=== block 1 ===
--- src/rtl/turn_scheduler.sv ---
// turn_scheduler: sequences one battle turn through the shared datapath.
// Player roll/issue/wait/check, then AI roll/issue/wait/check, then end.
module turn_scheduler #(
    parameter int         HP_W      = 4,
    parameter logic [7:0] LFSR_SEED = 8'hA5,
    parameter int         TIMEOUT   = 16
) (
    input  logic            clk,
    input  logic            reset_n,
    input  logic            go,
    input  logic [1:0]      move_op,
    input  logic [HP_W-1:0] accu,
    input  logic [HP_W-1:0] ai_hp,
    input  logic            ai_dead,
    input  logic            p_dead,
    input  logic            dp_done,
    input  logic            rng_ld,
    input  logic [7:0]      rng_val,
    output logic            dp_start,
    output logic            active_trainer,
    output logic            target,
    output logic            apply_p_damage,
    output logic            apply_ai_damage,
    output logic            p_heal,
    output logic            catch,
    output logic            load_ai_hp,
    output logic            hit,
    output logic            busy,
    output logic            victory,
    output logic            loss,
    output logic            caught,
    output logic            timeout_err,
    output logic [7:0]      turn_count
);
    localparam int CNT_W = $clog2(TIMEOUT + 1);
    localparam logic [1:0] OP_HEAL  = 2'b01;
    localparam logic [1:0] OP_CATCH = 2'b10;

    // cmd bits: [3] p damage, [2] ai damage, [1] heal, [0] catch
    localparam logic [3:0] CMD_PDMG  = 4'b1000;
    localparam logic [3:0] CMD_AIDMG = 4'b0100;
    localparam logic [3:0] CMD_HEAL  = 4'b0010;
    localparam logic [3:0] CMD_CATCH = 4'b0001;

    typedef enum logic [3:0] {
        S_INIT, S_IDLE,
        S_P_ROLL, S_P_ISSUE, S_P_WAIT, S_P_CHECK,
        S_AI_ROLL, S_AI_ISSUE, S_AI_WAIT, S_AI_CHECK,
        S_END, S_WIN, S_LOSS, S_CAUGHT
    } state_t;

    state_t           state_q, state_d;
    logic [7:0]       lfsr_q, lfsr_d;
    logic             lfsr_fb;
    logic             go_q;
    logic             edge_q, edge_d;
    logic [1:0]       op_q, op_d;
    logic [3:0]       cmd_q, cmd_d;
    logic             act_q, act_d;
    logic             tgt_q, tgt_d;
    logic             hit_q, hit_d;
    logic             load_q, load_d;
    logic             tmo_q, tmo_d;
    logic [7:0]       tc_q, tc_d;
    logic [CNT_W-1:0] cnt_q, cnt_d;
    logic [HP_W-1:0]  rng_w;
    logic             p_hit;
    logic             ai_hit;

    assign lfsr_fb = lfsr_q[7] ^ lfsr_q[5] ^ lfsr_q[4] ^ lfsr_q[3];
    assign lfsr_d  = (rng_ld && rng_val != 8'd0) ? rng_val
                                                 : {lfsr_q[6:0], lfsr_fb};
    assign rng_w   = HP_W'(lfsr_q[3:0]);
    assign ai_hit  = |lfsr_q[3:2];

    // A go edge only counts while idle; edges in any other state are dropped.
    assign edge_d = go & ~go_q & (state_q == S_IDLE);

    // Player roll outcome for the selected action (no-op rolls as attack).
    always_comb begin
        p_hit = rng_w < accu;
        if (move_op == OP_HEAL) begin
            p_hit = 1'b1;
        end else if (move_op == OP_CATCH) begin
            p_hit = ai_hp < rng_w;
        end
    end

    // State, LFSR and all held outputs.
    always_ff @(posedge clk or negedge reset_n) begin
        if (!reset_n) begin
            state_q <= S_INIT;
            lfsr_q  <= LFSR_SEED;
            go_q    <= 1'b0;
            edge_q  <= 1'b0;
            op_q    <= 2'b00;
            cmd_q   <= 4'b0000;
            act_q   <= 1'b0;
            tgt_q   <= 1'b0;
            hit_q   <= 1'b0;
            load_q  <= 1'b0;
            tmo_q   <= 1'b0;
            tc_q    <= 8'd0;
            cnt_q   <= '0;
        end else begin
            state_q <= state_d;
            lfsr_q  <= lfsr_d;
            go_q    <= go;
            edge_q  <= edge_d;
            op_q    <= op_d;
            cmd_q   <= cmd_d;
            act_q   <= act_d;
            tgt_q   <= tgt_d;
            hit_q   <= hit_d;
            load_q  <= load_d;
            tmo_q   <= tmo_d;
            tc_q    <= tc_d;
            cnt_q   <= cnt_d;
        end
    end

    // Next-state and decoded outputs of the turn sequencer.
    always_comb begin
        state_d  = state_q;
        op_d     = op_q;
        cmd_d    = cmd_q;
        act_d    = act_q;
        tgt_d    = tgt_q;
        hit_d    = hit_q;
        load_d   = 1'b0;
        tmo_d    = tmo_q;
        tc_d     = tc_q;
        cnt_d    = cnt_q;
        dp_start = 1'b0;
        busy     = 1'b0;
        victory  = 1'b0;
        loss     = 1'b0;
        caught   = 1'b0;
        unique case (state_q)
            S_INIT: begin
                load_d  = 1'b1;
                state_d = S_IDLE;
            end
            S_IDLE: begin
                if (edge_q) begin
                    state_d = S_P_ROLL;
                end
            end
            S_P_ROLL: begin
                busy  = 1'b1;
                op_d  = move_op;
                hit_d = p_hit;
                if (move_op == OP_CATCH) begin
                    state_d = S_P_ISSUE;
                    cmd_d   = CMD_CATCH;
                    act_d   = 1'b0;
                    tgt_d   = 1'b1;
                end else if (p_hit) begin
                    state_d = S_P_ISSUE;
                    act_d   = 1'b0;
                    if (move_op == OP_HEAL) begin
                        cmd_d = CMD_HEAL;
                        tgt_d = 1'b0;
                    end else begin
                        cmd_d = CMD_AIDMG;
                        tgt_d = 1'b1;
                    end
                end else begin
                    state_d = S_AI_ROLL;
                end
            end
            S_P_ISSUE, S_AI_ISSUE: begin
                busy     = 1'b1;
                dp_start = 1'b1;
                cnt_d    = '0;
                state_d  = (state_q == S_P_ISSUE) ? S_P_WAIT : S_AI_WAIT;
            end
            S_P_WAIT, S_AI_WAIT: begin
                busy = 1'b1;
                if (dp_done) begin
                    cmd_d   = 4'b0000;
                    act_d   = 1'b0;
                    tgt_d   = 1'b0;
                    state_d = (state_q == S_P_WAIT) ? S_P_CHECK : S_AI_CHECK;
                end else if (cnt_q == CNT_W'(TIMEOUT - 1)) begin
                    cmd_d   = 4'b0000;
                    act_d   = 1'b0;
                    tgt_d   = 1'b0;
                    tmo_d   = 1'b1;
                    state_d = S_IDLE;
                end else begin
                    cnt_d = cnt_q + CNT_W'(1);
                end
            end
            S_P_CHECK: begin
                busy = 1'b1;
                if (op_q == OP_CATCH && hit_q) begin
                    state_d = S_CAUGHT;
                end else if (ai_dead) begin
                    state_d = S_WIN;
                end else begin
                    state_d = S_AI_ROLL;
                end
            end
            S_AI_ROLL: begin
                busy  = 1'b1;
                hit_d = ai_hit;
                if (ai_hit) begin
                    state_d = S_AI_ISSUE;
                    cmd_d   = CMD_PDMG;
                    act_d   = 1'b1;
                    tgt_d   = 1'b0;
                end else begin
                    state_d = S_END;
                end
            end
            S_AI_CHECK: begin
                busy    = 1'b1;
                state_d = p_dead ? S_LOSS : S_END;
            end
            S_END: begin
                tc_d    = (tc_q == 8'd255) ? tc_q : tc_q + 8'd1;
                state_d = S_IDLE;
            end
            S_WIN: begin
                victory = 1'b1;
            end
            S_LOSS: begin
                loss = 1'b1;
            end
            S_CAUGHT: begin
                caught = 1'b1;
            end
            default: begin
                state_d = S_INIT;
            end
        endcase
    end

    assign apply_p_damage  = cmd_q[3];
    assign apply_ai_damage = cmd_q[2];
    assign p_heal          = cmd_q[1];
    assign catch           = cmd_q[0];
    assign active_trainer  = act_q;
    assign target          = tgt_q;
    assign hit             = hit_q;
    assign load_ai_hp      = load_q;
    assign timeout_err     = tmo_q;
    assign turn_count      = tc_q;

endmodule

--- config.mk ---
export PLATFORM = sky130hd
export DESIGN_NAME = turn_scheduler
export DESIGN_NICKNAME = d
export VERILOG_FILES = /design/src/rtl/turn_scheduler.sv
export SDC_FILE = /design/constraint.sdc
export NUM_CORES = 1
export LEC_CHECK = 0
export ABC_AREA = 1
export CORE_MARGIN = 1
export CORE_UTILIZATION = 45
export DETAILED_ROUTE_END_ITERATION = 12
export PLACE_DENSITY = 0.72
export SLEW_MARGIN = 20
export SYNTH_ARGS = -nofsm -noshare
export SYNTH_HDL_FRONTEND = slang
export SYNTH_SLANG_ARGS = --single-unit
--- constraint.sdc ---
create_clock -name clk -period 2.2 [get_ports clk]
set_clock_uncertainty 0.2 [all_clocks]
set_input_delay 0.33 -clock clk [delete_from_list [all_inputs] [get_ports clk]]
set_output_delay 0.33 -clock clk [all_outputs]
set_load 0.005 [all_outputs]
Figure 1. Routing congestion (block 1).
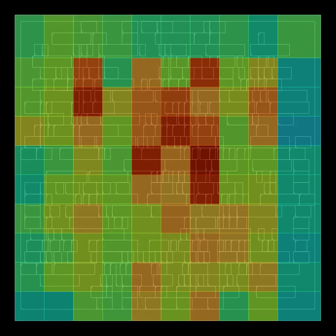
wire length per cell: 10.83 µm
GR peak layer: met2

==> notes.md <==
run results: number of nets in the layout 376, CP Class flip-flop to primary output, fin util 62.68%, Final WS setup 0.1012 ns, number of fill cells 417, slew margin rel. 69.04%, WL met2 2061 µm, worst hold path class flip-flop to flip-flop, Post-CTS Setup Inserts 0, highest-count logic cell in the final layout nand2_1, final wirelength 4409 µm, Synth Warn # 0, fin cells 407, Worst Min Path Start go_q, initial drt markers 90, largest delay contributor family on the critical path buffers and inverters, Top Layout Cells nand2_1, inv_1, clkdlybuf4s50_1, Critical Path Start Type flip-flop, Ports 47, FF-to-FF path depth 10, CP endpoint caught, row count 25, Crit-path slowest cell clkdlybuf4s50_1, clock edge transition at the registers on the reported setup and hold paths 0.07 ns, final worst path period share 95.40%, CTS H-tree lvls 2, Area after DPL 2798 µm², syn nets 316, root buffer cell clkbuf_8, met1 WL 2089 µm, Via density 4.786, Power Density 1009 nW/µm², RSZ-0062 raised after global routing false, status complete, no violations, Cells after Synth 279, mux share 0.4510%, asr flop ratio synth 100.0%, pre-placement core utilization 46.99%, drt pass-1 iters 4, yosys stat chip area 2220 µm², pre-CTS setup slack 0.008811 ns
==> registers in the layout (all words and copies together) (netlist names) <==
name         cells
go_q             1
state_q          4
load_ai_hp       1
lfsr_q           8
cmd_q            4
edge_q           1
target           1
timeout_err      1
op_q             2
cnt_q            5
turn_count       8
hit              1
==> report_power, final <==
part	total, mW	switching [mW]	internal (mW)
Clock	0.696	0.246	0.450
Combinational	1.29	0.709	0.579
Sequential	1.00	0.142	0.859
==> final cells by class <==
cell class	instances	area, µm²	area share (%)
repair buffers	55	526.8	17.79
multi-input cells	186	1080	36.48
clock inverters	3	65.06	2.198
clock buffers	5	68.82	2.325
flip-flops and latches	37	933.4	31.53
inverters	54	202.7	6.847
well taps	67	83.83	2.832
==> synthesized netlist by cell type, types with 4 or more instances <==
library cell / number
dfrtp_1: 33
xor2_1: 5
ha_1: 12
a21oi_1: 4
o21ai_0: 20
xnor2_1: 5
inv_1: 51
dfstp_2: 4
nand3_1: 12
nand4_1: 8
nand2_1: 74
nor2_1: 20

=== block 2 ===
Figure 2. Port wiring (block 2).
The bar under the picture is 20 µm long.
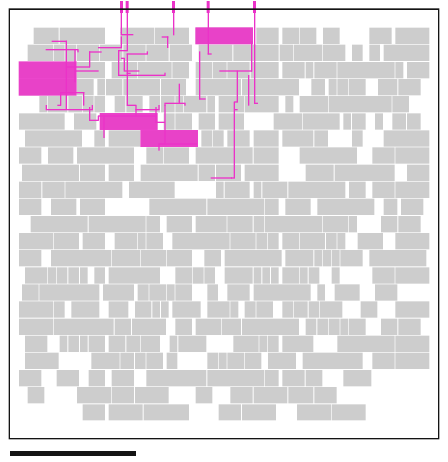
Figure 3. Sequential cells colored by netlist name (block 2).
The bar under the picture is 20 µm long.
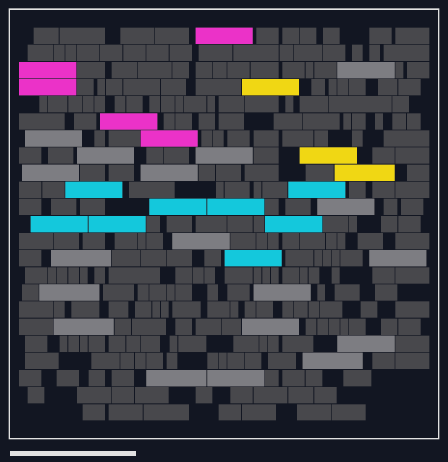
$ cat src/rtl/risc_datapath.sv
// Execution datapath of the 3-bit-opcode accumulator CPU: PC, IR, accumulator,
// operand latch and ALU, sequenced by the controller strobes and a lock-step phase counter.
module risc_datapath #(
    parameter int unsigned ADDR_WIDTH = 5,
    parameter int unsigned DATA_WIDTH = 8
) (
    input  logic                  clk,
    input  logic                  rst_,
    input  logic                  mem_rd,
    input  logic                  load_ir,
    input  logic                  halt,
    input  logic                  inc_pc,
    input  logic                  load_ac,
    input  logic                  load_pc,
    input  logic                  mem_wr,
    input  logic [DATA_WIDTH-1:0] mem_rdata,
    output logic [2:0]            opcode,
    output logic                  zero,
    output logic [ADDR_WIDTH-1:0] mem_addr,
    output logic [DATA_WIDTH-1:0] mem_wdata,
    output logic                  mem_re,
    output logic                  mem_we,
    output logic [ADDR_WIDTH-1:0] pc_o,
    output logic [DATA_WIDTH-1:0] acc_o,
    output logic                  halted,
    output logic                  seq_err
);

    localparam logic [2:0] OpAdd = 3'b000;
    localparam logic [2:0] OpAnd = 3'b001;
    localparam logic [2:0] OpXor = 3'b010;
    localparam logic [2:0] OpLda = 3'b011;
    localparam logic [2:0] OpJmp = 3'b101;

    localparam logic [ADDR_WIDTH-1:0] PcOne = {{(ADDR_WIDTH-1){1'b0}}, 1'b1};

    if (DATA_WIDTH != ADDR_WIDTH + 3) begin : g_width_check
        $fatal(1, "risc_datapath: DATA_WIDTH must equal ADDR_WIDTH+3");
    end

    logic [2:0]            r_phase;
    logic [ADDR_WIDTH-1:0] r_pc;
    logic [DATA_WIDTH-1:0] r_ir;
    logic [DATA_WIDTH-1:0] r_acc;
    logic [DATA_WIDTH-1:0] r_opnd;
    logic                  r_halted;
    logic                  r_seq_err;

    logic                  w_frozen;
    logic                  w_seq_bad;
    logic [ADDR_WIDTH-1:0] w_ir_addr;
    logic [DATA_WIDTH-1:0] w_alu;

    // The halt edge itself is frozen as well, so halt beats any simultaneous update.
    assign w_frozen  = r_halted | halt;
    assign w_ir_addr = r_ir[ADDR_WIDTH-1:0];

    assign w_seq_bad = (load_ir && r_phase != 3'd2) ||
                       (mem_wr  && r_phase != 3'd7) ||
                       (load_pc && r_phase != 3'd6) ||
                       (halt    && r_phase != 3'd4);

    always_comb begin
        w_alu = r_acc;
        case (opcode)
            OpAdd:   w_alu = r_acc + r_opnd;
            OpAnd:   w_alu = r_acc & r_opnd;
            OpXor:   w_alu = r_acc ^ r_opnd;
            OpLda:   w_alu = r_opnd;
            default: w_alu = r_acc;
        endcase
    end

    // Free-running so it stays in lock with the controller, even while halted.
    always_ff @(posedge clk or negedge rst_) begin
        if (!rst_) begin
            r_phase <= '0;
        end else begin
            r_phase <= r_phase + 3'd1;
        end
    end

    always_ff @(posedge clk or negedge rst_) begin
        if (!rst_) begin
            r_pc   <= '0;
            r_ir   <= '0;
            r_acc  <= '0;
            r_opnd <= '0;
        end else if (!w_frozen) begin
            if (load_ir) begin
                r_ir <= mem_rdata;
            end
            if (load_ac && r_phase == 3'd5) begin
                r_opnd <= mem_rdata;
            end
            // load_ac spans phases 5 and 6; only phase 6 commits the ALU result.
            if (load_ac && r_phase == 3'd6) begin
                r_acc <= w_alu;
            end
            if (load_pc && opcode == OpJmp) begin
                r_pc <= w_ir_addr;
            end else if (inc_pc) begin
                r_pc <= r_pc + PcOne;
            end
        end
    end

    always_ff @(posedge clk or negedge rst_) begin
        if (!rst_) begin
            r_halted  <= 1'b0;
            r_seq_err <= 1'b0;
        end else begin
            if (halt) begin
                r_halted <= 1'b1;
            end
            if (w_seq_bad) begin
                r_seq_err <= 1'b1;
            end
        end
    end

    assign opcode    = r_ir[DATA_WIDTH-1:ADDR_WIDTH];
    assign zero      = (r_acc == '0);
    assign mem_addr  = (r_phase < 3'd3) ? r_pc : w_ir_addr;
    assign mem_wdata = r_acc;
    assign mem_re    = mem_rd & ~r_halted;
    assign mem_we    = mem_wr & ~r_halted;
    assign pc_o      = r_pc;
    assign acc_o     = r_acc;
    assign halted    = r_halted;
    assign seq_err   = r_seq_err;

endmodule

$ cat config.mk
export PLATFORM = sky130hd
export DESIGN_NAME = risc_datapath
export DESIGN_NICKNAME = d
export VERILOG_FILES = /design/src/rtl/risc_datapath.sv
export SDC_FILE = /design/constraint.sdc
export NUM_CORES = 1
export LEC_CHECK = 0
export CAP_MARGIN = 40
export CORE_UTILIZATION = 50
export DETAILED_ROUTE_END_ITERATION = 16
export GPL_TIMING_DRIVEN = 0
export PLACE_DENSITY = 0.82
export SLEW_MARGIN = 20
export SYNTH_ARGS = -nofsm -noshare
export SYNTH_HDL_FRONTEND = slang
export SYNTH_SLANG_ARGS = --single-unit
$ cat constraint.sdc
create_clock -name clk -period 2.2 [get_ports clk]
set_input_delay 0.44 -clock clk [delete_from_list [all_inputs] [get_ports clk]]
set_output_delay 0.44 -clock clk [all_outputs]
set_load 0.1 [all_outputs]
==> notes.md <==
run results: Cells after Synth 214, Data buffer area share 34.60%, FMAX 467.3 MHz, row count 23, met3 global-route usage 4.667%, CORE AREA 4086 µm², drt drc 0, most frequent CP cell buf_4, switching pwr 0.4621 mW, final setup fails 0, slew margin rel. 64.01%, TritonCTS clock tree done, root buffer cell clkbuf_8, maximum VDD drop 507.4 µV, die width 68.03 µm, initial antenna violation count 0, Worst Tran Pin Value 0.5398 ns, WL met2 3036 µm, PortBufs 50, post-route minimum period 2.140 ns, status complete, no violations, CP arrival 1.70 ns, Seq cells 34, Pint 0.9865 mW, top comb family, area AND-OR/OR-AND gates, max-cap violation count 0, Area growth, synth to finish 55.97%, Flop pwr share 45.7%, Synth Warn # 0, pre-CTS setup slack -0.1833 ns, number of well taps 50, RSZ-0062 raised after global routing false, Dominant cell area share 39.04%, sequential portion of the cell area 25.25%, DR WL met3 332 µm, CTS H-tree lvls 2, combinational share of power 22.9%, CP bufs+invs 3, vias in the first global route 1918, switch share 31.90%
Notes on Figure 2 above:
- magenta: `pc_o` (bits 5; direction output; edge top; end cells 5; buffers 10; wire 221 µm)

Notes on Figure 3 above:
- yellow: `r_phase` (sequential cells 3)
- cyan: `r_opnd` (sequential cells 8)
- magenta: `pc_o` (sequential cells 5)
- not colored: 18

Yosys cell counts (5+ instances only):
| master | number |
|---|---|
| nor2b_1 | 5 |
| ha_1 | 14 |
| dfrtp_1 | 34 |
| mux2_2 | 8 |
| nor2_1 | 13 |
| a22oi_1 | 7 |
| o21ai_1 | 9 |
| a21o_1 | 6 |
| mux2_1 | 19 |
| buf_4 | 11 |
| a21oi_1 | 16 |
| nand2_1 | 15 |
per-stage QoR:
step / setup TNS (ns) / power, mW / area (µm²) / cells / util (%)
finish: 0 / 1.449 / 3400 / 355 / 83.19
CTS: -0.1676 / 1.441 / 3395 / 356 / 83.07
global placement: -5.609 / 0.9441 / 2751 / 314 / 67.33
global route: 0 / 1.491 / 3400 / 355 / 83.19
floorplan: -1.435 / 0.8503 / 2188 / 214 / -
detailed placement: -0.9452 / 1.005 / 3284 / 349 / 80.37
final timing paths:
path | start | end | cells after the start
max | r_phase[0] | mem_addr[0] | 5
min | rst_ | seq_err | 1
max reg2reg | acc_o[0] | acc_o[6] | 7
min reg2reg | seq_err | seq_err | 2
max in group asynchronous | rst_ | acc_o[1] | 2
min in group clk | seq_err | seq_err | 2

=== block 3 ===
Figure 4. Routing congestion (block 3).
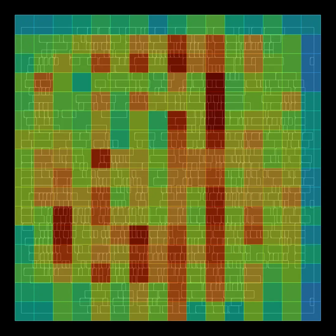
Figure 5. Port wiring (block 3).
The bar under the picture is 20 µm long.
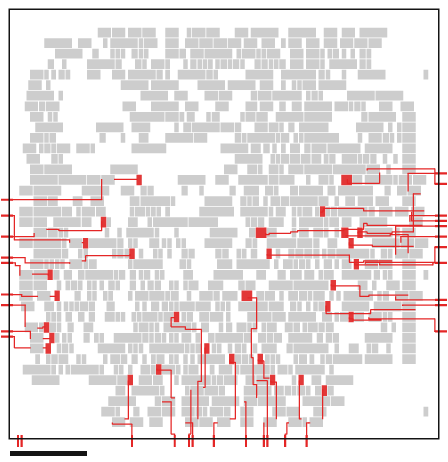
Figure 6. Sequential cells colored by netlist name (block 3).
The bar under the picture is 20 µm long.
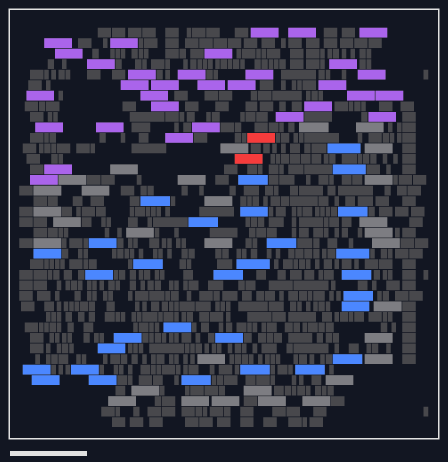
[config.mk]
export PLATFORM = sky130hd
export DESIGN_NAME = fetch_stage
export DESIGN_NICKNAME = d
export VERILOG_FILES = /design/src/rtl/rv_pkg.sv /design/src/rtl/fetch_stage.sv
export SDC_FILE = /design/constraint.sdc
export NUM_CORES = 1
export LEC_CHECK = 0
export ABC_AREA = 1
export CORE_MARGIN = 2
export CORE_UTILIZATION = 40
export DETAILED_ROUTE_END_ITERATION = 10
export PLACE_DENSITY = 0.76
export SLEW_MARGIN = 0
export SYNTH_ARGS = -nofsm -noshare
export SYNTH_HDL_FRONTEND = slang
export SYNTH_SLANG_ARGS = --single-unit
[constraint.sdc]
create_clock -name clk -period 1.55 [get_ports clk]
set_input_delay 0.155 -clock clk [delete_from_list [all_inputs] [get_ports clk]]
set_output_delay 0.155 -clock clk [all_outputs]
set_load 0.005 [all_outputs]
[src/rtl/rv_pkg.sv]
// Shared fetch-stage definitions: FSM state encoding, NOP, base opcodes and reset vectors.
package rv_pkg;

    typedef enum logic [1:0] {
        ST_RESET = 2'd0,
        ST_RUN   = 2'd1,
        ST_WAIT  = 2'd2
    } fetch_state_t;

    localparam logic [31:0] NOP              = 32'h0000_0013;
    localparam logic [6:0]  OPC_BRANCH       = 7'b1100011;
    localparam logic [6:0]  OPC_JAL          = 7'b1101111;
    localparam logic [6:0]  OPC_JALR         = 7'b1100111;
    localparam logic [31:0] RESET_PC_DEFAULT = 32'h0000_0000;
    localparam logic [31:0] TRAP_VEC_DEFAULT = 32'h0000_0100;

    function automatic logic [31:0] pc_next_seq(input logic [31:0] pc);
        return pc + 32'd4;
    endfunction

endpackage

[src/rtl/fetch_stage.sv]
// Instruction fetch: PC, RESET/RUN/WAIT fetch FSM, next-PC mux and IF/EX register; one instruction per accepted fetch.
// Stall holds everything and drops imem_req; MISALIGN_TRAP_EN routes misaligned redirects to TRAP_VEC.
module fetch_stage
    import rv_pkg::*;
#(
    parameter logic [31:0] RESET_PC = RESET_PC_DEFAULT,
    parameter logic [31:0] TRAP_VEC = TRAP_VEC_DEFAULT
) (
    input  logic        clk,
    input  logic        rst,
    input  logic        stall,
    input  logic        branch_taken,
    input  logic [31:0] branch_target,
    output logic        imem_req,
    output logic [31:0] imem_addr,
    input  logic        imem_ready,
    input  logic [31:0] imem_rdata,
    output logic        if_ex_valid,
    output logic [31:0] if_ex_pc,
    output logic [31:0] if_ex_instr,
    output logic        misaligned_trap
);

    fetch_state_t r_state;
    logic [31:0]  r_pc;
    logic         r_valid;
    logic [31:0]  r_ex_pc;
    logic [31:0]  r_instr;

    logic         w_req;
    logic         w_accept;
    logic         w_redirect;
    logic         w_misaligned;
    logic [31:0]  w_target;

    assign w_req      = (r_state != ST_RESET) && !stall;
    assign w_accept   = w_req && imem_ready;
    assign w_redirect = branch_taken && r_valid && !stall;

`ifdef MISALIGN_TRAP_EN
    logic r_trap;

    assign w_misaligned = |branch_target[1:0];
    assign w_target     = w_misaligned ? TRAP_VEC : branch_target;

    always_ff @(posedge clk) begin
        if (rst) begin
            r_trap <= 1'b0;
        end else begin
            r_trap <= w_redirect && w_misaligned;
        end
    end

    assign misaligned_trap = r_trap;
`else
    // Low bits are cleared rather than trapped; masking keeps every input bit in use.
    assign w_misaligned    = 1'b0;
    assign w_target        = branch_target & ~32'h0000_0003;
    assign misaligned_trap = w_misaligned;
`endif

    always_ff @(posedge clk) begin
        if (rst) begin
            r_state <= ST_RESET;
            r_pc    <= RESET_PC;
            r_valid <= 1'b0;
            r_ex_pc <= 32'h0000_0000;
            r_instr <= NOP;
        end else if (!stall) begin
            if (w_redirect) begin
                // Any fetch accepted this cycle is on the wrong path and is dropped.
                r_state <= ST_RUN;
                r_pc    <= w_target;
                r_valid <= 1'b0;
                r_instr <= NOP;
            end else if (w_accept) begin
                r_state <= ST_RUN;
                r_pc    <= pc_next_seq(r_pc);
                r_valid <= 1'b1;
                r_ex_pc <= r_pc;
                r_instr <= imem_rdata;
            end else begin
                r_state <= (r_state == ST_RESET) ? ST_RUN : ST_WAIT;
                r_valid <= 1'b0;
                r_instr <= NOP;
            end
        end
    end

    assign imem_req    = w_req;
    assign imem_addr   = r_pc;
    assign if_ex_valid = r_valid;
    assign if_ex_pc    = r_ex_pc;
    assign if_ex_instr = r_instr;

endmodule

==> notes.md <==
run results: status complete, no violations, clk sink count 95, switch share 23.69%, Clock-cell share 3.790%, Non-Clock Inverter Count 56, Cell area leaders dfxtp_1, nand2_1, a21oi_1, final setup fails 0, top comb family, area simple AND/OR/NAND/NOR gates, initial antenna violation count 0, pre-CTS setup slack -0.1949 ns, top cells by count nand2_1, dfxtp_1, nor2_1, pre-placement core utilization 41.52%, Pint 3.976 mW, CTS Hold Bufs 0, Dominant cell area share 41.88%, number of well taps 140, CTS buffer count 9, first-pass GRT wire length 23090 µm, register share after synthesis 41.88%, XOR/XNOR Fraction of Synth Area 0.3858%, clock share of power 38.9%, CTS resizes 8, pin count of the biggest net entering global routing 35, Gate Area 2307 µm², Area growth, synth to finish 54.15%, number of enable flip-flop cells 0, Seq cells 95, maximum VDD drop 460.1 µV, number of fill cells 968, clock edge transition at the registers on the reported setup and hold paths 0.06 ns, Seq. cell area 1934 µm²
About Figure 4:
fin util: 64.00%
GRT Util Overall: 22.75%
met3 global-route usage: 5.104%

About Figure 5:
- red: `branch_target` (bits 32; direction input; edge 12 bottom, 11 right, 9 left; end cells 30; buffers 30; wire 802 µm)

About Figure 6:
- blue: `imem_addr` (sequential cells 30)
- red: `r_state` (sequential cells 2)
- purple: `if_ex_instr` (sequential cells 32; where a band across the top)
- not colored: 31

## path summary, 6_finish.rpt
kind	cells past startpoint	from	slack (ns)	to
max	2	imem_addr[9]	0.03	imem_addr[9]
min	3	rst	0.20	if_ex_instr[1]
max reg2reg	10	imem_addr[3]	0.06	imem_addr[30]
min reg2reg	2	if_ex_instr[24]	0.46	if_ex_instr[24]
## layer usage
layer | vias to the layer above | routed length, µm | GRT usage [%]
li1 | 2461 | - | -
met1 | 2321 | 6238 | 29.81
met2 | 181 | 6696 | 37.22
met3 | 21 | 1020 | 5.104
met4 | 0 | 271 | 7.417
met5 | - | 0 | 0
## power groups by stage
| stage | Clock (mW) | Combinational, mW | Sequential, mW |
|---|---|---|---|
| 6_report | 2.03 | 0.643 | 2.54 |
| 5_1_grt | 2.19 | 0.695 | 2.55 |
| 4_1_cts | 2.07 | 0.632 | 2.54 |
| 3_5_place_dp | 0 | 0.630 | 2.60 |
| 3_3_place_gp | 0 | 0.625 | 2.59 |
| 2_1_floorplan | 0 | 0.230 | 2.60 |
## sequential cells by signal, summed over array words and instances (netlist names)
signal and cells:
if_ex_valid 1, if_ex_pc 30, imem_addr 30, if_ex_instr 32, r_state 2

=== block 4 ===
Figure 7. Port wiring (block 4).
The bar under the picture is 100 µm long.
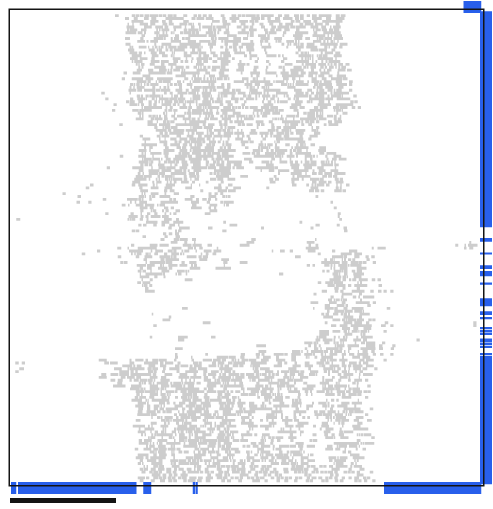
Figure 8. Routing congestion (block 4).
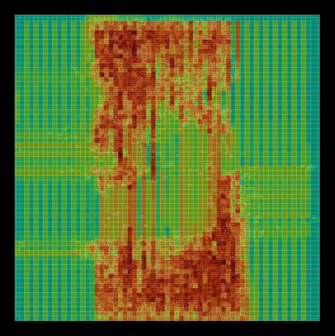
**config.mk**
```make
export PLATFORM = sky130hd
export DESIGN_NAME = axi_lite_regbank
export DESIGN_NICKNAME = d
export VERILOG_FILES = /design/src/rtl/axi_lite_pkg.sv /design/src/rtl/axi_lite_wr_ctrl.sv /design/src/rtl/axi_lite_regbank.sv
export SDC_FILE = /design/constraint.sdc
export NUM_CORES = 2
export LEC_CHECK = 0
export CORE_AREA = 2 2 446 448
export DETAILED_ROUTE_END_ITERATION = 12
export DIE_AREA = 0 0 448 450
export SETUP_SLACK_MARGIN = 0.3
export SYNTH_ARGS = -nofsm -noshare
export SYNTH_HDL_FRONTEND = slang
export SYNTH_SLANG_ARGS = --single-unit
export TNS_END_PERCENT = 100
```
**constraint.sdc**
```tcl
create_clock -name s3_axi_aclk -period 2.42 [get_ports s3_axi_aclk]
set_input_delay 0.484 -clock s3_axi_aclk [delete_from_list [all_inputs] [get_ports s3_axi_aclk]]
set_output_delay 0.484 -clock s3_axi_aclk [all_outputs]
set_load 0.01 [all_outputs]
```
**src/rtl/axi_lite_pkg.sv**
```systemverilog
// Shared definitions for the s3_axi family of AXI4-Lite slaves:
// response codes, write-FSM state type and the write response decode.
package axi_lite_pkg;

    localparam logic [1:0] RESP_OKAY   = 2'd0;
    localparam logic [1:0] RESP_EXOKAY = 2'd1;
    localparam logic [1:0] RESP_SLVERR = 2'd2;
    localparam logic [1:0] RESP_DECERR = 2'd3;

    typedef enum logic [0:0] {
        WR_IDLE = 1'b0,
        WR_RESP = 1'b1
    } wr_state_t;

    // Decode wins over access mode: an unmapped index is DECERR even if RO.
    function automatic logic [1:0] wr_resp_code(input logic in_range, input logic ro);
        if (!in_range) return RESP_DECERR;
        if (ro)        return RESP_SLVERR;
        return RESP_OKAY;
    endfunction

endpackage

```
**src/rtl/axi_lite_wr_ctrl.sv**
```systemverilog
// AXI4-Lite write channel controller: independent AW/W slots, commit decode,
// write FSM and B-channel response. Emits a one-cycle commit to the register array.
module axi_lite_wr_ctrl #(
    parameter int                DATA_WIDTH = 32,
    parameter int                ADDR_WIDTH = 8,
    parameter int                RESP_WIDTH = 2,
    parameter int                NUM_REGS   = 16,
    parameter logic [NUM_REGS-1:0] RO_MASK  = '0
) (
    input  logic                    i_clk,
    input  logic                    i_rst,
    input  logic [ADDR_WIDTH-1:0]   i_awaddr,
    input  logic                    i_awvalid,
    output logic                    o_awready,
    input  logic [DATA_WIDTH-1:0]   i_wdata,
    input  logic [DATA_WIDTH/8-1:0] i_wstrb,
    input  logic                    i_wvalid,
    output logic                    o_wready,
    output logic [RESP_WIDTH-1:0]   o_bresp,
    output logic                    o_bvalid,
    input  logic                    i_bready,
    output logic                    o_wr_en,
    output logic [ADDR_WIDTH-3:0]   o_wr_idx,
    output logic [DATA_WIDTH-1:0]   o_wr_data,
    output logic [DATA_WIDTH/8-1:0] o_wr_strb
);
    import axi_lite_pkg::*;

    localparam int IDX_W  = ADDR_WIDTH - 2;
    localparam int STRB_W = DATA_WIDTH / 8;

    wr_state_t           r_state;
    wr_state_t           w_next;
    logic                r_aw_held;
    logic                r_w_held;
    logic [IDX_W-1:0]    r_aw_idx;
    logic [DATA_WIDTH-1:0] r_wdata;
    logic [STRB_W-1:0]   r_wstrb;
    logic [RESP_WIDTH-1:0] r_bresp;

    logic w_aw_hs;
    logic w_w_hs;
    logic w_commit;
    logic w_in_range;
    logic w_ro;
    logic w_unused_addr;

    assign w_unused_addr = &{1'b0, i_awaddr[1:0]};

    assign o_awready = !r_aw_held && !o_bvalid;
    assign o_wready  = !r_w_held && !o_bvalid;
    assign w_aw_hs   = i_awvalid && o_awready;
    assign w_w_hs    = i_wvalid && o_wready;

    always_comb begin
        w_in_range = (32'(r_aw_idx) < NUM_REGS);
        w_ro       = 1'b0;
        for (int i = 0; i < NUM_REGS; i++) begin
            if (32'(r_aw_idx) == i) w_ro = RO_MASK[i];
        end
    end

    always_ff @(posedge i_clk) begin
        if (i_rst) r_state <= WR_IDLE;
        else       r_state <= w_next;
    end

    always_comb begin
        w_next = r_state;
        case (r_state)
            WR_IDLE: if (r_aw_held && r_w_held) w_next = WR_RESP;
            WR_RESP: if (i_bready)              w_next = WR_IDLE;
            default:                            w_next = WR_IDLE;
        endcase
    end

    always_comb begin
        o_bvalid = (r_state == WR_RESP);
        w_commit = (r_state == WR_IDLE) && r_aw_held && r_w_held;
        o_wr_en  = w_commit && w_in_range && !w_ro;
    end

    // Slots are freed on commit; bvalid then keeps the readies low until B completes.
    always_ff @(posedge i_clk) begin
        if (i_rst) begin
            r_aw_held <= 1'b0;
            r_w_held  <= 1'b0;
            r_aw_idx  <= '0;
            r_wdata   <= '0;
            r_wstrb   <= '0;
            r_bresp   <= '0;
        end else begin
            if (w_aw_hs) begin
                r_aw_held <= 1'b1;
                r_aw_idx  <= i_awaddr[ADDR_WIDTH-1:2];
            end else if (w_commit) begin
                r_aw_held <= 1'b0;
            end
            if (w_w_hs) begin
                r_w_held <= 1'b1;
                r_wdata  <= i_wdata;
                r_wstrb  <= i_wstrb;
            end else if (w_commit) begin
                r_w_held <= 1'b0;
            end
            if (w_commit) r_bresp <= RESP_WIDTH'(wr_resp_code(w_in_range, w_ro));
        end
    end

    assign o_bresp   = r_bresp;
    assign o_wr_idx  = r_aw_idx;
    assign o_wr_data = r_wdata;
    assign o_wr_strb = r_wstrb;

endmodule

```
**src/rtl/axi_lite_regbank.sv**
```systemverilog
// Parametrised AXI4-Lite register bank: RW registers exposed in parallel on reg_out,
// RO registers read from status_in, write commits strobed on wr_pulse.
module axi_lite_regbank #(
    parameter int                  DATA_WIDTH = 32,
    parameter int                  ADDR_WIDTH = 8,
    parameter int                  RESP_WIDTH = 2,
    parameter int                  NUM_REGS   = 16,
    parameter logic [NUM_REGS-1:0] RO_MASK    = '0
) (
    input  logic                           s3_axi_aclk,
    input  logic                           s3_axi_areset,
    input  logic [ADDR_WIDTH-1:0]          s3_axi_awaddr,
    input  logic                           s3_axi_awvalid,
    output logic                           s3_axi_awready,
    input  logic [DATA_WIDTH-1:0]          s3_axi_wdata,
    input  logic [DATA_WIDTH/8-1:0]        s3_axi_wstrb,
    input  logic                           s3_axi_wvalid,
    output logic                           s3_axi_wready,
    output logic [RESP_WIDTH-1:0]          s3_axi_bresp,
    output logic                           s3_axi_bvalid,
    input  logic                           s3_axi_bready,
    input  logic [ADDR_WIDTH-1:0]          s3_axi_araddr,
    input  logic                           s3_axi_arvalid,
    output logic                           s3_axi_arready,
    output logic [DATA_WIDTH-1:0]          s3_axi_rdata,
    output logic [RESP_WIDTH-1:0]          s3_axi_rresp,
    output logic                           s3_axi_rvalid,
    input  logic                           s3_axi_rready,
    output logic [NUM_REGS*DATA_WIDTH-1:0] reg_out,
    input  logic [NUM_REGS*DATA_WIDTH-1:0] status_in,
    output logic [NUM_REGS-1:0]            wr_pulse
);
    import axi_lite_pkg::*;

    localparam int IDX_W  = ADDR_WIDTH - 2;
    localparam int STRB_W = DATA_WIDTH / 8;

    logic [NUM_REGS-1:0][DATA_WIDTH-1:0] r_regs;
    logic [NUM_REGS-1:0]                 r_wr_pulse;

    logic                  w_wr_en;
    logic [IDX_W-1:0]      w_wr_idx;
    logic [DATA_WIDTH-1:0] w_wr_data;
    logic [STRB_W-1:0]     w_wr_strb;

    axi_lite_wr_ctrl #(
        .DATA_WIDTH (DATA_WIDTH),
        .ADDR_WIDTH (ADDR_WIDTH),
        .RESP_WIDTH (RESP_WIDTH),
        .NUM_REGS   (NUM_REGS),
        .RO_MASK    (RO_MASK)
    ) u_wr_ctrl (
        .i_clk     (s3_axi_aclk),
        .i_rst     (s3_axi_areset),
        .i_awaddr  (s3_axi_awaddr),
        .i_awvalid (s3_axi_awvalid),
        .o_awready (s3_axi_awready),
        .i_wdata   (s3_axi_wdata),
        .i_wstrb   (s3_axi_wstrb),
        .i_wvalid  (s3_axi_wvalid),
        .o_wready  (s3_axi_wready),
        .o_bresp   (s3_axi_bresp),
        .o_bvalid  (s3_axi_bvalid),
        .i_bready  (s3_axi_bready),
        .o_wr_en   (w_wr_en),
        .o_wr_idx  (w_wr_idx),
        .o_wr_data (w_wr_data),
        .o_wr_strb (w_wr_strb)
    );

    always_ff @(posedge s3_axi_aclk) begin
        if (s3_axi_areset) begin
            r_regs     <= '0;
            r_wr_pulse <= '0;
        end else begin
            r_wr_pulse <= '0;
            for (int i = 0; i < NUM_REGS; i++) begin
                if (w_wr_en && (32'(w_wr_idx) == i)) begin
                    r_wr_pulse[i] <= 1'b1;
                    for (int b = 0; b < STRB_W; b++) begin
                        if (w_wr_strb[b]) r_regs[i][b*8 +: 8] <= w_wr_data[b*8 +: 8];
                    end
                end
            end
        end
    end

    assign reg_out  = r_regs;
    assign wr_pulse = r_wr_pulse;

    // Read path: address slot, then registered response one edge later.
    logic                  r_ar_held;
    logic [IDX_W-1:0]      r_ar_idx;
    logic                  r_rvalid;
    logic [DATA_WIDTH-1:0] r_rdata;
    logic [RESP_WIDTH-1:0] r_rresp;

    logic                  w_ar_hs;
    logic                  w_rd_in_range;
    logic [DATA_WIDTH-1:0] w_rd_data;
    logic                  w_unused_araddr;

    assign w_unused_araddr = &{1'b0, s3_axi_araddr[1:0]};
    assign s3_axi_arready  = !r_ar_held && !r_rvalid;
    assign w_ar_hs         = s3_axi_arvalid && s3_axi_arready;

    always_comb begin
        w_rd_in_range = (32'(r_ar_idx) < NUM_REGS);
        w_rd_data     = '0;
        for (int i = 0; i < NUM_REGS; i++) begin
            if (32'(r_ar_idx) == i)
                w_rd_data = RO_MASK[i] ? status_in[i*DATA_WIDTH +: DATA_WIDTH] : r_regs[i];
        end
    end

    always_ff @(posedge s3_axi_aclk) begin
        if (s3_axi_areset) begin
            r_ar_held <= 1'b0;
            r_ar_idx  <= '0;
            r_rvalid  <= 1'b0;
            r_rdata   <= '0;
            r_rresp   <= '0;
        end else begin
            if (r_ar_held) begin
                r_ar_held <= 1'b0;
                r_rvalid  <= 1'b1;
                r_rdata   <= w_rd_in_range ? w_rd_data : '0;
                r_rresp   <= RESP_WIDTH'(w_rd_in_range ? RESP_OKAY : RESP_DECERR);
            end else if (r_rvalid && s3_axi_rready) begin
                r_rvalid  <= 1'b0;
            end
            if (w_ar_hs) begin
                r_ar_held <= 1'b1;
                r_ar_idx  <= s3_axi_araddr[ADDR_WIDTH-1:2];
            end
        end
    end

    assign s3_axi_rvalid = r_rvalid;
    assign s3_axi_rdata  = r_rdata;
    assign s3_axi_rresp  = r_rresp;

endmodule

```
==> notes.md <==
run results: number of fill cells 21740, switch share 27.13%, final setup fails 8, Antenna Cells 12, cell count of the worst hold path 3, GRT Util Overall 17.86%, Final WS setup -0.09962 ns, Power Density 560.6 nW/µm², failing checks negative setup slack, CP endpoint s3_axi_rdata[16], WHS 0.3666 ns, PortBufs 623, CP cell instances or4b_4 > buf_6 > nor2_4 > buf_4 > buf_6 > buf_16 > buf_6 > a2bb2oi_2 > o21ai_2 > o211ai_1 > a31oi_1, RSZ-0062 raised after global routing true, die width 448 µm, status complete, but fails checks, Dominant cell area share 47.61%
Notes on Figure 7 above:
- blue: `status_in` (bits 512; direction input; edge 264 right, 231 bottom, 17 top; end cells 0; buffers 0)

Notes on Figure 8 above:
GR peak layer: met2
met3 global-route usage: 4.437%
met2 usage: 29.38%

## kinds of logic (layout without fill, tap and decap cells)
kind of cell	after synthesis	count (layout)	synth area share [%]
buffers and inverters	317	1121	5.211
other	0	12	0
and+or+nand+nor	1459	1460	24.52
AOI/OAI and AO/OA	855	855	19.71
DFF	615	615	47.61
muxes	75	75	2.956
## worst reg2reg max path: stages (launching register included)
cell       delay (ns)
dfxtp_4          0.37
or4b_4           0.55
buf_6            0.13
nor2_4           0.17
buf_4            0.15
buf_6            0.09
buf_16           0.15
buf_6            0.12
a2bb2oi_2        0.05
o21ai_2          0.20
o211ai_1         0.27
a31oi_1          0.20
## sequential cells by signal, summed over array words and instances, names as in the netlist
register             count
reg_out                512
s3_axi_rdata            32
u_wr_ctrl.o_wr_data     32
wr_pulse                16
r_ar_idx                 6
u_wr_ctrl.o_wr_idx       6
u_wr_ctrl.o_wr_strb      4
r_ar_held                1
s3_axi_rresp             1
s3_axi_rvalid            1
u_wr_ctrl.o_bresp        1
u_wr_ctrl.o_bvalid       1
u_wr_ctrl.r_aw_held      1
u_wr_ctrl.r_w_held       1

=== block 5 ===
File: src/rtl/firwin_coef_sequencer_pkg.sv
// Shared definitions for the FIR coefficient sequencer: FSM encoding,
// error flag bit positions and the generator's result width.
package firwin_coef_sequencer_pkg;

    localparam int FIRWIN_W    = 16;
    localparam int ERR_TIMEOUT = 0;
    localparam int ERR_CFG     = 1;

    typedef enum logic [3:0] {
        S_IDLE,
        S_ARM,
        S_WAIT_HI,
        S_WAIT_LO,
        S_SETTLE,
        S_WR_LO,
        S_WR_HI,
        S_NEXT,
        S_ERR,
        S_DONE
    } state_e;

endpackage

File: src/rtl/firwin_coef_sequencer.sv
// Steps the window coefficient generator over tap indices 0..n/2 and writes
// each result to both symmetric RAM addresses i and n-i.
module firwin_coef_sequencer
    import firwin_coef_sequencer_pkg::*;
#(
    parameter int DATA_W  = FIRWIN_W,
    parameter int ADDR_W  = 10,
    parameter int EN_HOLD = 2,
    parameter int TIMEOUT = 64
) (
    input  logic              clk,
    input  logic              rst_n,
    input  logic              start,
    input  logic              abort,
    input  logic [15:0]       pi_phase_in,
    input  logic [3:0]        win_type_in,
    input  logic [15:0]       n_in,
    input  logic [7:0]        lgn_in,
    output logic              gen_en,
    output logic [15:0]       gen_pi_phase,
    output logic [3:0]        gen_win_type,
    output logic [15:0]       gen_n,
    output logic [7:0]        gen_lgn,
    output logic [15:0]       gen_i,
    input  logic              gen_busy,
    input  logic [DATA_W-1:0] gen_firwin,
    output logic              coef_we,
    output logic [ADDR_W-1:0] coef_addr,
    output logic [DATA_W-1:0] coef_data,
    output logic              busy,
    output logic              done,
    output logic [1:0]        err
);

    state_e              state_q, state_d;
    logic [15:0]         cnt_q, cnt_d;
    logic [15:0]         i_q, i_d;
    logic [15:0]         pi_q, pi_d;
    logic [3:0]          win_q, win_d;
    logic [15:0]         n_q, n_d;
    logic [7:0]          lgn_q, lgn_d;
    logic [DATA_W-1:0]   data_q, data_d;
    logic [1:0]          err_q, err_d;
    logic                gen_en_q, gen_en_d;
    logic                coef_we_q, coef_we_d;
    logic [ADDR_W-1:0]   coef_addr_q, coef_addr_d;
    logic                busy_q, busy_d;
    logic                done_q, done_d;

    logic [15:0] n_minus_i;
    logic        cfg_bad;
    logic        hold_last;
    logic        wait_expired;

    assign n_minus_i    = n_q - i_q;
    // Any bit at or above ADDR_W means the table cannot hold n+1 taps.
    assign cfg_bad      = |(n_in >> ADDR_W);
    assign hold_last    = (cnt_q == 16'(EN_HOLD - 1));
    assign wait_expired = (cnt_q == 16'(TIMEOUT - 1));

    always_comb begin
        state_d     = state_q;
        cnt_d       = cnt_q;
        i_d         = i_q;
        pi_d        = pi_q;
        win_d       = win_q;
        n_d         = n_q;
        lgn_d       = lgn_q;
        data_d      = data_q;
        err_d       = err_q;
        coef_addr_d = coef_addr_q;

        case (state_q)
            S_IDLE: begin
                if (start) begin
                    pi_d  = pi_phase_in;
                    win_d = win_type_in;
                    n_d   = n_in;
                    lgn_d = lgn_in;
                    i_d   = '0;
                    cnt_d = '0;
                    err_d = '0;
                    if (cfg_bad) begin
                        err_d[ERR_CFG] = 1'b1;
                        state_d        = S_DONE;
                    end else begin
                        state_d = S_ARM;
                    end
                end
            end
            S_ARM: begin
                if (hold_last) begin
                    cnt_d   = '0;
                    state_d = S_WAIT_HI;
                end else begin
                    cnt_d = cnt_q + 16'd1;
                end
            end
            S_WAIT_HI: begin
                if (gen_busy) begin
                    cnt_d   = '0;
                    state_d = S_WAIT_LO;
                end else if (wait_expired) begin
                    state_d = S_ERR;
                end else begin
                    cnt_d = cnt_q + 16'd1;
                end
            end
            S_WAIT_LO: begin
                if (!gen_busy) begin
                    state_d = S_SETTLE;
                end else if (wait_expired) begin
                    state_d = S_ERR;
                end else begin
                    cnt_d = cnt_q + 16'd1;
                end
            end
            S_SETTLE: begin
                data_d      = gen_firwin;
                coef_addr_d = i_q[ADDR_W-1:0];
                state_d     = S_WR_LO;
            end
            S_WR_LO: begin
                if (i_q != n_minus_i) begin
                    coef_addr_d = n_minus_i[ADDR_W-1:0];
                    state_d     = S_WR_HI;
                end else begin
                    state_d = S_NEXT;
                end
            end
            S_WR_HI: state_d = S_NEXT;
            S_NEXT: begin
                // Abort only takes effect between runs so a started run is never lost.
                if (abort || (i_q == (n_q >> 1))) begin
                    state_d = S_DONE;
                end else begin
                    i_d     = i_q + 16'd1;
                    cnt_d   = '0;
                    state_d = S_ARM;
                end
            end
            S_ERR: begin
                err_d[ERR_TIMEOUT] = 1'b1;
                state_d            = S_DONE;
            end
            S_DONE:  state_d = S_IDLE;
            default: state_d = S_IDLE;
        endcase

        gen_en_d  = (state_d == S_ARM);
        coef_we_d = (state_d == S_WR_LO) || (state_d == S_WR_HI);
        busy_d    = (state_d != S_IDLE);
        done_d    = (state_d == S_DONE);
    end

    always_ff @(posedge clk or negedge rst_n) begin
        if (!rst_n) begin
            state_q     <= S_IDLE;
            cnt_q       <= '0;
            i_q         <= '0;
            pi_q        <= '0;
            win_q       <= '0;
            n_q         <= '0;
            lgn_q       <= '0;
            data_q      <= '0;
            err_q       <= '0;
            gen_en_q    <= 1'b0;
            coef_we_q   <= 1'b0;
            coef_addr_q <= '0;
            busy_q      <= 1'b0;
            done_q      <= 1'b0;
        end else begin
            state_q     <= state_d;
            cnt_q       <= cnt_d;
            i_q         <= i_d;
            pi_q        <= pi_d;
            win_q       <= win_d;
            n_q         <= n_d;
            lgn_q       <= lgn_d;
            data_q      <= data_d;
            err_q       <= err_d;
            gen_en_q    <= gen_en_d;
            coef_we_q   <= coef_we_d;
            coef_addr_q <= coef_addr_d;
            busy_q      <= busy_d;
            done_q      <= done_d;
        end
    end

    assign gen_en       = gen_en_q;
    assign gen_pi_phase = pi_q;
    assign gen_win_type = win_q;
    assign gen_n        = n_q;
    assign gen_lgn      = lgn_q;
    assign gen_i        = i_q;
    assign coef_we      = coef_we_q;
    assign coef_addr    = coef_addr_q;
    assign coef_data    = data_q;
    assign busy         = busy_q;
    assign done         = done_q;
    assign err          = err_q;

endmodule

File: config.mk
export PLATFORM = sky130hd
export DESIGN_NAME = firwin_coef_sequencer
export DESIGN_NICKNAME = d
export VERILOG_FILES = /design/src/rtl/firwin_coef_sequencer_pkg.sv /design/src/rtl/firwin_coef_sequencer.sv
export SDC_FILE = /design/constraint.sdc
export NUM_CORES = 1
export LEC_CHECK = 0
export CORE_ASPECT_RATIO = 1.1
export CORE_MARGIN = 5
export CORE_UTILIZATION = 45
export CTS_CLUSTER_SIZE = 40
export DETAILED_ROUTE_END_ITERATION = 10
export DONT_BUFFER_PORTS = 1
export GPL_ROUTABILITY_DRIVEN = 0
export RECOVER_POWER = 25
export SLEW_MARGIN = 10
export SYNTH_ARGS = -nofsm -noshare
export SYNTH_HDL_FRONTEND = slang
export SYNTH_SLANG_ARGS = --single-unit
File: constraint.sdc
create_clock -name clk -period 8.14 [get_ports clk]
set_clock_uncertainty 0.05 [all_clocks]
set_input_delay 2.035 -clock clk [delete_from_list [all_inputs] [get_ports clk]]
set_output_delay 2.035 -clock clk [all_outputs]
set_load 0.05 [all_outputs]
Figure 9. Routing congestion (block 5).
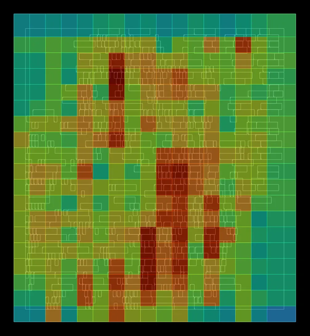
met3 global-route usage: 5.441%
GR peak layer: met2
GR Layer Usage met1: 27.21%

Figure 10. Metal 1 (block 5).
The bar under the picture is 20 µm long. Supply wires on this layer in gray. Cells faint in the background.
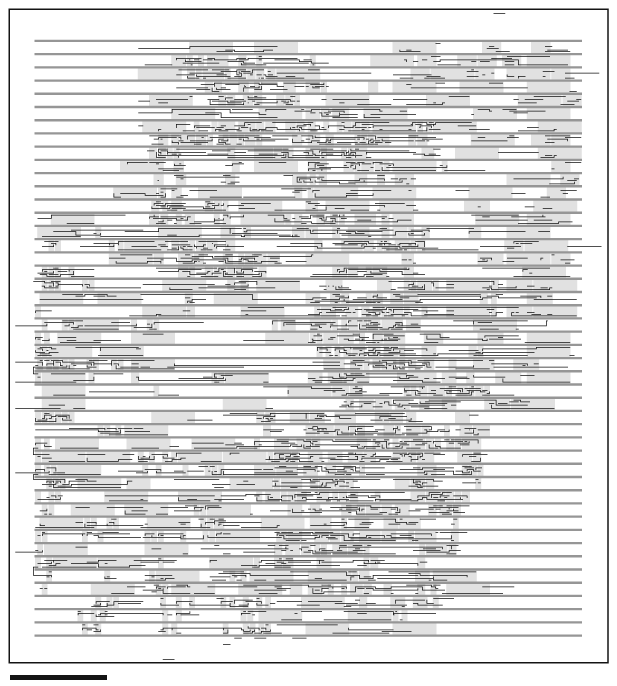
- share of all routed wire: 42%
- wire length on this layer: 6830 µm
- longest straight run: 37.3 µm

==> notes.md <==
run results: Worst Tran Pin Value 1.178 ns, FMAX 214.6 MHz, #MultiIn Comb 539, area leader, netlist dfrtp_1, PortBufs 0, FF-to-FF End coef_addr[9], pre-placement core utilization 45.75%, max-cap violation count 0, CP endpoint coef_addr[9], status complete, no violations, post-route cell area 6709 µm², met2 usage 32.03%, Max Fanout on Critical Path 11, Yosys Instances 708, fraction of layout cells with a size suffix above 1 7.792%
Figure 11. Port wiring (block 5).
The bar under the picture is 20 µm long.
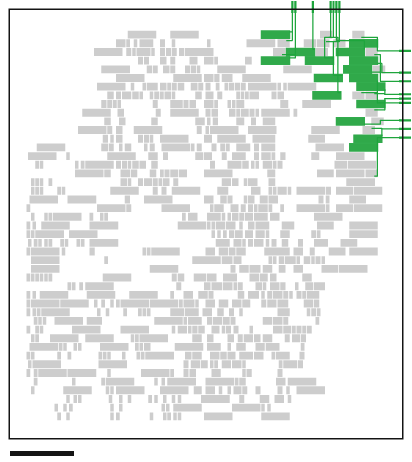
- green: `coef_data` (bits 16; direction output; edge 9 right, 7 top; end cells 16; buffers 0; wire 273 µm)

==> cell families after synthesis <==
family	after synthesis	synth area share, %
flops	112	44.41
mux	31	6.027
buf+inv	57	3.707
compound gates	124	12.09
fa+ha+maj	20	4.084
simple gates	314	22.52
xor+xnor	50	7.157
==> layer usage <==
layer,vias to the layer above,wire [µm]
li1,2388,-
met1,2408,6831
met2,217,7739
met3,26,1448
met4,0,383
met5,-,0
==> placed cells by master, fill, tap and decap left out, types with 4 or more instances in the layout <==
cell | Yosys | routed
xor2_1 | 26 | 26
nor4_1 | 8 | 8
inv_1 | 24 | 24
clkbuf_16 | 0 | 9
nand4_1 | 10 | 10
mux2_4 | 9 | 9
or3_1 | 4 | 4
nor2_1 | 52 | 52
xnor2_1 | 23 | 23
and3_1 | 15 | 14
nor3_1 | 14 | 14
ha_1 | 19 | 19
o21ai_0 | 52 | 52
nand2_1 | 164 | 164
dfrtp_1 | 112 | 112
and2_1 | 4 | 4
a21oi_1 | 28 | 28
mux2_2 | 20 | 20
a211oi_1 | 6 | 6
nand2b_1 | 9 | 9
nand3_1 | 14 | 14
o31ai_1 | 4 | 4

=== block 6 ===
## config.mk

```make
export PLATFORM = sky130hd
export DESIGN_NAME = alu_muldiv
export DESIGN_NICKNAME = d
export VERILOG_FILES = /design/src/rtl/alu_muldiv.sv
export SDC_FILE = /design/constraint.sdc
export NUM_CORES = 1
export LEC_CHECK = 0
export CAP_MARGIN = 15
export CORE_MARGIN = 2
export CORE_UTILIZATION = 28
export CTS_CLUSTER_DIAMETER = 80
export DETAILED_ROUTE_END_ITERATION = 16
export GPL_TIMING_DRIVEN = 0
export HOLD_SLACK_MARGIN = 0.12
export PLACE_DENSITY = 0.57
export SLEW_MARGIN = 15
export SYNTH_ARGS = -nofsm -noshare
export SYNTH_HDL_FRONTEND = slang
export SYNTH_SLANG_ARGS = --single-unit
```

## constraint.sdc

```tcl
create_clock -name i_clk -period 5.16 [get_ports i_clk]
set_clock_uncertainty 0.05 [all_clocks]
set_input_delay 1.29 -clock i_clk [delete_from_list [all_inputs] [get_ports i_clk]]
set_output_delay 1.29 -clock i_clk [all_outputs]
set_load 0.01 [all_outputs]
```

## src/rtl/alu_muldiv.sv

```systemverilog
// alu_muldiv: iterative RV32M/RV64M-style multiply/divide unit.
//   Radix-2 shift-add multiplier and restoring divider, one iteration per
//   clock, on operand magnitudes; sign fix-up is applied in a final cycle.
//   Divide-by-zero and signed overflow (MIN / -1) complete on the accept edge.
// Ports:
//   i_clk, i_reset      clock (rising edge), async active-high reset
//   i_start, i_kill     request (IDLE only) / abort of an in-flight operation
//   i_md_op[2:0]        funct3: MUL MULH MULHSU MULHU DIV DIVU REM REMU
//   i_op_a, i_op_b      rs1 / rs2
//   o_busy              operation in flight, requests ignored
//   o_done              one-cycle pulse, o_md_data valid
//   o_md_data           result, held until the next o_done
module alu_muldiv #(
    parameter int XLEN = 32
) (
    input  logic            i_clk,
    input  logic            i_reset,
    input  logic            i_start,
    input  logic            i_kill,
    input  logic [2:0]      i_md_op,
    input  logic [XLEN-1:0] i_op_a,
    input  logic [XLEN-1:0] i_op_b,
    output logic            o_busy,
    output logic            o_done,
    output logic [XLEN-1:0] o_md_data
);

    localparam int CW = $clog2(XLEN + 1);

    localparam logic [1:0] S_IDLE = 2'd0;
    localparam logic [1:0] S_CALC = 2'd1;
    localparam logic [1:0] S_FIN  = 2'd2;

    localparam logic [XLEN-1:0] MIN_VAL = {1'b1, {(XLEN-1){1'b0}}};

    logic [1:0]        state;
    logic [2:0]        op;
    logic              sa, sb;
    logic [XLEN-1:0]   opnd;   // multiplicand (MUL*) or divisor (DIV*)
    logic [2*XLEN-1:0] acc;    // {hi, lo}: product / {remainder, quotient}
    logic [CW-1:0]     cnt;
    logic              done;

    // ---------------- accept-edge decode ----------------
    logic            is_div, a_signed, b_signed, neg_a, neg_b;
    logic            div_zero, div_ovf;
    logic [XLEN-1:0] abs_a, abs_b, fast_res;

    always_comb begin
        is_div   = i_md_op[2];
        // MUL (low half) is sign-agnostic; treat it as signed x signed
        a_signed = (i_md_op == 3'd0) || (i_md_op == 3'd1) || (i_md_op == 3'd2) ||
                   (i_md_op == 3'd4) || (i_md_op == 3'd6);
        b_signed = (i_md_op == 3'd0) || (i_md_op == 3'd1) ||
                   (i_md_op == 3'd4) || (i_md_op == 3'd6);
        neg_a    = a_signed & i_op_a[XLEN-1];
        neg_b    = b_signed & i_op_b[XLEN-1];
        // -MIN wraps back to MIN, which as unsigned is exactly 2^(XLEN-1)
        abs_a    = neg_a ? -i_op_a : i_op_a;
        abs_b    = neg_b ? -i_op_b : i_op_b;
        div_zero = is_div && (i_op_b == '0);
        div_ovf  = is_div && !i_md_op[0] && (i_op_a == MIN_VAL) && (i_op_b == '1);
        // i_md_op[1] selects the remainder flavour among the divides
        if (div_zero) fast_res = i_md_op[1] ? i_op_a : '1;
        else          fast_res = i_md_op[1] ? '0     : i_op_a;
    end

    // ---------------- one iteration ----------------
    logic [XLEN:0]     mul_sum, trial;
    logic              ge;
    logic [2*XLEN-1:0] mul_next, div_next;

    always_comb begin
        // shift-add: the multiplier sits in acc[XLEN-1:0] and is consumed LSB first
        mul_sum  = {1'b0, acc[2*XLEN-1:XLEN]} + (acc[0] ? {1'b0, opnd} : '0);
        mul_next = {mul_sum, acc[XLEN-1:1]};
        // restoring divide: shifted remainder can reach XLEN+1 bits
        trial    = acc[2*XLEN-1:XLEN-1] - {1'b0, opnd};
        ge       = !trial[XLEN];
        div_next = {(ge ? trial[XLEN-1:0] : acc[2*XLEN-2:XLEN-1]), acc[XLEN-2:0], ge};
    end

    // ---------------- sign fix-up and select ----------------
    logic [2*XLEN-1:0] prod;
    logic [XLEN-1:0]   quo, rem, fin_res;

    always_comb begin
        prod = (sa ^ sb) ? -acc : acc;
        quo  = (sa ^ sb) ? -acc[XLEN-1:0] : acc[XLEN-1:0];
        rem  = sa ? -acc[2*XLEN-1:XLEN] : acc[2*XLEN-1:XLEN];
        case (op)
            3'd0:                fin_res = prod[XLEN-1:0];
            3'd1, 3'd2, 3'd3:    fin_res = prod[2*XLEN-1:XLEN];
            3'd4, 3'd5:          fin_res = quo;
            default:             fin_res = rem;
        endcase
    end

    // ---------------- control ----------------
    always_ff @(posedge i_clk or posedge i_reset) begin
        if (i_reset) begin
            state     <= S_IDLE;
            op        <= '0;
            sa        <= 1'b0;
            sb        <= 1'b0;
            opnd      <= '0;
            acc       <= '0;
            cnt       <= '0;
            done      <= 1'b0;
            o_md_data <= '0;
        end else begin
            done <= 1'b0;
            case (state)
                S_IDLE: begin
                    if (i_start && !i_kill) begin
                        op  <= i_md_op;
                        sa  <= neg_a;
                        sb  <= neg_b;
                        cnt <= '0;
                        if (div_zero || div_ovf) begin
                            o_md_data <= fast_res;
                            done      <= 1'b1;
                        end else begin
                            state <= S_CALC;
                            opnd  <= is_div ? abs_b : abs_a;
                            acc   <= {{XLEN{1'b0}}, (is_div ? abs_a : abs_b)};
                        end
                    end
                end
                S_CALC: begin
                    if (i_kill) begin
                        state <= S_IDLE;
                    end else begin
                        acc <= op[2] ? div_next : mul_next;
                        cnt <= cnt + CW'(1);
                        if (cnt == CW'(XLEN - 1)) state <= S_FIN;
                    end
                end
                S_FIN: begin
                    state <= S_IDLE;
                    if (!i_kill) begin
                        o_md_data <= fin_res;
                        done      <= 1'b1;
                    end
                end
                default: state <= S_IDLE;
            endcase
        end
    end

    assign o_busy = (state != S_IDLE);
    assign o_done = done;

endmodule
```

Figure 12. Signal wires by layer (block 6).
Two of the layers only.
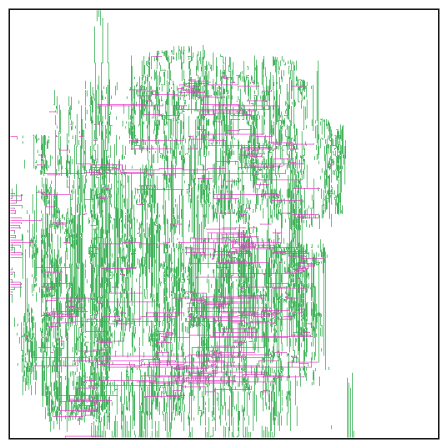
- magenta: M3 (wire length 5040 µm)
- green: M2 (wire length 29.1 mm)

Figure 13. Metal 1 (block 6).
The bar under the picture is 50 µm long. Supply wires on this layer in gray. Cells faint in the background.
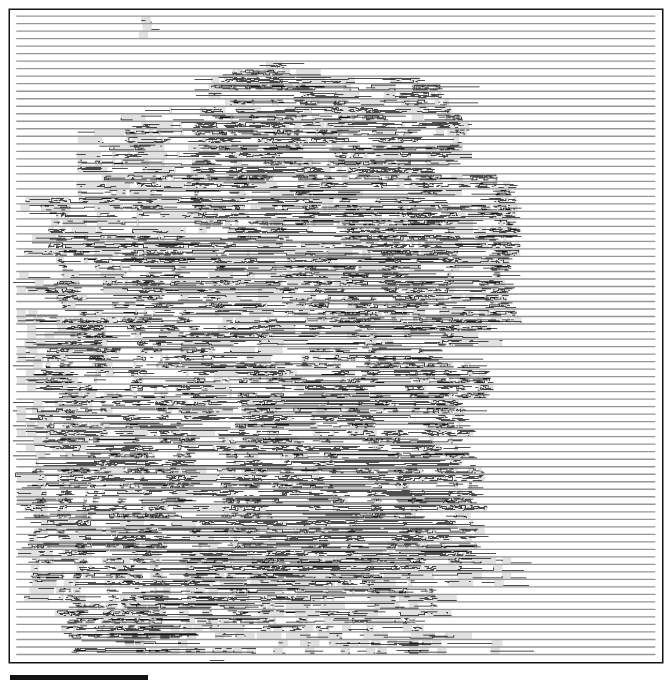
- longest straight run: 105 µm
- wire length on this layer: 28.7 mm
- nets with wire on the layer: 2170
- main direction: horizontal
- share of all routed wire: 43%

Figure 14. Port wiring (block 6).
The bar under the picture is 50 µm long.
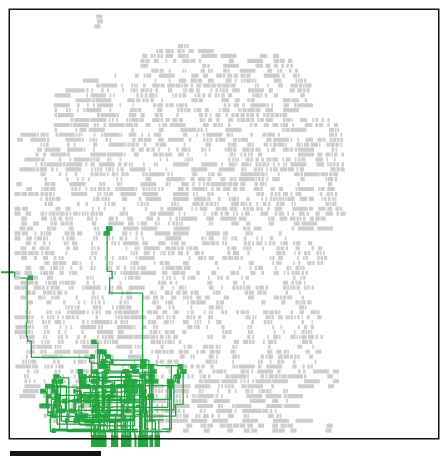
- green: `i_op_a` (bits 32; direction input; edge 31 bottom, 1 left; end cells 104; buffers 32; wire 3160 µm)

==> notes.md <==
run results: placed cells 2857, FF-to-FF End acc[59], die height 236.1 µm, Top reg by flops acc, Syn Area/Cell 7.339 µm², Chip Area 55760 µm², Data buffer area share 9.261%, CP bufs+invs 2, wire length per cell 23.35 µm, final setup fails 0, status complete, no violations, drt drc 0, fin cells 2887, post-route minimum period 5.104 ns, number of enable flip-flop cells 0, Non-Clock Inverter Count 62, Hold Path Sink opnd[24], maximum VDD drop 265.9 µV, GR Overflow Total 0, PortBufs 104, final number of hold-violating endpoints 0, post-route cell area 17630 µm², Dominant cell area share 23.55%
-- power breakdown --
part	internal, mW	switching (mW)	total (mW)
clock network	0.758	0.535	1.29
registers	1.36	0.413	1.77
logic	2.07	3.85	5.92
-- cell families (layout without fill, tap and decap cells) --
logic type      count (synthesis)  after routing  synth area share (%)
compound gates                678            678                 27.71
xor+xnor                      181            181                 10.51
fa+ha+maj                     100            100                 7.928
buf+inv                       205            340                 5.291
flops                         142            142                 23.55
mux                            57             57                 3.831
simple gates                  693            693                 21.18
-- worst reg2reg max path, stage by stage, from the launching register on --
cell and delay, ns:
dfrtp_1 0.53, inv_1 0.25, clkbuf_1 0.43, nor2_1 0.13
ha_1 0.30, clkbuf_1 0.29, nand4_1 0.22, a2111oi_0 0.45
a21oi_1 0.18, a211oi_1 0.80, a31o_2 0.34, xnor2_1 0.16
mux2i_1 0.10, a32o_1 0.26
-- cell usage in the layout (no fill, tap or decap), drive strengths merged, types with 50 or more instances in the layout --
master / instances
nor2: 248
nand2: 210
a21oi: 202
o21ai: 198
dfrtp: 142
clkbuf: 138
clkdlybuf4s50: 104
xor2: 95
xnor2: 86
ha: 70
inv: 64
mux2i: 51
nor3: 50

=== block 7 ===
Figure 15. Port wiring (block 7).
The bar under the picture is 20 µm long.
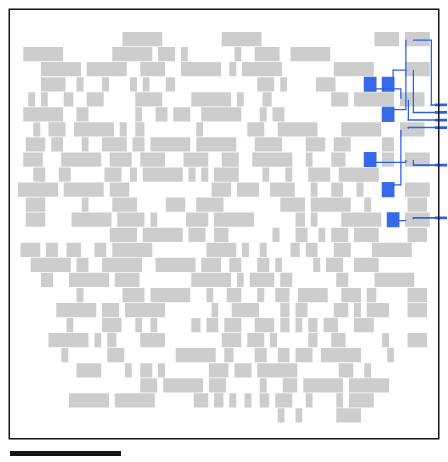
Figure 16. Routing congestion (block 7).
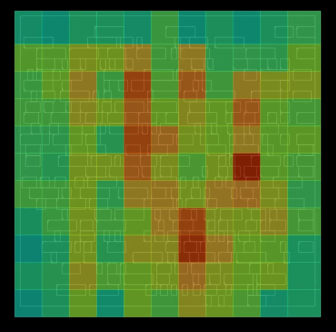
File: config.mk
export PLATFORM = sky130hd
export DESIGN_NAME = morse_input_ctrl_flat
export DESIGN_NICKNAME = d
export VERILOG_FILES = /design/src/rtl/morse_pkg.sv /design/src/rtl/morse_input_ctrl_if.sv /design/src/rtl/morse_btn_cond.sv /design/src/rtl/morse_input_ctrl.sv /design/src/flat_wrapper.sv
export SDC_FILE = /design/constraint.sdc
export NUM_CORES = 1
export LEC_CHECK = 0
export CAP_MARGIN = 20
export CELL_PAD_IN_SITES_DETAIL_PLACEMENT = 1
export CELL_PAD_IN_SITES_GLOBAL_PLACEMENT = 2
export CORE_UTILIZATION = 38
export CTS_CLUSTER_DIAMETER = 30
export DETAILED_ROUTE_END_ITERATION = 8
export PLACE_DENSITY = 0.94
export SETUP_SLACK_MARGIN = 0.3
export SKIP_CTS_REPAIR_TIMING = 1
export SLEW_MARGIN = 10
export SYNTH_ARGS = -nofsm -noshare
export SYNTH_HDL_FRONTEND = slang
export SYNTH_HIERARCHICAL = 1
export SYNTH_SLANG_ARGS = --single-unit
File: constraint.sdc
create_clock -name clk -period 2.65 [get_ports clk]
set_input_delay 0.53 -clock clk [delete_from_list [all_inputs] [get_ports clk]]
set_output_delay 0.53 -clock clk [all_outputs]
set_load 0.02 [all_outputs]
File: src/rtl/morse_pkg.sv
// Shared types and constants for the Morse button front-end.
package morse_pkg;

  localparam int MAX_SYM_DEF = 6;
  localparam int LEN_W       = 3;
  localparam int KIND_W      = 2;

  typedef enum logic [KIND_W-1:0] {
    TOK_CHAR  = 2'd0,
    TOK_SPACE = 2'd1,
    TOK_ERR   = 2'd2
  } tok_kind_e;

  typedef enum logic [2:0] {
    ST_IDLE,
    ST_COLLECT,
    ST_OVERFLOW,
    ST_EMIT_CHAR,
    ST_EMIT_SPACE
  } state_e;

endpackage

File: src/rtl/morse_input_ctrl_if.sv
// Token channel from the button front-end to the character decoder.
interface morse_input_ctrl_if #(parameter int MAX_SYM = morse_pkg::MAX_SYM_DEF);
  import morse_pkg::*;

  logic                 tok_valid;
  logic                 tok_ready;
  tok_kind_e            tok_kind;
  logic [LEN_W-1:0]     tok_len;
  logic [MAX_SYM-1:0]   tok_bits;

  modport master (output tok_valid, tok_kind, tok_len, tok_bits, input tok_ready);
  modport slave  (input tok_valid, tok_kind, tok_len, tok_bits, output tok_ready);
endinterface

File: src/rtl/morse_btn_cond.sv
// Per-button synchroniser, debouncer and rising-edge event pulse.
// Press to evt takes SYNC_STAGES+DEBOUNCE_CYC cycles; free-running, no backpressure.
module morse_btn_cond #(
  parameter int SYNC_STAGES  = 2,
  parameter int DEBOUNCE_CYC = 16
) (
  input  logic clk,
  input  logic rst,
  input  logic raw,
  output logic evt
);
  localparam int CNT_W = $clog2(DEBOUNCE_CYC + 1);

  logic [SYNC_STAGES-1:0] sync_q;
  logic [CNT_W-1:0]       cnt_q;
  logic                   level_q;
  logic                   mismatch;
  logic                   flip;

  assign mismatch = sync_q[SYNC_STAGES-1] != level_q;
  assign flip     = mismatch && (cnt_q == CNT_W'(DEBOUNCE_CYC - 1));

  always_ff @(posedge clk) begin
    if (rst) begin
      sync_q  <= '0;
      cnt_q   <= '0;
      level_q <= 1'b0;
      evt     <= 1'b0;
    end else begin
      sync_q <= {sync_q[SYNC_STAGES-2:0], raw};
      // Only the debounced rising edge is an event; releases are silent.
      evt    <= flip && !level_q;
      if (flip) begin
        level_q <= ~level_q;
        cnt_q   <= '0;
      end else if (mismatch) begin
        cnt_q <= cnt_q + CNT_W'(1);
      end else begin
        cnt_q <= '0;
      end
    end
  end
endmodule

File: src/rtl/morse_input_ctrl.sv
// Turns debounced Morse button events into CHAR/SPACE/ERR tokens on a valid/ready channel.
// Terminating event to tok_valid is one cycle; tok_* hold while tok_ready is low and events are dropped while busy.
module morse_input_ctrl
  import morse_pkg::*;
#(
  parameter int MAX_SYM      = MAX_SYM_DEF,
  parameter int SYNC_STAGES  = 2,
  parameter int DEBOUNCE_CYC = 16
) (
  input  logic               clk,
  input  logic               rst,
  input  logic               dot_inp,
  input  logic               dash_inp,
  input  logic               char_space_inp,
  input  logic               word_space_inp,
  morse_input_ctrl_if.master tok,
  output logic [LEN_W-1:0]   sym_count,
  output logic               busy
);
  logic [3:0] raw;
  logic [3:0] evt;

  assign raw = {word_space_inp, char_space_inp, dash_inp, dot_inp};

  for (genvar i = 0; i < 4; i++) begin : g_btn
    morse_btn_cond #(
      .SYNC_STAGES  (SYNC_STAGES),
      .DEBOUNCE_CYC (DEBOUNCE_CYC)
    ) u_cond (
      .clk (clk),
      .rst (rst),
      .raw (raw[i]),
      .evt (evt[i])
    );
  end

  logic ev_word, ev_char, ev_sym, sym_val;
  assign ev_word = evt[3];
  assign ev_char = evt[2];
  assign ev_sym  = evt[1] | evt[0];
  assign sym_val = evt[1];

  state_e               state_q, state_d;
  logic [MAX_SYM-1:0]   acc_q, acc_d;
  logic [LEN_W-1:0]     cnt_q, cnt_d;
  logic                 pend_q, pend_d;
  logic                 err_q, err_d;

  always_ff @(posedge clk) begin
    if (rst) begin
      state_q <= ST_IDLE;
      acc_q   <= '0;
      cnt_q   <= '0;
      pend_q  <= 1'b0;
      err_q   <= 1'b0;
    end else begin
      state_q <= state_d;
      acc_q   <= acc_d;
      cnt_q   <= cnt_d;
      pend_q  <= pend_d;
      err_q   <= err_d;
    end
  end

  // The if/else ordering inside each state is the event priority: word > char > dash > dot.
  always_comb begin
    state_d = state_q;
    acc_d   = acc_q;
    cnt_d   = cnt_q;
    pend_d  = pend_q;
    err_d   = err_q;
    case (state_q)
      ST_IDLE: begin
        if (ev_word) begin
          state_d = ST_EMIT_SPACE;
        end else if (ev_char) begin
          state_d = ST_IDLE;
        end else if (ev_sym) begin
          acc_d   = MAX_SYM'(sym_val);
          cnt_d   = LEN_W'(1);
          state_d = ST_COLLECT;
        end
      end
      ST_COLLECT: begin
        if (ev_word) begin
          pend_d  = 1'b1;
          state_d = ST_EMIT_CHAR;
        end else if (ev_char) begin
          state_d = ST_EMIT_CHAR;
        end else if (ev_sym) begin
          if (cnt_q == LEN_W'(MAX_SYM)) begin
            err_d   = 1'b1;
            state_d = ST_OVERFLOW;
          end else begin
            acc_d = acc_q | (MAX_SYM'(sym_val) << cnt_q);
            cnt_d = cnt_q + LEN_W'(1);
          end
        end
      end
      ST_OVERFLOW: begin
        if (ev_word) begin
          pend_d  = 1'b1;
          state_d = ST_EMIT_CHAR;
        end else if (ev_char) begin
          state_d = ST_EMIT_CHAR;
        end
      end
      ST_EMIT_CHAR: begin
        if (tok.tok_ready) begin
          acc_d   = '0;
          cnt_d   = '0;
          err_d   = 1'b0;
          state_d = pend_q ? ST_EMIT_SPACE : ST_IDLE;
        end
      end
      ST_EMIT_SPACE: begin
        if (tok.tok_ready) begin
          pend_d  = 1'b0;
          state_d = ST_IDLE;
        end
      end
      default: state_d = ST_IDLE;
    endcase
  end

  // Outputs come straight from registered state, so they cannot move during a stall.
  always_comb begin
    tok.tok_valid = 1'b0;
    tok.tok_kind  = TOK_CHAR;
    tok.tok_len   = '0;
    tok.tok_bits  = '0;
    if (state_q == ST_EMIT_CHAR) begin
      tok.tok_valid = 1'b1;
      if (err_q) begin
        tok.tok_kind = TOK_ERR;
      end else begin
        tok.tok_len  = cnt_q;
        tok.tok_bits = acc_q;
      end
    end else if (state_q == ST_EMIT_SPACE) begin
      tok.tok_valid = 1'b1;
      tok.tok_kind  = TOK_SPACE;
    end
  end

  assign sym_count = cnt_q;
  assign busy      = (state_q == ST_EMIT_CHAR) || (state_q == ST_EMIT_SPACE);
endmodule
File: src/flat_wrapper.sv
// flat-port wrapper written by rule: the top's interface ports become plain ports
module morse_input_ctrl_flat import morse_pkg::*;
#(
  parameter int MAX_SYM      = MAX_SYM_DEF,
  parameter int SYNC_STAGES  = 2,
  parameter int DEBOUNCE_CYC = 16
)
  (clk, rst, dot_inp, dash_inp, char_space_inp, word_space_inp, sym_count, busy, tok_tok_valid, tok_tok_kind, tok_tok_len, tok_tok_bits, tok_tok_ready);
  morse_input_ctrl_if #(.MAX_SYM(MAX_SYM)) tok_i ();
  input  logic clk;
  input  logic rst;
  input  logic dot_inp;
  input  logic dash_inp;
  input  logic char_space_inp;
  input  logic word_space_inp;
  output logic [LEN_W-1:0] sym_count;
  output logic busy;
  output wire logic [$bits(tok_i.tok_valid)-1:0] tok_tok_valid;
  output wire logic [$bits(tok_i.tok_kind)-1:0] tok_tok_kind;
  output wire logic [$bits(tok_i.tok_len)-1:0] tok_tok_len;
  output wire logic [$bits(tok_i.tok_bits)-1:0] tok_tok_bits;
  input wire logic [$bits(tok_i.tok_ready)-1:0] tok_tok_ready;
  assign tok_tok_valid = tok_i.tok_valid;
  assign tok_tok_kind = tok_i.tok_kind;
  assign tok_tok_len = tok_i.tok_len;
  assign tok_tok_bits = tok_i.tok_bits;
  assign tok_i.tok_ready = tok_tok_ready;
  morse_input_ctrl #(.MAX_SYM(MAX_SYM), .SYNC_STAGES(SYNC_STAGES), .DEBOUNCE_CYC(DEBOUNCE_CYC)) u_core (.clk(clk), .rst(rst), .dot_inp(dot_inp), .dash_inp(dash_inp), .char_space_inp(char_space_inp), .word_space_inp(word_space_inp), .tok(tok_i), .sym_count(sym_count), .busy(busy));
endmodule
==> notes.md <==
run results: status complete, no violations, Via density 5.034, Seq cells 50, Pint 1.002 mW, Ports 23, max-cap violation count 0, pre-CTS setup slack 0.3247 ns, XOR/XNOR Fraction of Synth Area 5.278%, met1 WL 1958 µm, Clk Latency, worst-skew pair 0.30 ns, PortBufs 22, worst hold path class flip-flop to flip-flop, CP bufs+invs 2, Layout Skew 0.006105 ns, Final WS setup 0.4542 ns, Unique masters post-synth 45, clk sink count 50, vias in the first global route 1638, Basic Gates by Area 25.70%, Top Layout Cells dfxtp_1, nor2_1, inv_1, Data buffer area share 10.97%, maximum VDD drop 340.6 µV, WL met2 2164 µm, pin count of the biggest net entering global routing 16, clock group power 0.457 mW, TritonCTS clock tree done, cell count of the worst hold path 1, combinational share of power 5.4%, area leader, netlist dfxtp_1, pre-placement core utilization 39.41%, root buffer cell clkbuf_8, DR WL met3 118 µm, Comb group 0.0694 mW, Critical Path Start Type flip-flop, Seq. cell area 1001 µm², CORE AREA 5473 µm², Antenna Cells 0
About Figure 15:
- blue: `tok_tok_bits` (bits 6; direction output; edge right; end cells 6; buffers 6; wire 93.1 µm)

About Figure 16:
fin util: 47.51%
GR Layer Usage met1: 17.83%
wire length per cell: 13.15 µm

-- how the worst max path moves through the flow --
stage | endpoint | slack, ns | cells past startpoint
2_1_floorplan | tok_tok_valid | 0.87 | 5
3_3_place_gp | u_core/sym_count[0] | 0.38 | 5
3_5_place_dp | u_core/sym_count[0] | 0.32 | 5
4_1_cts | tok_tok_bits[5] | 0.10 | 5
5_1_grt | tok_tok_len[0] | 0.36 | 3
6_report | tok_tok_len[0] | 0.45 | 4
-- per-stage QoR --
stage | instances | instance area [µm²]
floorplan | 225 | 2157
global placement | 317 | 2465
detailed placement | 317 | 2465
CTS | 325 | 2560
global route | 325 | 2600
finish | 325 | 2600
-- sequential cells by signal, summed over array words and instances (netlist names) --
| register | cells |
|---|---|
| u_core/g_btn.u_cond/sync_q | 8 |
| u_core/g_btn.u_cond/evt | 4 |
| u_core/state_q | 3 |
| u_core/pend_q | 1 |
| u_core/sym_count | 3 |
| u_core/err_q | 1 |
| u_core/g_btn.u_cond/cnt_q | 20 |
| u_core/g_btn.u_cond/level_q | 4 |
| u_core/acc_q | 6 |

=== block 8 ===
Figure 17. Signal wires by layer (block 8).
Two of the layers only.
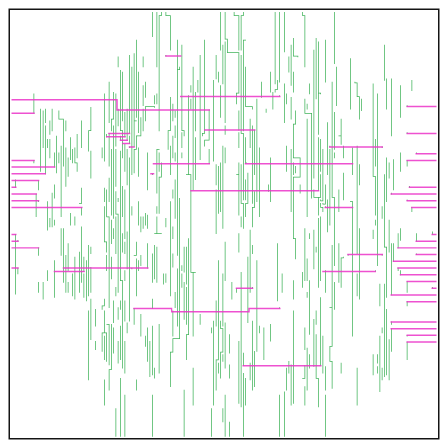
Figure 18. Metal 1 (block 8).
The bar under the picture is 20 µm long. Supply wires on this layer in gray. Cells faint in the background.
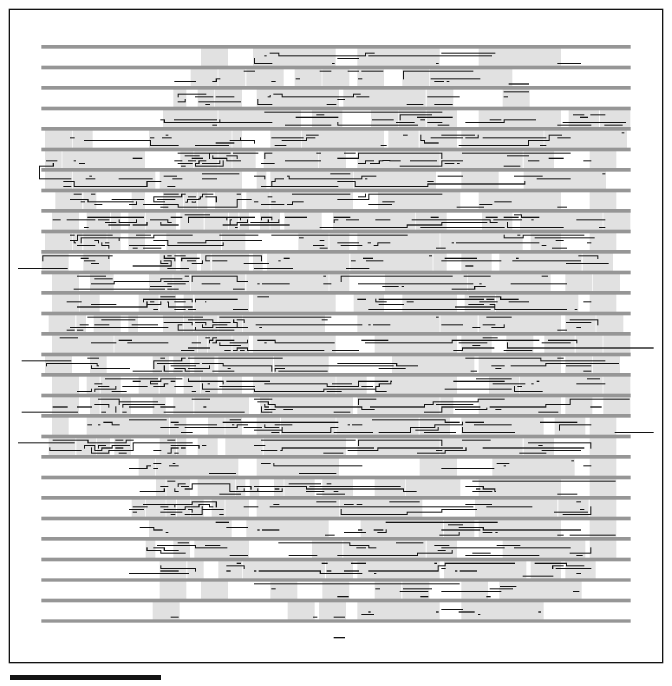
### src/rtl/demux1to4_stream.sv
// demux1to4_stream
//    Registered 1-to-4 stream demultiplexer. Each accepted input word is
//    routed by i_sel into one of four independent 2-entry queues, and each
//    queue has its own valid/ready handshake. The queues decouple the
//    backpressure of the four consumers from each other.
//
// Ports
//    i_clk    clock, rising edge
//    i_rst    synchronous active-high reset
//    i_data   input word (W bits)
//    i_sel    destination channel 0..3, qualified by i_valid
//    i_valid  input word present
//    o_ready  input accepted when i_valid & o_ready
//    o_data   channel n data on [n*W +: W]
//    o_valid  per-channel output valid
//    i_ready  per-channel consumer ready
//    o_level  channel n occupancy (0..2) on [2n +: 2]
//
// Per-channel count states
//    state | meaning
//    EMPTY | no word queued, o_valid low
//    ONE   | one word queued, push and pop both allowed
//    FULL  | two words queued, pushes to this channel stalled
module demux1to4_stream #(
   parameter int W = 8
) (
   input  logic           i_clk,
   input  logic           i_rst,
   input  logic [W-1:0]   i_data,
   input  logic [1:0]     i_sel,
   input  logic           i_valid,
   output logic           o_ready,
   output logic [4*W-1:0] o_data,
   output logic [3:0]     o_valid,
   input  logic [3:0]     i_ready,
   output logic [7:0]     o_level
);

   typedef enum logic [1:0] {
      EMPTY = 2'd0,
      ONE   = 2'd1,
      FULL  = 2'd2
   } count_t;

   count_t count [4];

   // Readiness depends only on the selected channel's registered count, so
   // a pop on a full channel frees it one cycle later (no ready pass-through).
   assign o_ready = (count[i_sel] != FULL);

   for (genvar n = 0; n < 4; n++) begin : g_chan
      logic [W-1:0] mem [2];
      logic         wr_ptr;
      logic         rd_ptr;
      logic         push;
      logic         pop;

      assign push = i_valid & o_ready & (i_sel == 2'(n));
      assign pop  = o_valid[n] & i_ready[n];

      assign o_valid[n]          = (count[n] != EMPTY);
      assign o_data[n*W +: W]    = mem[rd_ptr];
      assign o_level[2*n +: 2]   = count[n];

      // Storage carries no reset; a word is only visible once counted.
      always_ff @(posedge i_clk) begin
         if (push && !i_rst) begin
            mem[wr_ptr] <= i_data;
         end
      end

      always_ff @(posedge i_clk) begin
         if (i_rst) begin
            count[n] <= EMPTY;
            wr_ptr   <= 1'b0;
            rd_ptr   <= 1'b0;
         end else begin
            if (push) begin
               wr_ptr <= ~wr_ptr;
            end
            if (pop) begin
               rd_ptr <= ~rd_ptr;
            end
            case (count[n])
               EMPTY: begin
                  if (push) begin
                     count[n] <= ONE;
                  end
               end
               ONE: begin
                  if (push && !pop) begin
                     count[n] <= FULL;
                  end else if (pop && !push) begin
                     count[n] <= EMPTY;
                  end
               end
               FULL: begin
                  if (pop) begin
                     count[n] <= ONE;
                  end
               end
               default: count[n] <= EMPTY;
            endcase
         end
      end
   end

endmodule

### config.mk
export PLATFORM = sky130hd
export DESIGN_NAME = demux1to4_stream
export DESIGN_NICKNAME = d
export VERILOG_FILES = /design/src/rtl/demux1to4_stream.sv
export SDC_FILE = /design/constraint.sdc
export NUM_CORES = 1
export LEC_CHECK = 0
export CAP_MARGIN = 20
export CORE_MARGIN = 4
export CORE_UTILIZATION = 55
export DETAILED_ROUTE_END_ITERATION = 6
export PLACE_DENSITY = 0.92
export REMOVE_ABC_BUFFERS = 1
export SLEW_MARGIN = 20
export SYNTH_ARGS = -nofsm -noshare
export SYNTH_HDL_FRONTEND = slang
export SYNTH_SLANG_ARGS = --single-unit
### constraint.sdc
create_clock -name i_clk -period 4.4 [get_ports i_clk]
set_input_delay 1.1 -clock i_clk [delete_from_list [all_inputs] [get_ports i_clk]]
set_output_delay 1.1 -clock i_clk [all_outputs]
set_load 0.01 [all_outputs]
==> notes.md <==
run results: placed cells 352, register share after synthesis 70.90%, CTS max path bufs 2, drt pass-1 iters 5, Area growth, synth to finish 27.25%, Gate Area 933.4 µm², Clk Latency, worst-skew pair 0.35 ns, DR WL met3 449 µm, Antenna Nets Post-Route 0, mux share 11.89%, GR peak layer met2, CTS H-tree lvls 3, GR Layer Usage met1 24.37%, Ports 62, Seq. cell area 2402 µm², Flop pwr share 53.2%, status complete, no violations, Power Density 405.7 nW/µm², number of fill cells 397, FF-to-FF path depth 3, Layout Skew 0.01277 ns, Worst Tran Pin Value 0.7108 ns, Top Metal Used met4, switching pwr 0.3988 mW, tool warnings 25, leakage 1.468 nW, final wirelength 6461 µm, number of enable flip-flop cells 72, met1 WL 2740 µm, met2 usage 30.39%, Post-Synth Adder-Cell Area 0%, ys flops 84, Complex Gates by Area 3.730%, drt drc 0, Worst Setup End Kind primary output
About Figure 17:
- magenta: M3 (wire length 450 µm)
- green: M2 (wire length 3220 µm)

About Figure 18:
- share of all routed wire: 42%
- main direction: horizontal
- longest straight run: 27.1 µm
- wire length on this layer: 2740 µm

[power groups by stage]
stage	registers, mW	clock network, mW	logic [mW]
finish	0.931	0.582	0.237
global placement	0.947	0	0.231
global route	0.937	0.624	0.254
detailed placement	0.948	0	0.237
CTS	0.931	0.591	0.239
floorplan	0.943	0	0.106
[registers in the layout, summed over array words and instances (netlist names), named ones only]
signal / count
g_chan.wr_ptr: 4
count: 8
g_chan.mem: 64
g_chan.rd_ptr: 4
[synth_stat cells (5+ instances only)]
| cell | n |
|---|---|
| clkbuf_1 | 8 |
| dfxtp_1 | 12 |
| edfxtp_1 | 72 |
| mux2_2 | 32 |
| nand2_1 | 9 |
| nor2_1 | 13 |
| nor3_1 | 8 |
| nor4b_1 | 5 |
| o21ai_0 | 5 |
[area by class of cell]
class | instances | share of cell area (%)
multi-input combinational | 122 | 21.65
clock buffer | 9 | 2.873
timing repair buffer | 67 | 15.21
tap | 75 | 2.176
clock inverter | 6 | 2.031
inverter | 4 | 0.3482
sequential | 84 | 55.72
[worst max-delay path, cell delays in order]
cell             delay, ns
clkdlybuf4s50_1       0.67
mux4_2                0.35
clkdlybuf4s50_1       0.50

=== block 9 ===
Figure 19. Sequential cells colored by netlist name (block 9).
The bar under the picture is 20 µm long.
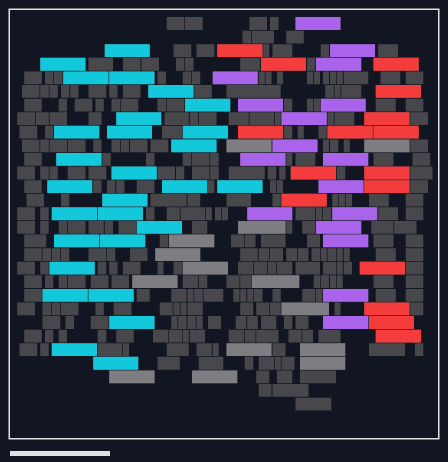
Figure 20. Signal wires by layer (block 9).
Two of the layers only.
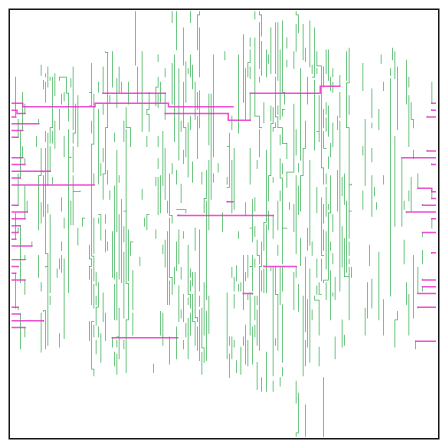
<file path="config.mk">
export PLATFORM = sky130hd
export DESIGN_NAME = gps_counter_spi_master
export DESIGN_NICKNAME = d
export VERILOG_FILES = /design/src/rtl/gps_counter_spi_master.sv
export SDC_FILE = /design/constraint.sdc
export NUM_CORES = 1
export LEC_CHECK = 0
export ABC_CLOCK_PERIOD_IN_PS = 1960
export CAP_MARGIN = 40
export CORE_UTILIZATION = 48
export DETAILED_ROUTE_END_ITERATION = 10
export PLACE_DENSITY = 0.83
export REMOVE_ABC_BUFFERS = 1
export SLEW_MARGIN = 20
export SYNTH_ARGS = -nofsm -noshare
export SYNTH_HDL_FRONTEND = slang
export SYNTH_SLANG_ARGS = --single-unit
</file>
<file path="constraint.sdc">
create_clock -name clk_i -period 1.96 [get_ports clk_i]
set_input_delay 0.392 -clock clk_i [delete_from_list [all_inputs] [get_ports clk_i]]
set_output_delay 0.392 -clock clk_i [all_outputs]
set_load 0.05 [all_outputs]
</file>
<file path="src/rtl/gps_counter_spi_master.sv">
// gps_counter_spi_master
//   SPI master for the serial port of the GPS clock counter. A read fetches the
//   1PPS-latched count and its valid flag; a write loads the PPS compare value.
//   Every transaction, and the state after reset, ends with one spi_clk pulse
//   while spi_sen is high so the slave clears its started/update state.
//
// Optional build macro: GPS_AUTO_POLL_EN adds one_pps_i. A rising edge on it
//   queues a single read, which is launched the next time the block is idle.
//
// Ports
//   clk_i        system clock
//   nreset_i     asynchronous active-low reset
//   one_pps_i    1PPS strobe, synchronous to clk_i (GPS_AUTO_POLL_EN only)
//   start_i      single-cycle request, sampled only while busy_o is low
//   wr_i         1 = write compare value, 0 = read count
//   wr_data_i    compare value, captured when start_i is accepted
//   busy_o       transaction or flush in progress
//   done_o       one-cycle pulse at the end of a transaction
//   rd_data_o    count from the last read
//   rd_flag_o    valid/new-data flag from the last read
//   spi_clk_o    serial clock, idles low
//   spi_sen_o    serial enable, active low, idles high
//   spi_mosi_o   to the slave's spi_in
//   spi_miso_i   from the slave's spi_out

module gps_counter_spi_master #(
    parameter int unsigned CLK_DIV          = 4,
    parameter int unsigned COUNTER_BITS     = 16,
    parameter int unsigned COMPARE_PPS_BITS = 28
) (
    input  logic                        clk_i,
    input  logic                        nreset_i,
`ifdef GPS_AUTO_POLL_EN
    input  logic                        one_pps_i,
`endif
    input  logic                        start_i,
    input  logic                        wr_i,
    input  logic [COMPARE_PPS_BITS-1:0] wr_data_i,
    output logic                        busy_o,
    output logic                        done_o,
    output logic [COUNTER_BITS-1:0]     rd_data_o,
    output logic                        rd_flag_o,
    output logic                        spi_clk_o,
    output logic                        spi_sen_o,
    output logic                        spi_mosi_o,
    input  logic                        spi_miso_i
);

    localparam int unsigned RdBits  = COUNTER_BITS + 1;
    localparam int unsigned WrBits  = COMPARE_PPS_BITS + 1;
    localparam int unsigned MaxBits = (WrBits > RdBits) ? WrBits : RdBits;
    localparam int unsigned BitCntW = $clog2(MaxBits + 1);
    localparam int unsigned DivW    = $clog2(CLK_DIV);

    typedef enum logic [2:0] {
        StIdle,
        StSetup,
        StHigh,
        StLow,
        StFlushLow,
        StFlushHigh,
        StDone
    } state_e;

    state_e                      state_q, state_d;
    logic [DivW-1:0]             div_q, div_d;
    logic [BitCntW-1:0]          bit_cnt_q, bit_cnt_d;
    logic                        wr_q, wr_d;
    logic [COMPARE_PPS_BITS-1:0] wr_shift_q, wr_shift_d;
    logic [COUNTER_BITS:0]       cap_q, cap_d;
    logic                        mosi_q, mosi_d;
    logic [COUNTER_BITS-1:0]     rd_data_q, rd_data_d;
    logic                        rd_flag_q, rd_flag_d;
    // Set by reset: the first flush returns to idle without a done pulse.
    logic                        boot_q, boot_d;

    logic div_last;
    logic go;
    logic go_wr;

`ifdef GPS_AUTO_POLL_EN
    logic pps_q;
    logic pend_q, pend_d;
    logic pend_now;
`endif

    assign div_last = (div_q == DivW'(CLK_DIV - 1));

    always_comb begin
        state_d    = state_q;
        div_d      = div_last ? '0 : div_q + DivW'(1);
        bit_cnt_d  = bit_cnt_q;
        wr_d       = wr_q;
        wr_shift_d = wr_shift_q;
        cap_d      = cap_q;
        mosi_d     = mosi_q;
        rd_data_d  = rd_data_q;
        rd_flag_d  = rd_flag_q;
        boot_d     = boot_q;
        go         = 1'b0;
        go_wr      = 1'b0;
`ifdef GPS_AUTO_POLL_EN
        pend_now   = pend_q | (one_pps_i & ~pps_q);
        pend_d     = pend_now;
`endif

        unique case (state_q)
            StIdle: begin
                div_d = '0;
                if (start_i) begin
                    go    = 1'b1;
                    go_wr = wr_i;
`ifdef GPS_AUTO_POLL_EN
                end else if (pend_now) begin
                    go     = 1'b1;
                    go_wr  = 1'b0;
                    pend_d = 1'b0;
`endif
                end
            end
            StSetup, StLow: begin
                if (div_last) begin
                    state_d = StHigh;
                    // miso is sampled on the last cycle of every low phase
                    if (!wr_q) begin
                        cap_d = {cap_q[COUNTER_BITS-1:0], spi_miso_i};
                    end
                end
            end
            StHigh: begin
                if (div_last) begin
                    bit_cnt_d = bit_cnt_q - BitCntW'(1);
                    if (bit_cnt_q == BitCntW'(1)) begin
                        state_d = StFlushLow;
                        mosi_d  = 1'b0;
                    end else begin
                        state_d = StLow;
                        // Next compare bit appears in the first cycle of low;
                        // a read keeps mosi at 1.
                        if (wr_q) begin
                            mosi_d     = wr_shift_q[COMPARE_PPS_BITS-1];
                            wr_shift_d = wr_shift_q << 1;
                        end
                    end
                end
            end
            StFlushLow: begin
                if (div_last) begin
                    state_d = StFlushHigh;
                end
            end
            StFlushHigh: begin
                if (div_last) begin
                    if (boot_q) begin
                        state_d = StIdle;
                        boot_d  = 1'b0;
                    end else begin
                        state_d = StDone;
                        // Load results on entry to done so they are valid with the pulse.
                        if (!wr_q) begin
                            rd_flag_d = cap_q[COUNTER_BITS];
                            rd_data_d = cap_q[COUNTER_BITS-1:0];
                        end
                    end
                end
            end
            StDone: begin
                div_d   = '0;
                state_d = StIdle;
            end
            default: begin
                state_d = StFlushLow;
            end
        endcase

        if (go) begin
            state_d    = StSetup;
            wr_d       = go_wr;
            wr_shift_d = go_wr ? wr_data_i : '0;
            bit_cnt_d  = go_wr ? BitCntW'(WrBits) : BitCntW'(RdBits);
            mosi_d     = ~go_wr;  // command bit: 1 = read, 0 = write
            cap_d      = '0;
        end
    end

    always_ff @(posedge clk_i or negedge nreset_i) begin
        if (!nreset_i) begin
            state_q    <= StFlushLow;
            div_q      <= '0;
            bit_cnt_q  <= '0;
            wr_q       <= 1'b0;
            wr_shift_q <= '0;
            cap_q      <= '0;
            mosi_q     <= 1'b0;
            rd_data_q  <= '0;
            rd_flag_q  <= 1'b0;
            boot_q     <= 1'b1;
        end else begin
            state_q    <= state_d;
            div_q      <= div_d;
            bit_cnt_q  <= bit_cnt_d;
            wr_q       <= wr_d;
            wr_shift_q <= wr_shift_d;
            cap_q      <= cap_d;
            mosi_q     <= mosi_d;
            rd_data_q  <= rd_data_d;
            rd_flag_q  <= rd_flag_d;
            boot_q     <= boot_d;
        end
    end

`ifdef GPS_AUTO_POLL_EN
    always_ff @(posedge clk_i or negedge nreset_i) begin
        if (!nreset_i) begin
            pps_q  <= 1'b0;
            pend_q <= 1'b0;
        end else begin
            pps_q  <= one_pps_i;
            pend_q <= pend_d;
        end
    end
`endif

    always_comb begin
        busy_o     = (state_q != StIdle);
        done_o     = (state_q == StDone);
        spi_clk_o  = (state_q == StHigh) || (state_q == StFlushHigh);
        spi_sen_o  = !((state_q == StSetup) || (state_q == StHigh) || (state_q == StLow));
        spi_mosi_o = mosi_q;
        rd_data_o  = rd_data_q;
        rd_flag_o  = rd_flag_q;
    end

endmodule

</file>
==> notes.md <==
run results: GR Layer Usage met1 22.63%, Post-synth top flop dfrtp_1, CTS resizes 2, Critical Path Start rd_data_o[8], Non-Clock Inverter Count 4, status complete, no violations, sequential portion of the cell area 43.44%, Antenna Nets Post-Route 0, FMAX 525.0 MHz, reg2reg setup slack 0.10 ns, Clock-cell share 4.769%, Seq cells 75, yosys stat chip area 3359 µm², CP endpoint rd_data_o[8], Top Metal Used met4, slew margin rel. 63.13%, leakage 1.828 nW, mux share 13.74%, FF-to-FF End rd_data_o[5], Layout Skew 0.01212 ns, number of enable flip-flop cells 0, tool warnings 26, GRT Util Overall 18.75%, Critical Path Start Type flip-flop
About Figure 19:
- cyan: `wr_shift_q` (sequential cells 28)
- purple: `cap_q` (sequential cells 17)
- red: `rd_data_o` (sequential cells 16)

About Figure 20:
- green: M2 (wire length 3100 µm)
- magenta: M3 (wire length 258 µm)

-- cells in the mapped netlist (all sizes together) (3+ instances only) --
library cell | n | area (µm²)
a21oi | 75 | 375.4
dfrtp | 73 | 1827
nand2 | 46 | 172.7
mux2i | 27 | 270.3
mux2 | 17 | 191.4
clkbuf | 16 | 61.30
buf | 9 | 63.81
inv | 4 | 15.01
nand3 | 4 | 20.02
nor2b | 4 | 25.02
o21ai | 4 | 20.01
and2 | 3 | 18.77
ha | 3 | 37.54
nor2 | 3 | 11.26
nor3 | 3 | 20.02
xor2 | 3 | 26.28
-- where the power goes --
group          switching, mW  internal (mW)  total, mW
Combinational         0.0507         0.0640      0.115
Clock                  0.610          0.607       1.22
Sequential           0.00473           1.55       1.56
-- metrics by stage --
step                      TNS (ns)  utilization [%]  setup slack (ns)  instance area, µm²
after floorplan             -16.94                -           -0.5583                3234
after global placement           0            60.24            0.1091                4093
after detailed placement         0            60.24           0.01253                4093
after CTS                        0            63.30          0.003161                4300
after global routing             0            63.72          0.002273                4329
final                            0            63.72           0.05516                4329
-- state kept, by name, indices dropped and copies added (netlist names), 2 cells and up --
register    count
wr_shift_q     28
rd_data_o      16
cap_q          17
state_q         3
div_q           2
bit_cnt_q       5

=== block 10 ===
===== src/rtl/pes_lcd_panel_if.sv =====
// HD44780-style parallel bus between the pes_lcd controller (master) and the panel model (slave).
interface pes_lcd_panel_if;
    logic       lcd_e;
    logic       lcd_rs;
    logic       lcd_rw;
    logic [7:0] lcd_db_in;
    logic [7:0] lcd_db_out;
    logic       lcd_db_oe;

    modport master (
        output lcd_e, lcd_rs, lcd_rw, lcd_db_in,
        input  lcd_db_out, lcd_db_oe
    );

    modport slave (
        input  lcd_e, lcd_rs, lcd_rw, lcd_db_in,
        output lcd_db_out, lcd_db_oe
    );
endinterface


===== src/rtl/pes_lcd_panel.sv =====
// Cycle-accurate HD44780-style panel responder: E synchroniser, instruction subset, DDRAM, bus reads.
// Busy timing is modelled only when PES_LCD_PANEL_BUSY_EN is defined; otherwise only the clear sweep is busy.
//
// state    | meaning
// IDLE     | ready, writes are accepted (BUSY=0)
// EXEC     | busy countdown after an accepted write
// CLEAR    | sweeping 0x20 into every DDRAM cell, one per cycle
// (oe_q=1) | READ: panel drives the bus until E falls; runs alongside the states above
module pes_lcd_panel #(
    parameter int unsigned DEPTH        = 80,
    parameter int unsigned BUSY_CYCLES  = 37,
    parameter int unsigned CLEAR_CYCLES = 152
) (
    input  logic               clk_i,
    input  logic               rst_i,
    pes_lcd_panel_if.slave     bus,
    output logic               busy_o,
    output logic [6:0]         addr_o,
    output logic               disp_on_o,
    output logic               ovr_o,
    input  logic [6:0]         mon_addr_i,
    output logic [7:0]         mon_data_o
);

    localparam logic [1:0] ST_IDLE  = 2'd0;
    localparam logic [1:0] ST_EXEC  = 2'd1;
    localparam logic [1:0] ST_CLEAR = 2'd2;

    localparam logic [6:0] LAST = 7'(DEPTH - 1);

`ifdef PES_LCD_PANEL_BUSY_EN
    localparam logic [15:0] BUSY_LD  = 16'(BUSY_CYCLES);
    localparam logic [15:0] CLEAR_LD = 16'(CLEAR_CYCLES);
`else
    // Timing disabled: both loads collapse to zero so writes finish without BUSY.
    localparam logic [15:0] BUSY_LD  = 16'(BUSY_CYCLES * 0);
    localparam logic [15:0] CLEAR_LD = 16'(CLEAR_CYCLES * 0);
`endif

    logic        e1_q, e2_q, e3_q;
    logic [1:0]  state_q, state_d;
    logic [15:0] cnt_q, cnt_d, cnt_dec;
    logic [6:0]  sweep_q, sweep_d;
    logic [6:0]  addr_q, addr_d;
    logic        id_q, id_d;
    logic        disp_q, disp_d;
    logic        ovr_q, ovr_d;
    logic        oe_q, oe_d;
    logic [7:0]  dout_q, dout_d;

    logic [7:0]  mem_q [DEPTH];
    logic        mem_we;
    logic [6:0]  mem_wa;
    logic [7:0]  mem_wd;

    logic        rise, fall, busy;
    logic [15:0] ld_val;
    logic        clr;

    function automatic logic [6:0] step(input logic [6:0] a, input logic inc);
        if (inc) return (a == LAST) ? 7'd0 : a + 7'd1;
        else     return (a == 7'd0) ? LAST : a - 7'd1;
    endfunction

    assign rise = e2_q & ~e3_q;
    assign fall = ~e2_q & e3_q;
    assign busy = (state_q != ST_IDLE);

    always_comb begin
        state_d = state_q;
        cnt_d   = cnt_q;
        sweep_d = sweep_q;
        addr_d  = addr_q;
        id_d    = id_q;
        disp_d  = disp_q;
        ovr_d   = ovr_q;
        oe_d    = oe_q;
        dout_d  = dout_q;
        mem_we  = 1'b0;
        mem_wa  = addr_q;
        mem_wd  = bus.lcd_db_in;
        ld_val  = BUSY_LD;
        clr     = 1'b0;
        cnt_dec = (cnt_q == 16'd0) ? 16'd0 : cnt_q - 16'd1;

        case (state_q)
            ST_EXEC: begin
                cnt_d = cnt_dec;
                if (cnt_q <= 16'd1) state_d = ST_IDLE;
            end
            ST_CLEAR: begin
                cnt_d   = cnt_dec;
                mem_we  = 1'b1;
                mem_wa  = sweep_q;
                mem_wd  = 8'h20;
                sweep_d = sweep_q + 7'd1;
                if (sweep_q == LAST) state_d = (cnt_q > 16'd1) ? ST_EXEC : ST_IDLE;
            end
            default: ;
        endcase

        if (rise && bus.lcd_rw) begin
            oe_d = 1'b1;
            if (bus.lcd_rs) begin
                dout_d = mem_q[addr_q];
                if (!busy) addr_d = step(addr_q, id_q);
            end else begin
                dout_d = {busy, addr_q};
            end
        end else if (fall && oe_q) begin
            oe_d   = 1'b0;
            dout_d = 8'h00;
        end else if (fall && !bus.lcd_rw) begin
            if (busy) begin
                ovr_d = 1'b1;
            end else begin
                if (bus.lcd_rs) begin
                    mem_we = 1'b1;
                    addr_d = step(addr_q, id_q);
                end else begin
                    // Decode by highest set bit; unlisted ranges only cost busy time.
                    casez (bus.lcd_db_in)
                        8'b1???????: if (bus.lcd_db_in[6:0] <= LAST) addr_d = bus.lcd_db_in[6:0];
                        8'b00001???: disp_d = bus.lcd_db_in[2];
                        8'b000001??: id_d = bus.lcd_db_in[1];
                        8'b0000001?: begin
                            addr_d = 7'd0;
                            ld_val = CLEAR_LD;
                        end
                        8'b00000001: begin
                            addr_d = 7'd0;
                            id_d   = 1'b1;
                            clr    = 1'b1;
                        end
                        default: ;
                    endcase
                end
                if (clr) begin
                    state_d = ST_CLEAR;
                    cnt_d   = CLEAR_LD;
                    sweep_d = 7'd0;
                end else if (ld_val != 16'd0) begin
                    state_d = ST_EXEC;
                    cnt_d   = ld_val;
                end
            end
        end
    end

    always_ff @(posedge clk_i) begin
        if (rst_i) begin
            e1_q    <= 1'b0;
            e2_q    <= 1'b0;
            e3_q    <= 1'b0;
            state_q <= ST_IDLE;
            cnt_q   <= 16'd0;
            sweep_q <= 7'd0;
            addr_q  <= 7'd0;
            id_q    <= 1'b1;
            disp_q  <= 1'b0;
            ovr_q   <= 1'b0;
            oe_q    <= 1'b0;
            dout_q  <= 8'h00;
        end else begin
            e1_q    <= bus.lcd_e;
            e2_q    <= e1_q;
            e3_q    <= e2_q;
            state_q <= state_d;
            cnt_q   <= cnt_d;
            sweep_q <= sweep_d;
            addr_q  <= addr_d;
            id_q    <= id_d;
            disp_q  <= disp_d;
            ovr_q   <= ovr_d;
            oe_q    <= oe_d;
            dout_q  <= dout_d;
        end
    end

    // DDRAM keeps its contents through reset; only an in-flight write is suppressed.
    always_ff @(posedge clk_i) begin
        if (mem_we && !rst_i) mem_q[mem_wa] <= mem_wd;
    end

    assign mon_data_o     = (32'(mon_addr_i) < DEPTH) ? mem_q[mon_addr_i] : 8'h00;
    assign busy_o         = busy;
    assign addr_o         = addr_q;
    assign disp_on_o      = disp_q;
    assign ovr_o          = ovr_q;
    assign bus.lcd_db_out = dout_q;
    assign bus.lcd_db_oe  = oe_q;

endmodule


===== src/flat_wrapper.sv =====
// flat-port wrapper written by rule: the top's interface ports become plain ports
module pes_lcd_panel_flat 
#(
    parameter int unsigned DEPTH        = 80,
    parameter int unsigned BUSY_CYCLES  = 37,
    parameter int unsigned CLEAR_CYCLES = 152
)
  (clk_i, rst_i, busy_o, addr_o, disp_on_o, ovr_o, mon_addr_i, mon_data_o, bus_lcd_e, bus_lcd_rs, bus_lcd_rw, bus_lcd_db_in, bus_lcd_db_out, bus_lcd_db_oe);
  pes_lcd_panel_if bus_i ();
  input  logic clk_i;
  input  logic rst_i;
  output logic busy_o;
  output logic [6:0] addr_o;
  output logic disp_on_o;
  output logic ovr_o;
  input  logic [6:0] mon_addr_i;
  output logic [7:0] mon_data_o;
  input wire logic [$bits(bus_i.lcd_e)-1:0] bus_lcd_e;
  input wire logic [$bits(bus_i.lcd_rs)-1:0] bus_lcd_rs;
  input wire logic [$bits(bus_i.lcd_rw)-1:0] bus_lcd_rw;
  input wire logic [$bits(bus_i.lcd_db_in)-1:0] bus_lcd_db_in;
  output wire logic [$bits(bus_i.lcd_db_out)-1:0] bus_lcd_db_out;
  output wire logic [$bits(bus_i.lcd_db_oe)-1:0] bus_lcd_db_oe;
  assign bus_i.lcd_e = bus_lcd_e;
  assign bus_i.lcd_rs = bus_lcd_rs;
  assign bus_i.lcd_rw = bus_lcd_rw;
  assign bus_i.lcd_db_in = bus_lcd_db_in;
  assign bus_lcd_db_out = bus_i.lcd_db_out;
  assign bus_lcd_db_oe = bus_i.lcd_db_oe;
  pes_lcd_panel #(.DEPTH(DEPTH), .BUSY_CYCLES(BUSY_CYCLES), .CLEAR_CYCLES(CLEAR_CYCLES)) u_core (.clk_i(clk_i), .rst_i(rst_i), .bus(bus_i), .busy_o(busy_o), .addr_o(addr_o), .disp_on_o(disp_on_o), .ovr_o(ovr_o), .mon_addr_i(mon_addr_i), .mon_data_o(mon_data_o));
endmodule

===== config.mk =====
export PLATFORM = sky130hd
export DESIGN_NAME = pes_lcd_panel_flat
export DESIGN_NICKNAME = d
export VERILOG_FILES = /design/src/rtl/pes_lcd_panel_if.sv /design/src/rtl/pes_lcd_panel.sv /design/src/flat_wrapper.sv
export SDC_FILE = /design/constraint.sdc
export NUM_CORES = 1
export LEC_CHECK = 0
export CAP_MARGIN = 30
export CORE_MARGIN = 1
export CORE_UTILIZATION = 35
export DETAILED_ROUTE_END_ITERATION = 10
export SYNTH_ARGS = -nofsm -noshare
export SYNTH_HDL_FRONTEND = slang
export SYNTH_SLANG_ARGS = --single-unit

===== constraint.sdc =====
create_clock -name clk_i -period 4.22 [get_ports clk_i]
set_clock_uncertainty 0.2 [all_clocks]
set_input_delay 0.422 -clock clk_i [delete_from_list [all_inputs] [get_ports clk_i]]
set_output_delay 0.422 -clock clk_i [all_outputs]
set_load 0.02 [all_outputs]

Figure 21. Metal 1 (block 10).
The bar under the picture is 100 µm long. Supply wires on this layer in gray. Cells faint in the background.
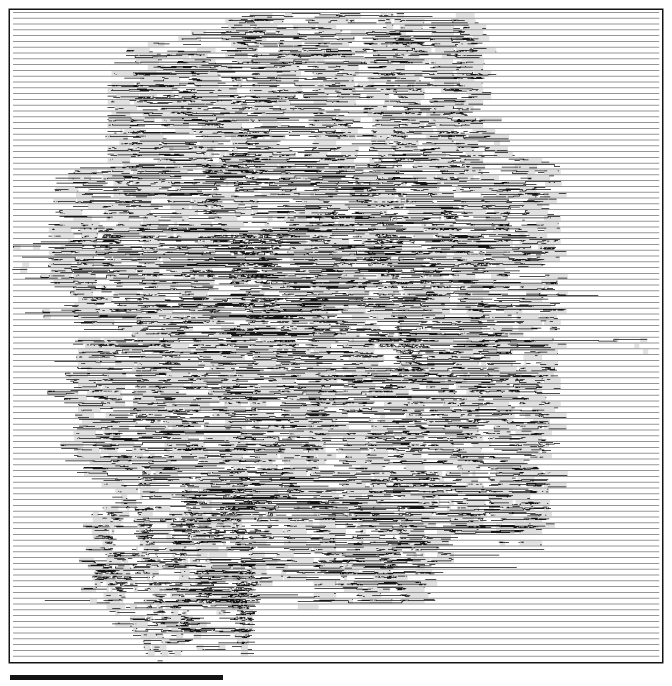
- share of all routed wire: 40%
- main direction: horizontal
- nets with wire on the layer: 1884

==> notes.md <==
run results: yosys stat chip area 32290 µm², via count 19050, initial antenna violation count 3, Post-CTS Setup Inserts 0, die width 305.8 µm, initial drt markers 2450, Pint 11.66 mW, status complete, no violations, CTS resizes 0, CTS H-tree lvls 3, TNS Setup 0 ns, cell count of the worst hold path 2, logic share of the area 30.42%, top comb family, area multiplexers, Largest stage delay, worst path 0.57 ns, post-route minimum period 3.957 ns, slew margin rel. 32.93%, Data buffer area share 5.166%, number of nets in the layout 1952, clkbuf count 93, FF-to-FF End u_core.bus.lcd_db_out[4], final worst path period share 93.77%, Dominant cell area share 59.51%, number of fill cells 7950, syn nets 1792, Final HPWL DP 66120 µm, Clock-cell share 6.307%, Worst Setup End Kind primary output, CTS Hold Bufs 0, combinational share of power 6.2%, Power Density 397.1 nW/µm², Ports 47, Chip Area 93490 µm²
[sequential cells by signal, indices dropped and copies added (netlist names), named ones only]
name / flops
u_core.addr_o: 7
u_core.bus.lcd_db_oe: 1
u_core.bus.lcd_db_out: 8
u_core.cnt_q: 16
u_core.disp_on_o: 1
u_core.e1_q: 1
u_core.e2_q: 1
u_core.e3_q: 1
u_core.id_q: 1
u_core.mem_q: 640
u_core.ovr_o: 1
u_core.state_q: 2
u_core.sweep_q: 7
[per-layer routing]
| layer | global-route usage, % | part of all wire (%) |
|---|---|---|
| met1 | 27.98 | 40 |
| met2 | 32.70 | 47 |
| met3 | 3.785 | 8.2 |
| met5 | 0 | 0.046 |
| met4 | 8.823 | 4.3 |
[worst max-delay path: cells and delay by family]
family | cells | cell delay (ns)
buffers and inverters | 5 | 1.50
muxes | 2 | 0.66
AOI/OAI and AO/OA | 2 | 0.46
and+or+nand+nor | 1 | 0.19
[metrics by stage]
stage	util [%]	setup slack (ns)	power (mW)
finish	41.09	0.2627	14.93
global route	41.09	0.1800	15.29
CTS	41.06	0.2380	15.03
detailed placement	38.47	0.2479	8.594
global placement	38.44	0.2478	8.581
floorplan	-	0.2708	8.210

=== block 11 ===
Figure 22. Metal 1 (block 11).
The bar under the picture is 20 µm long. Supply wires on this layer in gray. Cells faint in the background.
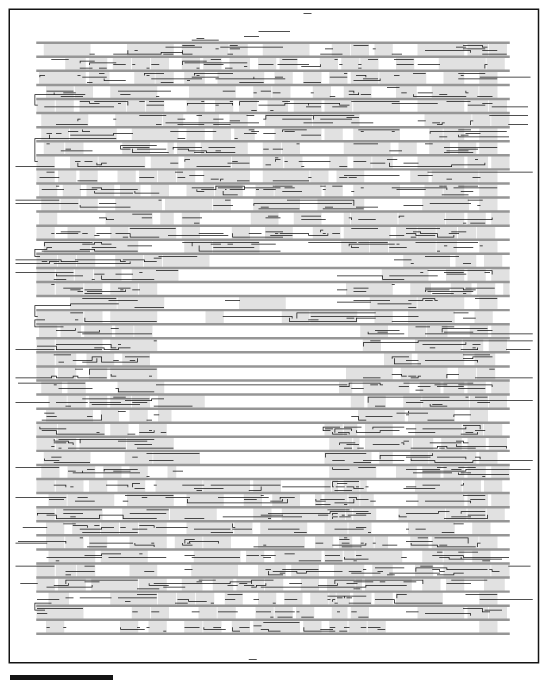
Figure 23. Routing congestion (block 11).
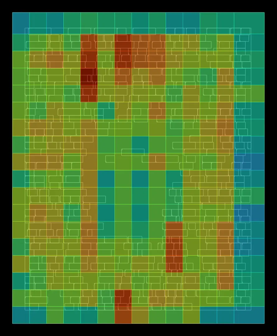
### config.mk
export PLATFORM = sky130hd
export DESIGN_NAME = div_ctrl
export DESIGN_NICKNAME = d
export VERILOG_FILES = /design/src/rtl/div_ctrl.sv
export SDC_FILE = /design/constraint.sdc
export NUM_CORES = 1
export LEC_CHECK = 0
export CAP_MARGIN = 20
export CORE_AREA = 5 5 97 121
export CTS_CLUSTER_SIZE = 12
export DETAILED_ROUTE_END_ITERATION = 8
export DIE_AREA = 0 0 102 126
export PLACE_DENSITY = 0.8
export REMOVE_ABC_BUFFERS = 1
export SYNTH_ARGS = -nofsm -noshare
export SYNTH_HDL_FRONTEND = slang
export SYNTH_SLANG_ARGS = --single-unit
### constraint.sdc
create_clock -name clk -period 2.85 [get_ports clk]
set_input_delay 0.285 -clock clk [delete_from_list [all_inputs] [get_ports clk]]
set_output_delay 0.285 -clock clk [all_outputs]
set_load 0.01 [all_outputs]
### src/rtl/div_ctrl.sv
// div_ctrl: issue/completion controller for the iterative radix-2 RV32 divider.
// Optional macro DIV_FAST_PATH_EN resolves divide-by-zero and signed overflow without the divider.
module div_ctrl (
   input  logic        clk,
   input  logic        rstn,
   input  logic        flush,
   input  logic        req_valid,
   output logic        req_ready,
   input  logic [2:0]  req_op,
   input  logic [31:0] req_op1,
   input  logic [31:0] req_op2,
   input  logic [4:0]  req_rd,
   output logic        rsp_valid,
   input  logic        rsp_ready,
   output logic [31:0] rsp_data,
   output logic [4:0]  rsp_rd,
   output logic        busy,
   output logic        div_valid,
   output logic        div_stall,
   input  logic        div_ready,
   output logic [2:0]  div_op,
   output logic [31:0] div_op1,
   output logic [31:0] div_op2,
   input  logic [31:0] div_out
);
   // state | meaning
   // IDLE  | waiting for a request
   // RUN   | divider working; start pulse on the first cycle only
   // DRAIN | killed while the divider runs; wait for its result and drop it
   // RESP  | result held until writeback takes it
   typedef enum logic [1:0] {IDLE = 2'd0, RUN = 2'd1, DRAIN = 2'd2, RESP = 2'd3} state_t;

   state_t      state_q, state_d;
   logic        start_q, start_d;
   logic [2:0]  op_q, op_d;
   logic [31:0] op1_q, op1_d;
   logic [31:0] op2_q, op2_d;
   logic [31:0] res_q, res_d;
   logic [4:0]  rd_q, rd_d;
   logic        accept;
   logic        fast_hit;
   logic [31:0] fast_res;

`ifdef DIV_FAST_PATH_EN
   always_comb begin
      fast_hit = 1'b0;
      fast_res = '0;
      if (req_op2 == 32'h0) begin
         fast_hit = 1'b1;
         fast_res = req_op[1] ? req_op1 : 32'hFFFF_FFFF;
      end else if (!req_op[0] && req_op1 == 32'h8000_0000 && req_op2 == 32'hFFFF_FFFF) begin
         fast_hit = 1'b1;
         fast_res = req_op[1] ? 32'h0 : 32'h8000_0000;
      end
   end
`else
   assign fast_hit = 1'b0;
   assign fast_res = '0;
`endif

   // rstn is folded in so every output reads 0 while reset is held.
   assign req_ready = rstn & ~flush & ((state_q == IDLE) | ((state_q == RESP) & rsp_ready));
   assign accept    = req_valid & req_ready;

   always_comb begin
      state_d = state_q;
      start_d = 1'b0;
      op_d    = op_q;
      op1_d   = op1_q;
      op2_d   = op2_q;
      rd_d    = rd_q;
      res_d   = res_q;
      case (state_q)
         IDLE: ;
         RUN: begin
            if (flush) begin
               state_d = div_ready ? IDLE : DRAIN;
            end else if (div_ready) begin
               res_d   = div_out;
               state_d = RESP;
            end
         end
         DRAIN: begin
            if (div_ready) state_d = IDLE;
         end
         RESP: begin
            if (flush || rsp_ready) state_d = IDLE;
         end
         default: state_d = IDLE;
      endcase
      if (accept) begin
         op_d  = req_op;
         op1_d = req_op1;
         op2_d = req_op2;
         rd_d  = req_rd;
         if (fast_hit) begin
            res_d   = fast_res;
            state_d = RESP;
         end else begin
            start_d = 1'b1;
            state_d = RUN;
         end
      end
   end

   always_ff @(posedge clk or negedge rstn) begin
      if (!rstn) begin
         state_q <= IDLE;
         start_q <= 1'b0;
         op_q    <= '0;
         op1_q   <= '0;
         op2_q   <= '0;
         rd_q    <= '0;
         res_q   <= '0;
      end else begin
         state_q <= state_d;
         start_q <= start_d;
         op_q    <= op_d;
         op1_q   <= op1_d;
         op2_q   <= op2_d;
         rd_q    <= rd_d;
         res_q   <= res_d;
      end
   end

   assign busy      = (state_q != IDLE);
   assign rsp_valid = (state_q == RESP);
   assign rsp_data  = res_q;
   assign rsp_rd    = rd_q;
   assign div_valid = start_q & (state_q == RUN);
   assign div_stall = 1'b0;
   assign div_op    = op_q;
   assign div_op1   = op1_q;
   assign div_op2   = op2_q;
endmodule

==> notes.md <==
run results: Via density 4.661, Yosys Instances 248, Post-Synth Adder-Cell Area 1.427%, root buffer cell clkbuf_16, initial drt markers 55, Antenna Nets Post-Route 0, largest delay contributor family on the critical path buffers and inverters, pre-placement core utilization 41.94%, final number of hold-violating endpoints 0, Area growth, synth to finish 57.32%, Complex Gates by Area 1.170%, Pwr Total 7.217 mW, wire length per cell 17.80 µm, pin count of the biggest net entering global routing 59, max-cap violation count 0, die width 102 µm, Final HPWL DP 8440 µm, WHS 0.3099 ns, final setup fails 0, pins over their slew limit 0, Area after DPL 6625 µm², Unique masters post-synth 21, status complete, no violations, CTS buffer count 9, asr flop ratio synth 100.0%, top cells by count dfrtp_1, mux2_2, mux2_4, Critical Path Start Type flip-flop, GRT Util Overall 16.92%, met1 WL 3882 µm, via count 2829, CTS Hold Bufs 1, vias in the first global route 3228, DR WL met3 1320 µm, die height 126 µm, Ports 219, worst hold path class input port to asynchronous set/reset pin, GR Overflow Total 0, Cell area leaders dfrtp_1, mux2_4, mux2_2, reg2reg setup slack 0.72 ns, PortBufs 217, drt drc 0, final worst path period share 76.11%, TritonCTS clock tree done, CORE AREA 10460 µm², area leader, netlist dfrtp_1
## Picture notes: Figure 22
- nets with wire on the layer: 475
- main direction: horizontal
- share of all routed wire: 36%
- wire length on this layer: 3880 µm
- longest straight run: 36.8 µm

## Picture notes: Figure 23
fin util: 65.97%
GR Layer Usage met1: 19.26%
met2 usage: 28.43%

==> cell type report <==
class,count,area [µm²],share of cell area [%]
clock buffers,12,236.5,3.428
clock inverters,4,27.53,0.3990
flip-flops and latches,107,2678,38.81
multi-input cells,125,1535,22.25
repair buffers,223,2242,32.50
inverters,4,15.01,0.2176
well taps,132,165.2,2.394
==> power by group <==
group | switching [mW] | leakage (nW) | internal, mW
Sequential | 0.432 | 1.29 | 2.28
Clock | 0.511 | 0.119 | 0.592
Combinational | 1.14 | 1.53 | 2.26
Total | 2.09 | 2.94 | 5.13
==> cell usage in the layout (no fill, tap or decap), types with 2 or more instances in the layout <==
cell and n:
buf_12 2, buf_4 4, clkbuf_1 3, clkbuf_16 9
clkdlybuf4s50_1 216, clkinvlp_4 3, dfrtp_1 107, ha_1 5
inv_1 4, mux2_2 55, mux2_4 49, nor2_1 3
nor3b_1 2
==> path summary, 6_finish.rpt <==
| check | startpoint | endpoint |
|---|---|---|
| max in group asynchronous | rstn | div_op1[28] |
| max reg2reg | state_q[0] | div_op1[13] |
| min reg2reg | div_op1[22] | div_op1[22] |
| max | state_q[0] | req_ready |
| min | rstn | div_op1[30] |
| min in group clk | div_op1[22] | div_op1[22] |

=== block 12 ===
Figure 24. Routing congestion (block 12).
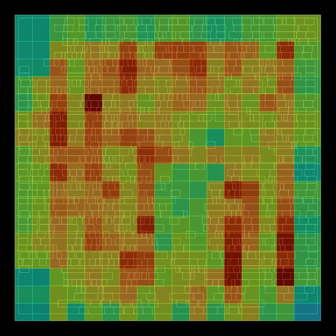
<file path="src/rtl/mips_fetch_stage_pkg.sv">
// Shared types and constants for the MIPS instruction-fetch stage.
// No logic; latency and backpressure not applicable.
package mips_fetch_stage_pkg;
    localparam int unsigned INSTR_W          = 32;
    localparam logic [31:0] RESET_PC_DEFAULT = 32'h0000_0000;
    localparam logic [31:0] NOP              = 32'h0000_0000;

    localparam logic [0:0] ST_RUN    = 1'b0;
    localparam logic [0:0] ST_HALTED = 1'b1;

    typedef struct packed {
        logic [31:0]        pc_plus4;
        logic [INSTR_W-1:0] instr;
        logic               valid;
    } ifid_t;

    localparam ifid_t IFID_BUBBLE = '{pc_plus4: 32'h0, instr: NOP, valid: 1'b0};

    // J/JAL keep the top nibble of the delay-slot PC (PC+4 of the jump itself).
    function automatic logic [31:0] jump_target(input logic [31:0] pc4, input logic [25:0] idx);
        return {pc4[31:28], idx, 2'b00};
    endfunction
endpackage

</file>
<file path="src/rtl/mips_fetch_stage_if.sv">
// Fetch-stage bus: control inputs from ID/EX, instruction memory and IF/ID outputs.
// Latency: wires only; backpressure: stall and redirects are sampled by the fetch stage.
interface mips_fetch_stage_if;
    import mips_fetch_stage_pkg::*;

    logic               stall;
    logic               branch_taken;
    logic [31:0]        branch_target;
    logic               jump;
    logic [25:0]        jump_index;
    logic               halt_req;
    logic [31:0]        imem_addr;
    logic [INSTR_W-1:0] imem_rdata;
    logic [31:0]        ifid_pc_plus4;
    logic [INSTR_W-1:0] ifid_instr;
    logic               ifid_valid;
    logic [31:0]        fetch_count;
    logic               halted;
    logic               misalign_err;

    modport master (
        input  stall, branch_taken, branch_target, jump, jump_index, halt_req, imem_rdata,
        output imem_addr, ifid_pc_plus4, ifid_instr, ifid_valid, fetch_count, halted, misalign_err
    );

    modport slave (
        output stall, branch_taken, branch_target, jump, jump_index, halt_req, imem_rdata,
        input  imem_addr, ifid_pc_plus4, ifid_instr, ifid_valid, fetch_count, halted, misalign_err
    );
endinterface

</file>
<file path="src/rtl/mips_fetch_stage_pc_incrementer.sv">
// 32-bit combinational adder producing PC+4; wraps modulo 2^32, no carry-out.
// Latency: 0 cycles; backpressure: none.
module pc_incrementer (
    input  logic [31:0] in1_i,
    input  logic [31:0] in2_i,
    output logic [31:0] sum_o
);
    assign sum_o = in1_i + in2_i;
endmodule

</file>
<file path="src/rtl/mips_fetch_stage.sv">
// MIPS IF stage: PC, next-PC select, IF/ID register, halt FSM, fetch counter.
// Latency: instruction in IF/ID one edge after its PC; backpressure: stall holds PC/IF/ID, redirects override it.
module mips_fetch_stage
    import mips_fetch_stage_pkg::*;
#(
    parameter logic [31:0] RESET_PC = RESET_PC_DEFAULT
) (
    input  logic                clk,
    input  logic                rst_n,
    mips_fetch_stage_if.master  bus
);
    logic [0:0]  state_q, state_d;
    logic [31:0] pc_q, pc_d;
    logic [31:0] pc_plus4;
    logic [31:0] fetch_count_q, fetch_count_d;
    logic        misalign_q, misalign_d;
    ifid_t       ifid_q, ifid_d;

    pc_incrementer u_pc_inc (
        .in1_i (pc_q),
        .in2_i (32'd4),
        .sum_o (pc_plus4)
    );

    always_comb begin
        state_d       = state_q;
        pc_d          = pc_q;
        ifid_d        = ifid_q;
        fetch_count_d = fetch_count_q;
        misalign_d    = misalign_q;
        if (state_q == ST_RUN) begin
            // Redirects beat halt and stall; a jump also masks the branch misalign check.
            if (bus.jump) begin
                pc_d   = jump_target(ifid_q.pc_plus4, bus.jump_index);
                ifid_d = IFID_BUBBLE;
            end else if (bus.branch_taken) begin
                pc_d   = {bus.branch_target[31:2], 2'b00};
                ifid_d = IFID_BUBBLE;
                if (bus.branch_target[1:0] != 2'b00) begin
                    misalign_d = 1'b1;
                end
            end else if (bus.halt_req) begin
                ifid_d  = IFID_BUBBLE;
                state_d = ST_HALTED;
            end else if (!bus.stall) begin
                pc_d          = pc_plus4;
                ifid_d        = '{pc_plus4: pc_plus4, instr: bus.imem_rdata, valid: 1'b1};
                fetch_count_d = fetch_count_q + 32'd1;
            end
        end else begin
            ifid_d = IFID_BUBBLE;
        end
    end

    always_ff @(posedge clk or negedge rst_n) begin
        if (!rst_n) begin
            state_q       <= ST_RUN;
            pc_q          <= RESET_PC;
            ifid_q        <= IFID_BUBBLE;
            fetch_count_q <= 32'd0;
            misalign_q    <= 1'b0;
        end else begin
            state_q       <= state_d;
            pc_q          <= pc_d;
            ifid_q        <= ifid_d;
            fetch_count_q <= fetch_count_d;
            misalign_q    <= misalign_d;
        end
    end

    assign bus.imem_addr     = pc_q;
    assign bus.ifid_pc_plus4 = ifid_q.pc_plus4;
    assign bus.ifid_instr    = ifid_q.instr;
    assign bus.ifid_valid    = ifid_q.valid;
    assign bus.fetch_count   = fetch_count_q;
    assign bus.halted        = (state_q == ST_HALTED);
    assign bus.misalign_err  = misalign_q;
endmodule

</file>
<file path="src/flat_wrapper.sv">
// flat-port wrapper written by rule: the top's interface ports become plain ports
module mips_fetch_stage_flat import mips_fetch_stage_pkg::*;
#(
    parameter logic [31:0] RESET_PC = RESET_PC_DEFAULT
)
  (clk, rst_n, bus_stall, bus_branch_taken, bus_branch_target, bus_jump, bus_jump_index, bus_halt_req, bus_imem_rdata, bus_imem_addr, bus_ifid_pc_plus4, bus_ifid_instr, bus_ifid_valid, bus_fetch_count, bus_halted, bus_misalign_err);
  mips_fetch_stage_if bus_i ();
  input  logic clk;
  input  logic rst_n;
  input wire logic [$bits(bus_i.stall)-1:0] bus_stall;
  input wire logic [$bits(bus_i.branch_taken)-1:0] bus_branch_taken;
  input wire logic [$bits(bus_i.branch_target)-1:0] bus_branch_target;
  input wire logic [$bits(bus_i.jump)-1:0] bus_jump;
  input wire logic [$bits(bus_i.jump_index)-1:0] bus_jump_index;
  input wire logic [$bits(bus_i.halt_req)-1:0] bus_halt_req;
  input wire logic [$bits(bus_i.imem_rdata)-1:0] bus_imem_rdata;
  output wire logic [$bits(bus_i.imem_addr)-1:0] bus_imem_addr;
  output wire logic [$bits(bus_i.ifid_pc_plus4)-1:0] bus_ifid_pc_plus4;
  output wire logic [$bits(bus_i.ifid_instr)-1:0] bus_ifid_instr;
  output wire logic [$bits(bus_i.ifid_valid)-1:0] bus_ifid_valid;
  output wire logic [$bits(bus_i.fetch_count)-1:0] bus_fetch_count;
  output wire logic [$bits(bus_i.halted)-1:0] bus_halted;
  output wire logic [$bits(bus_i.misalign_err)-1:0] bus_misalign_err;
  assign bus_i.stall = bus_stall;
  assign bus_i.branch_taken = bus_branch_taken;
  assign bus_i.branch_target = bus_branch_target;
  assign bus_i.jump = bus_jump;
  assign bus_i.jump_index = bus_jump_index;
  assign bus_i.halt_req = bus_halt_req;
  assign bus_i.imem_rdata = bus_imem_rdata;
  assign bus_imem_addr = bus_i.imem_addr;
  assign bus_ifid_pc_plus4 = bus_i.ifid_pc_plus4;
  assign bus_ifid_instr = bus_i.ifid_instr;
  assign bus_ifid_valid = bus_i.ifid_valid;
  assign bus_fetch_count = bus_i.fetch_count;
  assign bus_halted = bus_i.halted;
  assign bus_misalign_err = bus_i.misalign_err;
  mips_fetch_stage #(.RESET_PC(RESET_PC)) u_core (.clk(clk), .rst_n(rst_n), .bus(bus_i));
endmodule
</file>
<file path="config.mk">
export PLATFORM = sky130hd
export DESIGN_NAME = mips_fetch_stage_flat
export DESIGN_NICKNAME = d
export VERILOG_FILES = /design/src/rtl/mips_fetch_stage_pkg.sv /design/src/rtl/mips_fetch_stage_if.sv /design/src/rtl/mips_fetch_stage_pc_incrementer.sv /design/src/rtl/mips_fetch_stage.sv /design/src/flat_wrapper.sv
export SDC_FILE = /design/constraint.sdc
export NUM_CORES = 1
export LEC_CHECK = 0
export CORE_MARGIN = 1
export CORE_UTILIZATION = 45
export DETAILED_ROUTE_END_ITERATION = 16
export PLACE_DENSITY = 0.83
export SETUP_SLACK_MARGIN = 0.05
export SLEW_MARGIN = 20
export SYNTH_ARGS = -nofsm -noshare
export SYNTH_HDL_FRONTEND = slang
export SYNTH_SLANG_ARGS = --single-unit
</file>
<file path="constraint.sdc">
create_clock -name clk -period 6.28 [get_ports clk]
set_clock_uncertainty 0.2 [all_clocks]
set_input_delay 1.256 -clock clk [delete_from_list [all_inputs] [get_ports clk]]
set_output_delay 1.256 -clock clk [all_outputs]
set_load 0.005 [all_outputs]
</file>
==> notes.md <==
run results: flip-flop and latch power 1.05 mW, Synth Warn # 0, vias in the first global route 5425, CTS resizes 0, die width 120.9 µm, Yosys Instances 640, CTS max path bufs 2, pins over their slew limit 0, final worst path period share 59.06%, row count 43, clock share of power 39.5%, worst hold path class flip-flop to flip-flop, logic share of the area 31.57%, largest delay contributor family on the critical path simple AND/OR/NAND/NOR gates, Area growth, synth to finish 46.34%, Max Fanout on Critical Path 47, Post-Syn Area 6359 µm², Critical Path Start Type input port, register share after synthesis 50.37%, root buffer cell clkbuf_16, sequential portion of the cell area 34.42%, status complete, no violations, FMAX 269.6 MHz, Final WS setup 2.571 ns
Notes on Figure 24 above:
GR Layer Usage met1: 33.44%
wire length per cell: 17.52 µm
met2 usage: 41.71%

## state kept, by name (all words and copies together) (netlist names)
register / cells
u_core.bus.ifid_valid: 1
u_core.bus.halted: 1
u_core.bus.ifid_instr: 32
u_core.bus.imem_addr: 30
u_core.bus.misalign_err: 1
u_core.bus.fetch_count: 32
u_core.bus.ifid_pc_plus4: 31
## synthesized netlist by cell type (8+ instances only)
library cell,instances
nand2_1,31
nor3_1,14
mux2i_1,35
o2bb2ai_1,8
xor2_1,15
inv_1,10
dfrtp_1,128
and3_1,12
xnor2_1,44
clkbuf_1,33
nand4_1,20
a211oi_1,8
nor2_1,69
a21oi_1,37
nand3_1,19
a22oi_1,8
o21ai_0,56
## metal layers
| metal | part of all wire (%) | global-route usage [%] | up-vias |
|---|---|---|---|
| met2 | 49 | 41.71 | 236 |
| met5 | 0 | 0 | - |
| met4 | 1.3 | 8.179 | 0 |
| met3 | 5.9 | 4.276 | 20 |
| met1 | 44 | 33.44 | 2784 |
| li1 | - | - | 2708 |

=== block 13 ===
Figure 25. Port wiring (block 13).
The bar under the picture is 50 µm long.
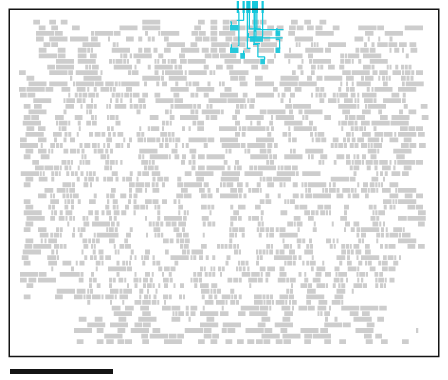
Figure 26. Sequential cells colored by netlist name (block 13).
The bar under the picture is 50 µm long.
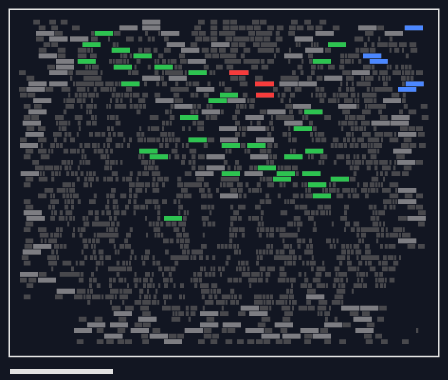
--- config.mk ---
export PLATFORM = sky130hd
export DESIGN_NAME = alu_seq_core
export DESIGN_NICKNAME = d
export VERILOG_FILES = /design/src/rtl/alu_seq_core.sv
export SDC_FILE = /design/constraint.sdc
export NUM_CORES = 1
export LEC_CHECK = 0
export CAP_MARGIN = 10
export CORE_ASPECT_RATIO = 0.8
export CORE_MARGIN = 4
export CORE_UTILIZATION = 40
export CTS_BUF_LIST = sky130_fd_sc_hd__clkbuf_16
export CTS_CLUSTER_SIZE = 16
export DETAILED_ROUTE_END_ITERATION = 12
export PLACE_DENSITY_LB_ADDON = 0.1
export RECOVER_POWER = 25
export SYNTH_ARGS = -nofsm -noshare
export SYNTH_HDL_FRONTEND = slang
export SYNTH_SLANG_ARGS = --single-unit
export TNS_END_PERCENT = 10
--- constraint.sdc ---
create_clock -name clk -period 5.4 [get_ports clk]
set_input_delay 1.08 -clock clk [delete_from_list [all_inputs] [get_ports clk]]
set_output_delay 1.08 -clock clk [all_outputs]
set_load 0.005 [all_outputs]
--- src/rtl/alu_seq_core.sv ---
// alu_seq_core: start-triggered ALU with an iterative shifter and registered result/flags.
// The result is viewed on 8 LEDs, either as one byte of f or as the flag bits.
module alu_seq_core #(
  parameter int WIDTH = 32,
  parameter int SH_W  = $clog2(WIDTH),
  parameter int SEL_W = $clog2(WIDTH/8) + 1
) (
  input  logic             clk,
  input  logic             rst_n,
  input  logic             start,
  input  logic [2:0]       alu_op,
  input  logic [WIDTH-1:0] a,
  input  logic [WIDTH-1:0] b,
  input  logic [SEL_W-1:0] led_sel,
  output logic             busy,
  output logic             done,
  output logic [WIDTH-1:0] f,
  output logic             zf,
  output logic             of,
  output logic             cf,
  output logic [7:0]       led
);
  localparam int IW = SEL_W > 1 ? SEL_W - 1 : 1;
  localparam int LW = 8 * (1 << IW);
  typedef enum logic [1:0] {IDLE, EXEC, SHIFT, DONE} state_t;
  state_t state_q, state_d;
  logic [WIDTH-1:0] a_q, a_d, b_q, b_d, sh_q, sh_d, f_q, f_d, res, shl;
  logic [2:0] op_q, op_d;
  logic [SH_W-1:0] cnt_q, cnt_d, n;
  logic zf_q, zf_d, of_q, of_d, cf_q, cf_d, res_of, res_cf;
  logic [WIDTH:0] sum, diff;
  logic [IW-1:0] idx;
  logic [LW-1:0] f_ext;
  assign n = b_q[SH_W-1:0];
  assign sum = {1'b0, a_q} + {1'b0, b_q};
  assign diff = {1'b0, a_q} - {1'b0, b_q};
  assign shl = {sh_q[WIDTH-2:0], 1'b0};
  always_comb begin
    res = '0;
    res_of = 1'b0;
    res_cf = 1'b0;
    case (op_q)
      3'b000: res = a_q & b_q;
      3'b001: res = a_q | b_q;
      3'b010: res = a_q ^ b_q;
      3'b011: res = ~(a_q | b_q);
      3'b100: begin
        res = sum[WIDTH-1:0];
        res_cf = sum[WIDTH];
        res_of = (a_q[WIDTH-1] == b_q[WIDTH-1]) && (sum[WIDTH-1] != a_q[WIDTH-1]);
      end
      3'b101: begin
        res = diff[WIDTH-1:0];
        res_cf = diff[WIDTH];
        res_of = (a_q[WIDTH-1] != b_q[WIDTH-1]) && (diff[WIDTH-1] != a_q[WIDTH-1]);
      end
      3'b110: res = {{(WIDTH-1){1'b0}}, $signed(a_q) < $signed(b_q)};
      default: res = a_q;
    endcase
  end
  always_comb begin
    state_d = state_q;
    a_d = a_q;
    b_d = b_q;
    op_d = op_q;
    sh_d = sh_q;
    cnt_d = cnt_q;
    f_d = f_q;
    zf_d = zf_q;
    of_d = of_q;
    cf_d = cf_q;
    unique case (state_q)
      IDLE: if (start) begin
        a_d = a;
        b_d = b;
        op_d = alu_op;
        state_d = EXEC;
      end
      EXEC: if (op_q == 3'b111 && n != '0) begin
        sh_d = a_q;
        cnt_d = n;
        state_d = SHIFT;
      end else begin
        f_d = res;
        zf_d = res == '0;
        of_d = res_of;
        cf_d = res_cf;
        state_d = DONE;
      end
      SHIFT: begin
        sh_d = shl;
        cnt_d = cnt_q - 1'b1;
        if (cnt_q == SH_W'(1)) begin
          f_d = shl;
          zf_d = shl == '0;
          of_d = 1'b0;
          cf_d = sh_q[WIDTH-1];
          state_d = DONE;
        end
      end
      DONE: state_d = IDLE;
    endcase
  end
  always_ff @(posedge clk or negedge rst_n)
    if (!rst_n) begin
      state_q <= IDLE;
      a_q <= '0;
      b_q <= '0;
      op_q <= '0;
      sh_q <= '0;
      cnt_q <= '0;
      f_q <= '0;
      zf_q <= 1'b0;
      of_q <= 1'b0;
      cf_q <= 1'b0;
    end else begin
      state_q <= state_d;
      a_q <= a_d;
      b_q <= b_d;
      op_q <= op_d;
      sh_q <= sh_d;
      cnt_q <= cnt_d;
      f_q <= f_d;
      zf_q <= zf_d;
      of_q <= of_d;
      cf_q <= cf_d;
    end
  // Byte indices past the top of f land in zero padding.
  assign idx = IW'(led_sel);
  assign f_ext = LW'(f_q);
  assign led = led_sel[SEL_W-1] ? {5'b0, cf_q, of_q, zf_q} : f_ext[{idx, 3'b000} +: 8];
  assign busy = state_q == EXEC || state_q == SHIFT;
  assign done = state_q == DONE;
  assign f = f_q;
  assign zf = zf_q;
  assign of = of_q;
  assign cf = cf_q;
endmodule

==> notes.md <==
run results: status complete, but fails checks, failing checks max-capacitance violations, max-slew violations, fraction of layout cells with a size suffix above 1 11.32%, Layout Skew 0.009126 ns, Basic Gates by Area 15.75%, Area after DPL 14230 µm², GR Layer Usage met1 38.90%, max-cap violation count 1, TNS Setup 0 ns, pins over their slew limit 58, Seq. cell area 3531 µm², FMAX 219.0 MHz, met2 usage 42.36%, Final WS setup 0.8347 ns, syn nets 1705, Yosys Instances 1520, Dominant cell area share 27.65%, Max Fanout on Critical Path 16, Gate Area 8348 µm², Ports 118, Antenna Cells 0, Top Metal Used met5, Worst Setup End Kind flip-flop, vias in the first global route 11790, highest-count logic cell in the final layout nor2_1, CP Class flip-flop to flip-flop, GR peak layer met2
About Figure 25:
- cyan: `led` (bits 8; direction output; edge top; end cells 8; buffers 8; wire 176 µm)

About Figure 26:
- blue: `cnt_q` (sequential cells 5; where top right)
- red: `op_q` (sequential cells 3)
- green: `sh_q` (sequential cells 32)
- not colored: 101

[flip-flops by register name, indices dropped and copies added, names as in the netlist, 2 cells and up]
name	flops
a_q	32
b_q	32
cnt_q	5
f	32
op_q	3
sh_q	32
state_q	2
[worst paths after layout]
kind | startpoint | end | cells after the start
hold / removal | f[1] | f[1] | 2
setup / recovery | a_q[17] | cf | 15
min in group asynchronous | rst_n | b_q[6] | 1
setup reg to reg | a_q[17] | cf | 15
max in group asynchronous | rst_n | op_q[2] | 2
hold reg to reg | f[1] | f[1] | 2
[cell type report]
class                   instances  share of cell area (%)
inverters                     105                   2.663
multi-input cells            1177                   56.40
clock buffers                  17                   2.874
well taps                     420                   3.550
repair buffers                153                   9.679
flip-flops and latches        141                   23.85
clock inverters                15                  0.9806

=== block 14 ===
Figure 27. Signal wires by layer (block 14).
Two of the layers only.
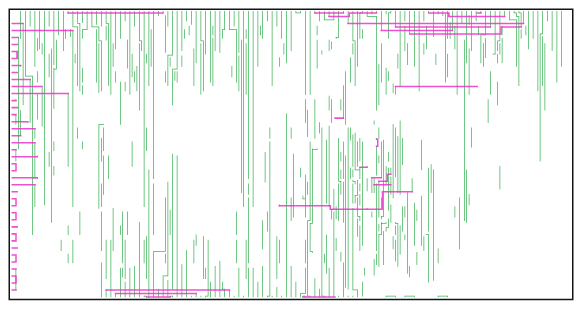
[config.mk]
export PLATFORM = sky130hd
export DESIGN_NAME = wishbone_bus_arbiter_flat
export DESIGN_NICKNAME = d
export VERILOG_FILES = /design/src/rtl/wishbone_bus_arbiter_if.sv /design/src/rtl/wishbone_bus_arbiter.sv /design/src/flat_wrapper.sv
export SDC_FILE = /design/constraint.sdc
export NUM_CORES = 1
export LEC_CHECK = 0
export CAP_MARGIN = 15
export CORE_ASPECT_RATIO = 0.5
export CORE_MARGIN = 1.5
export CORE_UTILIZATION = 25
export DETAILED_ROUTE_END_ITERATION = 12
export HOLD_SLACK_MARGIN = 0.1
export PLACE_DENSITY = 0.87
export SYNTH_ARGS = -nofsm -noshare
export SYNTH_HDL_FRONTEND = slang
export SYNTH_SLANG_ARGS = --single-unit
[constraint.sdc]
create_clock -name clk -period 3.58 [get_ports clk]
set_clock_uncertainty 0.2 [all_clocks]
set_input_delay 0.537 -clock clk [delete_from_list [all_inputs] [get_ports clk]]
set_output_delay 0.537 -clock clk [all_outputs]
set_load 0.005 [all_outputs]
[src/rtl/wishbone_bus_arbiter_if.sv]
// Wishbone classic signal bundle for N ports. The master modport issues cycles
// and the slave modport answers them.
interface wishbone_bus_arbiter_if #(
    parameter int N = 1
);
    logic [N-1:0]       cyc;
    logic [N-1:0]       stb;
    logic [N-1:0]       we;
    logic [N-1:0][31:0] adr;
    logic [N-1:0][3:0]  sel;
    logic [N-1:0][31:0] dat_w;
    logic [N-1:0]       ack;
    logic [31:0]        dat_r;

    modport master (output cyc, stb, we, adr, sel, dat_w, input ack, dat_r);
    modport slave  (input cyc, stb, we, adr, sel, dat_w, output ack, dat_r);
endinterface

[src/rtl/wishbone_bus_arbiter.sv]
// Cycle-based arbiter sharing one Wishbone classic slave between NUM_MASTERS
// requesters, with optional preemption of an owner that idles while others wait.
module wishbone_bus_arbiter #(
    parameter int NUM_MASTERS    = 2,
    parameter bit FIXED_PRIORITY = 1'b0,
    parameter int MAX_HOLD       = 32
) (
    input  logic                   clk,
    input  logic                   rst_n,
    wishbone_bus_arbiter_if.slave  m,
    wishbone_bus_arbiter_if.master s,
    output logic [NUM_MASTERS-1:0] grant,
    output logic [NUM_MASTERS-1:0] m_lost,
    output logic                   busy
);
    localparam int IW = (NUM_MASTERS > 1) ? $clog2(NUM_MASTERS) : 1;
    localparam int HW = (MAX_HOLD > 0) ? $clog2(MAX_HOLD + 1) : 1;
    localparam logic [IW:0]   NM         = (IW + 1)'(NUM_MASTERS);
    localparam logic [IW-1:0] LAST_IDX   = IW'(NUM_MASTERS - 1);
    localparam logic [HW-1:0] HOLD_MAX   = HW'(MAX_HOLD);
    localparam logic [HW-1:0] HOLD_LAST  = HW'((MAX_HOLD > 0) ? MAX_HOLD - 1 : 0);
    localparam bit            PREEMPT_EN = (MAX_HOLD > 0);

    typedef enum logic {IDLE, OWNED} state_t;

    state_t        state;
    logic [IW-1:0] owner_idx;
    logic [IW-1:0] rr_ptr;
    logic [HW-1:0] hold_cnt;
    logic [IW-1:0] winner;
    logic [IW-1:0] next_rr;
    logic          found;
    logic          owner_cyc;
    logic          owner_stb;
    logic          others_wait;
    logic          idle_wait;
    logic          preempt;

    // NOTE: every variable written here gets a default first, so no path leaves
    // a value unassigned and no latch is inferred.
    always_comb begin
        winner = '0;
        found  = 1'b0;
        for (int k = 0; k < NUM_MASTERS; k++) begin
            logic [IW:0] cand;
            cand = FIXED_PRIORITY ? (IW + 1)'(k) : {1'b0, rr_ptr} + (IW + 1)'(k);
            if (cand >= NM) cand = cand - NM;
            if (!found && m.cyc[cand[IW-1:0]]) begin
                winner = cand[IW-1:0];
                found  = 1'b1;
            end
        end
    end

    assign owner_cyc   = m.cyc[owner_idx];
    assign owner_stb   = m.stb[owner_idx];
    assign others_wait = |(m.cyc & ~grant);
    // An owner only accrues hold time between transfers, never with stb in flight.
    assign idle_wait   = owner_cyc & ~owner_stb & others_wait;
    assign preempt     = PREEMPT_EN & idle_wait & (hold_cnt == HOLD_LAST);
    assign next_rr     = (owner_idx == LAST_IDX) ? '0 : owner_idx + 1'b1;
    assign busy        = (state == OWNED);

    // NOTE: state registers use non-blocking assignments so every flop samples
    // the pre-edge values regardless of statement order.
    always_ff @(posedge clk or negedge rst_n) begin
        if (!rst_n) begin
            state     <= IDLE;
            grant     <= '0;
            owner_idx <= '0;
            rr_ptr    <= '0;
            hold_cnt  <= '0;
            m_lost    <= '0;
        end else begin
            m_lost <= '0;
            case (state)
                IDLE: begin
                    if (found) begin
                        state     <= OWNED;
                        grant     <= NUM_MASTERS'(1) << winner;
                        owner_idx <= winner;
                        hold_cnt  <= '0;
                    end
                end
                OWNED: begin
                    if (!owner_cyc) begin
                        state    <= IDLE;
                        grant    <= '0;
                        rr_ptr   <= next_rr;
                        hold_cnt <= '0;
                    end else if (preempt) begin
                        state    <= IDLE;
                        grant    <= '0;
                        rr_ptr   <= next_rr;
                        hold_cnt <= '0;
                        m_lost   <= grant;
                    end else if (idle_wait) begin
                        if (hold_cnt != HOLD_MAX) hold_cnt <= hold_cnt + 1'b1;
                    end else begin
                        hold_cnt <= '0;
                    end
                end
                default: state <= IDLE;
            endcase
        end
    end

    always_comb begin
        s.cyc   = '0;
        s.stb   = '0;
        s.we    = '0;
        s.adr   = '0;
        s.sel   = '0;
        s.dat_w = '0;
        for (int i = 0; i < NUM_MASTERS; i++) begin
            if (grant[i]) begin
                s.cyc   = m.cyc[i];
                s.stb   = m.stb[i];
                s.we    = m.we[i];
                s.adr   = m.adr[i];
                s.sel   = m.sel[i];
                s.dat_w = m.dat_w[i];
            end
        end
    end

    assign m.ack   = grant & {NUM_MASTERS{s.ack}};
    assign m.dat_r = s.dat_r;
endmodule
[src/flat_wrapper.sv]
// flat-port wrapper written by rule: the top's interface ports become plain ports
module wishbone_bus_arbiter_flat 
#(
    parameter int NUM_MASTERS    = 2,
    parameter bit FIXED_PRIORITY = 1'b0,
    parameter int MAX_HOLD       = 32
)
  (clk, rst_n, grant, m_lost, busy, m_cyc, m_stb, m_we, m_adr, m_sel, m_dat_w, m_ack, m_dat_r, s_cyc, s_stb, s_we, s_adr, s_sel, s_dat_w, s_ack, s_dat_r);
  wishbone_bus_arbiter_if m_i ();
  wishbone_bus_arbiter_if s_i ();
  input  logic clk;
  input  logic rst_n;
  output logic [NUM_MASTERS-1:0] grant;
  output logic [NUM_MASTERS-1:0] m_lost;
  output logic busy;
  input wire logic [$bits(m_i.cyc)-1:0] m_cyc;
  input wire logic [$bits(m_i.stb)-1:0] m_stb;
  input wire logic [$bits(m_i.we)-1:0] m_we;
  input wire logic [$bits(m_i.adr)-1:0] m_adr;
  input wire logic [$bits(m_i.sel)-1:0] m_sel;
  input wire logic [$bits(m_i.dat_w)-1:0] m_dat_w;
  output wire logic [$bits(m_i.ack)-1:0] m_ack;
  output wire logic [$bits(m_i.dat_r)-1:0] m_dat_r;
  output wire logic [$bits(s_i.cyc)-1:0] s_cyc;
  output wire logic [$bits(s_i.stb)-1:0] s_stb;
  output wire logic [$bits(s_i.we)-1:0] s_we;
  output wire logic [$bits(s_i.adr)-1:0] s_adr;
  output wire logic [$bits(s_i.sel)-1:0] s_sel;
  output wire logic [$bits(s_i.dat_w)-1:0] s_dat_w;
  input wire logic [$bits(s_i.ack)-1:0] s_ack;
  input wire logic [$bits(s_i.dat_r)-1:0] s_dat_r;
  assign m_i.cyc = m_cyc;
  assign m_i.stb = m_stb;
  assign m_i.we = m_we;
  assign m_i.adr = m_adr;
  assign m_i.sel = m_sel;
  assign m_i.dat_w = m_dat_w;
  assign m_ack = m_i.ack;
  assign m_dat_r = m_i.dat_r;
  assign s_cyc = s_i.cyc;
  assign s_stb = s_i.stb;
  assign s_we = s_i.we;
  assign s_adr = s_i.adr;
  assign s_sel = s_i.sel;
  assign s_dat_w = s_i.dat_w;
  assign s_i.ack = s_ack;
  assign s_i.dat_r = s_dat_r;
  wishbone_bus_arbiter #(.NUM_MASTERS(NUM_MASTERS), .FIXED_PRIORITY(FIXED_PRIORITY), .MAX_HOLD(MAX_HOLD)) u_core (.clk(clk), .rst_n(rst_n), .m(m_i), .s(s_i), .grant(grant), .m_lost(m_lost), .busy(busy));
endmodule
==> notes.md <==
run results: status complete, no violations, RR Startpoint u_core.grant[0], final wirelength 5632 µm, FF-to-FF path depth 5, final number of hold-violating endpoints 0, Area growth, synth to finish 97.95%, Crit-path slowest cell clkdlybuf4s50_1, vias in the first global route 1516, Worst Min Path Start u_core.owner_idx, Top reg by flops u_core.hold_cnt, asr flop ratio synth 100.0%, drt pass-1 iters 4, Hold Path Sink u_core.rr_ptr, Critical Path Start m_cyc, first-pass GRT wire length 8349 µm, CP endpoint s_cyc, PortBufs 150, highest-count logic cell in the final layout clkdlybuf4s50_1, Comb group 0.391 mW, Post-synth top flop dfrtp_1, tool warnings 27, Top Layout Cells clkdlybuf4s50_1, and2_1, dfrtp_1, Top Registers u_core.hold_cnt x6, u_core.grant x2, u_core.m_lost x2, maximum VDD drop 134.9 µV, wire length per cell 15.39 µm, top cells by count and2_1, buf_4, dfrtp_1, die height 55.99 µm, Max Fanout on Critical Path 8, Yosys Instances 178, WL met2 2971 µm, Ports 215, Top Metal Used met4, most frequent CP cell clkdlybuf4s50_1, clk sink count 13, max-cap violation count 0, Syn Area/Cell 7.887 µm², CTS H-tree lvls 1, slew margin rel. 62.11%, Synth top cell by count and2_1, area leader, netlist and2_1, CORE AREA 5444 µm², initial drt markers 30, yosys stat chip area 1404 µm², switching pwr 0.1903 mW
## Picture notes: Figure 27
- green: M2 (wire length 2970 µm)
- magenta: M3 (wire length 341 µm)

==> stage by stage <==
| step | area [µm²] | std cells | hold WS (ns) | util [%] | setup slack [ns] |
|---|---|---|---|---|---|
| 6_report | 2779 | 366 | 0.2606 | 51.05 | 0.9290 |
| 2_1_floorplan | 1404 | 178 | 0.04141 | - | 1.801 |
| 3_3_place_gp | 2734 | 362 | 0.2383 | 50.22 | 0.9256 |
| 5_1_grt | 2779 | 366 | 0.2783 | 51.05 | 0.8794 |
| 4_1_cts | 2779 | 366 | 0.2713 | 51.05 | 0.9178 |
| 3_5_place_dp | 2734 | 362 | 0.2629 | 50.22 | 0.9178 |
==> final cells by class <==
cell class,count,share of cell area [%]
Inverter,5,0.6754
Sequential cell,13,11.71
Clock buffer,4,1.621
Multi-Input combinational cell,120,28.41
Tap cell,73,3.287
Timing Repair Buffer,151,54.30
==> logic make-up after synthesis <==
kind of cell             after synthesis  share of synthesized area (%)
flip-flops                            13                          23.17
AND/OR/NAND/NOR                       97                          44.30
adder cells (fa/ha/maj)                2                          1.782
AND-OR/OR-AND                         17                          7.754
XOR/XNOR                               1                         0.6240
buffers and inverters                 45                          20.59
multiplexers                           2                          1.515
other                                  1                         0.2671

=== block 15 ===
Figure 28. Routing congestion (block 15).
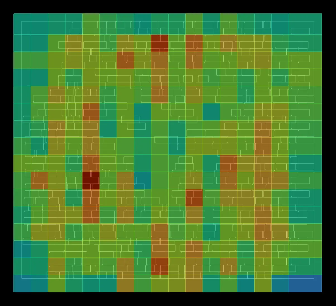
Figure 29. Port wiring (block 15).
The bar under the picture is 20 µm long.
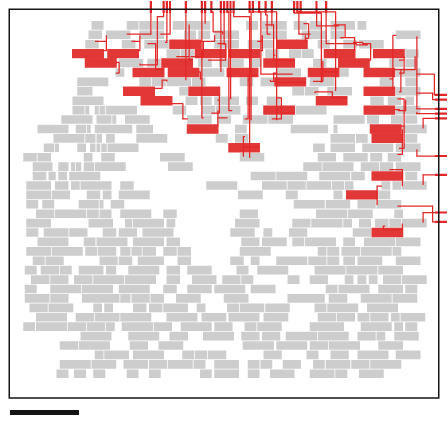
Figure 30. Signal wires by layer (block 15).
Two of the layers only.
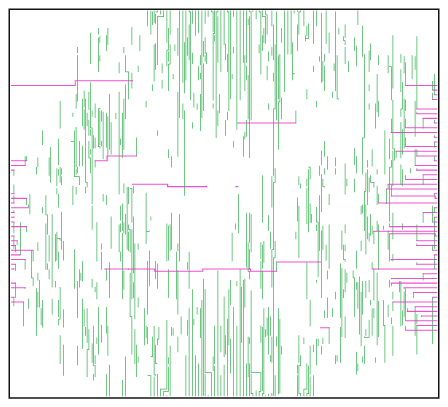
--- src/rtl/nubus_sram_ctrl.sv ---
// nubus_sram_ctrl
// ----------------
// Slave-side memory controller that sits behind the NuBus slave port. It takes
// one mem_valid request, issues exactly one single-port synchronous SRAM
// access with byte-lane write enables, optionally waits WAIT_STATES extra
// cycles, and then returns a one-cycle mem_ready pulse with the read data.
//
// All flops update on the falling edge of nub_clkn (the NuBus sampling edge)
// and clear asynchronously while nub_resetn is low.
//
// Parameters
//   ADDR_W       SRAM word-address width (depth = 2**ADDR_W x 32 bits)
//   WAIT_STATES  extra cycles between the SRAM access and completion, 0..15
//
// Ports
//   nub_clkn, nub_resetn          bus clock (falling edge active), async low reset
//   mem_valid/addr/wstrb/wdata    request from the slave port (wstrb == 0 is a read)
//   mem_myslot, mem_myexp         request targets this card's slot / expansion space
//   mem_ready, mem_rdata          completion pulse and read data (held until next read)
//   mem_write                     debug: high during the cycle an SRAM write is issued
//   sram_cs/we/addr/wdata         SRAM control, registered
//   sram_rdata                    SRAM read data, valid one edge after sram_cs
//
// Build option
//   NUBUS_SRAM_REGOUT_EN  when defined, an extra output register stage follows
//                         CAPTURE, so mem_ready/mem_rdata arrive one cycle later
//                         and sram_rdata passes through two flops on its way out.

module nubus_sram_ctrl #(
    parameter int ADDR_W      = 12,
    parameter int WAIT_STATES = 0
) (
    input  logic              nub_clkn,
    input  logic              nub_resetn,
    input  logic              mem_valid,
    input  logic [31:0]       mem_addr,
    input  logic [3:0]        mem_wstrb,
    input  logic [31:0]       mem_wdata,
    input  logic              mem_myslot,
    input  logic              mem_myexp,
    output logic              mem_ready,
    output logic [31:0]       mem_rdata,
    output logic              mem_write,
    output logic              sram_cs,
    output logic [3:0]        sram_we,
    output logic [ADDR_W-1:0] sram_addr,
    output logic [31:0]       sram_wdata,
    input  logic [31:0]       sram_rdata
);

    typedef enum logic [2:0] {
        ST_IDLE,
        ST_ACCESS,
        ST_WAIT,
        ST_CAPTURE,
        ST_DONE,
        ST_HOLD
    } state_t;

    // The wait counter counts WAIT_STATES cycles in ST_WAIT, so it is loaded
    // with one less; the guard keeps the constant legal when WAIT_STATES is 0.
    localparam logic [3:0] WAIT_LOAD = (WAIT_STATES > 0) ? 4'(WAIT_STATES - 1) : 4'd0;

    state_t              state_q, state_d;
    logic [3:0]          cnt_q, cnt_d;
    logic [3:0]          strb_q, strb_d;
    logic                cs_q, cs_d;
    logic [3:0]          we_q, we_d;
    logic [ADDR_W-1:0]   addr_q, addr_d;
    logic [31:0]         wdata_q, wdata_d;
    logic                ready_q, ready_d;
    logic [31:0]         rdata_q, rdata_d;
`ifdef NUBUS_SRAM_REGOUT_EN
    logic [31:0]         rdataCap_q, rdataCap_d;
`endif

    logic select;
    logic isRead;

    // Word address only: upper bits alias and the byte offset is resolved upstream.
    logic unusedAddrBits;
    assign unusedAddrBits = ^{mem_addr[31:ADDR_W+2], mem_addr[1:0]};

    assign select = mem_valid & (mem_myslot | mem_myexp);
    assign isRead = (strb_q == 4'b0000);

    // Next-state and output-register logic. The SRAM control and the
    // completion pulse are computed one state early so that they leave the
    // design straight from flops.
    always_comb begin
        state_d = state_q;
        cnt_d   = cnt_q;
        strb_d  = strb_q;
        addr_d  = addr_q;
        wdata_d = wdata_q;
        rdata_d = rdata_q;
        cs_d    = 1'b0;
        we_d    = 4'b0000;
        ready_d = 1'b0;
`ifdef NUBUS_SRAM_REGOUT_EN
        rdataCap_d = rdataCap_q;
`endif

        case (state_q)
            ST_IDLE: begin
                if (select) begin
                    addr_d  = mem_addr[ADDR_W+1:2];
                    strb_d  = mem_wstrb;
                    wdata_d = mem_wdata;
                    cs_d    = 1'b1;
                    we_d    = mem_wstrb;
                    state_d = ST_ACCESS;
                end
            end

            ST_ACCESS: begin
                if (WAIT_STATES > 0) begin
                    cnt_d   = WAIT_LOAD;
                    state_d = ST_WAIT;
                end else begin
                    state_d = ST_CAPTURE;
                end
            end

            ST_WAIT: begin
                if (cnt_q == 4'd0) begin
                    state_d = ST_CAPTURE;
                end else begin
                    cnt_d = cnt_q - 4'd1;
                end
            end

            ST_CAPTURE: begin
`ifdef NUBUS_SRAM_REGOUT_EN
                rdataCap_d = sram_rdata;
`else
                // A write completes without disturbing the last read data.
                ready_d = 1'b1;
                if (isRead) begin
                    rdata_d = sram_rdata;
                end
`endif
                state_d = ST_DONE;
            end

            ST_DONE: begin
`ifdef NUBUS_SRAM_REGOUT_EN
                ready_d = 1'b1;
                if (isRead) begin
                    rdata_d = rdataCap_q;
                end
`endif
                state_d = ST_HOLD;
            end

            ST_HOLD: begin
                // A request still asserted is the one just served; wait for
                // it to drop so it cannot trigger a second SRAM access.
                if (!mem_valid) begin
                    state_d = ST_IDLE;
                end
            end

            default: begin
                state_d = ST_IDLE;
            end
        endcase
    end

    always_ff @(negedge nub_clkn or negedge nub_resetn) begin
        if (!nub_resetn) begin
            state_q <= ST_IDLE;
            cnt_q   <= 4'd0;
            strb_q  <= 4'b0000;
            cs_q    <= 1'b0;
            we_q    <= 4'b0000;
            addr_q  <= '0;
            wdata_q <= 32'd0;
            ready_q <= 1'b0;
            rdata_q <= 32'd0;
        end else begin
            state_q <= state_d;
            cnt_q   <= cnt_d;
            strb_q  <= strb_d;
            cs_q    <= cs_d;
            we_q    <= we_d;
            addr_q  <= addr_d;
            wdata_q <= wdata_d;
            ready_q <= ready_d;
            rdata_q <= rdata_d;
        end
    end

`ifdef NUBUS_SRAM_REGOUT_EN
    always_ff @(negedge nub_clkn or negedge nub_resetn) begin
        if (!nub_resetn) begin
            rdataCap_q <= 32'd0;
        end else begin
            rdataCap_q <= rdataCap_d;
        end
    end
`endif

    assign mem_ready  = ready_q;
    assign mem_rdata  = rdata_q;
    assign sram_cs    = cs_q;
    assign sram_we    = we_q;
    assign sram_addr  = addr_q;
    assign sram_wdata = wdata_q;
    assign mem_write  = cs_q & (|we_q);

endmodule

--- config.mk ---
export PLATFORM = sky130hd
export DESIGN_NAME = nubus_sram_ctrl
export DESIGN_NICKNAME = d
export VERILOG_FILES = /design/src/rtl/nubus_sram_ctrl.sv
export SDC_FILE = /design/constraint.sdc
export NUM_CORES = 1
export LEC_CHECK = 0
export CORE_ASPECT_RATIO = 0.9
export CORE_MARGIN = 3
export CORE_UTILIZATION = 30
export CTS_CLUSTER_DIAMETER = 50
export DETAILED_ROUTE_END_ITERATION = 10
export MAX_ROUTING_LAYER = met4
export SKIP_LAST_GASP = 1
export SYNTH_ARGS = -nofsm -noshare
export SYNTH_HDL_FRONTEND = slang
export SYNTH_SLANG_ARGS = --single-unit
--- constraint.sdc ---
create_clock -name nub_clkn -period 2.4 [get_ports nub_clkn]
set_clock_uncertainty 0.1 [all_clocks]
set_input_delay 0.48 -clock nub_clkn [delete_from_list [all_inputs] [get_ports nub_clkn]]
set_output_delay 0.48 -clock nub_clkn [all_outputs]
set_load 0.05 [all_outputs]
==> notes.md <==
run results: Final WS setup -0.7272 ns, Power Density 1642 nW/µm², final number of hold-violating endpoints 0, FF-to-FF path depth 5, via count 2645, WL met2 4893 µm, initial antenna violation count 0, pin count of the biggest net entering global routing 33, number of nets in the layout 552, Hold Path Sink strb_q[1], highest-count logic cell in the final layout dfrtn_1, TritonCTS clock tree done, pre-placement core utilization 30.83%, Largest area class, layout buffers, Pwr Total 12.19 mW, max-cap violation count 0, Top Metal Used met4, slew margin rel. 71.95%, CP Class flip-flop to primary output, Antenna Cells 0, CP arrival 2.55 ns, Final HPWL DP 7249 µm, GR Layer Usage met1 19.44%, final setup fails 136, sequential portion of the cell area 31.33%, Seq cells 93, first-pass GRT wire length 15690 µm, Post-CTS Setup Inserts 32, met1 WL 4216 µm, WHS 0.3636 ns, pins over their slew limit 0, Critical Path Start Type flip-flop, tool warnings 49, syn nets 323, drt drc 0, number of well taps 160, status complete, but fails checks, Chip Area 13830 µm², final wirelength 9808 µm, XOR/XNOR Fraction of Synth Area 0.4687%, number of fill cells 892, Syn Area/Cell 17.22 µm², failing checks negative setup slack
About Figure 28:
fin util: 61.27%
GRT Util Overall: 15.20%

About Figure 29:
- red: `mem_rdata` (bits 32; direction output; edge 23 top, 9 right; end cells 32; buffers 32; wire 911 µm)

About Figure 30:
- green: M2 (wire length 4890 µm)
- magenta: M3 (wire length 576 µm)

Yosys cell counts (all sizes together):
library cell | instances | area, µm²
clkinv | 1 | 8.760
nor3b | 3 | 22.52
dfrtn | 93 | 2327
a21oi | 1 | 5.000
mux2 | 81 | 1062
nand3 | 1 | 5.000
ha | 1 | 12.51
buf | 8 | 110.1
nand2b | 1 | 6.260
a31o | 1 | 8.760
and3b | 1 | 8.760
nor4 | 2 | 18.77
a21boi | 1 | 7.510
nor2 | 3 | 11.26
or3b | 1 | 8.760
and2 | 4 | 25.02
xnor2 | 2 | 17.52
or4 | 1 | 11.26
mux2i | 1 | 10.01
o41a | 1 | 11.26
inv | 4 | 15.01
o21ai | 4 | 20.02
nand2 | 1 | 3.750
report_power, final:
group          total [mW]  switching, mW  leakage [nW]  internal (mW)
logic                7.32           3.30          2.04           4.02
registers            3.16          0.789          1.12           2.37
clock network        1.72          0.571         0.176           1.15
sequential cells by signal (all words and copies together), names as in the netlist:
signal / cells
sram_addr: 12
sram_wdata: 32
strb_q: 4
cnt_q: 4
sram_cs: 1
sram_we: 4
mem_ready: 1
state_q: 3
mem_rdata: 32

=== block 16 ===
===== src/rtl/md_rs.sv =====
// Reservation station for the RV32M multiply/divide unit: holds dispatched
// instructions, wakes operands from the CDB and issues one op at a time.
module md_rs #(
    parameter int ROB_DEPTH = 4,
    parameter int RS_DEPTH  = 4,
    localparam int TW = (ROB_DEPTH > 1) ? $clog2(ROB_DEPTH) : 1
) (
    input  logic          clk,
    input  logic          rst,
    input  logic          flush,
    input  logic          dispatch_valid,
    output logic          dispatch_ready,
    input  logic [31:0]   dispatch_instr,
    input  logic [TW-1:0] dispatch_rob_tag,
    input  logic          dispatch_rs1_ready,
    input  logic          dispatch_rs2_ready,
    input  logic [31:0]   dispatch_rs1_v,
    input  logic [31:0]   dispatch_rs2_v,
    input  logic [TW-1:0] dispatch_rs1_tag,
    input  logic [TW-1:0] dispatch_rs2_tag,
    input  logic          cdb_valid,
    input  logic [TW-1:0] cdb_rob,
    input  logic [31:0]   cdb_value,
    output logic          md_en,
    output logic [31:0]   md_instr,
    output logic [31:0]   md_rs1_v,
    output logic [31:0]   md_rs2_v,
    output logic [TW-1:0] md_rob_tag,
    input  logic          md_resp
);
    localparam int IW = (RS_DEPTH > 1) ? $clog2(RS_DEPTH) : 1;
    localparam int CW = $clog2(RS_DEPTH + 1);

    typedef enum logic {S_IDLE, S_BUSY} state_t;

    logic [RS_DEPTH-1:0] r_valid, r_rdy1, r_rdy2;
    logic [31:0]         r_instr [RS_DEPTH];
    logic [31:0]         r_v1    [RS_DEPTH];
    logic [31:0]         r_v2    [RS_DEPTH];
    logic [TW-1:0]       r_tag   [RS_DEPTH];
    logic [TW-1:0]       r_t1    [RS_DEPTH];
    logic [TW-1:0]       r_t2    [RS_DEPTH];

    state_t        r_state, w_next;
    logic [31:0]   r_md_instr, r_md_rs1, r_md_rs2;
    logic [TW-1:0] r_md_tag;

    logic [IW-1:0] w_free_idx, w_sel_idx;
    logic          w_sel_found, w_issue, w_accept;
    logic [CW-1:0] w_count;

    // Lowest index wins for both allocation and selection; scan downward so
    // the last hit is the lowest.
    always_comb begin
        w_free_idx  = '0;
        w_sel_idx   = '0;
        w_sel_found = 1'b0;
        w_count     = '0;
        for (int i = RS_DEPTH - 1; i >= 0; i--) begin
            if (!r_valid[i])
                w_free_idx = IW'(i);
            if (r_valid[i] && r_rdy1[i] && r_rdy2[i]) begin
                w_sel_idx   = IW'(i);
                w_sel_found = 1'b1;
            end
            w_count = w_count + CW'(r_valid[i]);
        end
    end

    assign dispatch_ready = (w_count < CW'(RS_DEPTH));
    assign w_accept       = dispatch_valid && dispatch_ready;

    always_ff @(posedge clk) begin
        if (rst || flush)
            r_state <= S_IDLE;
        else
            r_state <= w_next;
    end

    always_comb begin
        w_next = r_state;
        case (r_state)
            S_IDLE: if (w_sel_found) w_next = S_BUSY;
            S_BUSY: if (md_resp)     w_next = S_IDLE;
            default:                 w_next = S_IDLE;
        endcase
    end

    always_comb begin
        md_en   = (r_state == S_BUSY);
        w_issue = (r_state == S_IDLE) && w_sel_found;
    end

    // The issuing entry is still marked valid for allocation this cycle, so
    // a same-cycle dispatch always lands in a different slot.
    always_ff @(posedge clk) begin
        if (rst || flush) begin
            r_valid <= '0;
        end else begin
            for (int i = 0; i < RS_DEPTH; i++) begin
                if (cdb_valid && r_valid[i]) begin
                    if (!r_rdy1[i] && r_t1[i] == cdb_rob) begin
                        r_rdy1[i] <= 1'b1;
                        r_v1[i]   <= cdb_value;
                    end
                    if (!r_rdy2[i] && r_t2[i] == cdb_rob) begin
                        r_rdy2[i] <= 1'b1;
                        r_v2[i]   <= cdb_value;
                    end
                end
            end
            if (w_issue)
                r_valid[w_sel_idx] <= 1'b0;
            if (w_accept) begin
                r_valid[w_free_idx] <= 1'b1;
                r_instr[w_free_idx] <= dispatch_instr;
                r_tag[w_free_idx]   <= dispatch_rob_tag;
                r_t1[w_free_idx]    <= dispatch_rs1_tag;
                r_t2[w_free_idx]    <= dispatch_rs2_tag;
                r_rdy1[w_free_idx]  <= dispatch_rs1_ready ||
                                       (cdb_valid && dispatch_rs1_tag == cdb_rob);
                r_rdy2[w_free_idx]  <= dispatch_rs2_ready ||
                                       (cdb_valid && dispatch_rs2_tag == cdb_rob);
                r_v1[w_free_idx]    <= dispatch_rs1_ready ? dispatch_rs1_v : cdb_value;
                r_v2[w_free_idx]    <= dispatch_rs2_ready ? dispatch_rs2_v : cdb_value;
            end
        end
    end

    always_ff @(posedge clk) begin
        if (rst || flush) begin
            r_md_instr <= '0;
            r_md_rs1   <= '0;
            r_md_rs2   <= '0;
            r_md_tag   <= '0;
        end else if (w_issue) begin
            r_md_instr <= r_instr[w_sel_idx];
            r_md_rs1   <= r_v1[w_sel_idx];
            r_md_rs2   <= r_v2[w_sel_idx];
            r_md_tag   <= r_tag[w_sel_idx];
        end
    end

    assign md_instr   = r_md_instr;
    assign md_rs1_v   = r_md_rs1;
    assign md_rs2_v   = r_md_rs2;
    assign md_rob_tag = r_md_tag;
endmodule


===== config.mk =====
export PLATFORM = sky130hd
export DESIGN_NAME = md_rs
export DESIGN_NICKNAME = d
export VERILOG_FILES = /design/src/rtl/md_rs.sv
export SDC_FILE = /design/constraint.sdc
export NUM_CORES = 1
export LEC_CHECK = 0
export ABC_AREA = 1
export CORE_ASPECT_RATIO = 1.4
export CORE_MARGIN = 5
export CORE_UTILIZATION = 59
export CTS_BUF_LIST = sky130_fd_sc_hd__clkbuf_8
export DETAILED_ROUTE_END_ITERATION = 12
export PLACE_DENSITY = 0.81
export SYNTH_ARGS = -nofsm -noshare
export SYNTH_HDL_FRONTEND = slang
export SYNTH_SLANG_ARGS = --single-unit

===== constraint.sdc =====
create_clock -name clk -period 6.17 [get_ports clk]
set_input_delay 1.234 -clock clk [delete_from_list [all_inputs] [get_ports clk]]
set_output_delay 1.234 -clock clk [all_outputs]
set_load 0.1 [all_outputs]

==> notes.md <==
run results: leakage 10.19 nW, post-route minimum period 4.132 ns, maximum VDD drop 138.9 µV, number of enable flip-flop cells 416, Dominant cell area share 55.00%, Worst Min Path Start r_instr[0][19], final setup fails 0, Via density 5.944, final worst path period share 66.97%, ys flops 519, Cell area leaders edfxtp_1, dfxtp_1, nand3_1, root buffer cell clkbuf_8, clock edge transition at the registers on the reported setup and hold paths 0.06 ns, CTS max path bufs 3, Max Fanout on Critical Path 7, asr flop ratio synth 0%, worst hold path class flip-flop to flip-flop, CTS buffer count 75, initial drt markers 2032, WHS 0.5186 ns, Crit-path slowest cell clkdlybuf4s50_1, FF-to-FF path depth 9, pins over their slew limit 0, status complete, no violations, die width 175.8 µm, Worst Setup End Kind primary output, Largest stage delay, worst path 1.17 ns, pre-placement core utilization 59.32%, clock group power 2.61 mW, CP Class flip-flop to primary output
==> metal layers <==
metal / track usage [%] / routed length [µm] / vias up
met3: 3.981 / 5261 / 188
met5: 0 / 13 / -
met2: 49.60 / 31320 / 1015
met1: 32.86 / 21750 / 8241
li1: - / - / 8130
met4: 14.36 / 2817 / 2
==> tightest hold or removal path: cells and delay by family (launching register included) <==
kind            cells  cell delay (ns)
flops               1             0.31
simple gates        1             0.05
compound gates      1             0.12
==> area by class of cell <==
type | count | area share (%)
clock buffer | 80 | 4.111
clock inverter | 59 | 1.233
multi-input combinational | 1403 | 26.22
sequential | 519 | 54.34
timing repair buffer | 268 | 9.745
antenna | 3 | 0.02803
inverter | 147 | 2.084
tap | 478 | 2.233
==> final timing paths <==
kind,end,slack [ns]
worst min register to register,md_instr[19],0.52
worst min-delay path,md_instr[19],0.52
worst max-delay path,dispatch_ready,2.04
worst max register to register,md_rs2_v[7],2.63
==> logic make-up after synthesis <==
group / Yosys count / synth area share [%]
simple gates: 886 / 16.82
flops: 519 / 64.08
compound gates: 438 / 9.944
buf+inv: 292 / 5.702
mux: 64 / 2.821
xor+xnor: 14 / 0.5399
fa+ha+maj: 1 / 0.08815
Figure 31. Metal 1 (block 16).
The bar under the picture is 50 µm long. Supply wires on this layer in gray. Cells faint in the background.
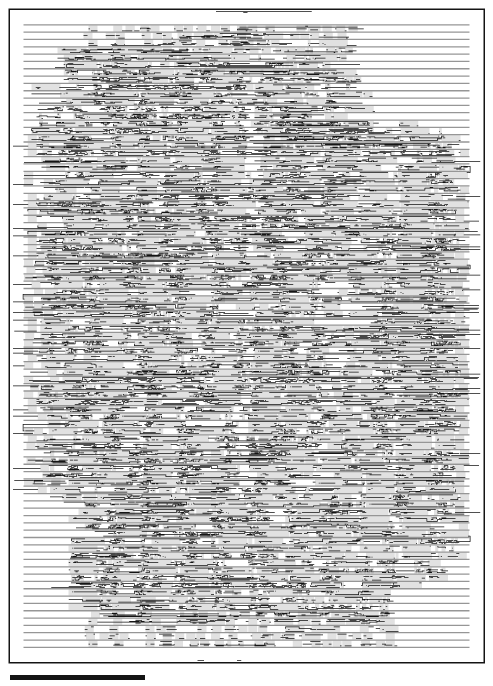
- share of all routed wire: 36%
- longest straight run: 53.4 µm
- wire length on this layer: 21.8 mm

Figure 32. Signal wires by layer (block 16).
Two of the layers only.
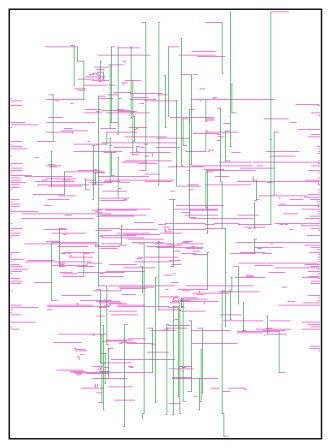
- magenta: M3 (wire length 5260 µm)
- green: M4 (wire length 2820 µm)


=== block 17 ===
Figure 33. Routing congestion (block 17).
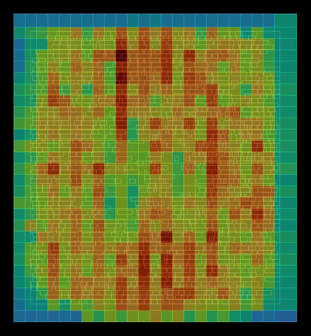
Figure 34. Port wiring (block 17).
The bar under the picture is 50 µm long.
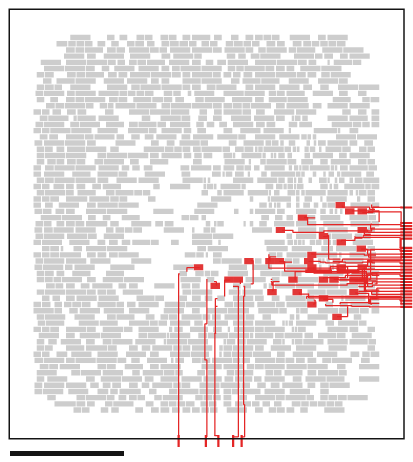
[src/rtl/sha_result_tx.sv]
// sha_result_tx: serializes one captured sha256_double result as a byte frame onto a valid/ready byte link
// Frame: HEADER, nonce[7:0]..nonce[31:24], digest[0]..digest[31] (SEND_HASH=1), optional XOR checksum
// Ports: clk/rst (async, active-high); in_valid/in_ready/in_result/in_nonce_found result capture;
//        flush sync abort; tx_data/tx_valid/tx_ready byte link; out_done end-of-frame pulse;
//        out_overrun sticky "result dropped while busy"
// Config: define SHA_RESULT_CKSUM_EN to append the checksum byte
module sha_result_tx #(
  parameter int         SEND_HASH = 0,
  parameter logic [7:0] HEADER    = 8'h59
) (
  input  logic             clk,
  input  logic             rst,
  input  logic             in_valid,
  output logic             in_ready,
  input  logic [31:0][7:0] in_result,
  input  logic [31:0]      in_nonce_found,
  input  logic             flush,
  output logic [7:0]       tx_data,
  output logic             tx_valid,
  input  logic             tx_ready,
  output logic             out_done,
  output logic             out_overrun
);
  typedef enum logic [2:0] {IDLE, HDR, NONCE, HASH, CKSUM} state_t;
  state_t           state_q, state_d;
  logic [5:0]       cnt_q, cnt_d;
  logic [3:0][7:0]  nonce_q;
  logic [31:0][7:0] hash_q;
  logic [7:0]       tx_data_q, tx_data_d;
  logic             tx_valid_q, tx_valid_d, done_q, done_d, overrun_q;
  logic             fin, xfer, cap;
  logic [1:0]       nidx;
  logic [4:0]       hidx;
`ifdef SHA_RESULT_CKSUM_EN
  logic [7:0]       cksum_q;
`endif
  assign in_ready    = state_q == IDLE && !rst;
  assign xfer        = tx_valid_q && tx_ready;
  assign cap         = in_valid && in_ready && !flush;
  assign nidx        = cnt_q[1:0] + 2'd1;
  assign hidx        = cnt_q[4:0] + 5'd1;
  assign tx_data     = tx_data_q;
  assign tx_valid    = tx_valid_q;
  assign out_done    = done_q;
  assign out_overrun = overrun_q;
  // Next byte is preloaded on the handshake edge so tx_data/tx_valid stay pure registers
  always_comb begin
    state_d    = state_q;
    cnt_d      = cnt_q;
    tx_data_d  = tx_data_q;
    tx_valid_d = tx_valid_q;
    done_d     = 1'b0;
    fin        = 1'b0;
    case (state_q)
      IDLE: if (in_valid) begin
        state_d    = HDR;
        cnt_d      = '0;
        tx_data_d  = HEADER;
        tx_valid_d = 1'b1;
      end
      HDR: if (xfer) begin
        state_d   = NONCE;
        cnt_d     = '0;
        tx_data_d = nonce_q[0];
      end
      NONCE: if (xfer) begin
        if (cnt_q != 6'd3) begin
          cnt_d     = cnt_q + 6'd1;
          tx_data_d = nonce_q[nidx];
        end else if (SEND_HASH != 0) begin
          state_d   = HASH;
          cnt_d     = '0;
          tx_data_d = hash_q[0];
        end else fin = 1'b1;
      end
      HASH: if (xfer) begin
        if (cnt_q != 6'd31) begin
          cnt_d     = cnt_q + 6'd1;
          tx_data_d = hash_q[hidx];
        end else fin = 1'b1;
      end
      default: fin = xfer;
    endcase
    if (fin) begin
      state_d    = IDLE;
      cnt_d      = '0;
      tx_data_d  = '0;
      tx_valid_d = 1'b0;
      done_d     = 1'b1;
    end
`ifdef SHA_RESULT_CKSUM_EN
    // Last data byte is still in tx_data_q, so fold it in while entering CKSUM
    if (fin && state_q != CKSUM) begin
      state_d    = CKSUM;
      tx_data_d  = cksum_q ^ tx_data_q;
      tx_valid_d = 1'b1;
      done_d     = 1'b0;
    end
`endif
  end
  always_ff @(posedge clk or posedge rst) begin
    if (rst) begin
      state_q    <= IDLE;
      cnt_q      <= '0;
      nonce_q    <= '0;
      hash_q     <= '0;
      tx_data_q  <= '0;
      tx_valid_q <= 1'b0;
      done_q     <= 1'b0;
      overrun_q  <= 1'b0;
    end else if (flush) begin
      state_q    <= IDLE;
      cnt_q      <= '0;
      tx_data_q  <= '0;
      tx_valid_q <= 1'b0;
      done_q     <= 1'b0;
      overrun_q  <= 1'b0;
    end else begin
      state_q    <= state_d;
      cnt_q      <= cnt_d;
      tx_data_q  <= tx_data_d;
      tx_valid_q <= tx_valid_d;
      done_q     <= done_d;
      if (in_valid && state_q != IDLE) overrun_q <= 1'b1;
      if (cap) begin
        nonce_q <= in_nonce_found;
        hash_q  <= in_result;
      end
    end
  end
`ifdef SHA_RESULT_CKSUM_EN
  always_ff @(posedge clk or posedge rst) begin
    if (rst) cksum_q <= '0;
    else if (cap) cksum_q <= '0;
    else if (xfer && !flush) cksum_q <= cksum_q ^ tx_data_q;
  end
`endif
endmodule

[config.mk]
export PLATFORM = sky130hd
export DESIGN_NAME = sha_result_tx
export DESIGN_NICKNAME = d
export VERILOG_FILES = /design/src/rtl/sha_result_tx.sv
export SDC_FILE = /design/constraint.sdc
export NUM_CORES = 1
export LEC_CHECK = 0
export CORE_ASPECT_RATIO = 1.1
export CORE_MARGIN = 10
export CORE_UTILIZATION = 55
export CTS_CLUSTER_DIAMETER = 60
export DETAILED_ROUTE_END_ITERATION = 7
export GPL_ROUTABILITY_DRIVEN = 1
export PLACE_DENSITY_LB_ADDON = 0.3
export SYNTH_ARGS = -nofsm -noshare
export SYNTH_HDL_FRONTEND = slang
export SYNTH_SLANG_ARGS = --single-unit
[constraint.sdc]
create_clock -name clk -period 21.4 [get_ports clk]
set_input_delay 5.35 -clock clk [delete_from_list [all_inputs] [get_ports clk]]
set_output_delay 5.35 -clock clk [all_outputs]
set_load 0.01 [all_outputs]
==> notes.md <==
run results: RR Startpoint cnt_q[0], clock edge transition at the registers on the reported setup and hold paths 0.05 ns, Basic Gates by Area 2.605%, CP required 16.05 ns, Final WS setup 9.347 ns, GR Layer Usage met1 26.32%, GR peak layer met2, initial drt markers 651, RSZ-0062 raised after global routing false, syn nets 1203, top comb family, area multiplexers, Comb group 0.320 mW, row count 61, pre-CTS setup slack 9.362 ns, Cells after Synth 909, number of enable flip-flop cells 0, status complete, no violations, PortBufs 304, met2 usage 39.56%, CP Class input port to primary output, Worst Min Path Start cnt_q[5], TritonCTS clock tree done
## Picture notes: Figure 33
met3 global-route usage: 6.597%
wire length per cell: 23.75 µm
fin util: 73.30%

## Picture notes: Figure 34
- red: `in_nonce_found` (bits 32; direction input; edge 27 right, 5 bottom; end cells 32; buffers 32; wire 1560 µm)

[layout make-up]
| cell class | instances | area, µm² |
|---|---|---|
| tap | 315 | 394.1 |
| inverter | 4 | 22.52 |
| sequential | 307 | 7686 |
| antenna | 6 | 15.01 |
| multi-input combinational | 535 | 6041 |
| timing repair buffer | 314 | 3143 |
| fill | 1642 | 6725 |
| clock buffer | 53 | 1076 |
| clock inverter | 6 | 83.83 |
[flip-flops by register name, summed over array words and instances, names as in the netlist]
signal / count
cnt_q: 6
out_overrun: 1
tx_valid: 1
tx_data: 8
nonce_q: 32
out_done: 1
hash_q: 256
state_q: 2
[metal layers]
layer,part of all wire (%),up-vias
met5,0.093,-
met4,1.9,8
met3,7.0,51
met2,54,237
met1,37,4619
li1,-,4003
[worst paths after layout]
kind | to | slack, ns | cells after the start
worst max-delay path | in_ready | 9.35 | 3
worst min-delay path | cnt_q[5] | 0.50 | 1
worst max register to register | tx_data[7] | 17.81 | 6
worst min register to register | cnt_q[5] | 0.50 | 1
max in group asynchronous | hash_q[99] | 14.45 | 3
min in group asynchronous | state_q[0] | 5.43 | 2

=== block 18 ===
--- config.mk ---
export PLATFORM = sky130hd
export DESIGN_NAME = kamus_mem_stage
export DESIGN_NICKNAME = d
export VERILOG_FILES = /design/src/rtl/kamus_pkg.sv /design/src/rtl/kamus_lsu_align.sv /design/src/rtl/kamus_mem_stage.sv
export SDC_FILE = /design/constraint.sdc
export NUM_CORES = 1
export LEC_CHECK = 0
export CORE_AREA = 2 2 121 147
export DETAILED_ROUTE_END_ITERATION = 10
export DIE_AREA = 0 0 123 149
export GPL_TIMING_DRIVEN = 1
export HOLD_SLACK_MARGIN = 0.12
export PLACE_DENSITY = 0.74
export RECOVER_POWER = 100
export SLEW_MARGIN = 15
export SYNTH_ARGS = -nofsm -noshare
export SYNTH_HDL_FRONTEND = slang
export SYNTH_SLANG_ARGS = --single-unit
--- constraint.sdc ---
create_clock -name clk_i -period 2.63 [get_ports clk_i]
set_clock_uncertainty 0.2 [all_clocks]
set_input_delay 0.526 -clock clk_i [delete_from_list [all_inputs] [get_ports clk_i]]
set_output_delay 0.526 -clock clk_i [all_outputs]
set_load 0.02 [all_outputs]
--- src/rtl/kamus_pkg.sv ---
// kamus_pkg: shared operation codes, writeback selects, memory-stage FSM states and memory-op decode helpers.
package kamus_pkg;

    typedef enum logic [5:0] {
        OP_NOP  = 6'h00,
        OP_ADD  = 6'h01,
        OP_SUB  = 6'h02,
        OP_AND  = 6'h03,
        OP_OR   = 6'h04,
        OP_XOR  = 6'h05,
        OP_SLL  = 6'h06,
        OP_SRL  = 6'h07,
        OP_SRA  = 6'h08,
        OP_SLT  = 6'h09,
        OP_SLTU = 6'h0A,
        OP_LUI  = 6'h0B,
        OP_JAL  = 6'h0C,
        OP_JALR = 6'h0D,
        OP_LB   = 6'h10,
        OP_LH   = 6'h11,
        OP_LW   = 6'h12,
        OP_LBU  = 6'h13,
        OP_LHU  = 6'h14,
        OP_SB   = 6'h18,
        OP_SH   = 6'h19,
        OP_SW   = 6'h1A
    } operation_e;

    localparam logic [1:0] WB_ALU = 2'd0;
    localparam logic [1:0] WB_MEM = 2'd1;
    localparam logic [1:0] WB_PC4 = 2'd2;

    typedef logic [1:0] mem_state_t;
    localparam mem_state_t ST_IDLE = 2'd0;
    localparam mem_state_t ST_REQ  = 2'd1;
    localparam mem_state_t ST_RSP  = 2'd2;

    function automatic logic is_load(operation_e op);
        return op == OP_LB || op == OP_LH || op == OP_LW || op == OP_LBU || op == OP_LHU;
    endfunction

    function automatic logic is_store(operation_e op);
        return op == OP_SB || op == OP_SH || op == OP_SW;
    endfunction

    function automatic logic is_misaligned(operation_e op, logic [1:0] off);
        return ((op == OP_LW || op == OP_SW) && off != 2'b00) ||
               ((op == OP_LH || op == OP_LHU || op == OP_SH) && off[0]);
    endfunction

endpackage

--- src/rtl/kamus_lsu_align.sv ---
// kamus_lsu_align: combinational store lane/byte-enable alignment and load extraction with sign/zero extension.
// Ports: st_op/st_off/rs2 -> be/wdata (store side); ld_op/ld_off/rdata -> load_data (load side).
module kamus_lsu_align
    import kamus_pkg::*;
(
    input  operation_e  st_op,
    input  logic [1:0]  st_off,
    input  logic [31:0] rs2,
    output logic [3:0]  be,
    output logic [31:0] wdata,
    input  operation_e  ld_op,
    input  logic [1:0]  ld_off,
    input  logic [31:0] rdata,
    output logic [31:0] load_data
);

    logic [31:0] sh;

    // Bring the addressed byte/halfword down to bit 0 before extension.
    assign sh = rdata >> {ld_off, 3'b000};

    always_comb begin
        be = st_op == OP_SB ? 4'b0001 << st_off :
             st_op == OP_SH ? (st_off[1] ? 4'b1100 : 4'b0011) :
             st_op == OP_SW ? 4'b1111 : 4'b0000;
        wdata = st_op == OP_SB ? {4{rs2[7:0]}} :
                st_op == OP_SH ? {2{rs2[15:0]}} : rs2;
        load_data = ld_op == OP_LB  ? {{24{sh[7]}}, sh[7:0]} :
                    ld_op == OP_LBU ? {24'd0, sh[7:0]} :
                    ld_op == OP_LH  ? {{16{sh[15]}}, sh[15:0]} :
                    ld_op == OP_LHU ? {16'd0, sh[15:0]} :
                    ld_op == OP_LW  ? rdata : sh;
    end

endmodule

--- src/rtl/kamus_mem_stage.sv ---
// kamus_mem_stage: memory pipeline stage; issues L1D requests, waits for grant/response, registers the WB bundle.
// Ports: EX bundle in (valid_i, ex_i, rs2_data_i, operation_i, rd_addr_i, l1d_wr_en_i, regfile_wr_en_i,
// wb_mux_sel_i); stall_o upstream; dmem_* request/response; WB bundle out (wb_valid_o ... misaligned_o).
module kamus_mem_stage
    import kamus_pkg::*;
#(
    parameter int AW = 32
) (
    input  logic          clk_i,
    input  logic          rst_i,
    input  logic          valid_i,
    input  logic [31:0]   ex_i,
    input  logic [31:0]   rs2_data_i,
    input  logic [5:0]    operation_i,
    input  logic [4:0]    rd_addr_i,
    input  logic          l1d_wr_en_i,
    input  logic          regfile_wr_en_i,
    input  logic [1:0]    wb_mux_sel_i,
    output logic          stall_o,
    output logic          dmem_req_o,
    output logic          dmem_we_o,
    output logic [AW-1:0] dmem_addr_o,
    output logic [3:0]    dmem_be_o,
    output logic [31:0]   dmem_wdata_o,
    input  logic          dmem_gnt_i,
    input  logic          dmem_rvalid_i,
    input  logic [31:0]   dmem_rdata_i,
    output logic          wb_valid_o,
    output logic [4:0]    rd_addr_o,
    output logic          regfile_wr_en_o,
    output logic [1:0]    wb_mux_sel_o,
    output logic [31:0]   alu_result_o,
    output logic [31:0]   load_data_o,
    output logic          misaligned_o
);

    operation_e op, op_q;
    mem_state_t state, state_nx;
    logic [1:0]  off_q;
    logic        ld, st, mem_op, mis, issue, gnt_ev, rsp_ev, mis_ev, done;
    logic [3:0]  be;
    logic [31:0] wdata, ext;

    assign op     = operation_e'(operation_i);
    assign ld     = is_load(op);
    assign st     = is_store(op);
    assign mem_op = ld | st;
    assign mis    = is_misaligned(op, ex_i[1:0]);

    // The EX bundle is held by stall_o while in REQ, so the request is driven straight from it;
    // reset gating makes the request drop immediately on an asynchronous reset.
    assign issue  = !rst_i && ((state == ST_IDLE && valid_i && mem_op && !mis) || state == ST_REQ);
    assign gnt_ev = issue && dmem_gnt_i;
    assign rsp_ev = state == ST_RSP && dmem_rvalid_i;
    assign mis_ev = state == ST_IDLE && valid_i && mem_op && mis;
    assign done   = (state == ST_IDLE && valid_i && !mem_op) || mis_ev || (gnt_ev && st) || rsp_ev;

    assign stall_o  = (issue && !(gnt_ev && st)) || (state == ST_RSP && !dmem_rvalid_i);
    assign state_nx = issue ? (dmem_gnt_i ? (ld ? ST_RSP : ST_IDLE) : ST_REQ) :
                      (state == ST_RSP && !dmem_rvalid_i) ? ST_RSP : ST_IDLE;

    assign dmem_req_o   = issue;
    assign dmem_we_o    = issue && l1d_wr_en_i;
    assign dmem_addr_o  = issue ? {ex_i[AW-1:2], 2'b00} : '0;
    assign dmem_be_o    = issue ? be : 4'b0000;
    assign dmem_wdata_o = issue ? wdata : 32'd0;

    kamus_lsu_align u_align (
        .st_op     (op),
        .st_off    (ex_i[1:0]),
        .rs2       (rs2_data_i),
        .be        (be),
        .wdata     (wdata),
        .ld_op     (op_q),
        .ld_off    (off_q),
        .rdata     (dmem_rdata_i),
        .load_data (ext)
    );

    always_ff @(posedge clk_i or posedge rst_i) begin
        if (rst_i) begin
            state           <= ST_IDLE;
            off_q           <= 2'b00;
            op_q            <= OP_NOP;
            wb_valid_o      <= 1'b0;
            rd_addr_o       <= 5'd0;
            regfile_wr_en_o <= 1'b0;
            wb_mux_sel_o    <= 2'd0;
            alu_result_o    <= 32'd0;
            load_data_o     <= 32'd0;
            misaligned_o    <= 1'b0;
        end else begin
            state        <= state_nx;
            wb_valid_o   <= done;
            misaligned_o <= mis_ev;
            if (gnt_ev && ld) begin
                off_q <= ex_i[1:0];
                op_q  <= op;
            end
            if (done) begin
                rd_addr_o       <= rd_addr_i;
                regfile_wr_en_o <= regfile_wr_en_i && !mis_ev && !(gnt_ev && st);
                wb_mux_sel_o    <= wb_mux_sel_i;
                alu_result_o    <= ex_i;
            end
            if (rsp_ev)
                load_data_o <= ext;
        end
    end

endmodule
==> notes.md <==
run results: Worst Setup End Kind primary output, Top Layout Cells clkdlybuf4s50_1, dfrtp_1, dlygate4sd3_1, final wirelength 18330 µm, slew margin rel. 24.64%, failing checks negative setup slack, RR Startpoint state[1], Comb group 1.25 mW, clock edge transition at the registers on the reported setup and hold paths 0.07 ns, Seq. cell area 2102 µm², Final WS setup -0.3911 ns, final worst path period share 114.9%, pre-placement core utilization 29.30%, Largest area class, layout buffers, top cells by count dfrtp_1, nor2_1, nand2_1, TNS Setup -24.48 ns, status complete, but fails checks, Power Density 440.2 nW/µm², initial drt markers 256, Dominant cell area share 41.94%, Pwr Total 4.002 mW, CTS buffer count 9, Synth Warn # 0, clock share of power 30.2%, final setup fails 69, CTS H-tree lvls 3, CTS max path bufs 2
metrics by stage:
step | hold WS [ns] | std cells | util, %
after floorplan | 0.2556 | 532 | -
after global placement | 0.2670 | 1036 | 49.14
after detailed placement | 0.2701 | 1036 | 49.14
after CTS | 0.2846 | 1061 | 52.49
after global routing | 0.3056 | 1065 | 53.13
final | 0.2748 | 1065 | 53.13
flip-flops by register name, indices dropped and copies added, names as in the netlist:
register	flops
state	2
rd_addr_o	5
off_q	2
regfile_wr_en_o	1
op_q	6
wb_valid_o	1
wb_mux_sel_o	2
load_data_o	32
misaligned_o	1
alu_result_o	32
cell families after synthesis:
logic type	Yosys count	synth area share, %
AOI/OAI and AO/OA	132	17.70
and+or+nand+nor	198	20.29
DFF	84	41.94
other	1	0.07482
buffers and inverters	55	6.315
muxes	61	13.68
layer usage:
layer / vias up / GRT usage [%] / part of all wire, %
met5: - / 0 / 0
met2: 199 / 32.98 / 52
met1: 2526 / 24.43 / 40
met3: 39 / 3.899 / 5.7
li1: 2505 / - / -
met4: 0 / 7.727 / 3.2
what timing repair did:
item,4_1_cts,5_1_grt
cloned,5,2
pin swaps,5,4
resized,436,21
setup buffers,4,2
setup endpoints to repair,109,103
Figure 35. Metal 1 (block 18).
The bar under the picture is 20 µm long. Supply wires on this layer in gray. Cells faint in the background.
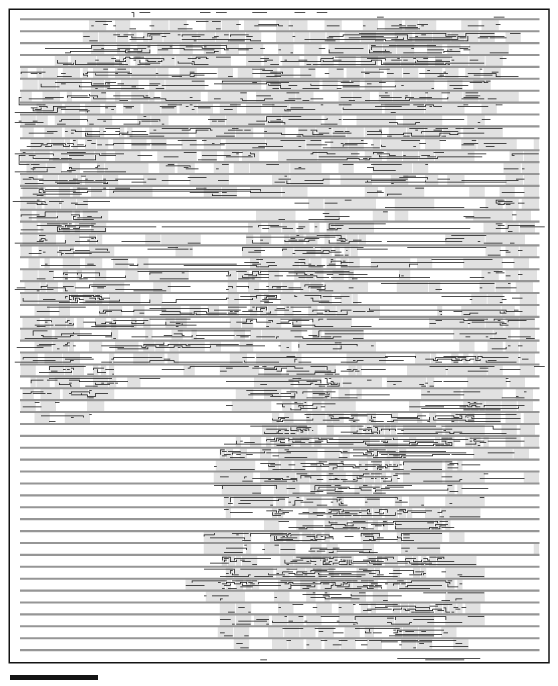
- longest straight run: 49.2 µm
- main direction: horizontal

Figure 36. Routing congestion (block 18).
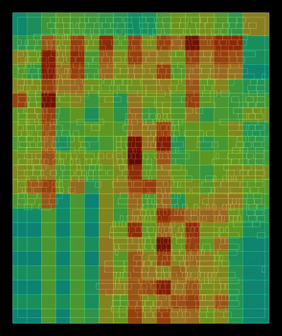
GR peak layer: met2
met3 global-route usage: 3.899%
met2 usage: 32.98%
GRT Util Overall: 19.57%
wire length per cell: 17.21 µm


=== block 19 ===
**config.mk**
```make
export PLATFORM = sky130hd
export DESIGN_NAME = mem_arbiter
export DESIGN_NICKNAME = d
export VERILOG_FILES = /design/src/rtl/mem_arbiter.sv
export SDC_FILE = /design/constraint.sdc
export NUM_CORES = 1
export LEC_CHECK = 0
export CORE_MARGIN = 1.5
export CORE_UTILIZATION = 42
export DETAILED_ROUTE_END_ITERATION = 8
export PLACE_DENSITY = 0.84
export REMOVE_ABC_BUFFERS = 1
export SYNTH_ARGS = -nofsm -noshare
export SYNTH_HDL_FRONTEND = slang
export SYNTH_SLANG_ARGS = --single-unit
```
**constraint.sdc**
```tcl
create_clock -name arb_clk -period 2.1 [get_ports arb_clk]
set_input_delay 0.42 -clock arb_clk [delete_from_list [all_inputs] [get_ports arb_clk]]
set_output_delay 0.42 -clock arb_clk [all_outputs]
set_load 0.01 [all_outputs]
```
**src/rtl/mem_arbiter.sv**
```systemverilog
// Two-port arbiter and access sequencer for the shared RAM (MAR/MBR path).
// Port 0 is the control unit; port 1 is the loader/debug port. Ties alternate.
module mem_arbiter #(
    parameter int unsigned AW     = 8,
    parameter int unsigned DW     = 8,
    parameter int unsigned RD_LAT = 1
) (
    input  logic          arb_clk,
    input  logic          arb_rst,
    input  logic          req0,
    input  logic          we0,
    input  logic [AW-1:0] addr0,
    input  logic [DW-1:0] wdata0,
    input  logic          req1,
    input  logic          we1,
    input  logic [AW-1:0] addr1,
    input  logic [DW-1:0] wdata1,
    output logic          gnt0,
    output logic          gnt1,
    output logic          done0,
    output logic          done1,
    output logic [DW-1:0] rdata,
    output logic [AW-1:0] ram_addr,
    output logic [DW-1:0] ram_wdata,
    output logic          ram_we,
    input  logic [DW-1:0] ram_rdata,
    output logic          busy
);

    localparam int unsigned CW = 4;

    typedef enum logic [1:0] {
        IDLE   = 2'd0,
        ACCESS = 2'd1,
        WAIT   = 2'd2,
        DONE   = 2'd3
    } state_t;

    state_t        state, state_d;
    logic [CW-1:0] cnt, cnt_d;
    logic          last, last_d;
    logic          lat_we, lat_we_d;
    logic          gnt0_d, gnt1_d;
    logic          done0_d, done1_d;
    logic [DW-1:0] rdata_d;
    logic [AW-1:0] ram_addr_d;
    logic [DW-1:0] ram_wdata_d;
    logic          ram_we_d;
    logic          busy_d;
    logic          win0, win1;

    // State and registered outputs
    always_ff @(posedge arb_clk) begin
        if (arb_rst) begin
            state     <= IDLE;
            cnt       <= '0;
            last      <= 1'b1;
            lat_we    <= 1'b0;
            gnt0      <= 1'b0;
            gnt1      <= 1'b0;
            done0     <= 1'b0;
            done1     <= 1'b0;
            rdata     <= '0;
            ram_addr  <= '0;
            ram_wdata <= '0;
            ram_we    <= 1'b0;
            busy      <= 1'b0;
        end else begin
            state     <= state_d;
            cnt       <= cnt_d;
            last      <= last_d;
            lat_we    <= lat_we_d;
            gnt0      <= gnt0_d;
            gnt1      <= gnt1_d;
            done0     <= done0_d;
            done1     <= done1_d;
            rdata     <= rdata_d;
            ram_addr  <= ram_addr_d;
            ram_wdata <= ram_wdata_d;
            ram_we    <= ram_we_d;
            busy      <= busy_d;
        end
    end

    // Next state and next output values
    always_comb begin
        state_d     = state;
        cnt_d       = cnt;
        last_d      = last;
        lat_we_d    = lat_we;
        gnt0_d      = gnt0;
        gnt1_d      = gnt1;
        done0_d     = 1'b0;
        done1_d     = 1'b0;
        rdata_d     = rdata;
        ram_addr_d  = ram_addr;
        ram_wdata_d = ram_wdata;
        ram_we_d    = 1'b0;
        // last=1 means port 1 was served most recently, so port 0 wins a tie
        win0        = req0 && (!req1 || last);
        win1        = req1 && !win0;

        unique case (state)
            IDLE: begin
                if (win0) begin
                    ram_addr_d  = addr0;
                    ram_wdata_d = wdata0;
                    lat_we_d    = we0;
                    ram_we_d    = we0;
                    last_d      = 1'b0;
                    gnt0_d      = 1'b1;
                    state_d     = ACCESS;
                end else if (win1) begin
                    ram_addr_d  = addr1;
                    ram_wdata_d = wdata1;
                    lat_we_d    = we1;
                    ram_we_d    = we1;
                    last_d      = 1'b1;
                    gnt1_d      = 1'b1;
                    state_d     = ACCESS;
                end
            end
            ACCESS: begin
                if (lat_we) begin
                    done0_d = gnt0;
                    done1_d = gnt1;
                    state_d = DONE;
                end else begin
                    cnt_d   = CW'(RD_LAT - 1);
                    state_d = WAIT;
                end
            end
            WAIT: begin
                if (cnt == '0) begin
                    rdata_d = ram_rdata;
                    done0_d = gnt0;
                    done1_d = gnt1;
                    state_d = DONE;
                end else begin
                    cnt_d = cnt - CW'(1);
                end
            end
            DONE: begin
                gnt0_d  = 1'b0;
                gnt1_d  = 1'b0;
                state_d = IDLE;
            end
            default: state_d = IDLE;
        endcase

        busy_d = (state_d != IDLE);
    end

endmodule

```
==> notes.md <==
run results: final number of hold-violating endpoints 0, FMAX 612.9 MHz, top cells by count dfxtp_1, nand2_1, nand3_1, pin count of the biggest net entering global routing 36, Ports 76, Worst Min Path Start rdata[5], highest-count logic cell in the final layout clkdlybuf4s50_1, CP required 2.30 ns, Gate Area 899.6 µm², Critical Path Start state[0], FF-to-FF End cnt[0], TNS Setup 0 ns, fraction of layout cells with a size suffix above 1 7.692%, #MultiIn Comb 147, clock group power 0.767 mW, Via density 5.271, vias in the first global route 1696, Synth Warn # 0, final wirelength 4613 µm, ys flops 38, number of well taps 50, reg2reg setup slack 0.47 ns, FF-to-FF path depth 5, combinational share of power 41.5%, tool warnings 30, cell count of the worst hold path 2, GRT Util Overall 20.88%, RR Startpoint state[0], CP endpoint cnt[0], CTS Hold Bufs 0, status complete, no violations, Main power group combinational cells, Comb group 1.28 mW, TritonCTS clock tree done, drt drc 0, final setup fails 0, Final HPWL DP 3373 µm, Critical Path Start Type flip-flop
==> worst max-delay path, cell delays in order, from the launching register on <==
cell and delay [ns]:
dfxtp_1 0.35, inv_1 0.12, ha_1 0.32, and4bb_2 0.42
a21oi_1 0.09, a211oi_1 0.24
==> flip-flops by register name, indices dropped and copies added (netlist names) <==
| name | flops |
|---|---|
| rdata | 8 |
| state | 2 |
| lat_we | 1 |
| done0 | 1 |
| gnt1 | 1 |
| gnt0 | 1 |
| done1 | 1 |
| last | 1 |
| ram_addr | 8 |
| ram_we | 1 |
| cnt | 4 |
| busy | 1 |
| ram_wdata | 8 |
==> cell families (layout without fill, tap and decap cells) <==
logic type	count (synthesis)	after routing	share of synthesized area [%]
AND-OR/OR-AND	60	60	22.94
adder cells (fa/ha/maj)	7	7	4.895
buffers and inverters	24	101	7.202
flip-flops	38	38	42.52
AND/OR/NAND/NOR	80	80	22.45
==> routing by layer <==
layer,track usage [%],up-vias,share of wire (%)
li1,-,908,-
met5,0,-,0
met4,7.750,0,0.54
met3,6.743,4,7.6
met1,23.82,806,42
met2,36.17,53,50
Figure 37. Routing congestion (block 19).
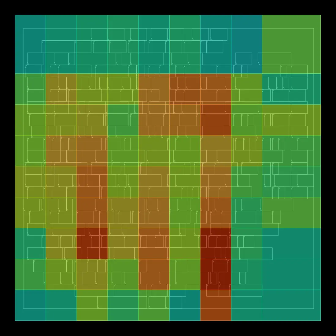
fin util: 67.38%
met2 usage: 36.17%

Figure 38. Sequential cells colored by netlist name (block 19).
The bar under the picture is 20 µm long.
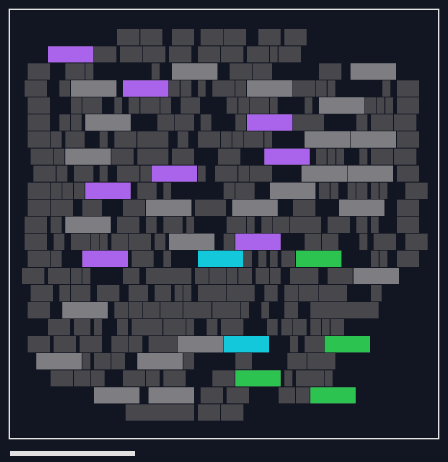
- cyan: `state` (sequential cells 2)
- green: `cnt` (sequential cells 4; where bottom right)
- purple: `ram_addr` (sequential cells 8)
- not colored: 24

Figure 39. Port wiring (block 19).
The bar under the picture is 20 µm long.
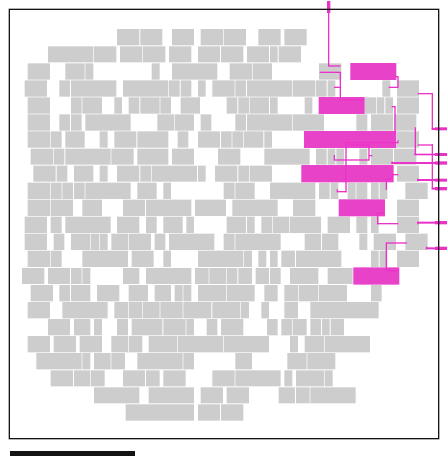
- magenta: `rdata` (bits 8; direction output; edge 7 right, 1 top; end cells 8; buffers 8; wire 120 µm)


=== block 20 ===
Figure 40. Routing congestion (block 20).
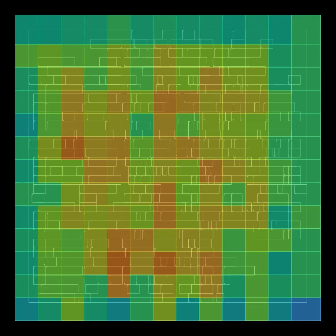
[src/rtl/cla_seq_pkg.sv]
// Shared types and constants for the nibble-serial carry-lookahead adder.
package cla_seq_pkg;

  typedef enum logic [1:0] {
    IDLE = 2'd0,
    BUSY = 2'd1,
    DONE = 2'd2
  } state_t;

  localparam int NIB_W = 4;

  function automatic bit width_ok(input int w);
    return (w >= NIB_W) && ((w % NIB_W) == 0);
  endfunction

endpackage

[src/rtl/cla_seq_adder_ctrl_cla4.sv]
// Four-bit carry-lookahead slice: sum, carry-out and group propagate.
module cla_seq_adder_ctrl_cla4
  import cla_seq_pkg::*;
(
  input  logic [NIB_W-1:0] a,
  input  logic [NIB_W-1:0] b,
  input  logic             cin,
  output logic [NIB_W-1:0] sum,
  output logic             cout,
  output logic             pg
);

  logic [NIB_W-1:0] p;
  logic [NIB_W-1:0] g;
  logic [NIB_W:0]   c;
  logic             gg;

  assign p = a ^ b;
  assign g = a & b;

  // Carries computed in parallel from generate/propagate terms.
  assign c[0] = cin;
  assign c[1] = g[0] | (p[0] & cin);
  assign c[2] = g[1] | (p[1] & g[0]) | (p[1] & p[0] & cin);
  assign c[3] = g[2] | (p[2] & g[1]) | (p[2] & p[1] & g[0])
              | (p[2] & p[1] & p[0] & cin);

  assign gg   = g[3] | (p[3] & g[2]) | (p[3] & p[2] & g[1])
              | (p[3] & p[2] & p[1] & g[0]);
  assign pg   = &p;
  assign c[4] = gg | (pg & cin);

  assign sum  = p ^ c[NIB_W-1:0];
  assign cout = c[NIB_W];

endmodule

[src/rtl/cla_seq_adder_ctrl.sv]
// Wide adder built by running one 4-bit CLA slice over the operands, LSB nibble first.
// Define CLA_SEQ_SUB_EN to add the in_sub port (A-B via inverted B and forced carry-in).
module cla_seq_adder_ctrl
  import cla_seq_pkg::*;
#(
  parameter int WIDTH = 16
) (
  input  logic             clk,
  input  logic             rst,
`ifdef CLA_SEQ_SUB_EN
  input  logic             in_sub,
`endif
  input  logic             in_valid,
  output logic             in_ready,
  input  logic [WIDTH-1:0] in_a,
  input  logic [WIDTH-1:0] in_b,
  input  logic             in_carry,
  output logic             out_valid,
  input  logic             out_ready,
  output logic [WIDTH-1:0] out_sum,
  output logic             out_carry,
  output logic             out_ovf,
  output logic             out_prop
);

  localparam int NIBBLES = WIDTH / NIB_W;
  localparam int IDX_W   = (NIBBLES > 1) ? $clog2(NIBBLES) : 1;
  localparam logic [IDX_W-1:0] LAST_IDX = IDX_W'(NIBBLES - 1);

  if (!width_ok(WIDTH)) begin : g_bad_width
    $error("cla_seq_adder_ctrl: WIDTH must be a positive multiple of 4");
  end

  state_t           state_q;
  state_t           state_d;
  logic [IDX_W-1:0] idx_q;
  logic             carry_q;
  logic             prop_q;
  logic [WIDTH-1:0] a_q;
  logic [WIDTH-1:0] b_q;
  logic [WIDTH-1:0] sum_q;
  logic [WIDTH-1:0] sum_d;
  logic [NIB_W-1:0] slice_a;
  logic [NIB_W-1:0] slice_b;
  logic [NIB_W-1:0] slice_sum;
  logic             slice_cout;
  logic             slice_pg;
  logic             accept;
  logic             last;
  logic             b_inv;
  logic             cin_eff;

`ifdef CLA_SEQ_SUB_EN
  assign b_inv   = in_sub;
  assign cin_eff = in_sub | in_carry;
`else
  assign b_inv   = 1'b0;
  assign cin_eff = in_carry;
`endif

  assign slice_a = a_q[idx_q*NIB_W +: NIB_W];
  assign slice_b = b_q[idx_q*NIB_W +: NIB_W];
  assign last    = (state_q == BUSY) && (idx_q == LAST_IDX);

  cla_seq_adder_ctrl_cla4 u_slice (
    .a    (slice_a),
    .b    (slice_b),
    .cin  (carry_q),
    .sum  (slice_sum),
    .cout (slice_cout),
    .pg   (slice_pg)
  );

  // Working sum with the current nibble merged in; becomes out_sum on the last pass.
  always_comb begin
    sum_d = sum_q;
    sum_d[idx_q*NIB_W +: NIB_W] = slice_sum;
  end

  always_comb begin
    state_d   = state_q;
    in_ready  = 1'b0;
    out_valid = 1'b0;
    accept    = 1'b0;
    case (state_q)
      IDLE: begin
        in_ready = 1'b1;
        if (in_valid) begin
          accept  = 1'b1;
          state_d = BUSY;
        end
      end
      BUSY: begin
        if (last) state_d = DONE;
      end
      DONE: begin
        out_valid = 1'b1;
        if (out_ready) state_d = IDLE;
      end
      default: state_d = IDLE;
    endcase
  end

  always_ff @(posedge clk or posedge rst) begin
    if (rst) begin
      state_q   <= IDLE;
      idx_q     <= '0;
      carry_q   <= 1'b0;
      prop_q    <= 1'b0;
      out_sum   <= '0;
      out_carry <= 1'b0;
      out_ovf   <= 1'b0;
      out_prop  <= 1'b0;
    end else begin
      state_q <= state_d;
      if (accept) begin
        idx_q   <= '0;
        carry_q <= cin_eff;
        prop_q  <= 1'b1;
      end else if (state_q == BUSY) begin
        idx_q   <= idx_q + 1'b1;
        carry_q <= slice_cout;
        prop_q  <= prop_q & slice_pg;
        if (last) begin
          out_sum   <= sum_d;
          out_carry <= slice_cout;
          out_ovf   <= (a_q[WIDTH-1] == b_q[WIDTH-1]) && (sum_d[WIDTH-1] != a_q[WIDTH-1]);
          out_prop  <= prop_q & slice_pg;
        end
      end
    end
  end

  // Operand and partial-sum storage carries no reset; it is always loaded before use.
  always_ff @(posedge clk) begin
    if (accept) begin
      a_q <= in_a;
      b_q <= in_b ^ {WIDTH{b_inv}};
    end
    if (state_q == BUSY) sum_q <= sum_d;
  end

endmodule

[config.mk]
export PLATFORM = sky130hd
export DESIGN_NAME = cla_seq_adder_ctrl
export DESIGN_NICKNAME = d
export VERILOG_FILES = /design/src/rtl/cla_seq_pkg.sv /design/src/rtl/cla_seq_adder_ctrl_cla4.sv /design/src/rtl/cla_seq_adder_ctrl.sv
export SDC_FILE = /design/constraint.sdc
export NUM_CORES = 1
export LEC_CHECK = 0
export CORE_MARGIN = 4
export CORE_UTILIZATION = 45
export CTS_CLUSTER_SIZE = 8
export DETAILED_ROUTE_END_ITERATION = 8
export PLACE_DENSITY_LB_ADDON = 0.2
export REMOVE_ABC_BUFFERS = 1
export SLEW_MARGIN = 25
export SYNTH_ARGS = -nofsm -noshare
export SYNTH_HDL_FRONTEND = slang
export SYNTH_SLANG_ARGS = --single-unit
[constraint.sdc]
create_clock -name clk -period 7.41 [get_ports clk]
set_input_delay 1.1115 -clock clk [delete_from_list [all_inputs] [get_ports clk]]
set_output_delay 1.1115 -clock clk [all_outputs]
set_load 0.03 [all_outputs]
==> notes.md <==
run results: status complete, no violations, Power Density 458.3 nW/µm², CP arrival 3.52 ns, CP required 7.68 ns, area leader, netlist edfxtp_1, leakage 1.646 nW, Seq. cell area 2067 µm², tool warnings 30, GR peak layer met2, Worst Min Path Start out_sum[11], row count 30, drt pass-1 iters 4, Largest stage delay, worst path 0.85 ns, Top Metal Used met4, reg2reg setup slack 4.17 ns, ys flops 73, Syn Area/Cell 14.35 µm², DR WL met3 271 µm, CTS buffer count 9, TritonCTS clock tree done, WL met2 2757 µm, first-pass GRT wire length 9556 µm, CP endpoint out_ovf, Max Fanout on Critical Path 17, post-route cell area 4003 µm², Antenna Cells 0, Worst Setup End Kind flip-flop, final worst path period share 43.79%, met2 usage 25.26%, Final WS setup 4.165 ns, CP Depth 7, yosys stat chip area 3143 µm², initial drt markers 86, CORE AREA 6794 µm², RR Startpoint idx_q[0], initial antenna violation count 0, Cell area leaders edfxtp_1, dfrtp_1, mux4_2, Area growth, synth to finish 27.35%, Post-synth top flop edfxtp_1, TNS Setup 0 ns, Chip Area 8386 µm², die width 91.58 µm, Antenna Nets Post-Route 0, Ports 58, CP Class flip-flop to flip-flop
## Picture notes: Figure 40
GR Layer Usage met1: 17.41%
fin util: 58.91%

[tightest hold or removal path: stages (launching register included)]
cell	delay, ns
dfrtp_1	0.34
nand2_1	0.05
o21ai_0	0.06
[kinds of logic (layout without fill, tap and decap cells)]
group	after synthesis	count (layout)	synth area share, %
simple gates	36	36	6.211
mux	17	17	9.196
compound gates	41	41	8.758
flops	73	73	65.76
xor+xnor	3	3	0.8361
fa+ha+maj	11	11	4.618
buf+inv	38	106	4.618
[state kept, by name (all words and copies together), names as in the netlist]
signal / flops
out_carry: 1
out_ovf: 1
b_q: 16
out_sum: 16
state_q: 2
idx_q: 2
prop_q: 1
carry_q: 1
a_q: 16
sum_q: 16
out_prop: 1
[cell type report]
type | count | area share, %
Clock buffer | 12 | 3.626
Clock inverter | 4 | 1.063
Inverter | 33 | 3.095
Multi-Input combinational cell | 108 | 23.32
Sequential cell | 73 | 51.64
Tap cell | 96 | 3.001
Timing Repair Buffer | 57 | 14.25
[power by group]
part	leakage [nW]	switching, mW	internal [mW]
combinational	0.773	0.483	0.348
sequential	0.778	0.0840	0.621
clock	0.0954	0.137	0.162
total	1.65	0.703	1.13

=== block 21 ===
`config.mk`:
```
export PLATFORM = sky130hd
export DESIGN_NAME = io_arbiter
export DESIGN_NICKNAME = d
export VERILOG_FILES = /design/src/rtl/io_arbiter.sv
export SDC_FILE = /design/constraint.sdc
export NUM_CORES = 1
export LEC_CHECK = 0
export CAP_MARGIN = 15
export CORE_MARGIN = 1.5
export CORE_UTILIZATION = 39
export DETAILED_ROUTE_END_ITERATION = 7
export GPL_TIMING_DRIVEN = 0
export PLACE_DENSITY_LB_ADDON = 0.15
export SLEW_MARGIN = 20
export SYNTH_ARGS = -nofsm -noshare
export SYNTH_HDL_FRONTEND = slang
export SYNTH_SLANG_ARGS = --single-unit
```
`constraint.sdc`:
```
create_clock -name clk -period 3.1 [get_ports clk]
set_input_delay 0.62 -clock clk [delete_from_list [all_inputs] [get_ports clk]]
set_output_delay 0.62 -clock clk [all_outputs]
set_load 0.03 [all_outputs]
```
`src/rtl/io_arbiter.sv`:
```
// io_arbiter: arbitrates NREQ requesters onto a single I/O port block.
// Each granted request runs one fixed four-state transaction:
// IDLE -> ACCESS (io_en pulse) -> CAPTURE (read data sampled) -> DONE (done pulse).
// Optional build macro: IO_ARB_CORE_PRIO_EN gives requester 0 (the core) absolute
// priority; the remaining requesters share round-robin among themselves.
// Without the macro, all requesters share a single round-robin.
// Ports:
//   clk, rst        clock, synchronous active-low reset
//   req, req_rw     per-requester level request and direction (1 = write)
//   req_addr        packed per-requester port addresses
//   req_wdata       packed per-requester write data
//   gnt, done       one-hot grant, one-cycle completion pulse
//   rdata           data of the last completed read
//   busy            high whenever a transaction is in flight
//   io_en, io_r_or_w, io_addr, io_data_in   request to the I/O port block
//   io_data_out     read data from the I/O port block (valid the cycle after io_en)
module io_arbiter #(
  parameter int unsigned NREQ      = 3,
  parameter int unsigned WIDTH     = 16,
  parameter int unsigned ADDR_BITS = 4
) (
  input  logic                      clk,
  input  logic                      rst,
  input  logic [NREQ-1:0]           req,
  input  logic [NREQ-1:0]           req_rw,
  input  logic [NREQ*ADDR_BITS-1:0] req_addr,
  input  logic [NREQ*WIDTH-1:0]     req_wdata,
  output logic [NREQ-1:0]           gnt,
  output logic [NREQ-1:0]           done,
  output logic [WIDTH-1:0]          rdata,
  output logic                      busy,
  output logic                      io_en,
  output logic                      io_r_or_w,
  output logic [ADDR_BITS-1:0]      io_addr,
  output logic [WIDTH-1:0]          io_data_in,
  input  logic [WIDTH-1:0]          io_data_out
);

  localparam int unsigned LW = (NREQ > 1) ? $clog2(NREQ) : 1;

`ifdef IO_ARB_CORE_PRIO_EN
  localparam bit CORE_PRIO = 1'b1;
`else
  localparam bit CORE_PRIO = 1'b0;
`endif

  typedef enum logic [1:0] {IDLE, ACCESS, CAPTURE, DONE} state_e;

  state_e                 state_q, state_d;
  logic [NREQ-1:0]        gnt_q, gnt_d;
  logic [NREQ-1:0]        done_q, done_d;
  logic [WIDTH-1:0]       rdata_q, rdata_d;
  logic                   busy_q, busy_d;
  logic                   io_en_q, io_en_d;
  logic                   io_rw_q, io_rw_d;
  logic [ADDR_BITS-1:0]   io_addr_q, io_addr_d;
  logic [WIDTH-1:0]       io_wdata_q, io_wdata_d;
  logic                   lat_rw_q, lat_rw_d;
  logic [LW-1:0]          last_q, last_d;

  logic [LW-1:0]          win_c;
  logic                   found_c;

  // Winner selection: optional core override, then round-robin from last_q+1.
  always_comb begin
    win_c   = '0;
    found_c = 1'b0;
    if (CORE_PRIO && req[0]) begin
      win_c   = '0;
      found_c = 1'b1;
    end
    for (int unsigned i = 1; i <= NREQ; i++) begin
      int unsigned cand;
      cand = (32'(last_q) + i) % NREQ;
      if (!found_c && req[cand] && (!CORE_PRIO || cand != 0)) begin
        win_c   = LW'(cand);
        found_c = 1'b1;
      end
    end
  end

  // Next-state and registered-output logic.
  always_comb begin
    state_d    = state_q;
    gnt_d      = gnt_q;
    done_d     = '0;
    rdata_d    = rdata_q;
    busy_d     = busy_q;
    io_en_d    = 1'b0;
    io_rw_d    = 1'b0;
    io_addr_d  = '0;
    io_wdata_d = '0;
    lat_rw_d   = lat_rw_q;
    last_d     = last_q;

    case (state_q)
      IDLE: begin
        if (found_c) begin
          state_d        = ACCESS;
          gnt_d          = '0;
          gnt_d[win_c]   = 1'b1;
          busy_d         = 1'b1;
          last_d         = win_c;
          lat_rw_d       = req_rw[win_c];
          // Address/data are captured into the port-side flops here and
          // never re-sampled, so later input changes cannot leak in.
          io_en_d        = 1'b1;
          io_rw_d        = req_rw[win_c];
          io_addr_d      = req_addr[win_c*ADDR_BITS +: ADDR_BITS];
          io_wdata_d     = req_wdata[win_c*WIDTH +: WIDTH];
        end
      end
      ACCESS: begin
        state_d = CAPTURE;
      end
      CAPTURE: begin
        if (!lat_rw_q) begin
          rdata_d = io_data_out;
        end
        done_d[last_q] = 1'b1;
        state_d        = DONE;
      end
      DONE: begin
        gnt_d   = '0;
        busy_d  = 1'b0;
        state_d = IDLE;
      end
      default: begin
        gnt_d   = '0;
        busy_d  = 1'b0;
        state_d = IDLE;
      end
    endcase
  end

  always_ff @(posedge clk) begin
    if (!rst) begin
      state_q    <= IDLE;
      gnt_q      <= '0;
      done_q     <= '0;
      rdata_q    <= '0;
      busy_q     <= 1'b0;
      io_en_q    <= 1'b0;
      io_rw_q    <= 1'b0;
      io_addr_q  <= '0;
      io_wdata_q <= '0;
      lat_rw_q   <= 1'b0;
      last_q     <= LW'(NREQ - 1);
    end else begin
      state_q    <= state_d;
      gnt_q      <= gnt_d;
      done_q     <= done_d;
      rdata_q    <= rdata_d;
      busy_q     <= busy_d;
      io_en_q    <= io_en_d;
      io_rw_q    <= io_rw_d;
      io_addr_q  <= io_addr_d;
      io_wdata_q <= io_wdata_d;
      lat_rw_q   <= lat_rw_d;
      last_q     <= last_d;
    end
  end

  assign gnt        = gnt_q;
  assign done       = done_q;
  assign rdata      = rdata_q;
  assign busy       = busy_q;
  assign io_en      = io_en_q;
  assign io_r_or_w  = io_rw_q;
  assign io_addr    = io_addr_q;
  assign io_data_in = io_wdata_q;

endmodule

```
Figure 41. Sequential cells colored by netlist name (block 21).
The bar under the picture is 20 µm long.
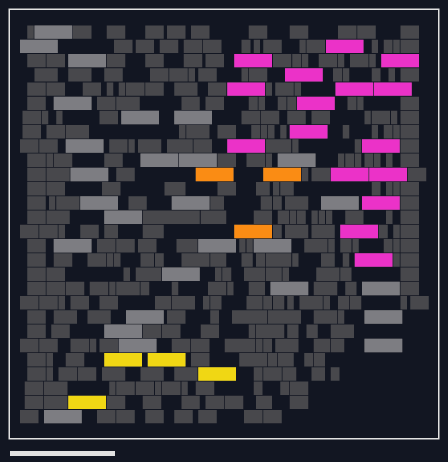
- magenta: `rdata` (sequential cells 16)
- orange: `gnt` (sequential cells 3)
- yellow: `io_addr` (sequential cells 4)

Figure 42. Metal 1 (block 21).
The bar under the picture is 20 µm long. Supply wires on this layer in gray. Cells faint in the background.
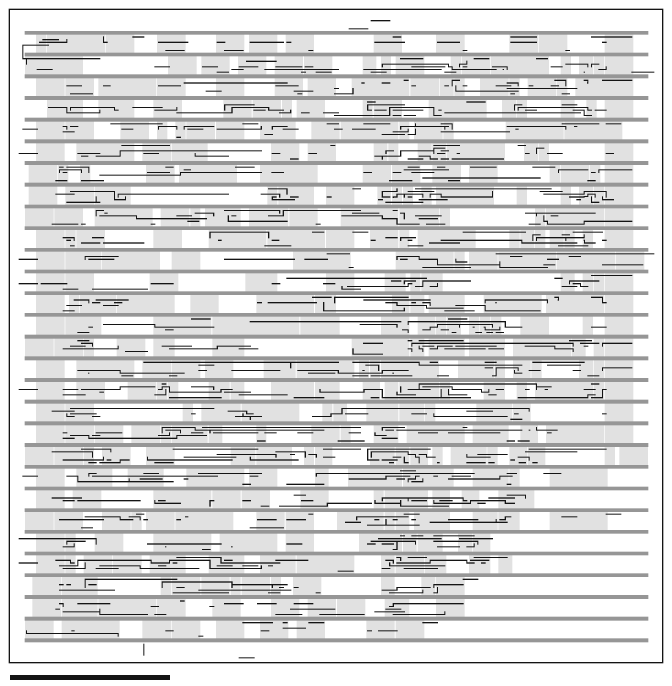
- nets with wire on the layer: 391
- share of all routed wire: 40%

-- final cells by class --
type / count / area share, %
flip-flops and latches: 50 / 25.67
plain buffers: 19 / 3.112
well taps: 75 / 2.406
multi-input cells: 178 / 32.56
repair buffers: 127 / 32.60
inverters: 7 / 0.6737
clock buffers: 5 / 1.765
clock inverters: 3 / 1.219
-- registers in the layout, indices dropped and copies added, names as in the netlist --
register    cells
io_en           1
io_addr         4
rdata          16
last_q          2
state_q         2
busy            1
io_data_in     16
done            3
lat_rw_q        1
gnt             3
io_r_or_w       1
-- cells in the final DEF (no fill, tap or decap), types with 2 or more instances in the layout --
cell             count
clkdlybuf4s50_1    127
o21ai_0              2
nand2_1             37
nand3_1              3
mux2_4               2
nor2_1              27
a21oi_1             22
and3_1               3
ha_1                 9
nor2b_1              2
clkbuf_1             8
a32o_1               2
dfxtp_1             50
nand2b_1             3
a22o_1               2
inv_1                7
buf_2                4
clkbuf_8             5
mux2i_1             23
buf_6                4
a211oi_2            19
a211oi_1             3
-- worst min-delay path: stages, from the launching register on --
cell	delay [ns]
dfxtp_1	0.32
nand2_1	0.05
a21oi_1	0.05
==> notes.md <==
run results: CP cell instances inv_1 > ha_1 > nor2b_1 > nand3b_1 > a21oi_1 > o221ai_1 > buf_2 > clkbuf_1 > nor2_1 > a211oi_2, post-route cell area 3900 µm², CP Class flip-flop to flip-flop, Via density 4.912, die height 81.75 µm, vias in the first global route 2218, CTS buffer count 5, syn nets 347, root buffer cell clkbuf_8, met3 global-route usage 7.889%, FMAX 405.2 MHz, CP arrival 2.70 ns, Post-synth top flop dfxtp_1, status complete, no violations, Syn Area/Cell 9.522 µm², Ports 129, tool warnings 33, Main power group combinational cells, GR peak layer met2, Yosys Instances 254, XOR/XNOR Fraction of Synth Area 0%, Pint 2.040 mW, DR WL met3 544 µm, TritonCTS clock tree done, clk sink count 50, clock edge transition at the registers on the reported setup and hold paths 0.10 ns, CP bufs+invs 3, mux share 10.76%, cell count of the worst hold path 2, drt pass-1 iters 4, Antenna Nets Post-Route 0, top cells by count dfxtp_1, nand2_1, nor2_1, PortBufs 127, Area after DPL 3784 µm², TNS Setup 0 ns, combinational share of power 60.2%, pre-placement core utilization 40.61%, post-route minimum period 2.468 ns, RR Startpoint last_q[0], GR Overflow Total 0, Critical Path Start Type flip-flop, Worst Setup End Kind flip-flop

=== block 22 ===
Figure 43. Metal 1 (block 22).
The bar under the picture is 20 µm long. Supply wires on this layer in gray. Cells faint in the background.
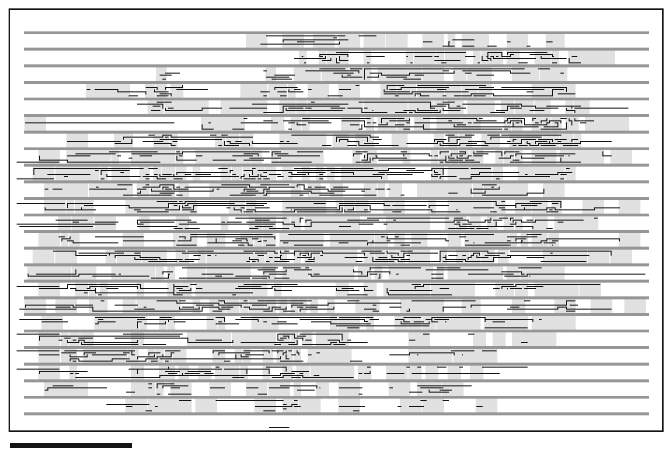
Figure 44. Port wiring (block 22).
The bar under the picture is 20 µm long.
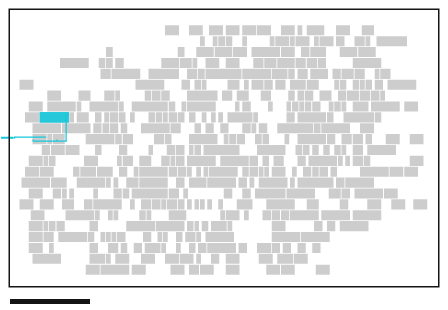
[src/rtl/buffer_swap_ctrl_if.sv]
// buffer_swap_ctrl_if: display timing, swap handshake and status bundle for the buffer swap controller
interface buffer_swap_ctrl_if #(parameter int ROW_W = 10);
    logic [ROW_W-1:0] pixel_row;
    logic swap_req;
    logic run_en;
    logic [7:0] frames_per_gen;
    logic clr_ovr;
    logic bram_display;
    logic swap_ack;
    logic gen_tick;
    logic pending;
    logic ovr;
    logic [31:0] gen_count;
    modport master(
        output pixel_row, swap_req, run_en, frames_per_gen, clr_ovr,
        input bram_display, swap_ack, gen_tick, pending, ovr, gen_count
    );
    modport slave(
        input pixel_row, swap_req, run_en, frames_per_gen, clr_ovr,
        output bram_display, swap_ack, gen_tick, pending, ovr, gen_count
    );
endinterface

[src/rtl/buffer_swap_ctrl.sv]
// buffer_swap_ctrl: vblank-synchronised double-buffer swap with overrun flag and generation tick
module buffer_swap_ctrl #(
    parameter int V_ACTIVE = 480,
    parameter int ROW_W = 10
) (
    input logic clk,
    input logic reset,
    buffer_swap_ctrl_if.slave bus
);
    typedef enum logic [1:0] {IDLE, PEND, ACK} state_t;
    localparam logic [ROW_W-1:0] VROW = ROW_W'(V_ACTIVE);
    state_t state, state_nxt;
    logic [ROW_W-1:0] prev_row;
    logic [7:0] fcnt;
    logic [7:0] fmax;
    logic vsync_evt;
    logic swap_now;
    logic fire;
    assign vsync_evt = bus.pixel_row == VROW && prev_row != VROW;
    assign swap_now = state == PEND && vsync_evt;
    assign fmax = bus.frames_per_gen == 8'd0 ? 8'd1 : bus.frames_per_gen;
    assign fire = {1'b0, fcnt} + 9'd1 >= {1'b0, fmax};
    always_ff @(posedge clk)
        state <= reset ? IDLE : state_nxt;
    always_comb begin
        state_nxt = state == IDLE ? (bus.swap_req ? PEND : IDLE) :
                    state == PEND ? (vsync_evt ? ACK : PEND) :
                    (bus.swap_req ? PEND : IDLE);
    end
    always_comb begin
        bus.swap_ack = state == ACK;
        bus.pending = state == PEND;
    end
    // a request arriving while one is already pending is dropped, even on the vblank edge
    always_ff @(posedge clk) begin
        if (reset) begin
            prev_row <= '0;
            fcnt <= '0;
            bus.bram_display <= 1'b0;
            bus.gen_count <= '0;
            bus.ovr <= 1'b0;
            bus.gen_tick <= 1'b0;
        end else begin
            prev_row <= bus.pixel_row;
            if (swap_now) begin
                bus.bram_display <= ~bus.bram_display;
                bus.gen_count <= bus.gen_count + 32'd1;
            end
            bus.ovr <= (bus.swap_req && state == PEND) || (bus.ovr && !bus.clr_ovr);
            bus.gen_tick <= bus.run_en && vsync_evt && fire;
            fcnt <= !bus.run_en ? 8'd0 : vsync_evt ? (fire ? 8'd0 : fcnt + 8'd1) : fcnt;
        end
    end
endmodule

[src/flat_wrapper.sv]
// flat-port wrapper written by rule: the top's interface ports become plain ports
module buffer_swap_ctrl_flat 
#(
    parameter int V_ACTIVE = 480,
    parameter int ROW_W = 10
)
  (clk, reset, bus_pixel_row, bus_swap_req, bus_run_en, bus_frames_per_gen, bus_clr_ovr, bus_bram_display, bus_swap_ack, bus_gen_tick, bus_pending, bus_ovr, bus_gen_count);
  buffer_swap_ctrl_if #(.ROW_W(ROW_W)) bus_i ();
  input logic clk;
  input logic reset;
  input wire logic [$bits(bus_i.pixel_row)-1:0] bus_pixel_row;
  input wire logic [$bits(bus_i.swap_req)-1:0] bus_swap_req;
  input wire logic [$bits(bus_i.run_en)-1:0] bus_run_en;
  input wire logic [$bits(bus_i.frames_per_gen)-1:0] bus_frames_per_gen;
  input wire logic [$bits(bus_i.clr_ovr)-1:0] bus_clr_ovr;
  output wire logic [$bits(bus_i.bram_display)-1:0] bus_bram_display;
  output wire logic [$bits(bus_i.swap_ack)-1:0] bus_swap_ack;
  output wire logic [$bits(bus_i.gen_tick)-1:0] bus_gen_tick;
  output wire logic [$bits(bus_i.pending)-1:0] bus_pending;
  output wire logic [$bits(bus_i.ovr)-1:0] bus_ovr;
  output wire logic [$bits(bus_i.gen_count)-1:0] bus_gen_count;
  assign bus_i.pixel_row = bus_pixel_row;
  assign bus_i.swap_req = bus_swap_req;
  assign bus_i.run_en = bus_run_en;
  assign bus_i.frames_per_gen = bus_frames_per_gen;
  assign bus_i.clr_ovr = bus_clr_ovr;
  assign bus_bram_display = bus_i.bram_display;
  assign bus_swap_ack = bus_i.swap_ack;
  assign bus_gen_tick = bus_i.gen_tick;
  assign bus_pending = bus_i.pending;
  assign bus_ovr = bus_i.ovr;
  assign bus_gen_count = bus_i.gen_count;
  buffer_swap_ctrl #(.V_ACTIVE(V_ACTIVE), .ROW_W(ROW_W)) u_core (.clk(clk), .reset(reset), .bus(bus_i));
endmodule
[config.mk]
export PLATFORM = sky130hd
export DESIGN_NAME = buffer_swap_ctrl_flat
export DESIGN_NICKNAME = d
export VERILOG_FILES = /design/src/rtl/buffer_swap_ctrl_if.sv /design/src/rtl/buffer_swap_ctrl.sv /design/src/flat_wrapper.sv
export SDC_FILE = /design/constraint.sdc
export NUM_CORES = 1
export LEC_CHECK = 0
export CAP_MARGIN = 20
export CORE_AREA = 2 2 105 67
export CTS_BUF_LIST = sky130_fd_sc_hd__clkbuf_16
export DETAILED_ROUTE_END_ITERATION = 7
export DIE_AREA = 0 0 107 69
export GPL_TIMING_DRIVEN = 0
export PLACE_DENSITY = 0.73
export SETUP_SLACK_MARGIN = 0.15
export SLEW_MARGIN = 20
export SYNTH_ARGS = -nofsm -noshare
export SYNTH_HDL_FRONTEND = slang
export SYNTH_SLANG_ARGS = --single-unit
[constraint.sdc]
create_clock -name clk -period 2.9 [get_ports clk]
set_input_delay 0.435 -clock clk [delete_from_list [all_inputs] [get_ports clk]]
set_output_delay 0.435 -clock clk [all_outputs]
set_load 0.05 [all_outputs]
==> notes.md <==
run results: Post-Syn Area 2795 µm², DR WL met3 538 µm, pins over their slew limit 0, CTS Hold Bufs 0, WHS 0.5003 ns, number of enable flip-flop cells 0, placed cells 487, reg2reg setup slack 0.23 ns, die height 69 µm, Antenna Cells 0, TritonCTS clock tree done, FF-to-FF path depth 11, number of nets in the layout 446, yosys stat chip area 2795 µm², cell count of the worst hold path 2, vias in the first global route 2438, Non-Clock Inverter Count 18, flip-flop and latch power 0.766 mW, Crit-path slowest cell a221o_1, RR Startpoint u_core.fcnt[4], clk sink count 55, CTS resizes 9, initial drt markers 177, FF-to-FF End u_core.fcnt[0], asr flop ratio synth 0%, Power Density 382.1 nW/µm², initial antenna violation count 0, syn nets 374, first-pass GRT wire length 11990 µm, Antenna Nets Post-Route 0, via count 2755, fin cells 501, #MultiIn Comb 255, Pint 1.124 mW, leakage 1.351 nW, status complete, no violations, Cell area leaders dfxtp_1, nor2b_1, ha_1
## Picture notes: Figure 43
- nets with wire on the layer: 407
- share of all routed wire: 51%
- longest straight run: 51.1 µm
- main direction: horizontal
- wire length on this layer: 3770 µm

## Picture notes: Figure 44
- cyan: `bus_bram_display` (bits 1; direction output; edge left; end cells 1; buffers 1; wire 24.6 µm)

-- worst max-delay path: cells and delay by family (launching register included) --
kind | cells | cell delay [ns]
buffers and inverters | 2 | 0.35
AND-OR/OR-AND | 3 | 0.86
flip-flops | 1 | 0.32
AND/OR/NAND/NOR | 4 | 0.62
XOR/XNOR | 1 | 0.16
adder cells (fa/ha/maj) | 1 | 0.27
-- registers in the layout, summed over array words and instances (netlist names) --
name / flops
u_core.bus.bram_display: 1
u_core.bus.gen_count: 32
u_core.bus.gen_tick: 1
u_core.bus.ovr: 1
u_core.fcnt: 8
u_core.prev_row: 10
u_core.state: 2
-- logic make-up after synthesis --
| logic type | count (synthesis) | synth area share [%] |
|---|---|---|
| simple gates | 177 | 35.36 |
| mux | 7 | 2.820 |
| compound gates | 49 | 10.03 |
| fa+ha+maj | 10 | 4.476 |
| flops | 55 | 39.39 |
| buf+inv | 31 | 4.163 |
| xor+xnor | 12 | 3.760 |
-- per-stage QoR --
stage	utilization, %	instance area (µm²)
CTS	57.13	3666
global route	58.61	3761
floorplan	-	2800
global placement	54.53	3500
detailed placement	54.53	3500
finish	58.61	3761

=== block 23 ===
Figure 45. Sequential cells colored by netlist name (block 23).
The bar under the picture is 50 µm long.
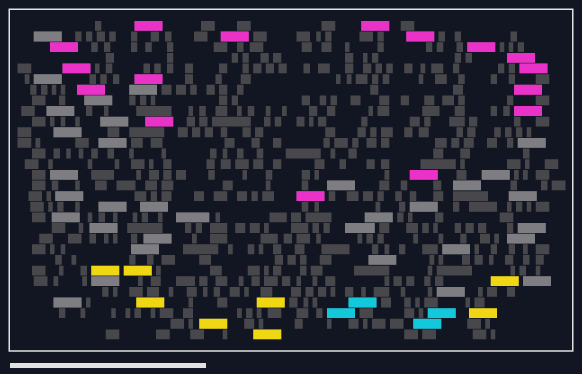
## config.mk

```make
export PLATFORM = sky130hd
export DESIGN_NAME = npn4_tt_capture
export DESIGN_NICKNAME = d
export VERILOG_FILES = /design/src/rtl/npn4_pkg.sv /design/src/rtl/npn4_input_map.sv /design/src/rtl/npn4_tt_capture.sv
export SDC_FILE = /design/constraint.sdc
export NUM_CORES = 1
export LEC_CHECK = 0
export CAP_MARGIN = 20
export CELL_PAD_IN_SITES_DETAIL_PLACEMENT = 1
export CELL_PAD_IN_SITES_GLOBAL_PLACEMENT = 2
export CORE_ASPECT_RATIO = 0.6
export CORE_UTILIZATION = 30
export DETAILED_ROUTE_END_ITERATION = 16
export MAX_ROUTING_LAYER = met4
export PLACE_DENSITY = 0.77
export SYNTH_ARGS = -nofsm -noshare
export SYNTH_HDL_FRONTEND = slang
export SYNTH_SLANG_ARGS = --single-unit
```

## constraint.sdc

```tcl
create_clock -name clk -period 2.3 [get_ports clk]
set_input_delay 0.23 -clock clk [delete_from_list [all_inputs] [get_ports clk]]
set_output_delay 0.23 -clock clk [all_outputs]
set_load 0.05 [all_outputs]
```

## src/rtl/npn4_pkg.sv

```systemverilog
// Shared types and constants for the 4-input NPN truth-table capture stage.
package npn4_pkg;

    localparam int unsigned TT_W = 16;
    localparam int unsigned N_IN = 4;

    // Identity permutation: sweep bit i drives x[i].
    localparam logic [7:0] PERM_ID = 8'hE4;

    typedef enum logic [2:0] {
        StIdle,
        StCheck,
        StDrive,
        StSettle,
        StSample,
        StFinish
    } state_e;

    // A permutation is a bijection on {0..3} exactly when every target index is hit.
    function automatic logic perm_valid(input logic [7:0] p);
        logic [N_IN-1:0] seen;
        seen = '0;
        for (int i = 0; i < N_IN; i++) begin
            seen[p[2*i+:2]] = 1'b1;
        end
        return &seen;
    endfunction

endpackage

```

## src/rtl/npn4_input_map.sv

```systemverilog
// Combinational NPN input transform: sweep index -> network x inputs.
module npn4_input_map
    import npn4_pkg::*;
(
    input  logic [N_IN-1:0] idx,
    input  logic [N_IN-1:0] neg_mask,
    input  logic [7:0]      perm,
    output logic [N_IN-1:0] x
);

    // Route each (optionally inverted) sweep bit to the x input its perm field selects.
    always_comb begin
        x = '0;
        for (int i = 0; i < N_IN; i++) begin
            x[perm[2*i+:2]] = idx[i] ^ neg_mask[i];
        end
    end

endmodule

```

## src/rtl/npn4_tt_capture.sv

```systemverilog
// Sweeps 16 minterms through an NPN transform into a network, samples y0 and
// assembles/compares the resulting 16-bit truth table.
module npn4_tt_capture
    import npn4_pkg::*;
#(
    parameter int unsigned SETTLE_CYCLES = 1
) (
    input  logic             clk,
    input  logic             rst,
    input  logic             start,
    input  logic [N_IN-1:0]  neg_mask,
    input  logic [7:0]       perm,
    input  logic             out_neg,
    input  logic [TT_W-1:0]  expected_tt,
    output logic [N_IN-1:0]  x_out,
    input  logic             y_in,
    output logic             busy,
    output logic             done,
    output logic [TT_W-1:0]  tt,
    output logic             match,
    output logic             perm_err
);

    localparam int unsigned CNT_W = (SETTLE_CYCLES > 1) ? $clog2(SETTLE_CYCLES) : 1;
    localparam logic [CNT_W-1:0] CNT_LAST = CNT_W'(SETTLE_CYCLES - 1);

    state_e            state_q, state_d;
    logic [N_IN-1:0]   idx_q;
    logic [CNT_W-1:0]  cnt_q;
    logic [N_IN-1:0]   neg_q;
    logic [7:0]        perm_q;
    logic              out_neg_q;
    logic [TT_W-1:0]   exp_q;
    logic [N_IN-1:0]   x_q;
    logic [TT_W-1:0]   tt_q;
    logic              busy_q;
    logic              done_q;
    logic              match_q;
    logic              perm_err_q;

    logic [N_IN-1:0]   x_map;
    logic [TT_W-1:0]   tt_next;
    logic              perm_ok;

    npn4_input_map u_input_map (
        .idx      (idx_q),
        .neg_mask (neg_q),
        .perm     (perm_q),
        .x        (x_map)
    );

    assign perm_ok = perm_valid(perm_q);

    // Truth table with the current minterm's sample merged in; used so the final
    // compare sees the fully updated table.
    always_comb begin
        tt_next         = tt_q;
        tt_next[idx_q]  = y_in ^ out_neg_q;
    end

    // Sweep state register.
    always_ff @(posedge clk) begin
        if (rst) begin
            state_q <= StIdle;
        end else begin
            state_q <= state_d;
        end
    end

    // Sweep sequencing.
    always_comb begin
        state_d = state_q;
        unique case (state_q)
            StIdle:   if (start) state_d = StCheck;
            StCheck:  state_d = perm_ok ? StDrive : StIdle;
            StDrive:  state_d = StSettle;
            StSettle: if (cnt_q == CNT_LAST) state_d = StSample;
            StSample: state_d = (idx_q == 4'd15) ? StFinish : StDrive;
            StFinish: state_d = StIdle;
            default:  state_d = StIdle;
        endcase
    end

    // Datapath: config latch, x drive, settle count, sampling and result flags.
    // done is set on the edge entering its pulse cycle so it is high for exactly
    // one cycle (FINISH, or the IDLE cycle after a failed CHECK).
    always_ff @(posedge clk) begin
        if (rst) begin
            idx_q      <= '0;
            cnt_q      <= '0;
            neg_q      <= '0;
            perm_q     <= PERM_ID;
            out_neg_q  <= 1'b0;
            exp_q      <= '0;
            x_q        <= '0;
            tt_q       <= '0;
            busy_q     <= 1'b0;
            done_q     <= 1'b0;
            match_q    <= 1'b0;
            perm_err_q <= 1'b0;
        end else begin
            done_q <= 1'b0;
            unique case (state_q)
                StIdle: begin
                    if (start) begin
                        neg_q      <= neg_mask;
                        perm_q     <= perm;
                        out_neg_q  <= out_neg;
                        exp_q      <= expected_tt;
                        tt_q       <= '0;
                        match_q    <= 1'b0;
                        perm_err_q <= 1'b0;
                        idx_q      <= '0;
                        busy_q     <= 1'b1;
                    end
                end
                StCheck: begin
                    if (!perm_ok) begin
                        perm_err_q <= 1'b1;
                        tt_q       <= '0;
                        match_q    <= 1'b0;
                        done_q     <= 1'b1;
                        busy_q     <= 1'b0;
                    end
                end
                StDrive: begin
                    x_q   <= x_map;
                    cnt_q <= '0;
                end
                StSettle: begin
                    cnt_q <= cnt_q + 1'b1;
                end
                StSample: begin
                    tt_q <= tt_next;
                    if (idx_q == 4'd15) begin
                        match_q <= (tt_next == exp_q);
                        done_q  <= 1'b1;
                        busy_q  <= 1'b0;
                        idx_q   <= '0;
                    end else begin
                        idx_q <= idx_q + 1'b1;
                    end
                end
                StFinish: begin
                end
                default: begin
                end
            endcase
        end
    end

    assign x_out    = x_q;
    assign busy     = busy_q;
    assign done     = done_q;
    assign tt       = tt_q;
    assign match    = match_q;
    assign perm_err = perm_err_q;

endmodule

```

==> notes.md <==
run results: Power Density 644.7 nW/µm², clock edge transition at the registers on the reported setup and hold paths 0.06 ns, Seq. cell area 1226 µm², Main power group the clock network, status complete, no violations, combinational share of power 20.2%, number of well taps 160, CTS resizes 2, RSZ-0062 raised after global routing false, Final WS setup 0.1502 ns, clock group power 1.25 mW, pins over their slew limit 0, CORE AREA 11520 µm², first-pass GRT wire length 22890 µm, via count 3937, CTS Hold Bufs 0, CP arrival 2.42 ns, FF-to-FF path depth 9, Syn Area/Cell 7.273 µm², CTS H-tree lvls 3, number of nets in the layout 598, WL met2 5528 µm, wire length per cell 20.67 µm, fraction of layout cells with a size suffix above 1 10.82%, GR peak layer met1, clkbuf count 12, Worst Setup End Kind flip-flop, GRT Util Overall 26.07%, yosys stat chip area 3615 µm²
## Picture notes: Figure 45
- magenta: `tt` (sequential cells 16)
- yellow: `perm_q` (sequential cells 8)
- cyan: `x_out` (sequential cells 4)

-- flip-flops by register name, indices dropped and copies added, names as in the netlist --
name / cells
match: 1
state_q: 3
neg_q: 4
tt: 16
exp_q: 16
out_neg_q: 1
cnt_q: 1
perm_q: 8
busy: 1
idx_q: 4
x_out: 4
done: 1
perm_err: 1
-- kinds of logic (layout without fill, tap and decap cells) --
group           count (synthesis)  after routing  synth area share [%]
buf+inv                        43            110                 5.227
flops                          61             61                 33.78
xor+xnor                        8              8                 2.146
compound gates                156            156                 25.65
fa+ha+maj                       4              4                 1.385
mux                             2              2                0.5884
simple gates                  223            223                 31.22
-- placed cells by master, fill, tap and decap left out, drive strengths merged, types with 4 or more instances in the layout --
| cell | count |
|---|---|
| nand2b | 18 |
| nor2b | 23 |
| a211oi | 4 |
| inv | 10 |
| clkdlybuf4s50 | 55 |
| o21ai | 25 |
| nand3 | 23 |
| a21oi | 80 |
| o22ai | 7 |
| a31oi | 11 |
| nor4 | 6 |
| ha | 4 |
| nor3 | 10 |
| clkbuf | 12 |
| dfxtp | 61 |
| nor2 | 36 |
| nand2 | 79 |
| buf | 31 |
| nand3b | 10 |
| xnor2 | 6 |

=== block 24 ===
Figure 46. Routing congestion (block 24).
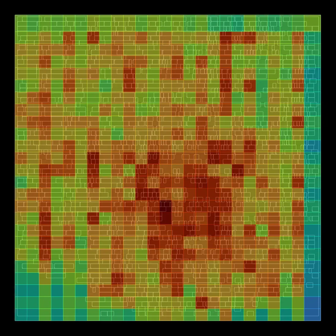
===== config.mk =====
export PLATFORM = sky130hd
export DESIGN_NAME = cache_write_buffer_flat
export DESIGN_NICKNAME = d
export VERILOG_FILES = /design/src/rtl/cache_write_buffer_if.sv /design/src/rtl/cache_write_buffer.sv /design/src/flat_wrapper.sv
export SDC_FILE = /design/constraint.sdc
export NUM_CORES = 1
export LEC_CHECK = 0
export CAP_MARGIN = 25
export CORE_UTILIZATION = 58
export CTS_BUF_LIST = sky130_fd_sc_hd__clkbuf_8
export CTS_CLUSTER_DIAMETER = 40
export CTS_CLUSTER_SIZE = 24
export DETAILED_ROUTE_END_ITERATION = 10
export PLACE_DENSITY = 0.83
export SYNTH_ARGS = -nofsm -noshare
export SYNTH_HDL_FRONTEND = slang
export SYNTH_SLANG_ARGS = --single-unit

===== constraint.sdc =====
create_clock -name clk -period 5.05 [get_ports clk]
set_clock_uncertainty 0.15 [all_clocks]
set_input_delay 1.01 -clock clk [delete_from_list [all_inputs] [get_ports clk]]
set_output_delay 1.01 -clock clk [all_outputs]
set_load 0.03 [all_outputs]

===== src/rtl/cache_write_buffer_if.sv =====
// Request/grant/rvalid bus shared by the cache side and the memory side.
// The requester is the master; the responder is the slave.
interface cache_write_buffer_if;
  logic [31:0] addr;
  logic [31:0] wdata;
  logic        we;
  logic        req;
  logic [3:0]  be;
  logic        gnt;
  logic        rvalid;
  logic [31:0] rdata;
  logic        error;

  modport master (output addr, wdata, we, req, be, input gnt, rvalid, rdata, error);
  modport slave  (input addr, wdata, we, req, be, output gnt, rvalid, rdata, error);
endinterface


===== src/rtl/cache_write_buffer.sv =====
// Posted-write buffer: acknowledges cache stores in one cycle, drains them to
// memory in the background and passes reads through unless they alias a
// buffered store (no forwarding, the read simply waits for the drain).
module cache_write_buffer #(
  parameter int DEPTH = 4,
  parameter int CNT_W = $clog2(DEPTH) + 1
) (
  input  logic                        clk,
  input  logic                        reset,
  cache_write_buffer_if.slave         up,
  cache_write_buffer_if.master        mem,
  output logic                        empty_o,
  output logic                        full_o,
  output logic                        drain_error_o
);

  localparam int PTR_W = (DEPTH > 1) ? $clog2(DEPTH) : 1;

  typedef enum logic [2:0] {IDLE, DRAIN_REQ, DRAIN_WAIT, READ_REQ, READ_WAIT} state_e;

  typedef struct packed {
    logic [31:0] addr;
    logic [31:0] wdata;
    logic [3:0]  be;
  } entry_t;

  entry_t           fifo_q [DEPTH];
  logic [PTR_W-1:0] head_q, tail_q;
  logic [CNT_W-1:0] count_q, count_d;
  state_e           state_q;
  logic             read_pending_q;
  logic [31:0]      rd_addr_q;
  logic             rvalid_q;
  logic [31:0]      rdata_q;
  logic             error_q;
  logic             drain_err_q;
  logic             hazard, wr_gnt, rd_gnt, push, pop;
  entry_t           head_e;

  assign head_e  = fifo_q[head_q];
  assign full_o  = (count_q == CNT_W'(DEPTH));
  assign empty_o = (count_q == '0);
  assign drain_error_o = drain_err_q;

  // Word-address match against every occupied slot, including the head being drained
  always_comb begin
    hazard = 1'b0;
    for (int i = 0; i < DEPTH; i++) begin
      if ((CNT_W'(i) < count_q) &&
          (fifo_q[head_q + PTR_W'(i)].addr[31:2] == up.addr[31:2]))
        hazard = 1'b1;
    end
  end

  // full_o is the registered count, so a pop this cycle never frees a slot early
  assign wr_gnt  = up.req &  up.we & ~full_o & ~read_pending_q;
  assign rd_gnt  = up.req & ~up.we & (state_q == IDLE) & ~hazard & ~full_o & ~read_pending_q;
  assign up.gnt  = wr_gnt | rd_gnt;
  assign push    = wr_gnt;
  assign pop     = (state_q == DRAIN_WAIT) & mem.rvalid;
  assign count_d = count_q + CNT_W'(push) - CNT_W'(pop);

  assign up.rvalid = rvalid_q;
  assign up.rdata  = rdata_q;
  assign up.error  = error_q;

  // Memory bus decoded straight from the state register; head is stable while draining
  always_comb begin
    mem.req   = (state_q == DRAIN_REQ) || (state_q == READ_REQ);
    mem.we    = (state_q == DRAIN_REQ);
    mem.addr  = '0;
    mem.wdata = '0;
    mem.be    = '0;
    if (state_q == DRAIN_REQ) begin
      mem.addr  = head_e.addr;
      mem.wdata = head_e.wdata;
      mem.be    = head_e.be;
    end else if (state_q == READ_REQ) begin
      mem.addr  = rd_addr_q;
      mem.be    = 4'b1111;
    end
  end

  // Entry storage; validity is tracked by the pointers, so no reset needed
  always_ff @(posedge clk) begin
    if (push) fifo_q[tail_q] <= '{addr: up.addr, wdata: up.wdata, be: up.be};
  end

  // Circular pointers and occupancy
  always_ff @(posedge clk or posedge reset) begin
    if (reset) begin
      head_q  <= '0;
      tail_q  <= '0;
      count_q <= '0;
    end else begin
      if (push) tail_q <= tail_q + PTR_W'(1);
      if (pop)  head_q <= head_q + PTR_W'(1);
      count_q <= count_d;
    end
  end

  // Sequencer: reads beat drains in IDLE; one memory transaction at a time
  always_ff @(posedge clk or posedge reset) begin
    if (reset) begin
      state_q        <= IDLE;
      read_pending_q <= 1'b0;
      rd_addr_q      <= '0;
      rvalid_q       <= 1'b0;
      rdata_q        <= '0;
      error_q        <= 1'b0;
      drain_err_q    <= 1'b0;
    end else begin
      rvalid_q <= 1'b0;
      if (wr_gnt) begin
        rvalid_q <= 1'b1;
        rdata_q  <= '0;
        error_q  <= 1'b0;
      end
      case (state_q)
        IDLE: begin
          if (rd_gnt) begin
            state_q        <= READ_REQ;
            rd_addr_q      <= up.addr;
            read_pending_q <= 1'b1;
          end else if (count_q != '0) begin
            state_q <= DRAIN_REQ;
          end
        end
        DRAIN_REQ:  if (mem.gnt) state_q <= DRAIN_WAIT;
        DRAIN_WAIT: begin
          if (mem.rvalid) begin
            state_q <= IDLE;
            if (mem.error) drain_err_q <= 1'b1;
          end
        end
        READ_REQ:   if (mem.gnt) state_q <= READ_WAIT;
        READ_WAIT: begin
          if (mem.rvalid) begin
            rdata_q        <= mem.rdata;
            error_q        <= mem.error;
            rvalid_q       <= 1'b1;
            read_pending_q <= 1'b0;
            state_q        <= IDLE;
          end
        end
        default: state_q <= IDLE;
      endcase
    end
  end

endmodule


===== src/flat_wrapper.sv =====
// flat-port wrapper written by rule: the top's interface ports become plain ports
module cache_write_buffer_flat 
#(
  parameter int DEPTH = 4,
  parameter int CNT_W = $clog2(DEPTH) + 1
)
  (clk, reset, empty_o, full_o, drain_error_o, up_addr, up_wdata, up_we, up_req, up_be, up_gnt, up_rvalid, up_rdata, up_error, mem_addr, mem_wdata, mem_we, mem_req, mem_be, mem_gnt, mem_rvalid, mem_rdata, mem_error);
  cache_write_buffer_if up_i ();
  cache_write_buffer_if mem_i ();
  input  logic clk;
  input  logic reset;
  output logic empty_o;
  output logic full_o;
  output logic drain_error_o;
  input wire logic [$bits(up_i.addr)-1:0] up_addr;
  input wire logic [$bits(up_i.wdata)-1:0] up_wdata;
  input wire logic [$bits(up_i.we)-1:0] up_we;
  input wire logic [$bits(up_i.req)-1:0] up_req;
  input wire logic [$bits(up_i.be)-1:0] up_be;
  output wire logic [$bits(up_i.gnt)-1:0] up_gnt;
  output wire logic [$bits(up_i.rvalid)-1:0] up_rvalid;
  output wire logic [$bits(up_i.rdata)-1:0] up_rdata;
  output wire logic [$bits(up_i.error)-1:0] up_error;
  output wire logic [$bits(mem_i.addr)-1:0] mem_addr;
  output wire logic [$bits(mem_i.wdata)-1:0] mem_wdata;
  output wire logic [$bits(mem_i.we)-1:0] mem_we;
  output wire logic [$bits(mem_i.req)-1:0] mem_req;
  output wire logic [$bits(mem_i.be)-1:0] mem_be;
  input wire logic [$bits(mem_i.gnt)-1:0] mem_gnt;
  input wire logic [$bits(mem_i.rvalid)-1:0] mem_rvalid;
  input wire logic [$bits(mem_i.rdata)-1:0] mem_rdata;
  input wire logic [$bits(mem_i.error)-1:0] mem_error;
  assign up_i.addr = up_addr;
  assign up_i.wdata = up_wdata;
  assign up_i.we = up_we;
  assign up_i.req = up_req;
  assign up_i.be = up_be;
  assign up_gnt = up_i.gnt;
  assign up_rvalid = up_i.rvalid;
  assign up_rdata = up_i.rdata;
  assign up_error = up_i.error;
  assign mem_addr = mem_i.addr;
  assign mem_wdata = mem_i.wdata;
  assign mem_we = mem_i.we;
  assign mem_req = mem_i.req;
  assign mem_be = mem_i.be;
  assign mem_i.gnt = mem_gnt;
  assign mem_i.rvalid = mem_rvalid;
  assign mem_i.rdata = mem_rdata;
  assign mem_i.error = mem_error;
  cache_write_buffer #(.DEPTH(DEPTH), .CNT_W(CNT_W)) u_core (.clk(clk), .reset(reset), .up(up_i), .mem(mem_i), .empty_o(empty_o), .full_o(full_o), .drain_error_o(drain_error_o));
endmodule

==> notes.md <==
run results: Chip Area 30660 µm², register share after synthesis 58.23%, status complete, no violations, cell count of the worst hold path 1, Final Wtd Congestion 0.9621, CP bufs+invs 3, clkbuf count 49, number of well taps 390, leakage 7.740 nW, Yosys Instances 1242, clock edge transition at the registers on the reported setup and hold paths 0.07 ns, Flop pwr share 31.1%, Dominant cell area share 47.00%, CP cell instances buf_4 > buf_4 > mux2i_1 > mux2i_1 > xnor2_1 > nand4_1 > nor4_1 > nand4b_1 > and4_2 > or2_1 > buf_4, Gate Area 6775 µm²
## Picture notes: Figure 46
GR Layer Usage met1: 41.11%
met2 usage: 46.96%
fin util: 72.32%
GR peak layer: met2

## layout by cell type (no fill, tap or decap), types with 8 or more instances in the layout
master,instances
a211oi_1,11
buf_12,8
xnor2_1,70
nand4_1,14
and2_1,39
buf_4,71
ha_1,8
clkbuf_8,49
a21oi_1,40
nand3_1,9
nor4_1,8
nor2_1,81
mux2_2,19
o21ai_0,45
clkinv_2,10
mux2i_1,102
dfrtp_1,75
xor2_1,25
o22ai_1,8
edfxtp_1,272
mux4_2,78
nand2_1,100
clkdlybuf4s50_1,213
inv_6,10
inv_1,19
nor3_1,11
mux2_4,27
## layer usage
layer	up-vias	share of wire [%]	global-route usage, %
met2	569	47	46.96
met5	-	0	0
met3	106	8.6	6.462
met1	5854	41	41.11
met4	0	3.1	10.29
li1	5190	-	-
## worst reg2reg max path: stages (launching register included)
cell and delay, ns:
dfrtp_4 0.52, buf_4 0.15, buf_4 0.28, mux2i_1 0.39, mux2i_1 0.19, xnor2_1 0.39, nand4_1 0.17, nor4_1 0.46
nand4b_1 0.13, and4_2 0.24, buf_4 0.37, or3_1 0.45

=== block 25 ===
Figure 47. Routing congestion (block 25).
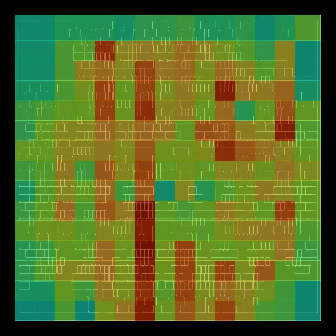
File: config.mk
export PLATFORM = sky130hd
export DESIGN_NAME = logic_unit_arb
export DESIGN_NICKNAME = d
export VERILOG_FILES = /design/src/rtl/logic_unit_arb.sv
export SDC_FILE = /design/constraint.sdc
export NUM_CORES = 1
export LEC_CHECK = 0
export ABC_AREA = 1
export CAP_MARGIN = 30
export CORE_UTILIZATION = 35
export CTS_BUF_LIST = sky130_fd_sc_hd__clkbuf_8
export CTS_CLUSTER_SIZE = 20
export DETAILED_ROUTE_END_ITERATION = 6
export HOLD_SLACK_MARGIN = 0.05
export PLACE_DENSITY = 0.7
export SETUP_SLACK_MARGIN = 0.05
export SYNTH_ARGS = -nofsm -noshare
export SYNTH_HDL_FRONTEND = slang
export SYNTH_SLANG_ARGS = --single-unit
File: constraint.sdc
create_clock -name clk -period 3.55 [get_ports clk]
set_input_delay 0.355 -clock clk [delete_from_list [all_inputs] [get_ports clk]]
set_output_delay 0.355 -clock clk [all_outputs]
set_load 0.05 [all_outputs]
File: src/rtl/logic_unit_arb.sv
// Two-requester round-robin front end for a shared bitwise logic unit.
// Define LOGIC_UNIT_ARB_XOR_EN to enable opcode 11 (XOR); otherwise it flags rsp_err.
module logic_unit_arb #(
    parameter int WIDTH = 32
) (
    input  logic             clk,
    input  logic             rst_n,
    input  logic             req0_valid,
    output logic             req0_ready,
    input  logic [1:0]       req0_op,
    input  logic [WIDTH-1:0] req0_a,
    input  logic [WIDTH-1:0] req0_b,
    input  logic             req1_valid,
    output logic             req1_ready,
    input  logic [1:0]       req1_op,
    input  logic [WIDTH-1:0] req1_a,
    input  logic [WIDTH-1:0] req1_b,
    output logic             rsp_valid,
    input  logic             rsp_ready,
    output logic [WIDTH-1:0] rsp_z,
    output logic             rsp_id,
    output logic             rsp_err
);

    typedef enum logic {
        EMPTY = 1'b0,
        FULL  = 1'b1
    } state_e;

    state_e           state_q, state_d;
    logic             last_q, last_d;
    logic [WIDTH-1:0] z_q, z_d;
    logic             id_q, id_d;
    logic             err_q, err_d;

    logic             slot_free;
    logic             grant;
    logic             accept;
    logic [1:0]       sel_op;
    logic [WIDTH-1:0] sel_a;
    logic [WIDTH-1:0] sel_b;
    logic [WIDTH-1:0] res_z;
    logic             res_err;

    // On a tie the requester not granted last wins.
    always_comb begin
        grant = req1_valid;
        if (req0_valid && req1_valid) begin
            grant = ~last_q;
        end
    end

    assign slot_free  = (state_q == EMPTY) || rsp_ready;
    assign req0_ready = rst_n & slot_free & req0_valid & ~grant;
    assign req1_ready = rst_n & slot_free & req1_valid & grant;
    assign accept     = req0_ready | req1_ready;

    always_comb begin
        sel_op = req0_op;
        sel_a  = req0_a;
        sel_b  = req0_b;
        if (grant) begin
            sel_op = req1_op;
            sel_a  = req1_a;
            sel_b  = req1_b;
        end
    end

    always_comb begin
        res_z   = '0;
        res_err = 1'b0;
        unique case (sel_op)
            2'b00: res_z = ~sel_a;
            2'b01: res_z = sel_a & sel_b;
            2'b10: res_z = sel_a | sel_b;
            2'b11: begin
`ifdef LOGIC_UNIT_ARB_XOR_EN
                res_z   = sel_a ^ sel_b;
                res_err = 1'b0;
`else
                res_z   = '0;
                res_err = 1'b1;
`endif
            end
        endcase
    end

    always_comb begin
        state_d = state_q;
        last_d  = last_q;
        z_d     = z_q;
        id_d    = id_q;
        err_d   = err_q;
        if (accept) begin
            state_d = FULL;
            last_d  = grant;
            z_d     = res_z;
            id_d    = grant;
            err_d   = res_err;
        end else if (state_q == FULL && rsp_ready) begin
            state_d = EMPTY;
        end
    end

    always_ff @(posedge clk or negedge rst_n) begin
        if (!rst_n) begin
            state_q <= EMPTY;
            last_q  <= 1'b1;
            z_q     <= '0;
            id_q    <= 1'b0;
            err_q   <= 1'b0;
        end else begin
            state_q <= state_d;
            last_q  <= last_d;
            z_q     <= z_d;
            id_q    <= id_d;
            err_q   <= err_d;
        end
    end

    assign rsp_valid = (state_q == FULL);
    assign rsp_z     = z_q;
    assign rsp_id    = id_q;
    assign rsp_err   = err_q;

endmodule

==> notes.md <==
run results: Critical Path Start Type input port, RR Startpoint last_q, top cells by count nand2_1, nor2_1, inv_1, worst hold path class input port to asynchronous set/reset pin, Area after DPL 5473 µm², CTS resizes 0, post-route cell area 5570 µm², DR WL met3 607 µm, Post-Syn Area 3747 µm², pin count of the biggest net entering global routing 66, drt drc 0, ys flops 36, Top Metal Used met4, GR Overflow Total 0, Complex Gates by Area 0.4007%, CTS buffer count 5, Cell area leaders nand2_1, dfrtp_1, nand3b_1, Unique masters post-synth 16, Post-synth top flop dfrtp_1, TritonCTS clock tree done, area leader, netlist nand2_1, CP Depth 10, register share after synthesis 24.07%, Final WS setup 0.7736 ns, post-route minimum period 2.776 ns, drt pass-1 iters 4, Layout Skew 0.007911 ns, Power Density 421.3 nW/µm², PortBufs 173, met1 WL 5275 µm, via count 4483, FF-to-FF path depth 9, CP Class input port to flip-flop, mux share 0%, first-pass GRT wire length 19160 µm, Cells after Synth 684, status complete, no violations, CP cell instances clkdlybuf4s50_1 > nand2_2 > nand2_2 > nand2_1 > nand2_2 > nor2_4 > nand2_1 > nand2_1 > nor2_1 > nor2_1, WHS 0.1390 ns, max-cap violation count 0, Post-CTS Setup Inserts 0, largest delay contributor family on the critical path simple AND/OR/NAND/NOR gates
## Picture notes: Figure 47
GRT Util Overall: 21.08%
wire length per cell: 12.03 µm
met2 usage: 37.97%

## how the worst min path moves through the flow
stage	startpoint	end	slack, ns	depth (start not counted)
finish	rst_n	rsp_z[2]	0.14	2
floorplan	rst_n	rsp_err	0.06	0
detailed placement	rsp_id	rsp_id	0.47	2
CTS	rst_n	rsp_z[31]	0.16	2
global placement	rsp_id	rsp_id	0.46	2
global route	rst_n	rsp_z[16]	0.17	2
## layout make-up
cell class | count | area share (%)
multi-input combinational | 542 | 42.07
timing repair buffer | 180 | 32.21
sequential | 36 | 16.19
inverter | 70 | 4.717
tap | 136 | 3.055
clock buffer | 6 | 1.482
clock inverter | 2 | 0.2695
## worst register-to-register path, delay by kind of cell (launching register included)
family,cells,cell delay [ns]
AND/OR/NAND/NOR,9,2.15
flip-flops,1,0.38
## state kept, by name, summed over array words and instances (netlist names)
signal,cells
rsp_err,1
rsp_id,1
rsp_z,32
last_q,1
rsp_valid,1
## power by group
group          switching (mW)  internal [mW]
registers              0.0676          0.529
logic                   0.908          0.525
clock network           0.159          0.157


==> layout pictures side by side <==
Sequential cells colored by netlist name.
(a)
The bar under the picture is 20 µm long.
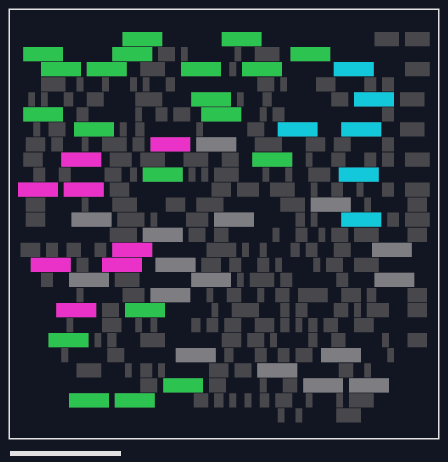
(b)
The bar under the picture is 20 µm long.
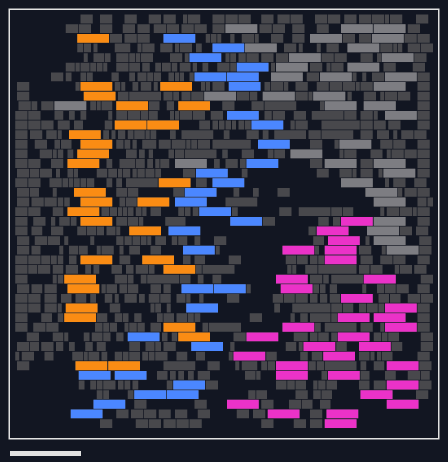
(c)
The bar under the picture is 20 µm long.
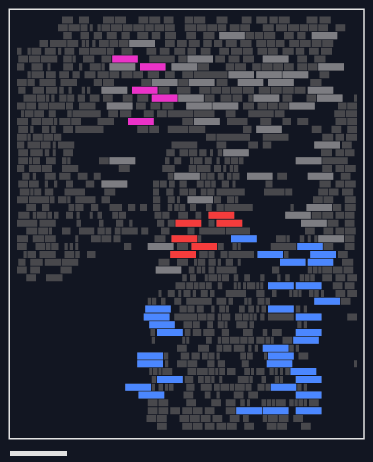
(d)
The bar under the picture is 20 µm long.
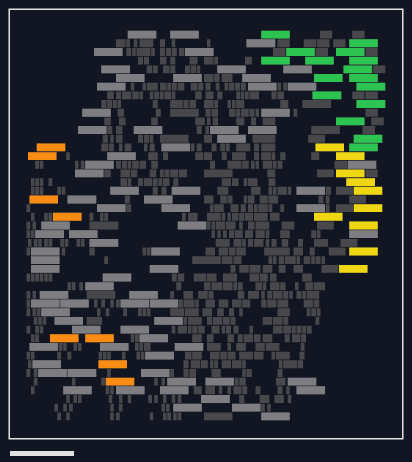
(e)
The bar under the picture is 20 µm long.
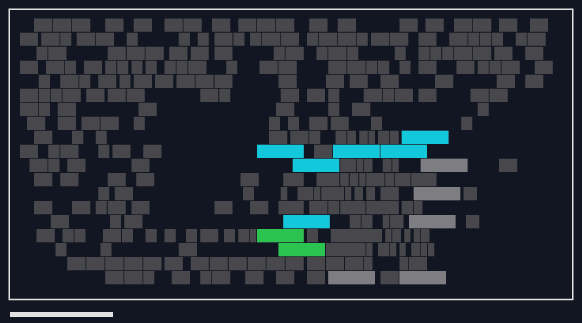
(f)
The bar under the picture is 100 µm long.
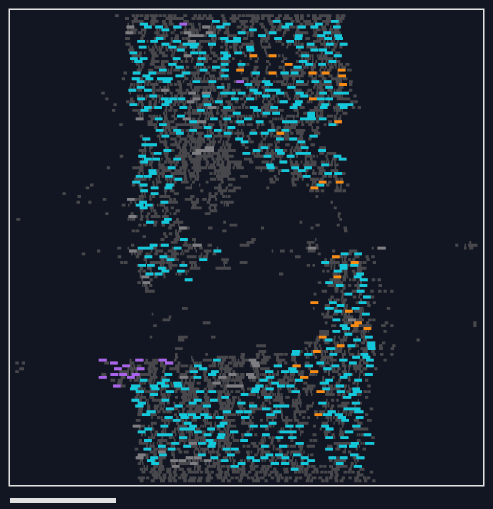
Of these, most sequential cells: (f)
Of these, largest die: (f)
| picture | from |
|---|---|
| (f) | block 4 |
| (d) | block 5 |
| (b) | block 12 |
| (e) | block 14 |
| (a) | block 7 |
| (c) | block 18 |

Key to (c):
- red: `op_q` (sequential cells 6; where middle)
- blue: `load_data_o` (sequential cells 32)
- magenta: `rd_addr_o` (sequential cells 5)
- not colored: 41


==> layout pictures side by side <==
Port wiring.
image #1
The bar under the picture is 20 µm long.
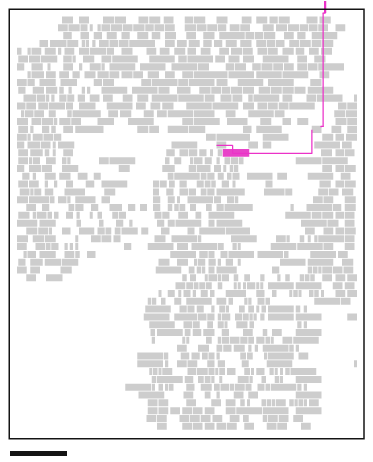
image #2
The bar under the picture is 100 µm long.
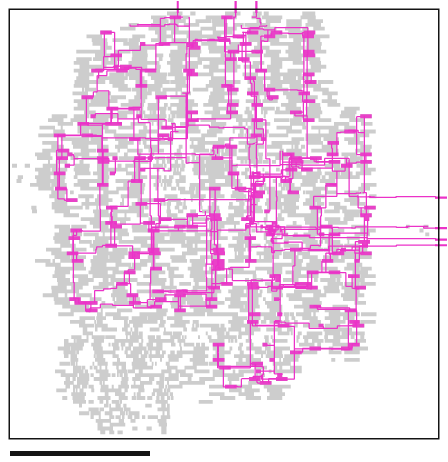
image #3
The bar under the picture is 20 µm long.
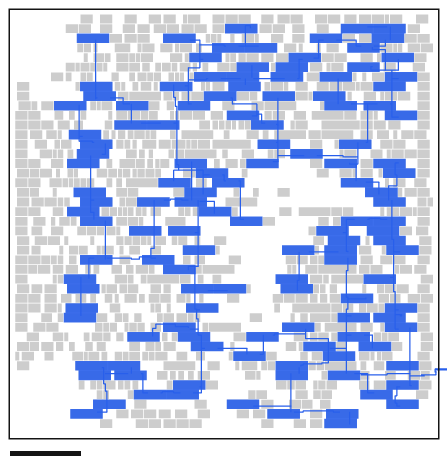
image #4
The bar under the picture is 20 µm long.
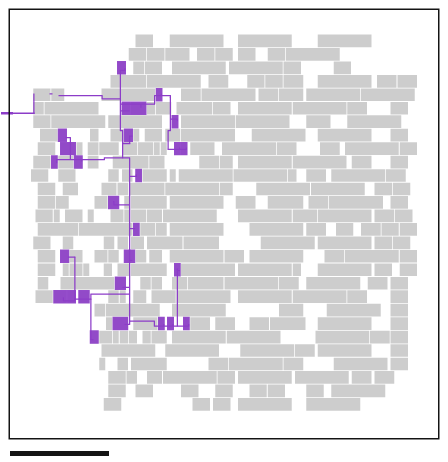
image #5
The bar under the picture is 20 µm long.
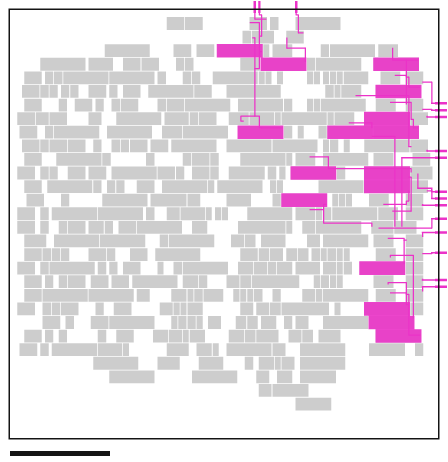
image #6
The bar under the picture is 20 µm long.
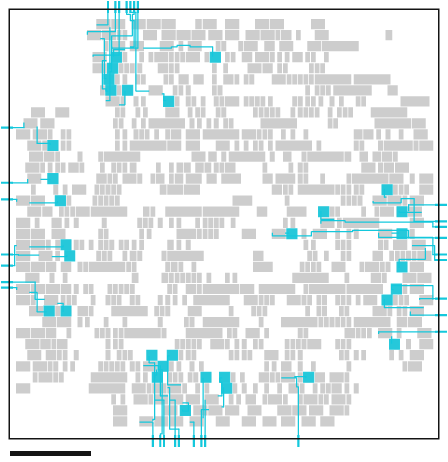
Image #5 comes from block 9.
Image #1 comes from block 18.
Image #6 comes from block 25.
Image #2 comes from block 10.
Image #3 comes from block 12.
Image #4 comes from block 8.

Power and IR drop assume default switching activity.
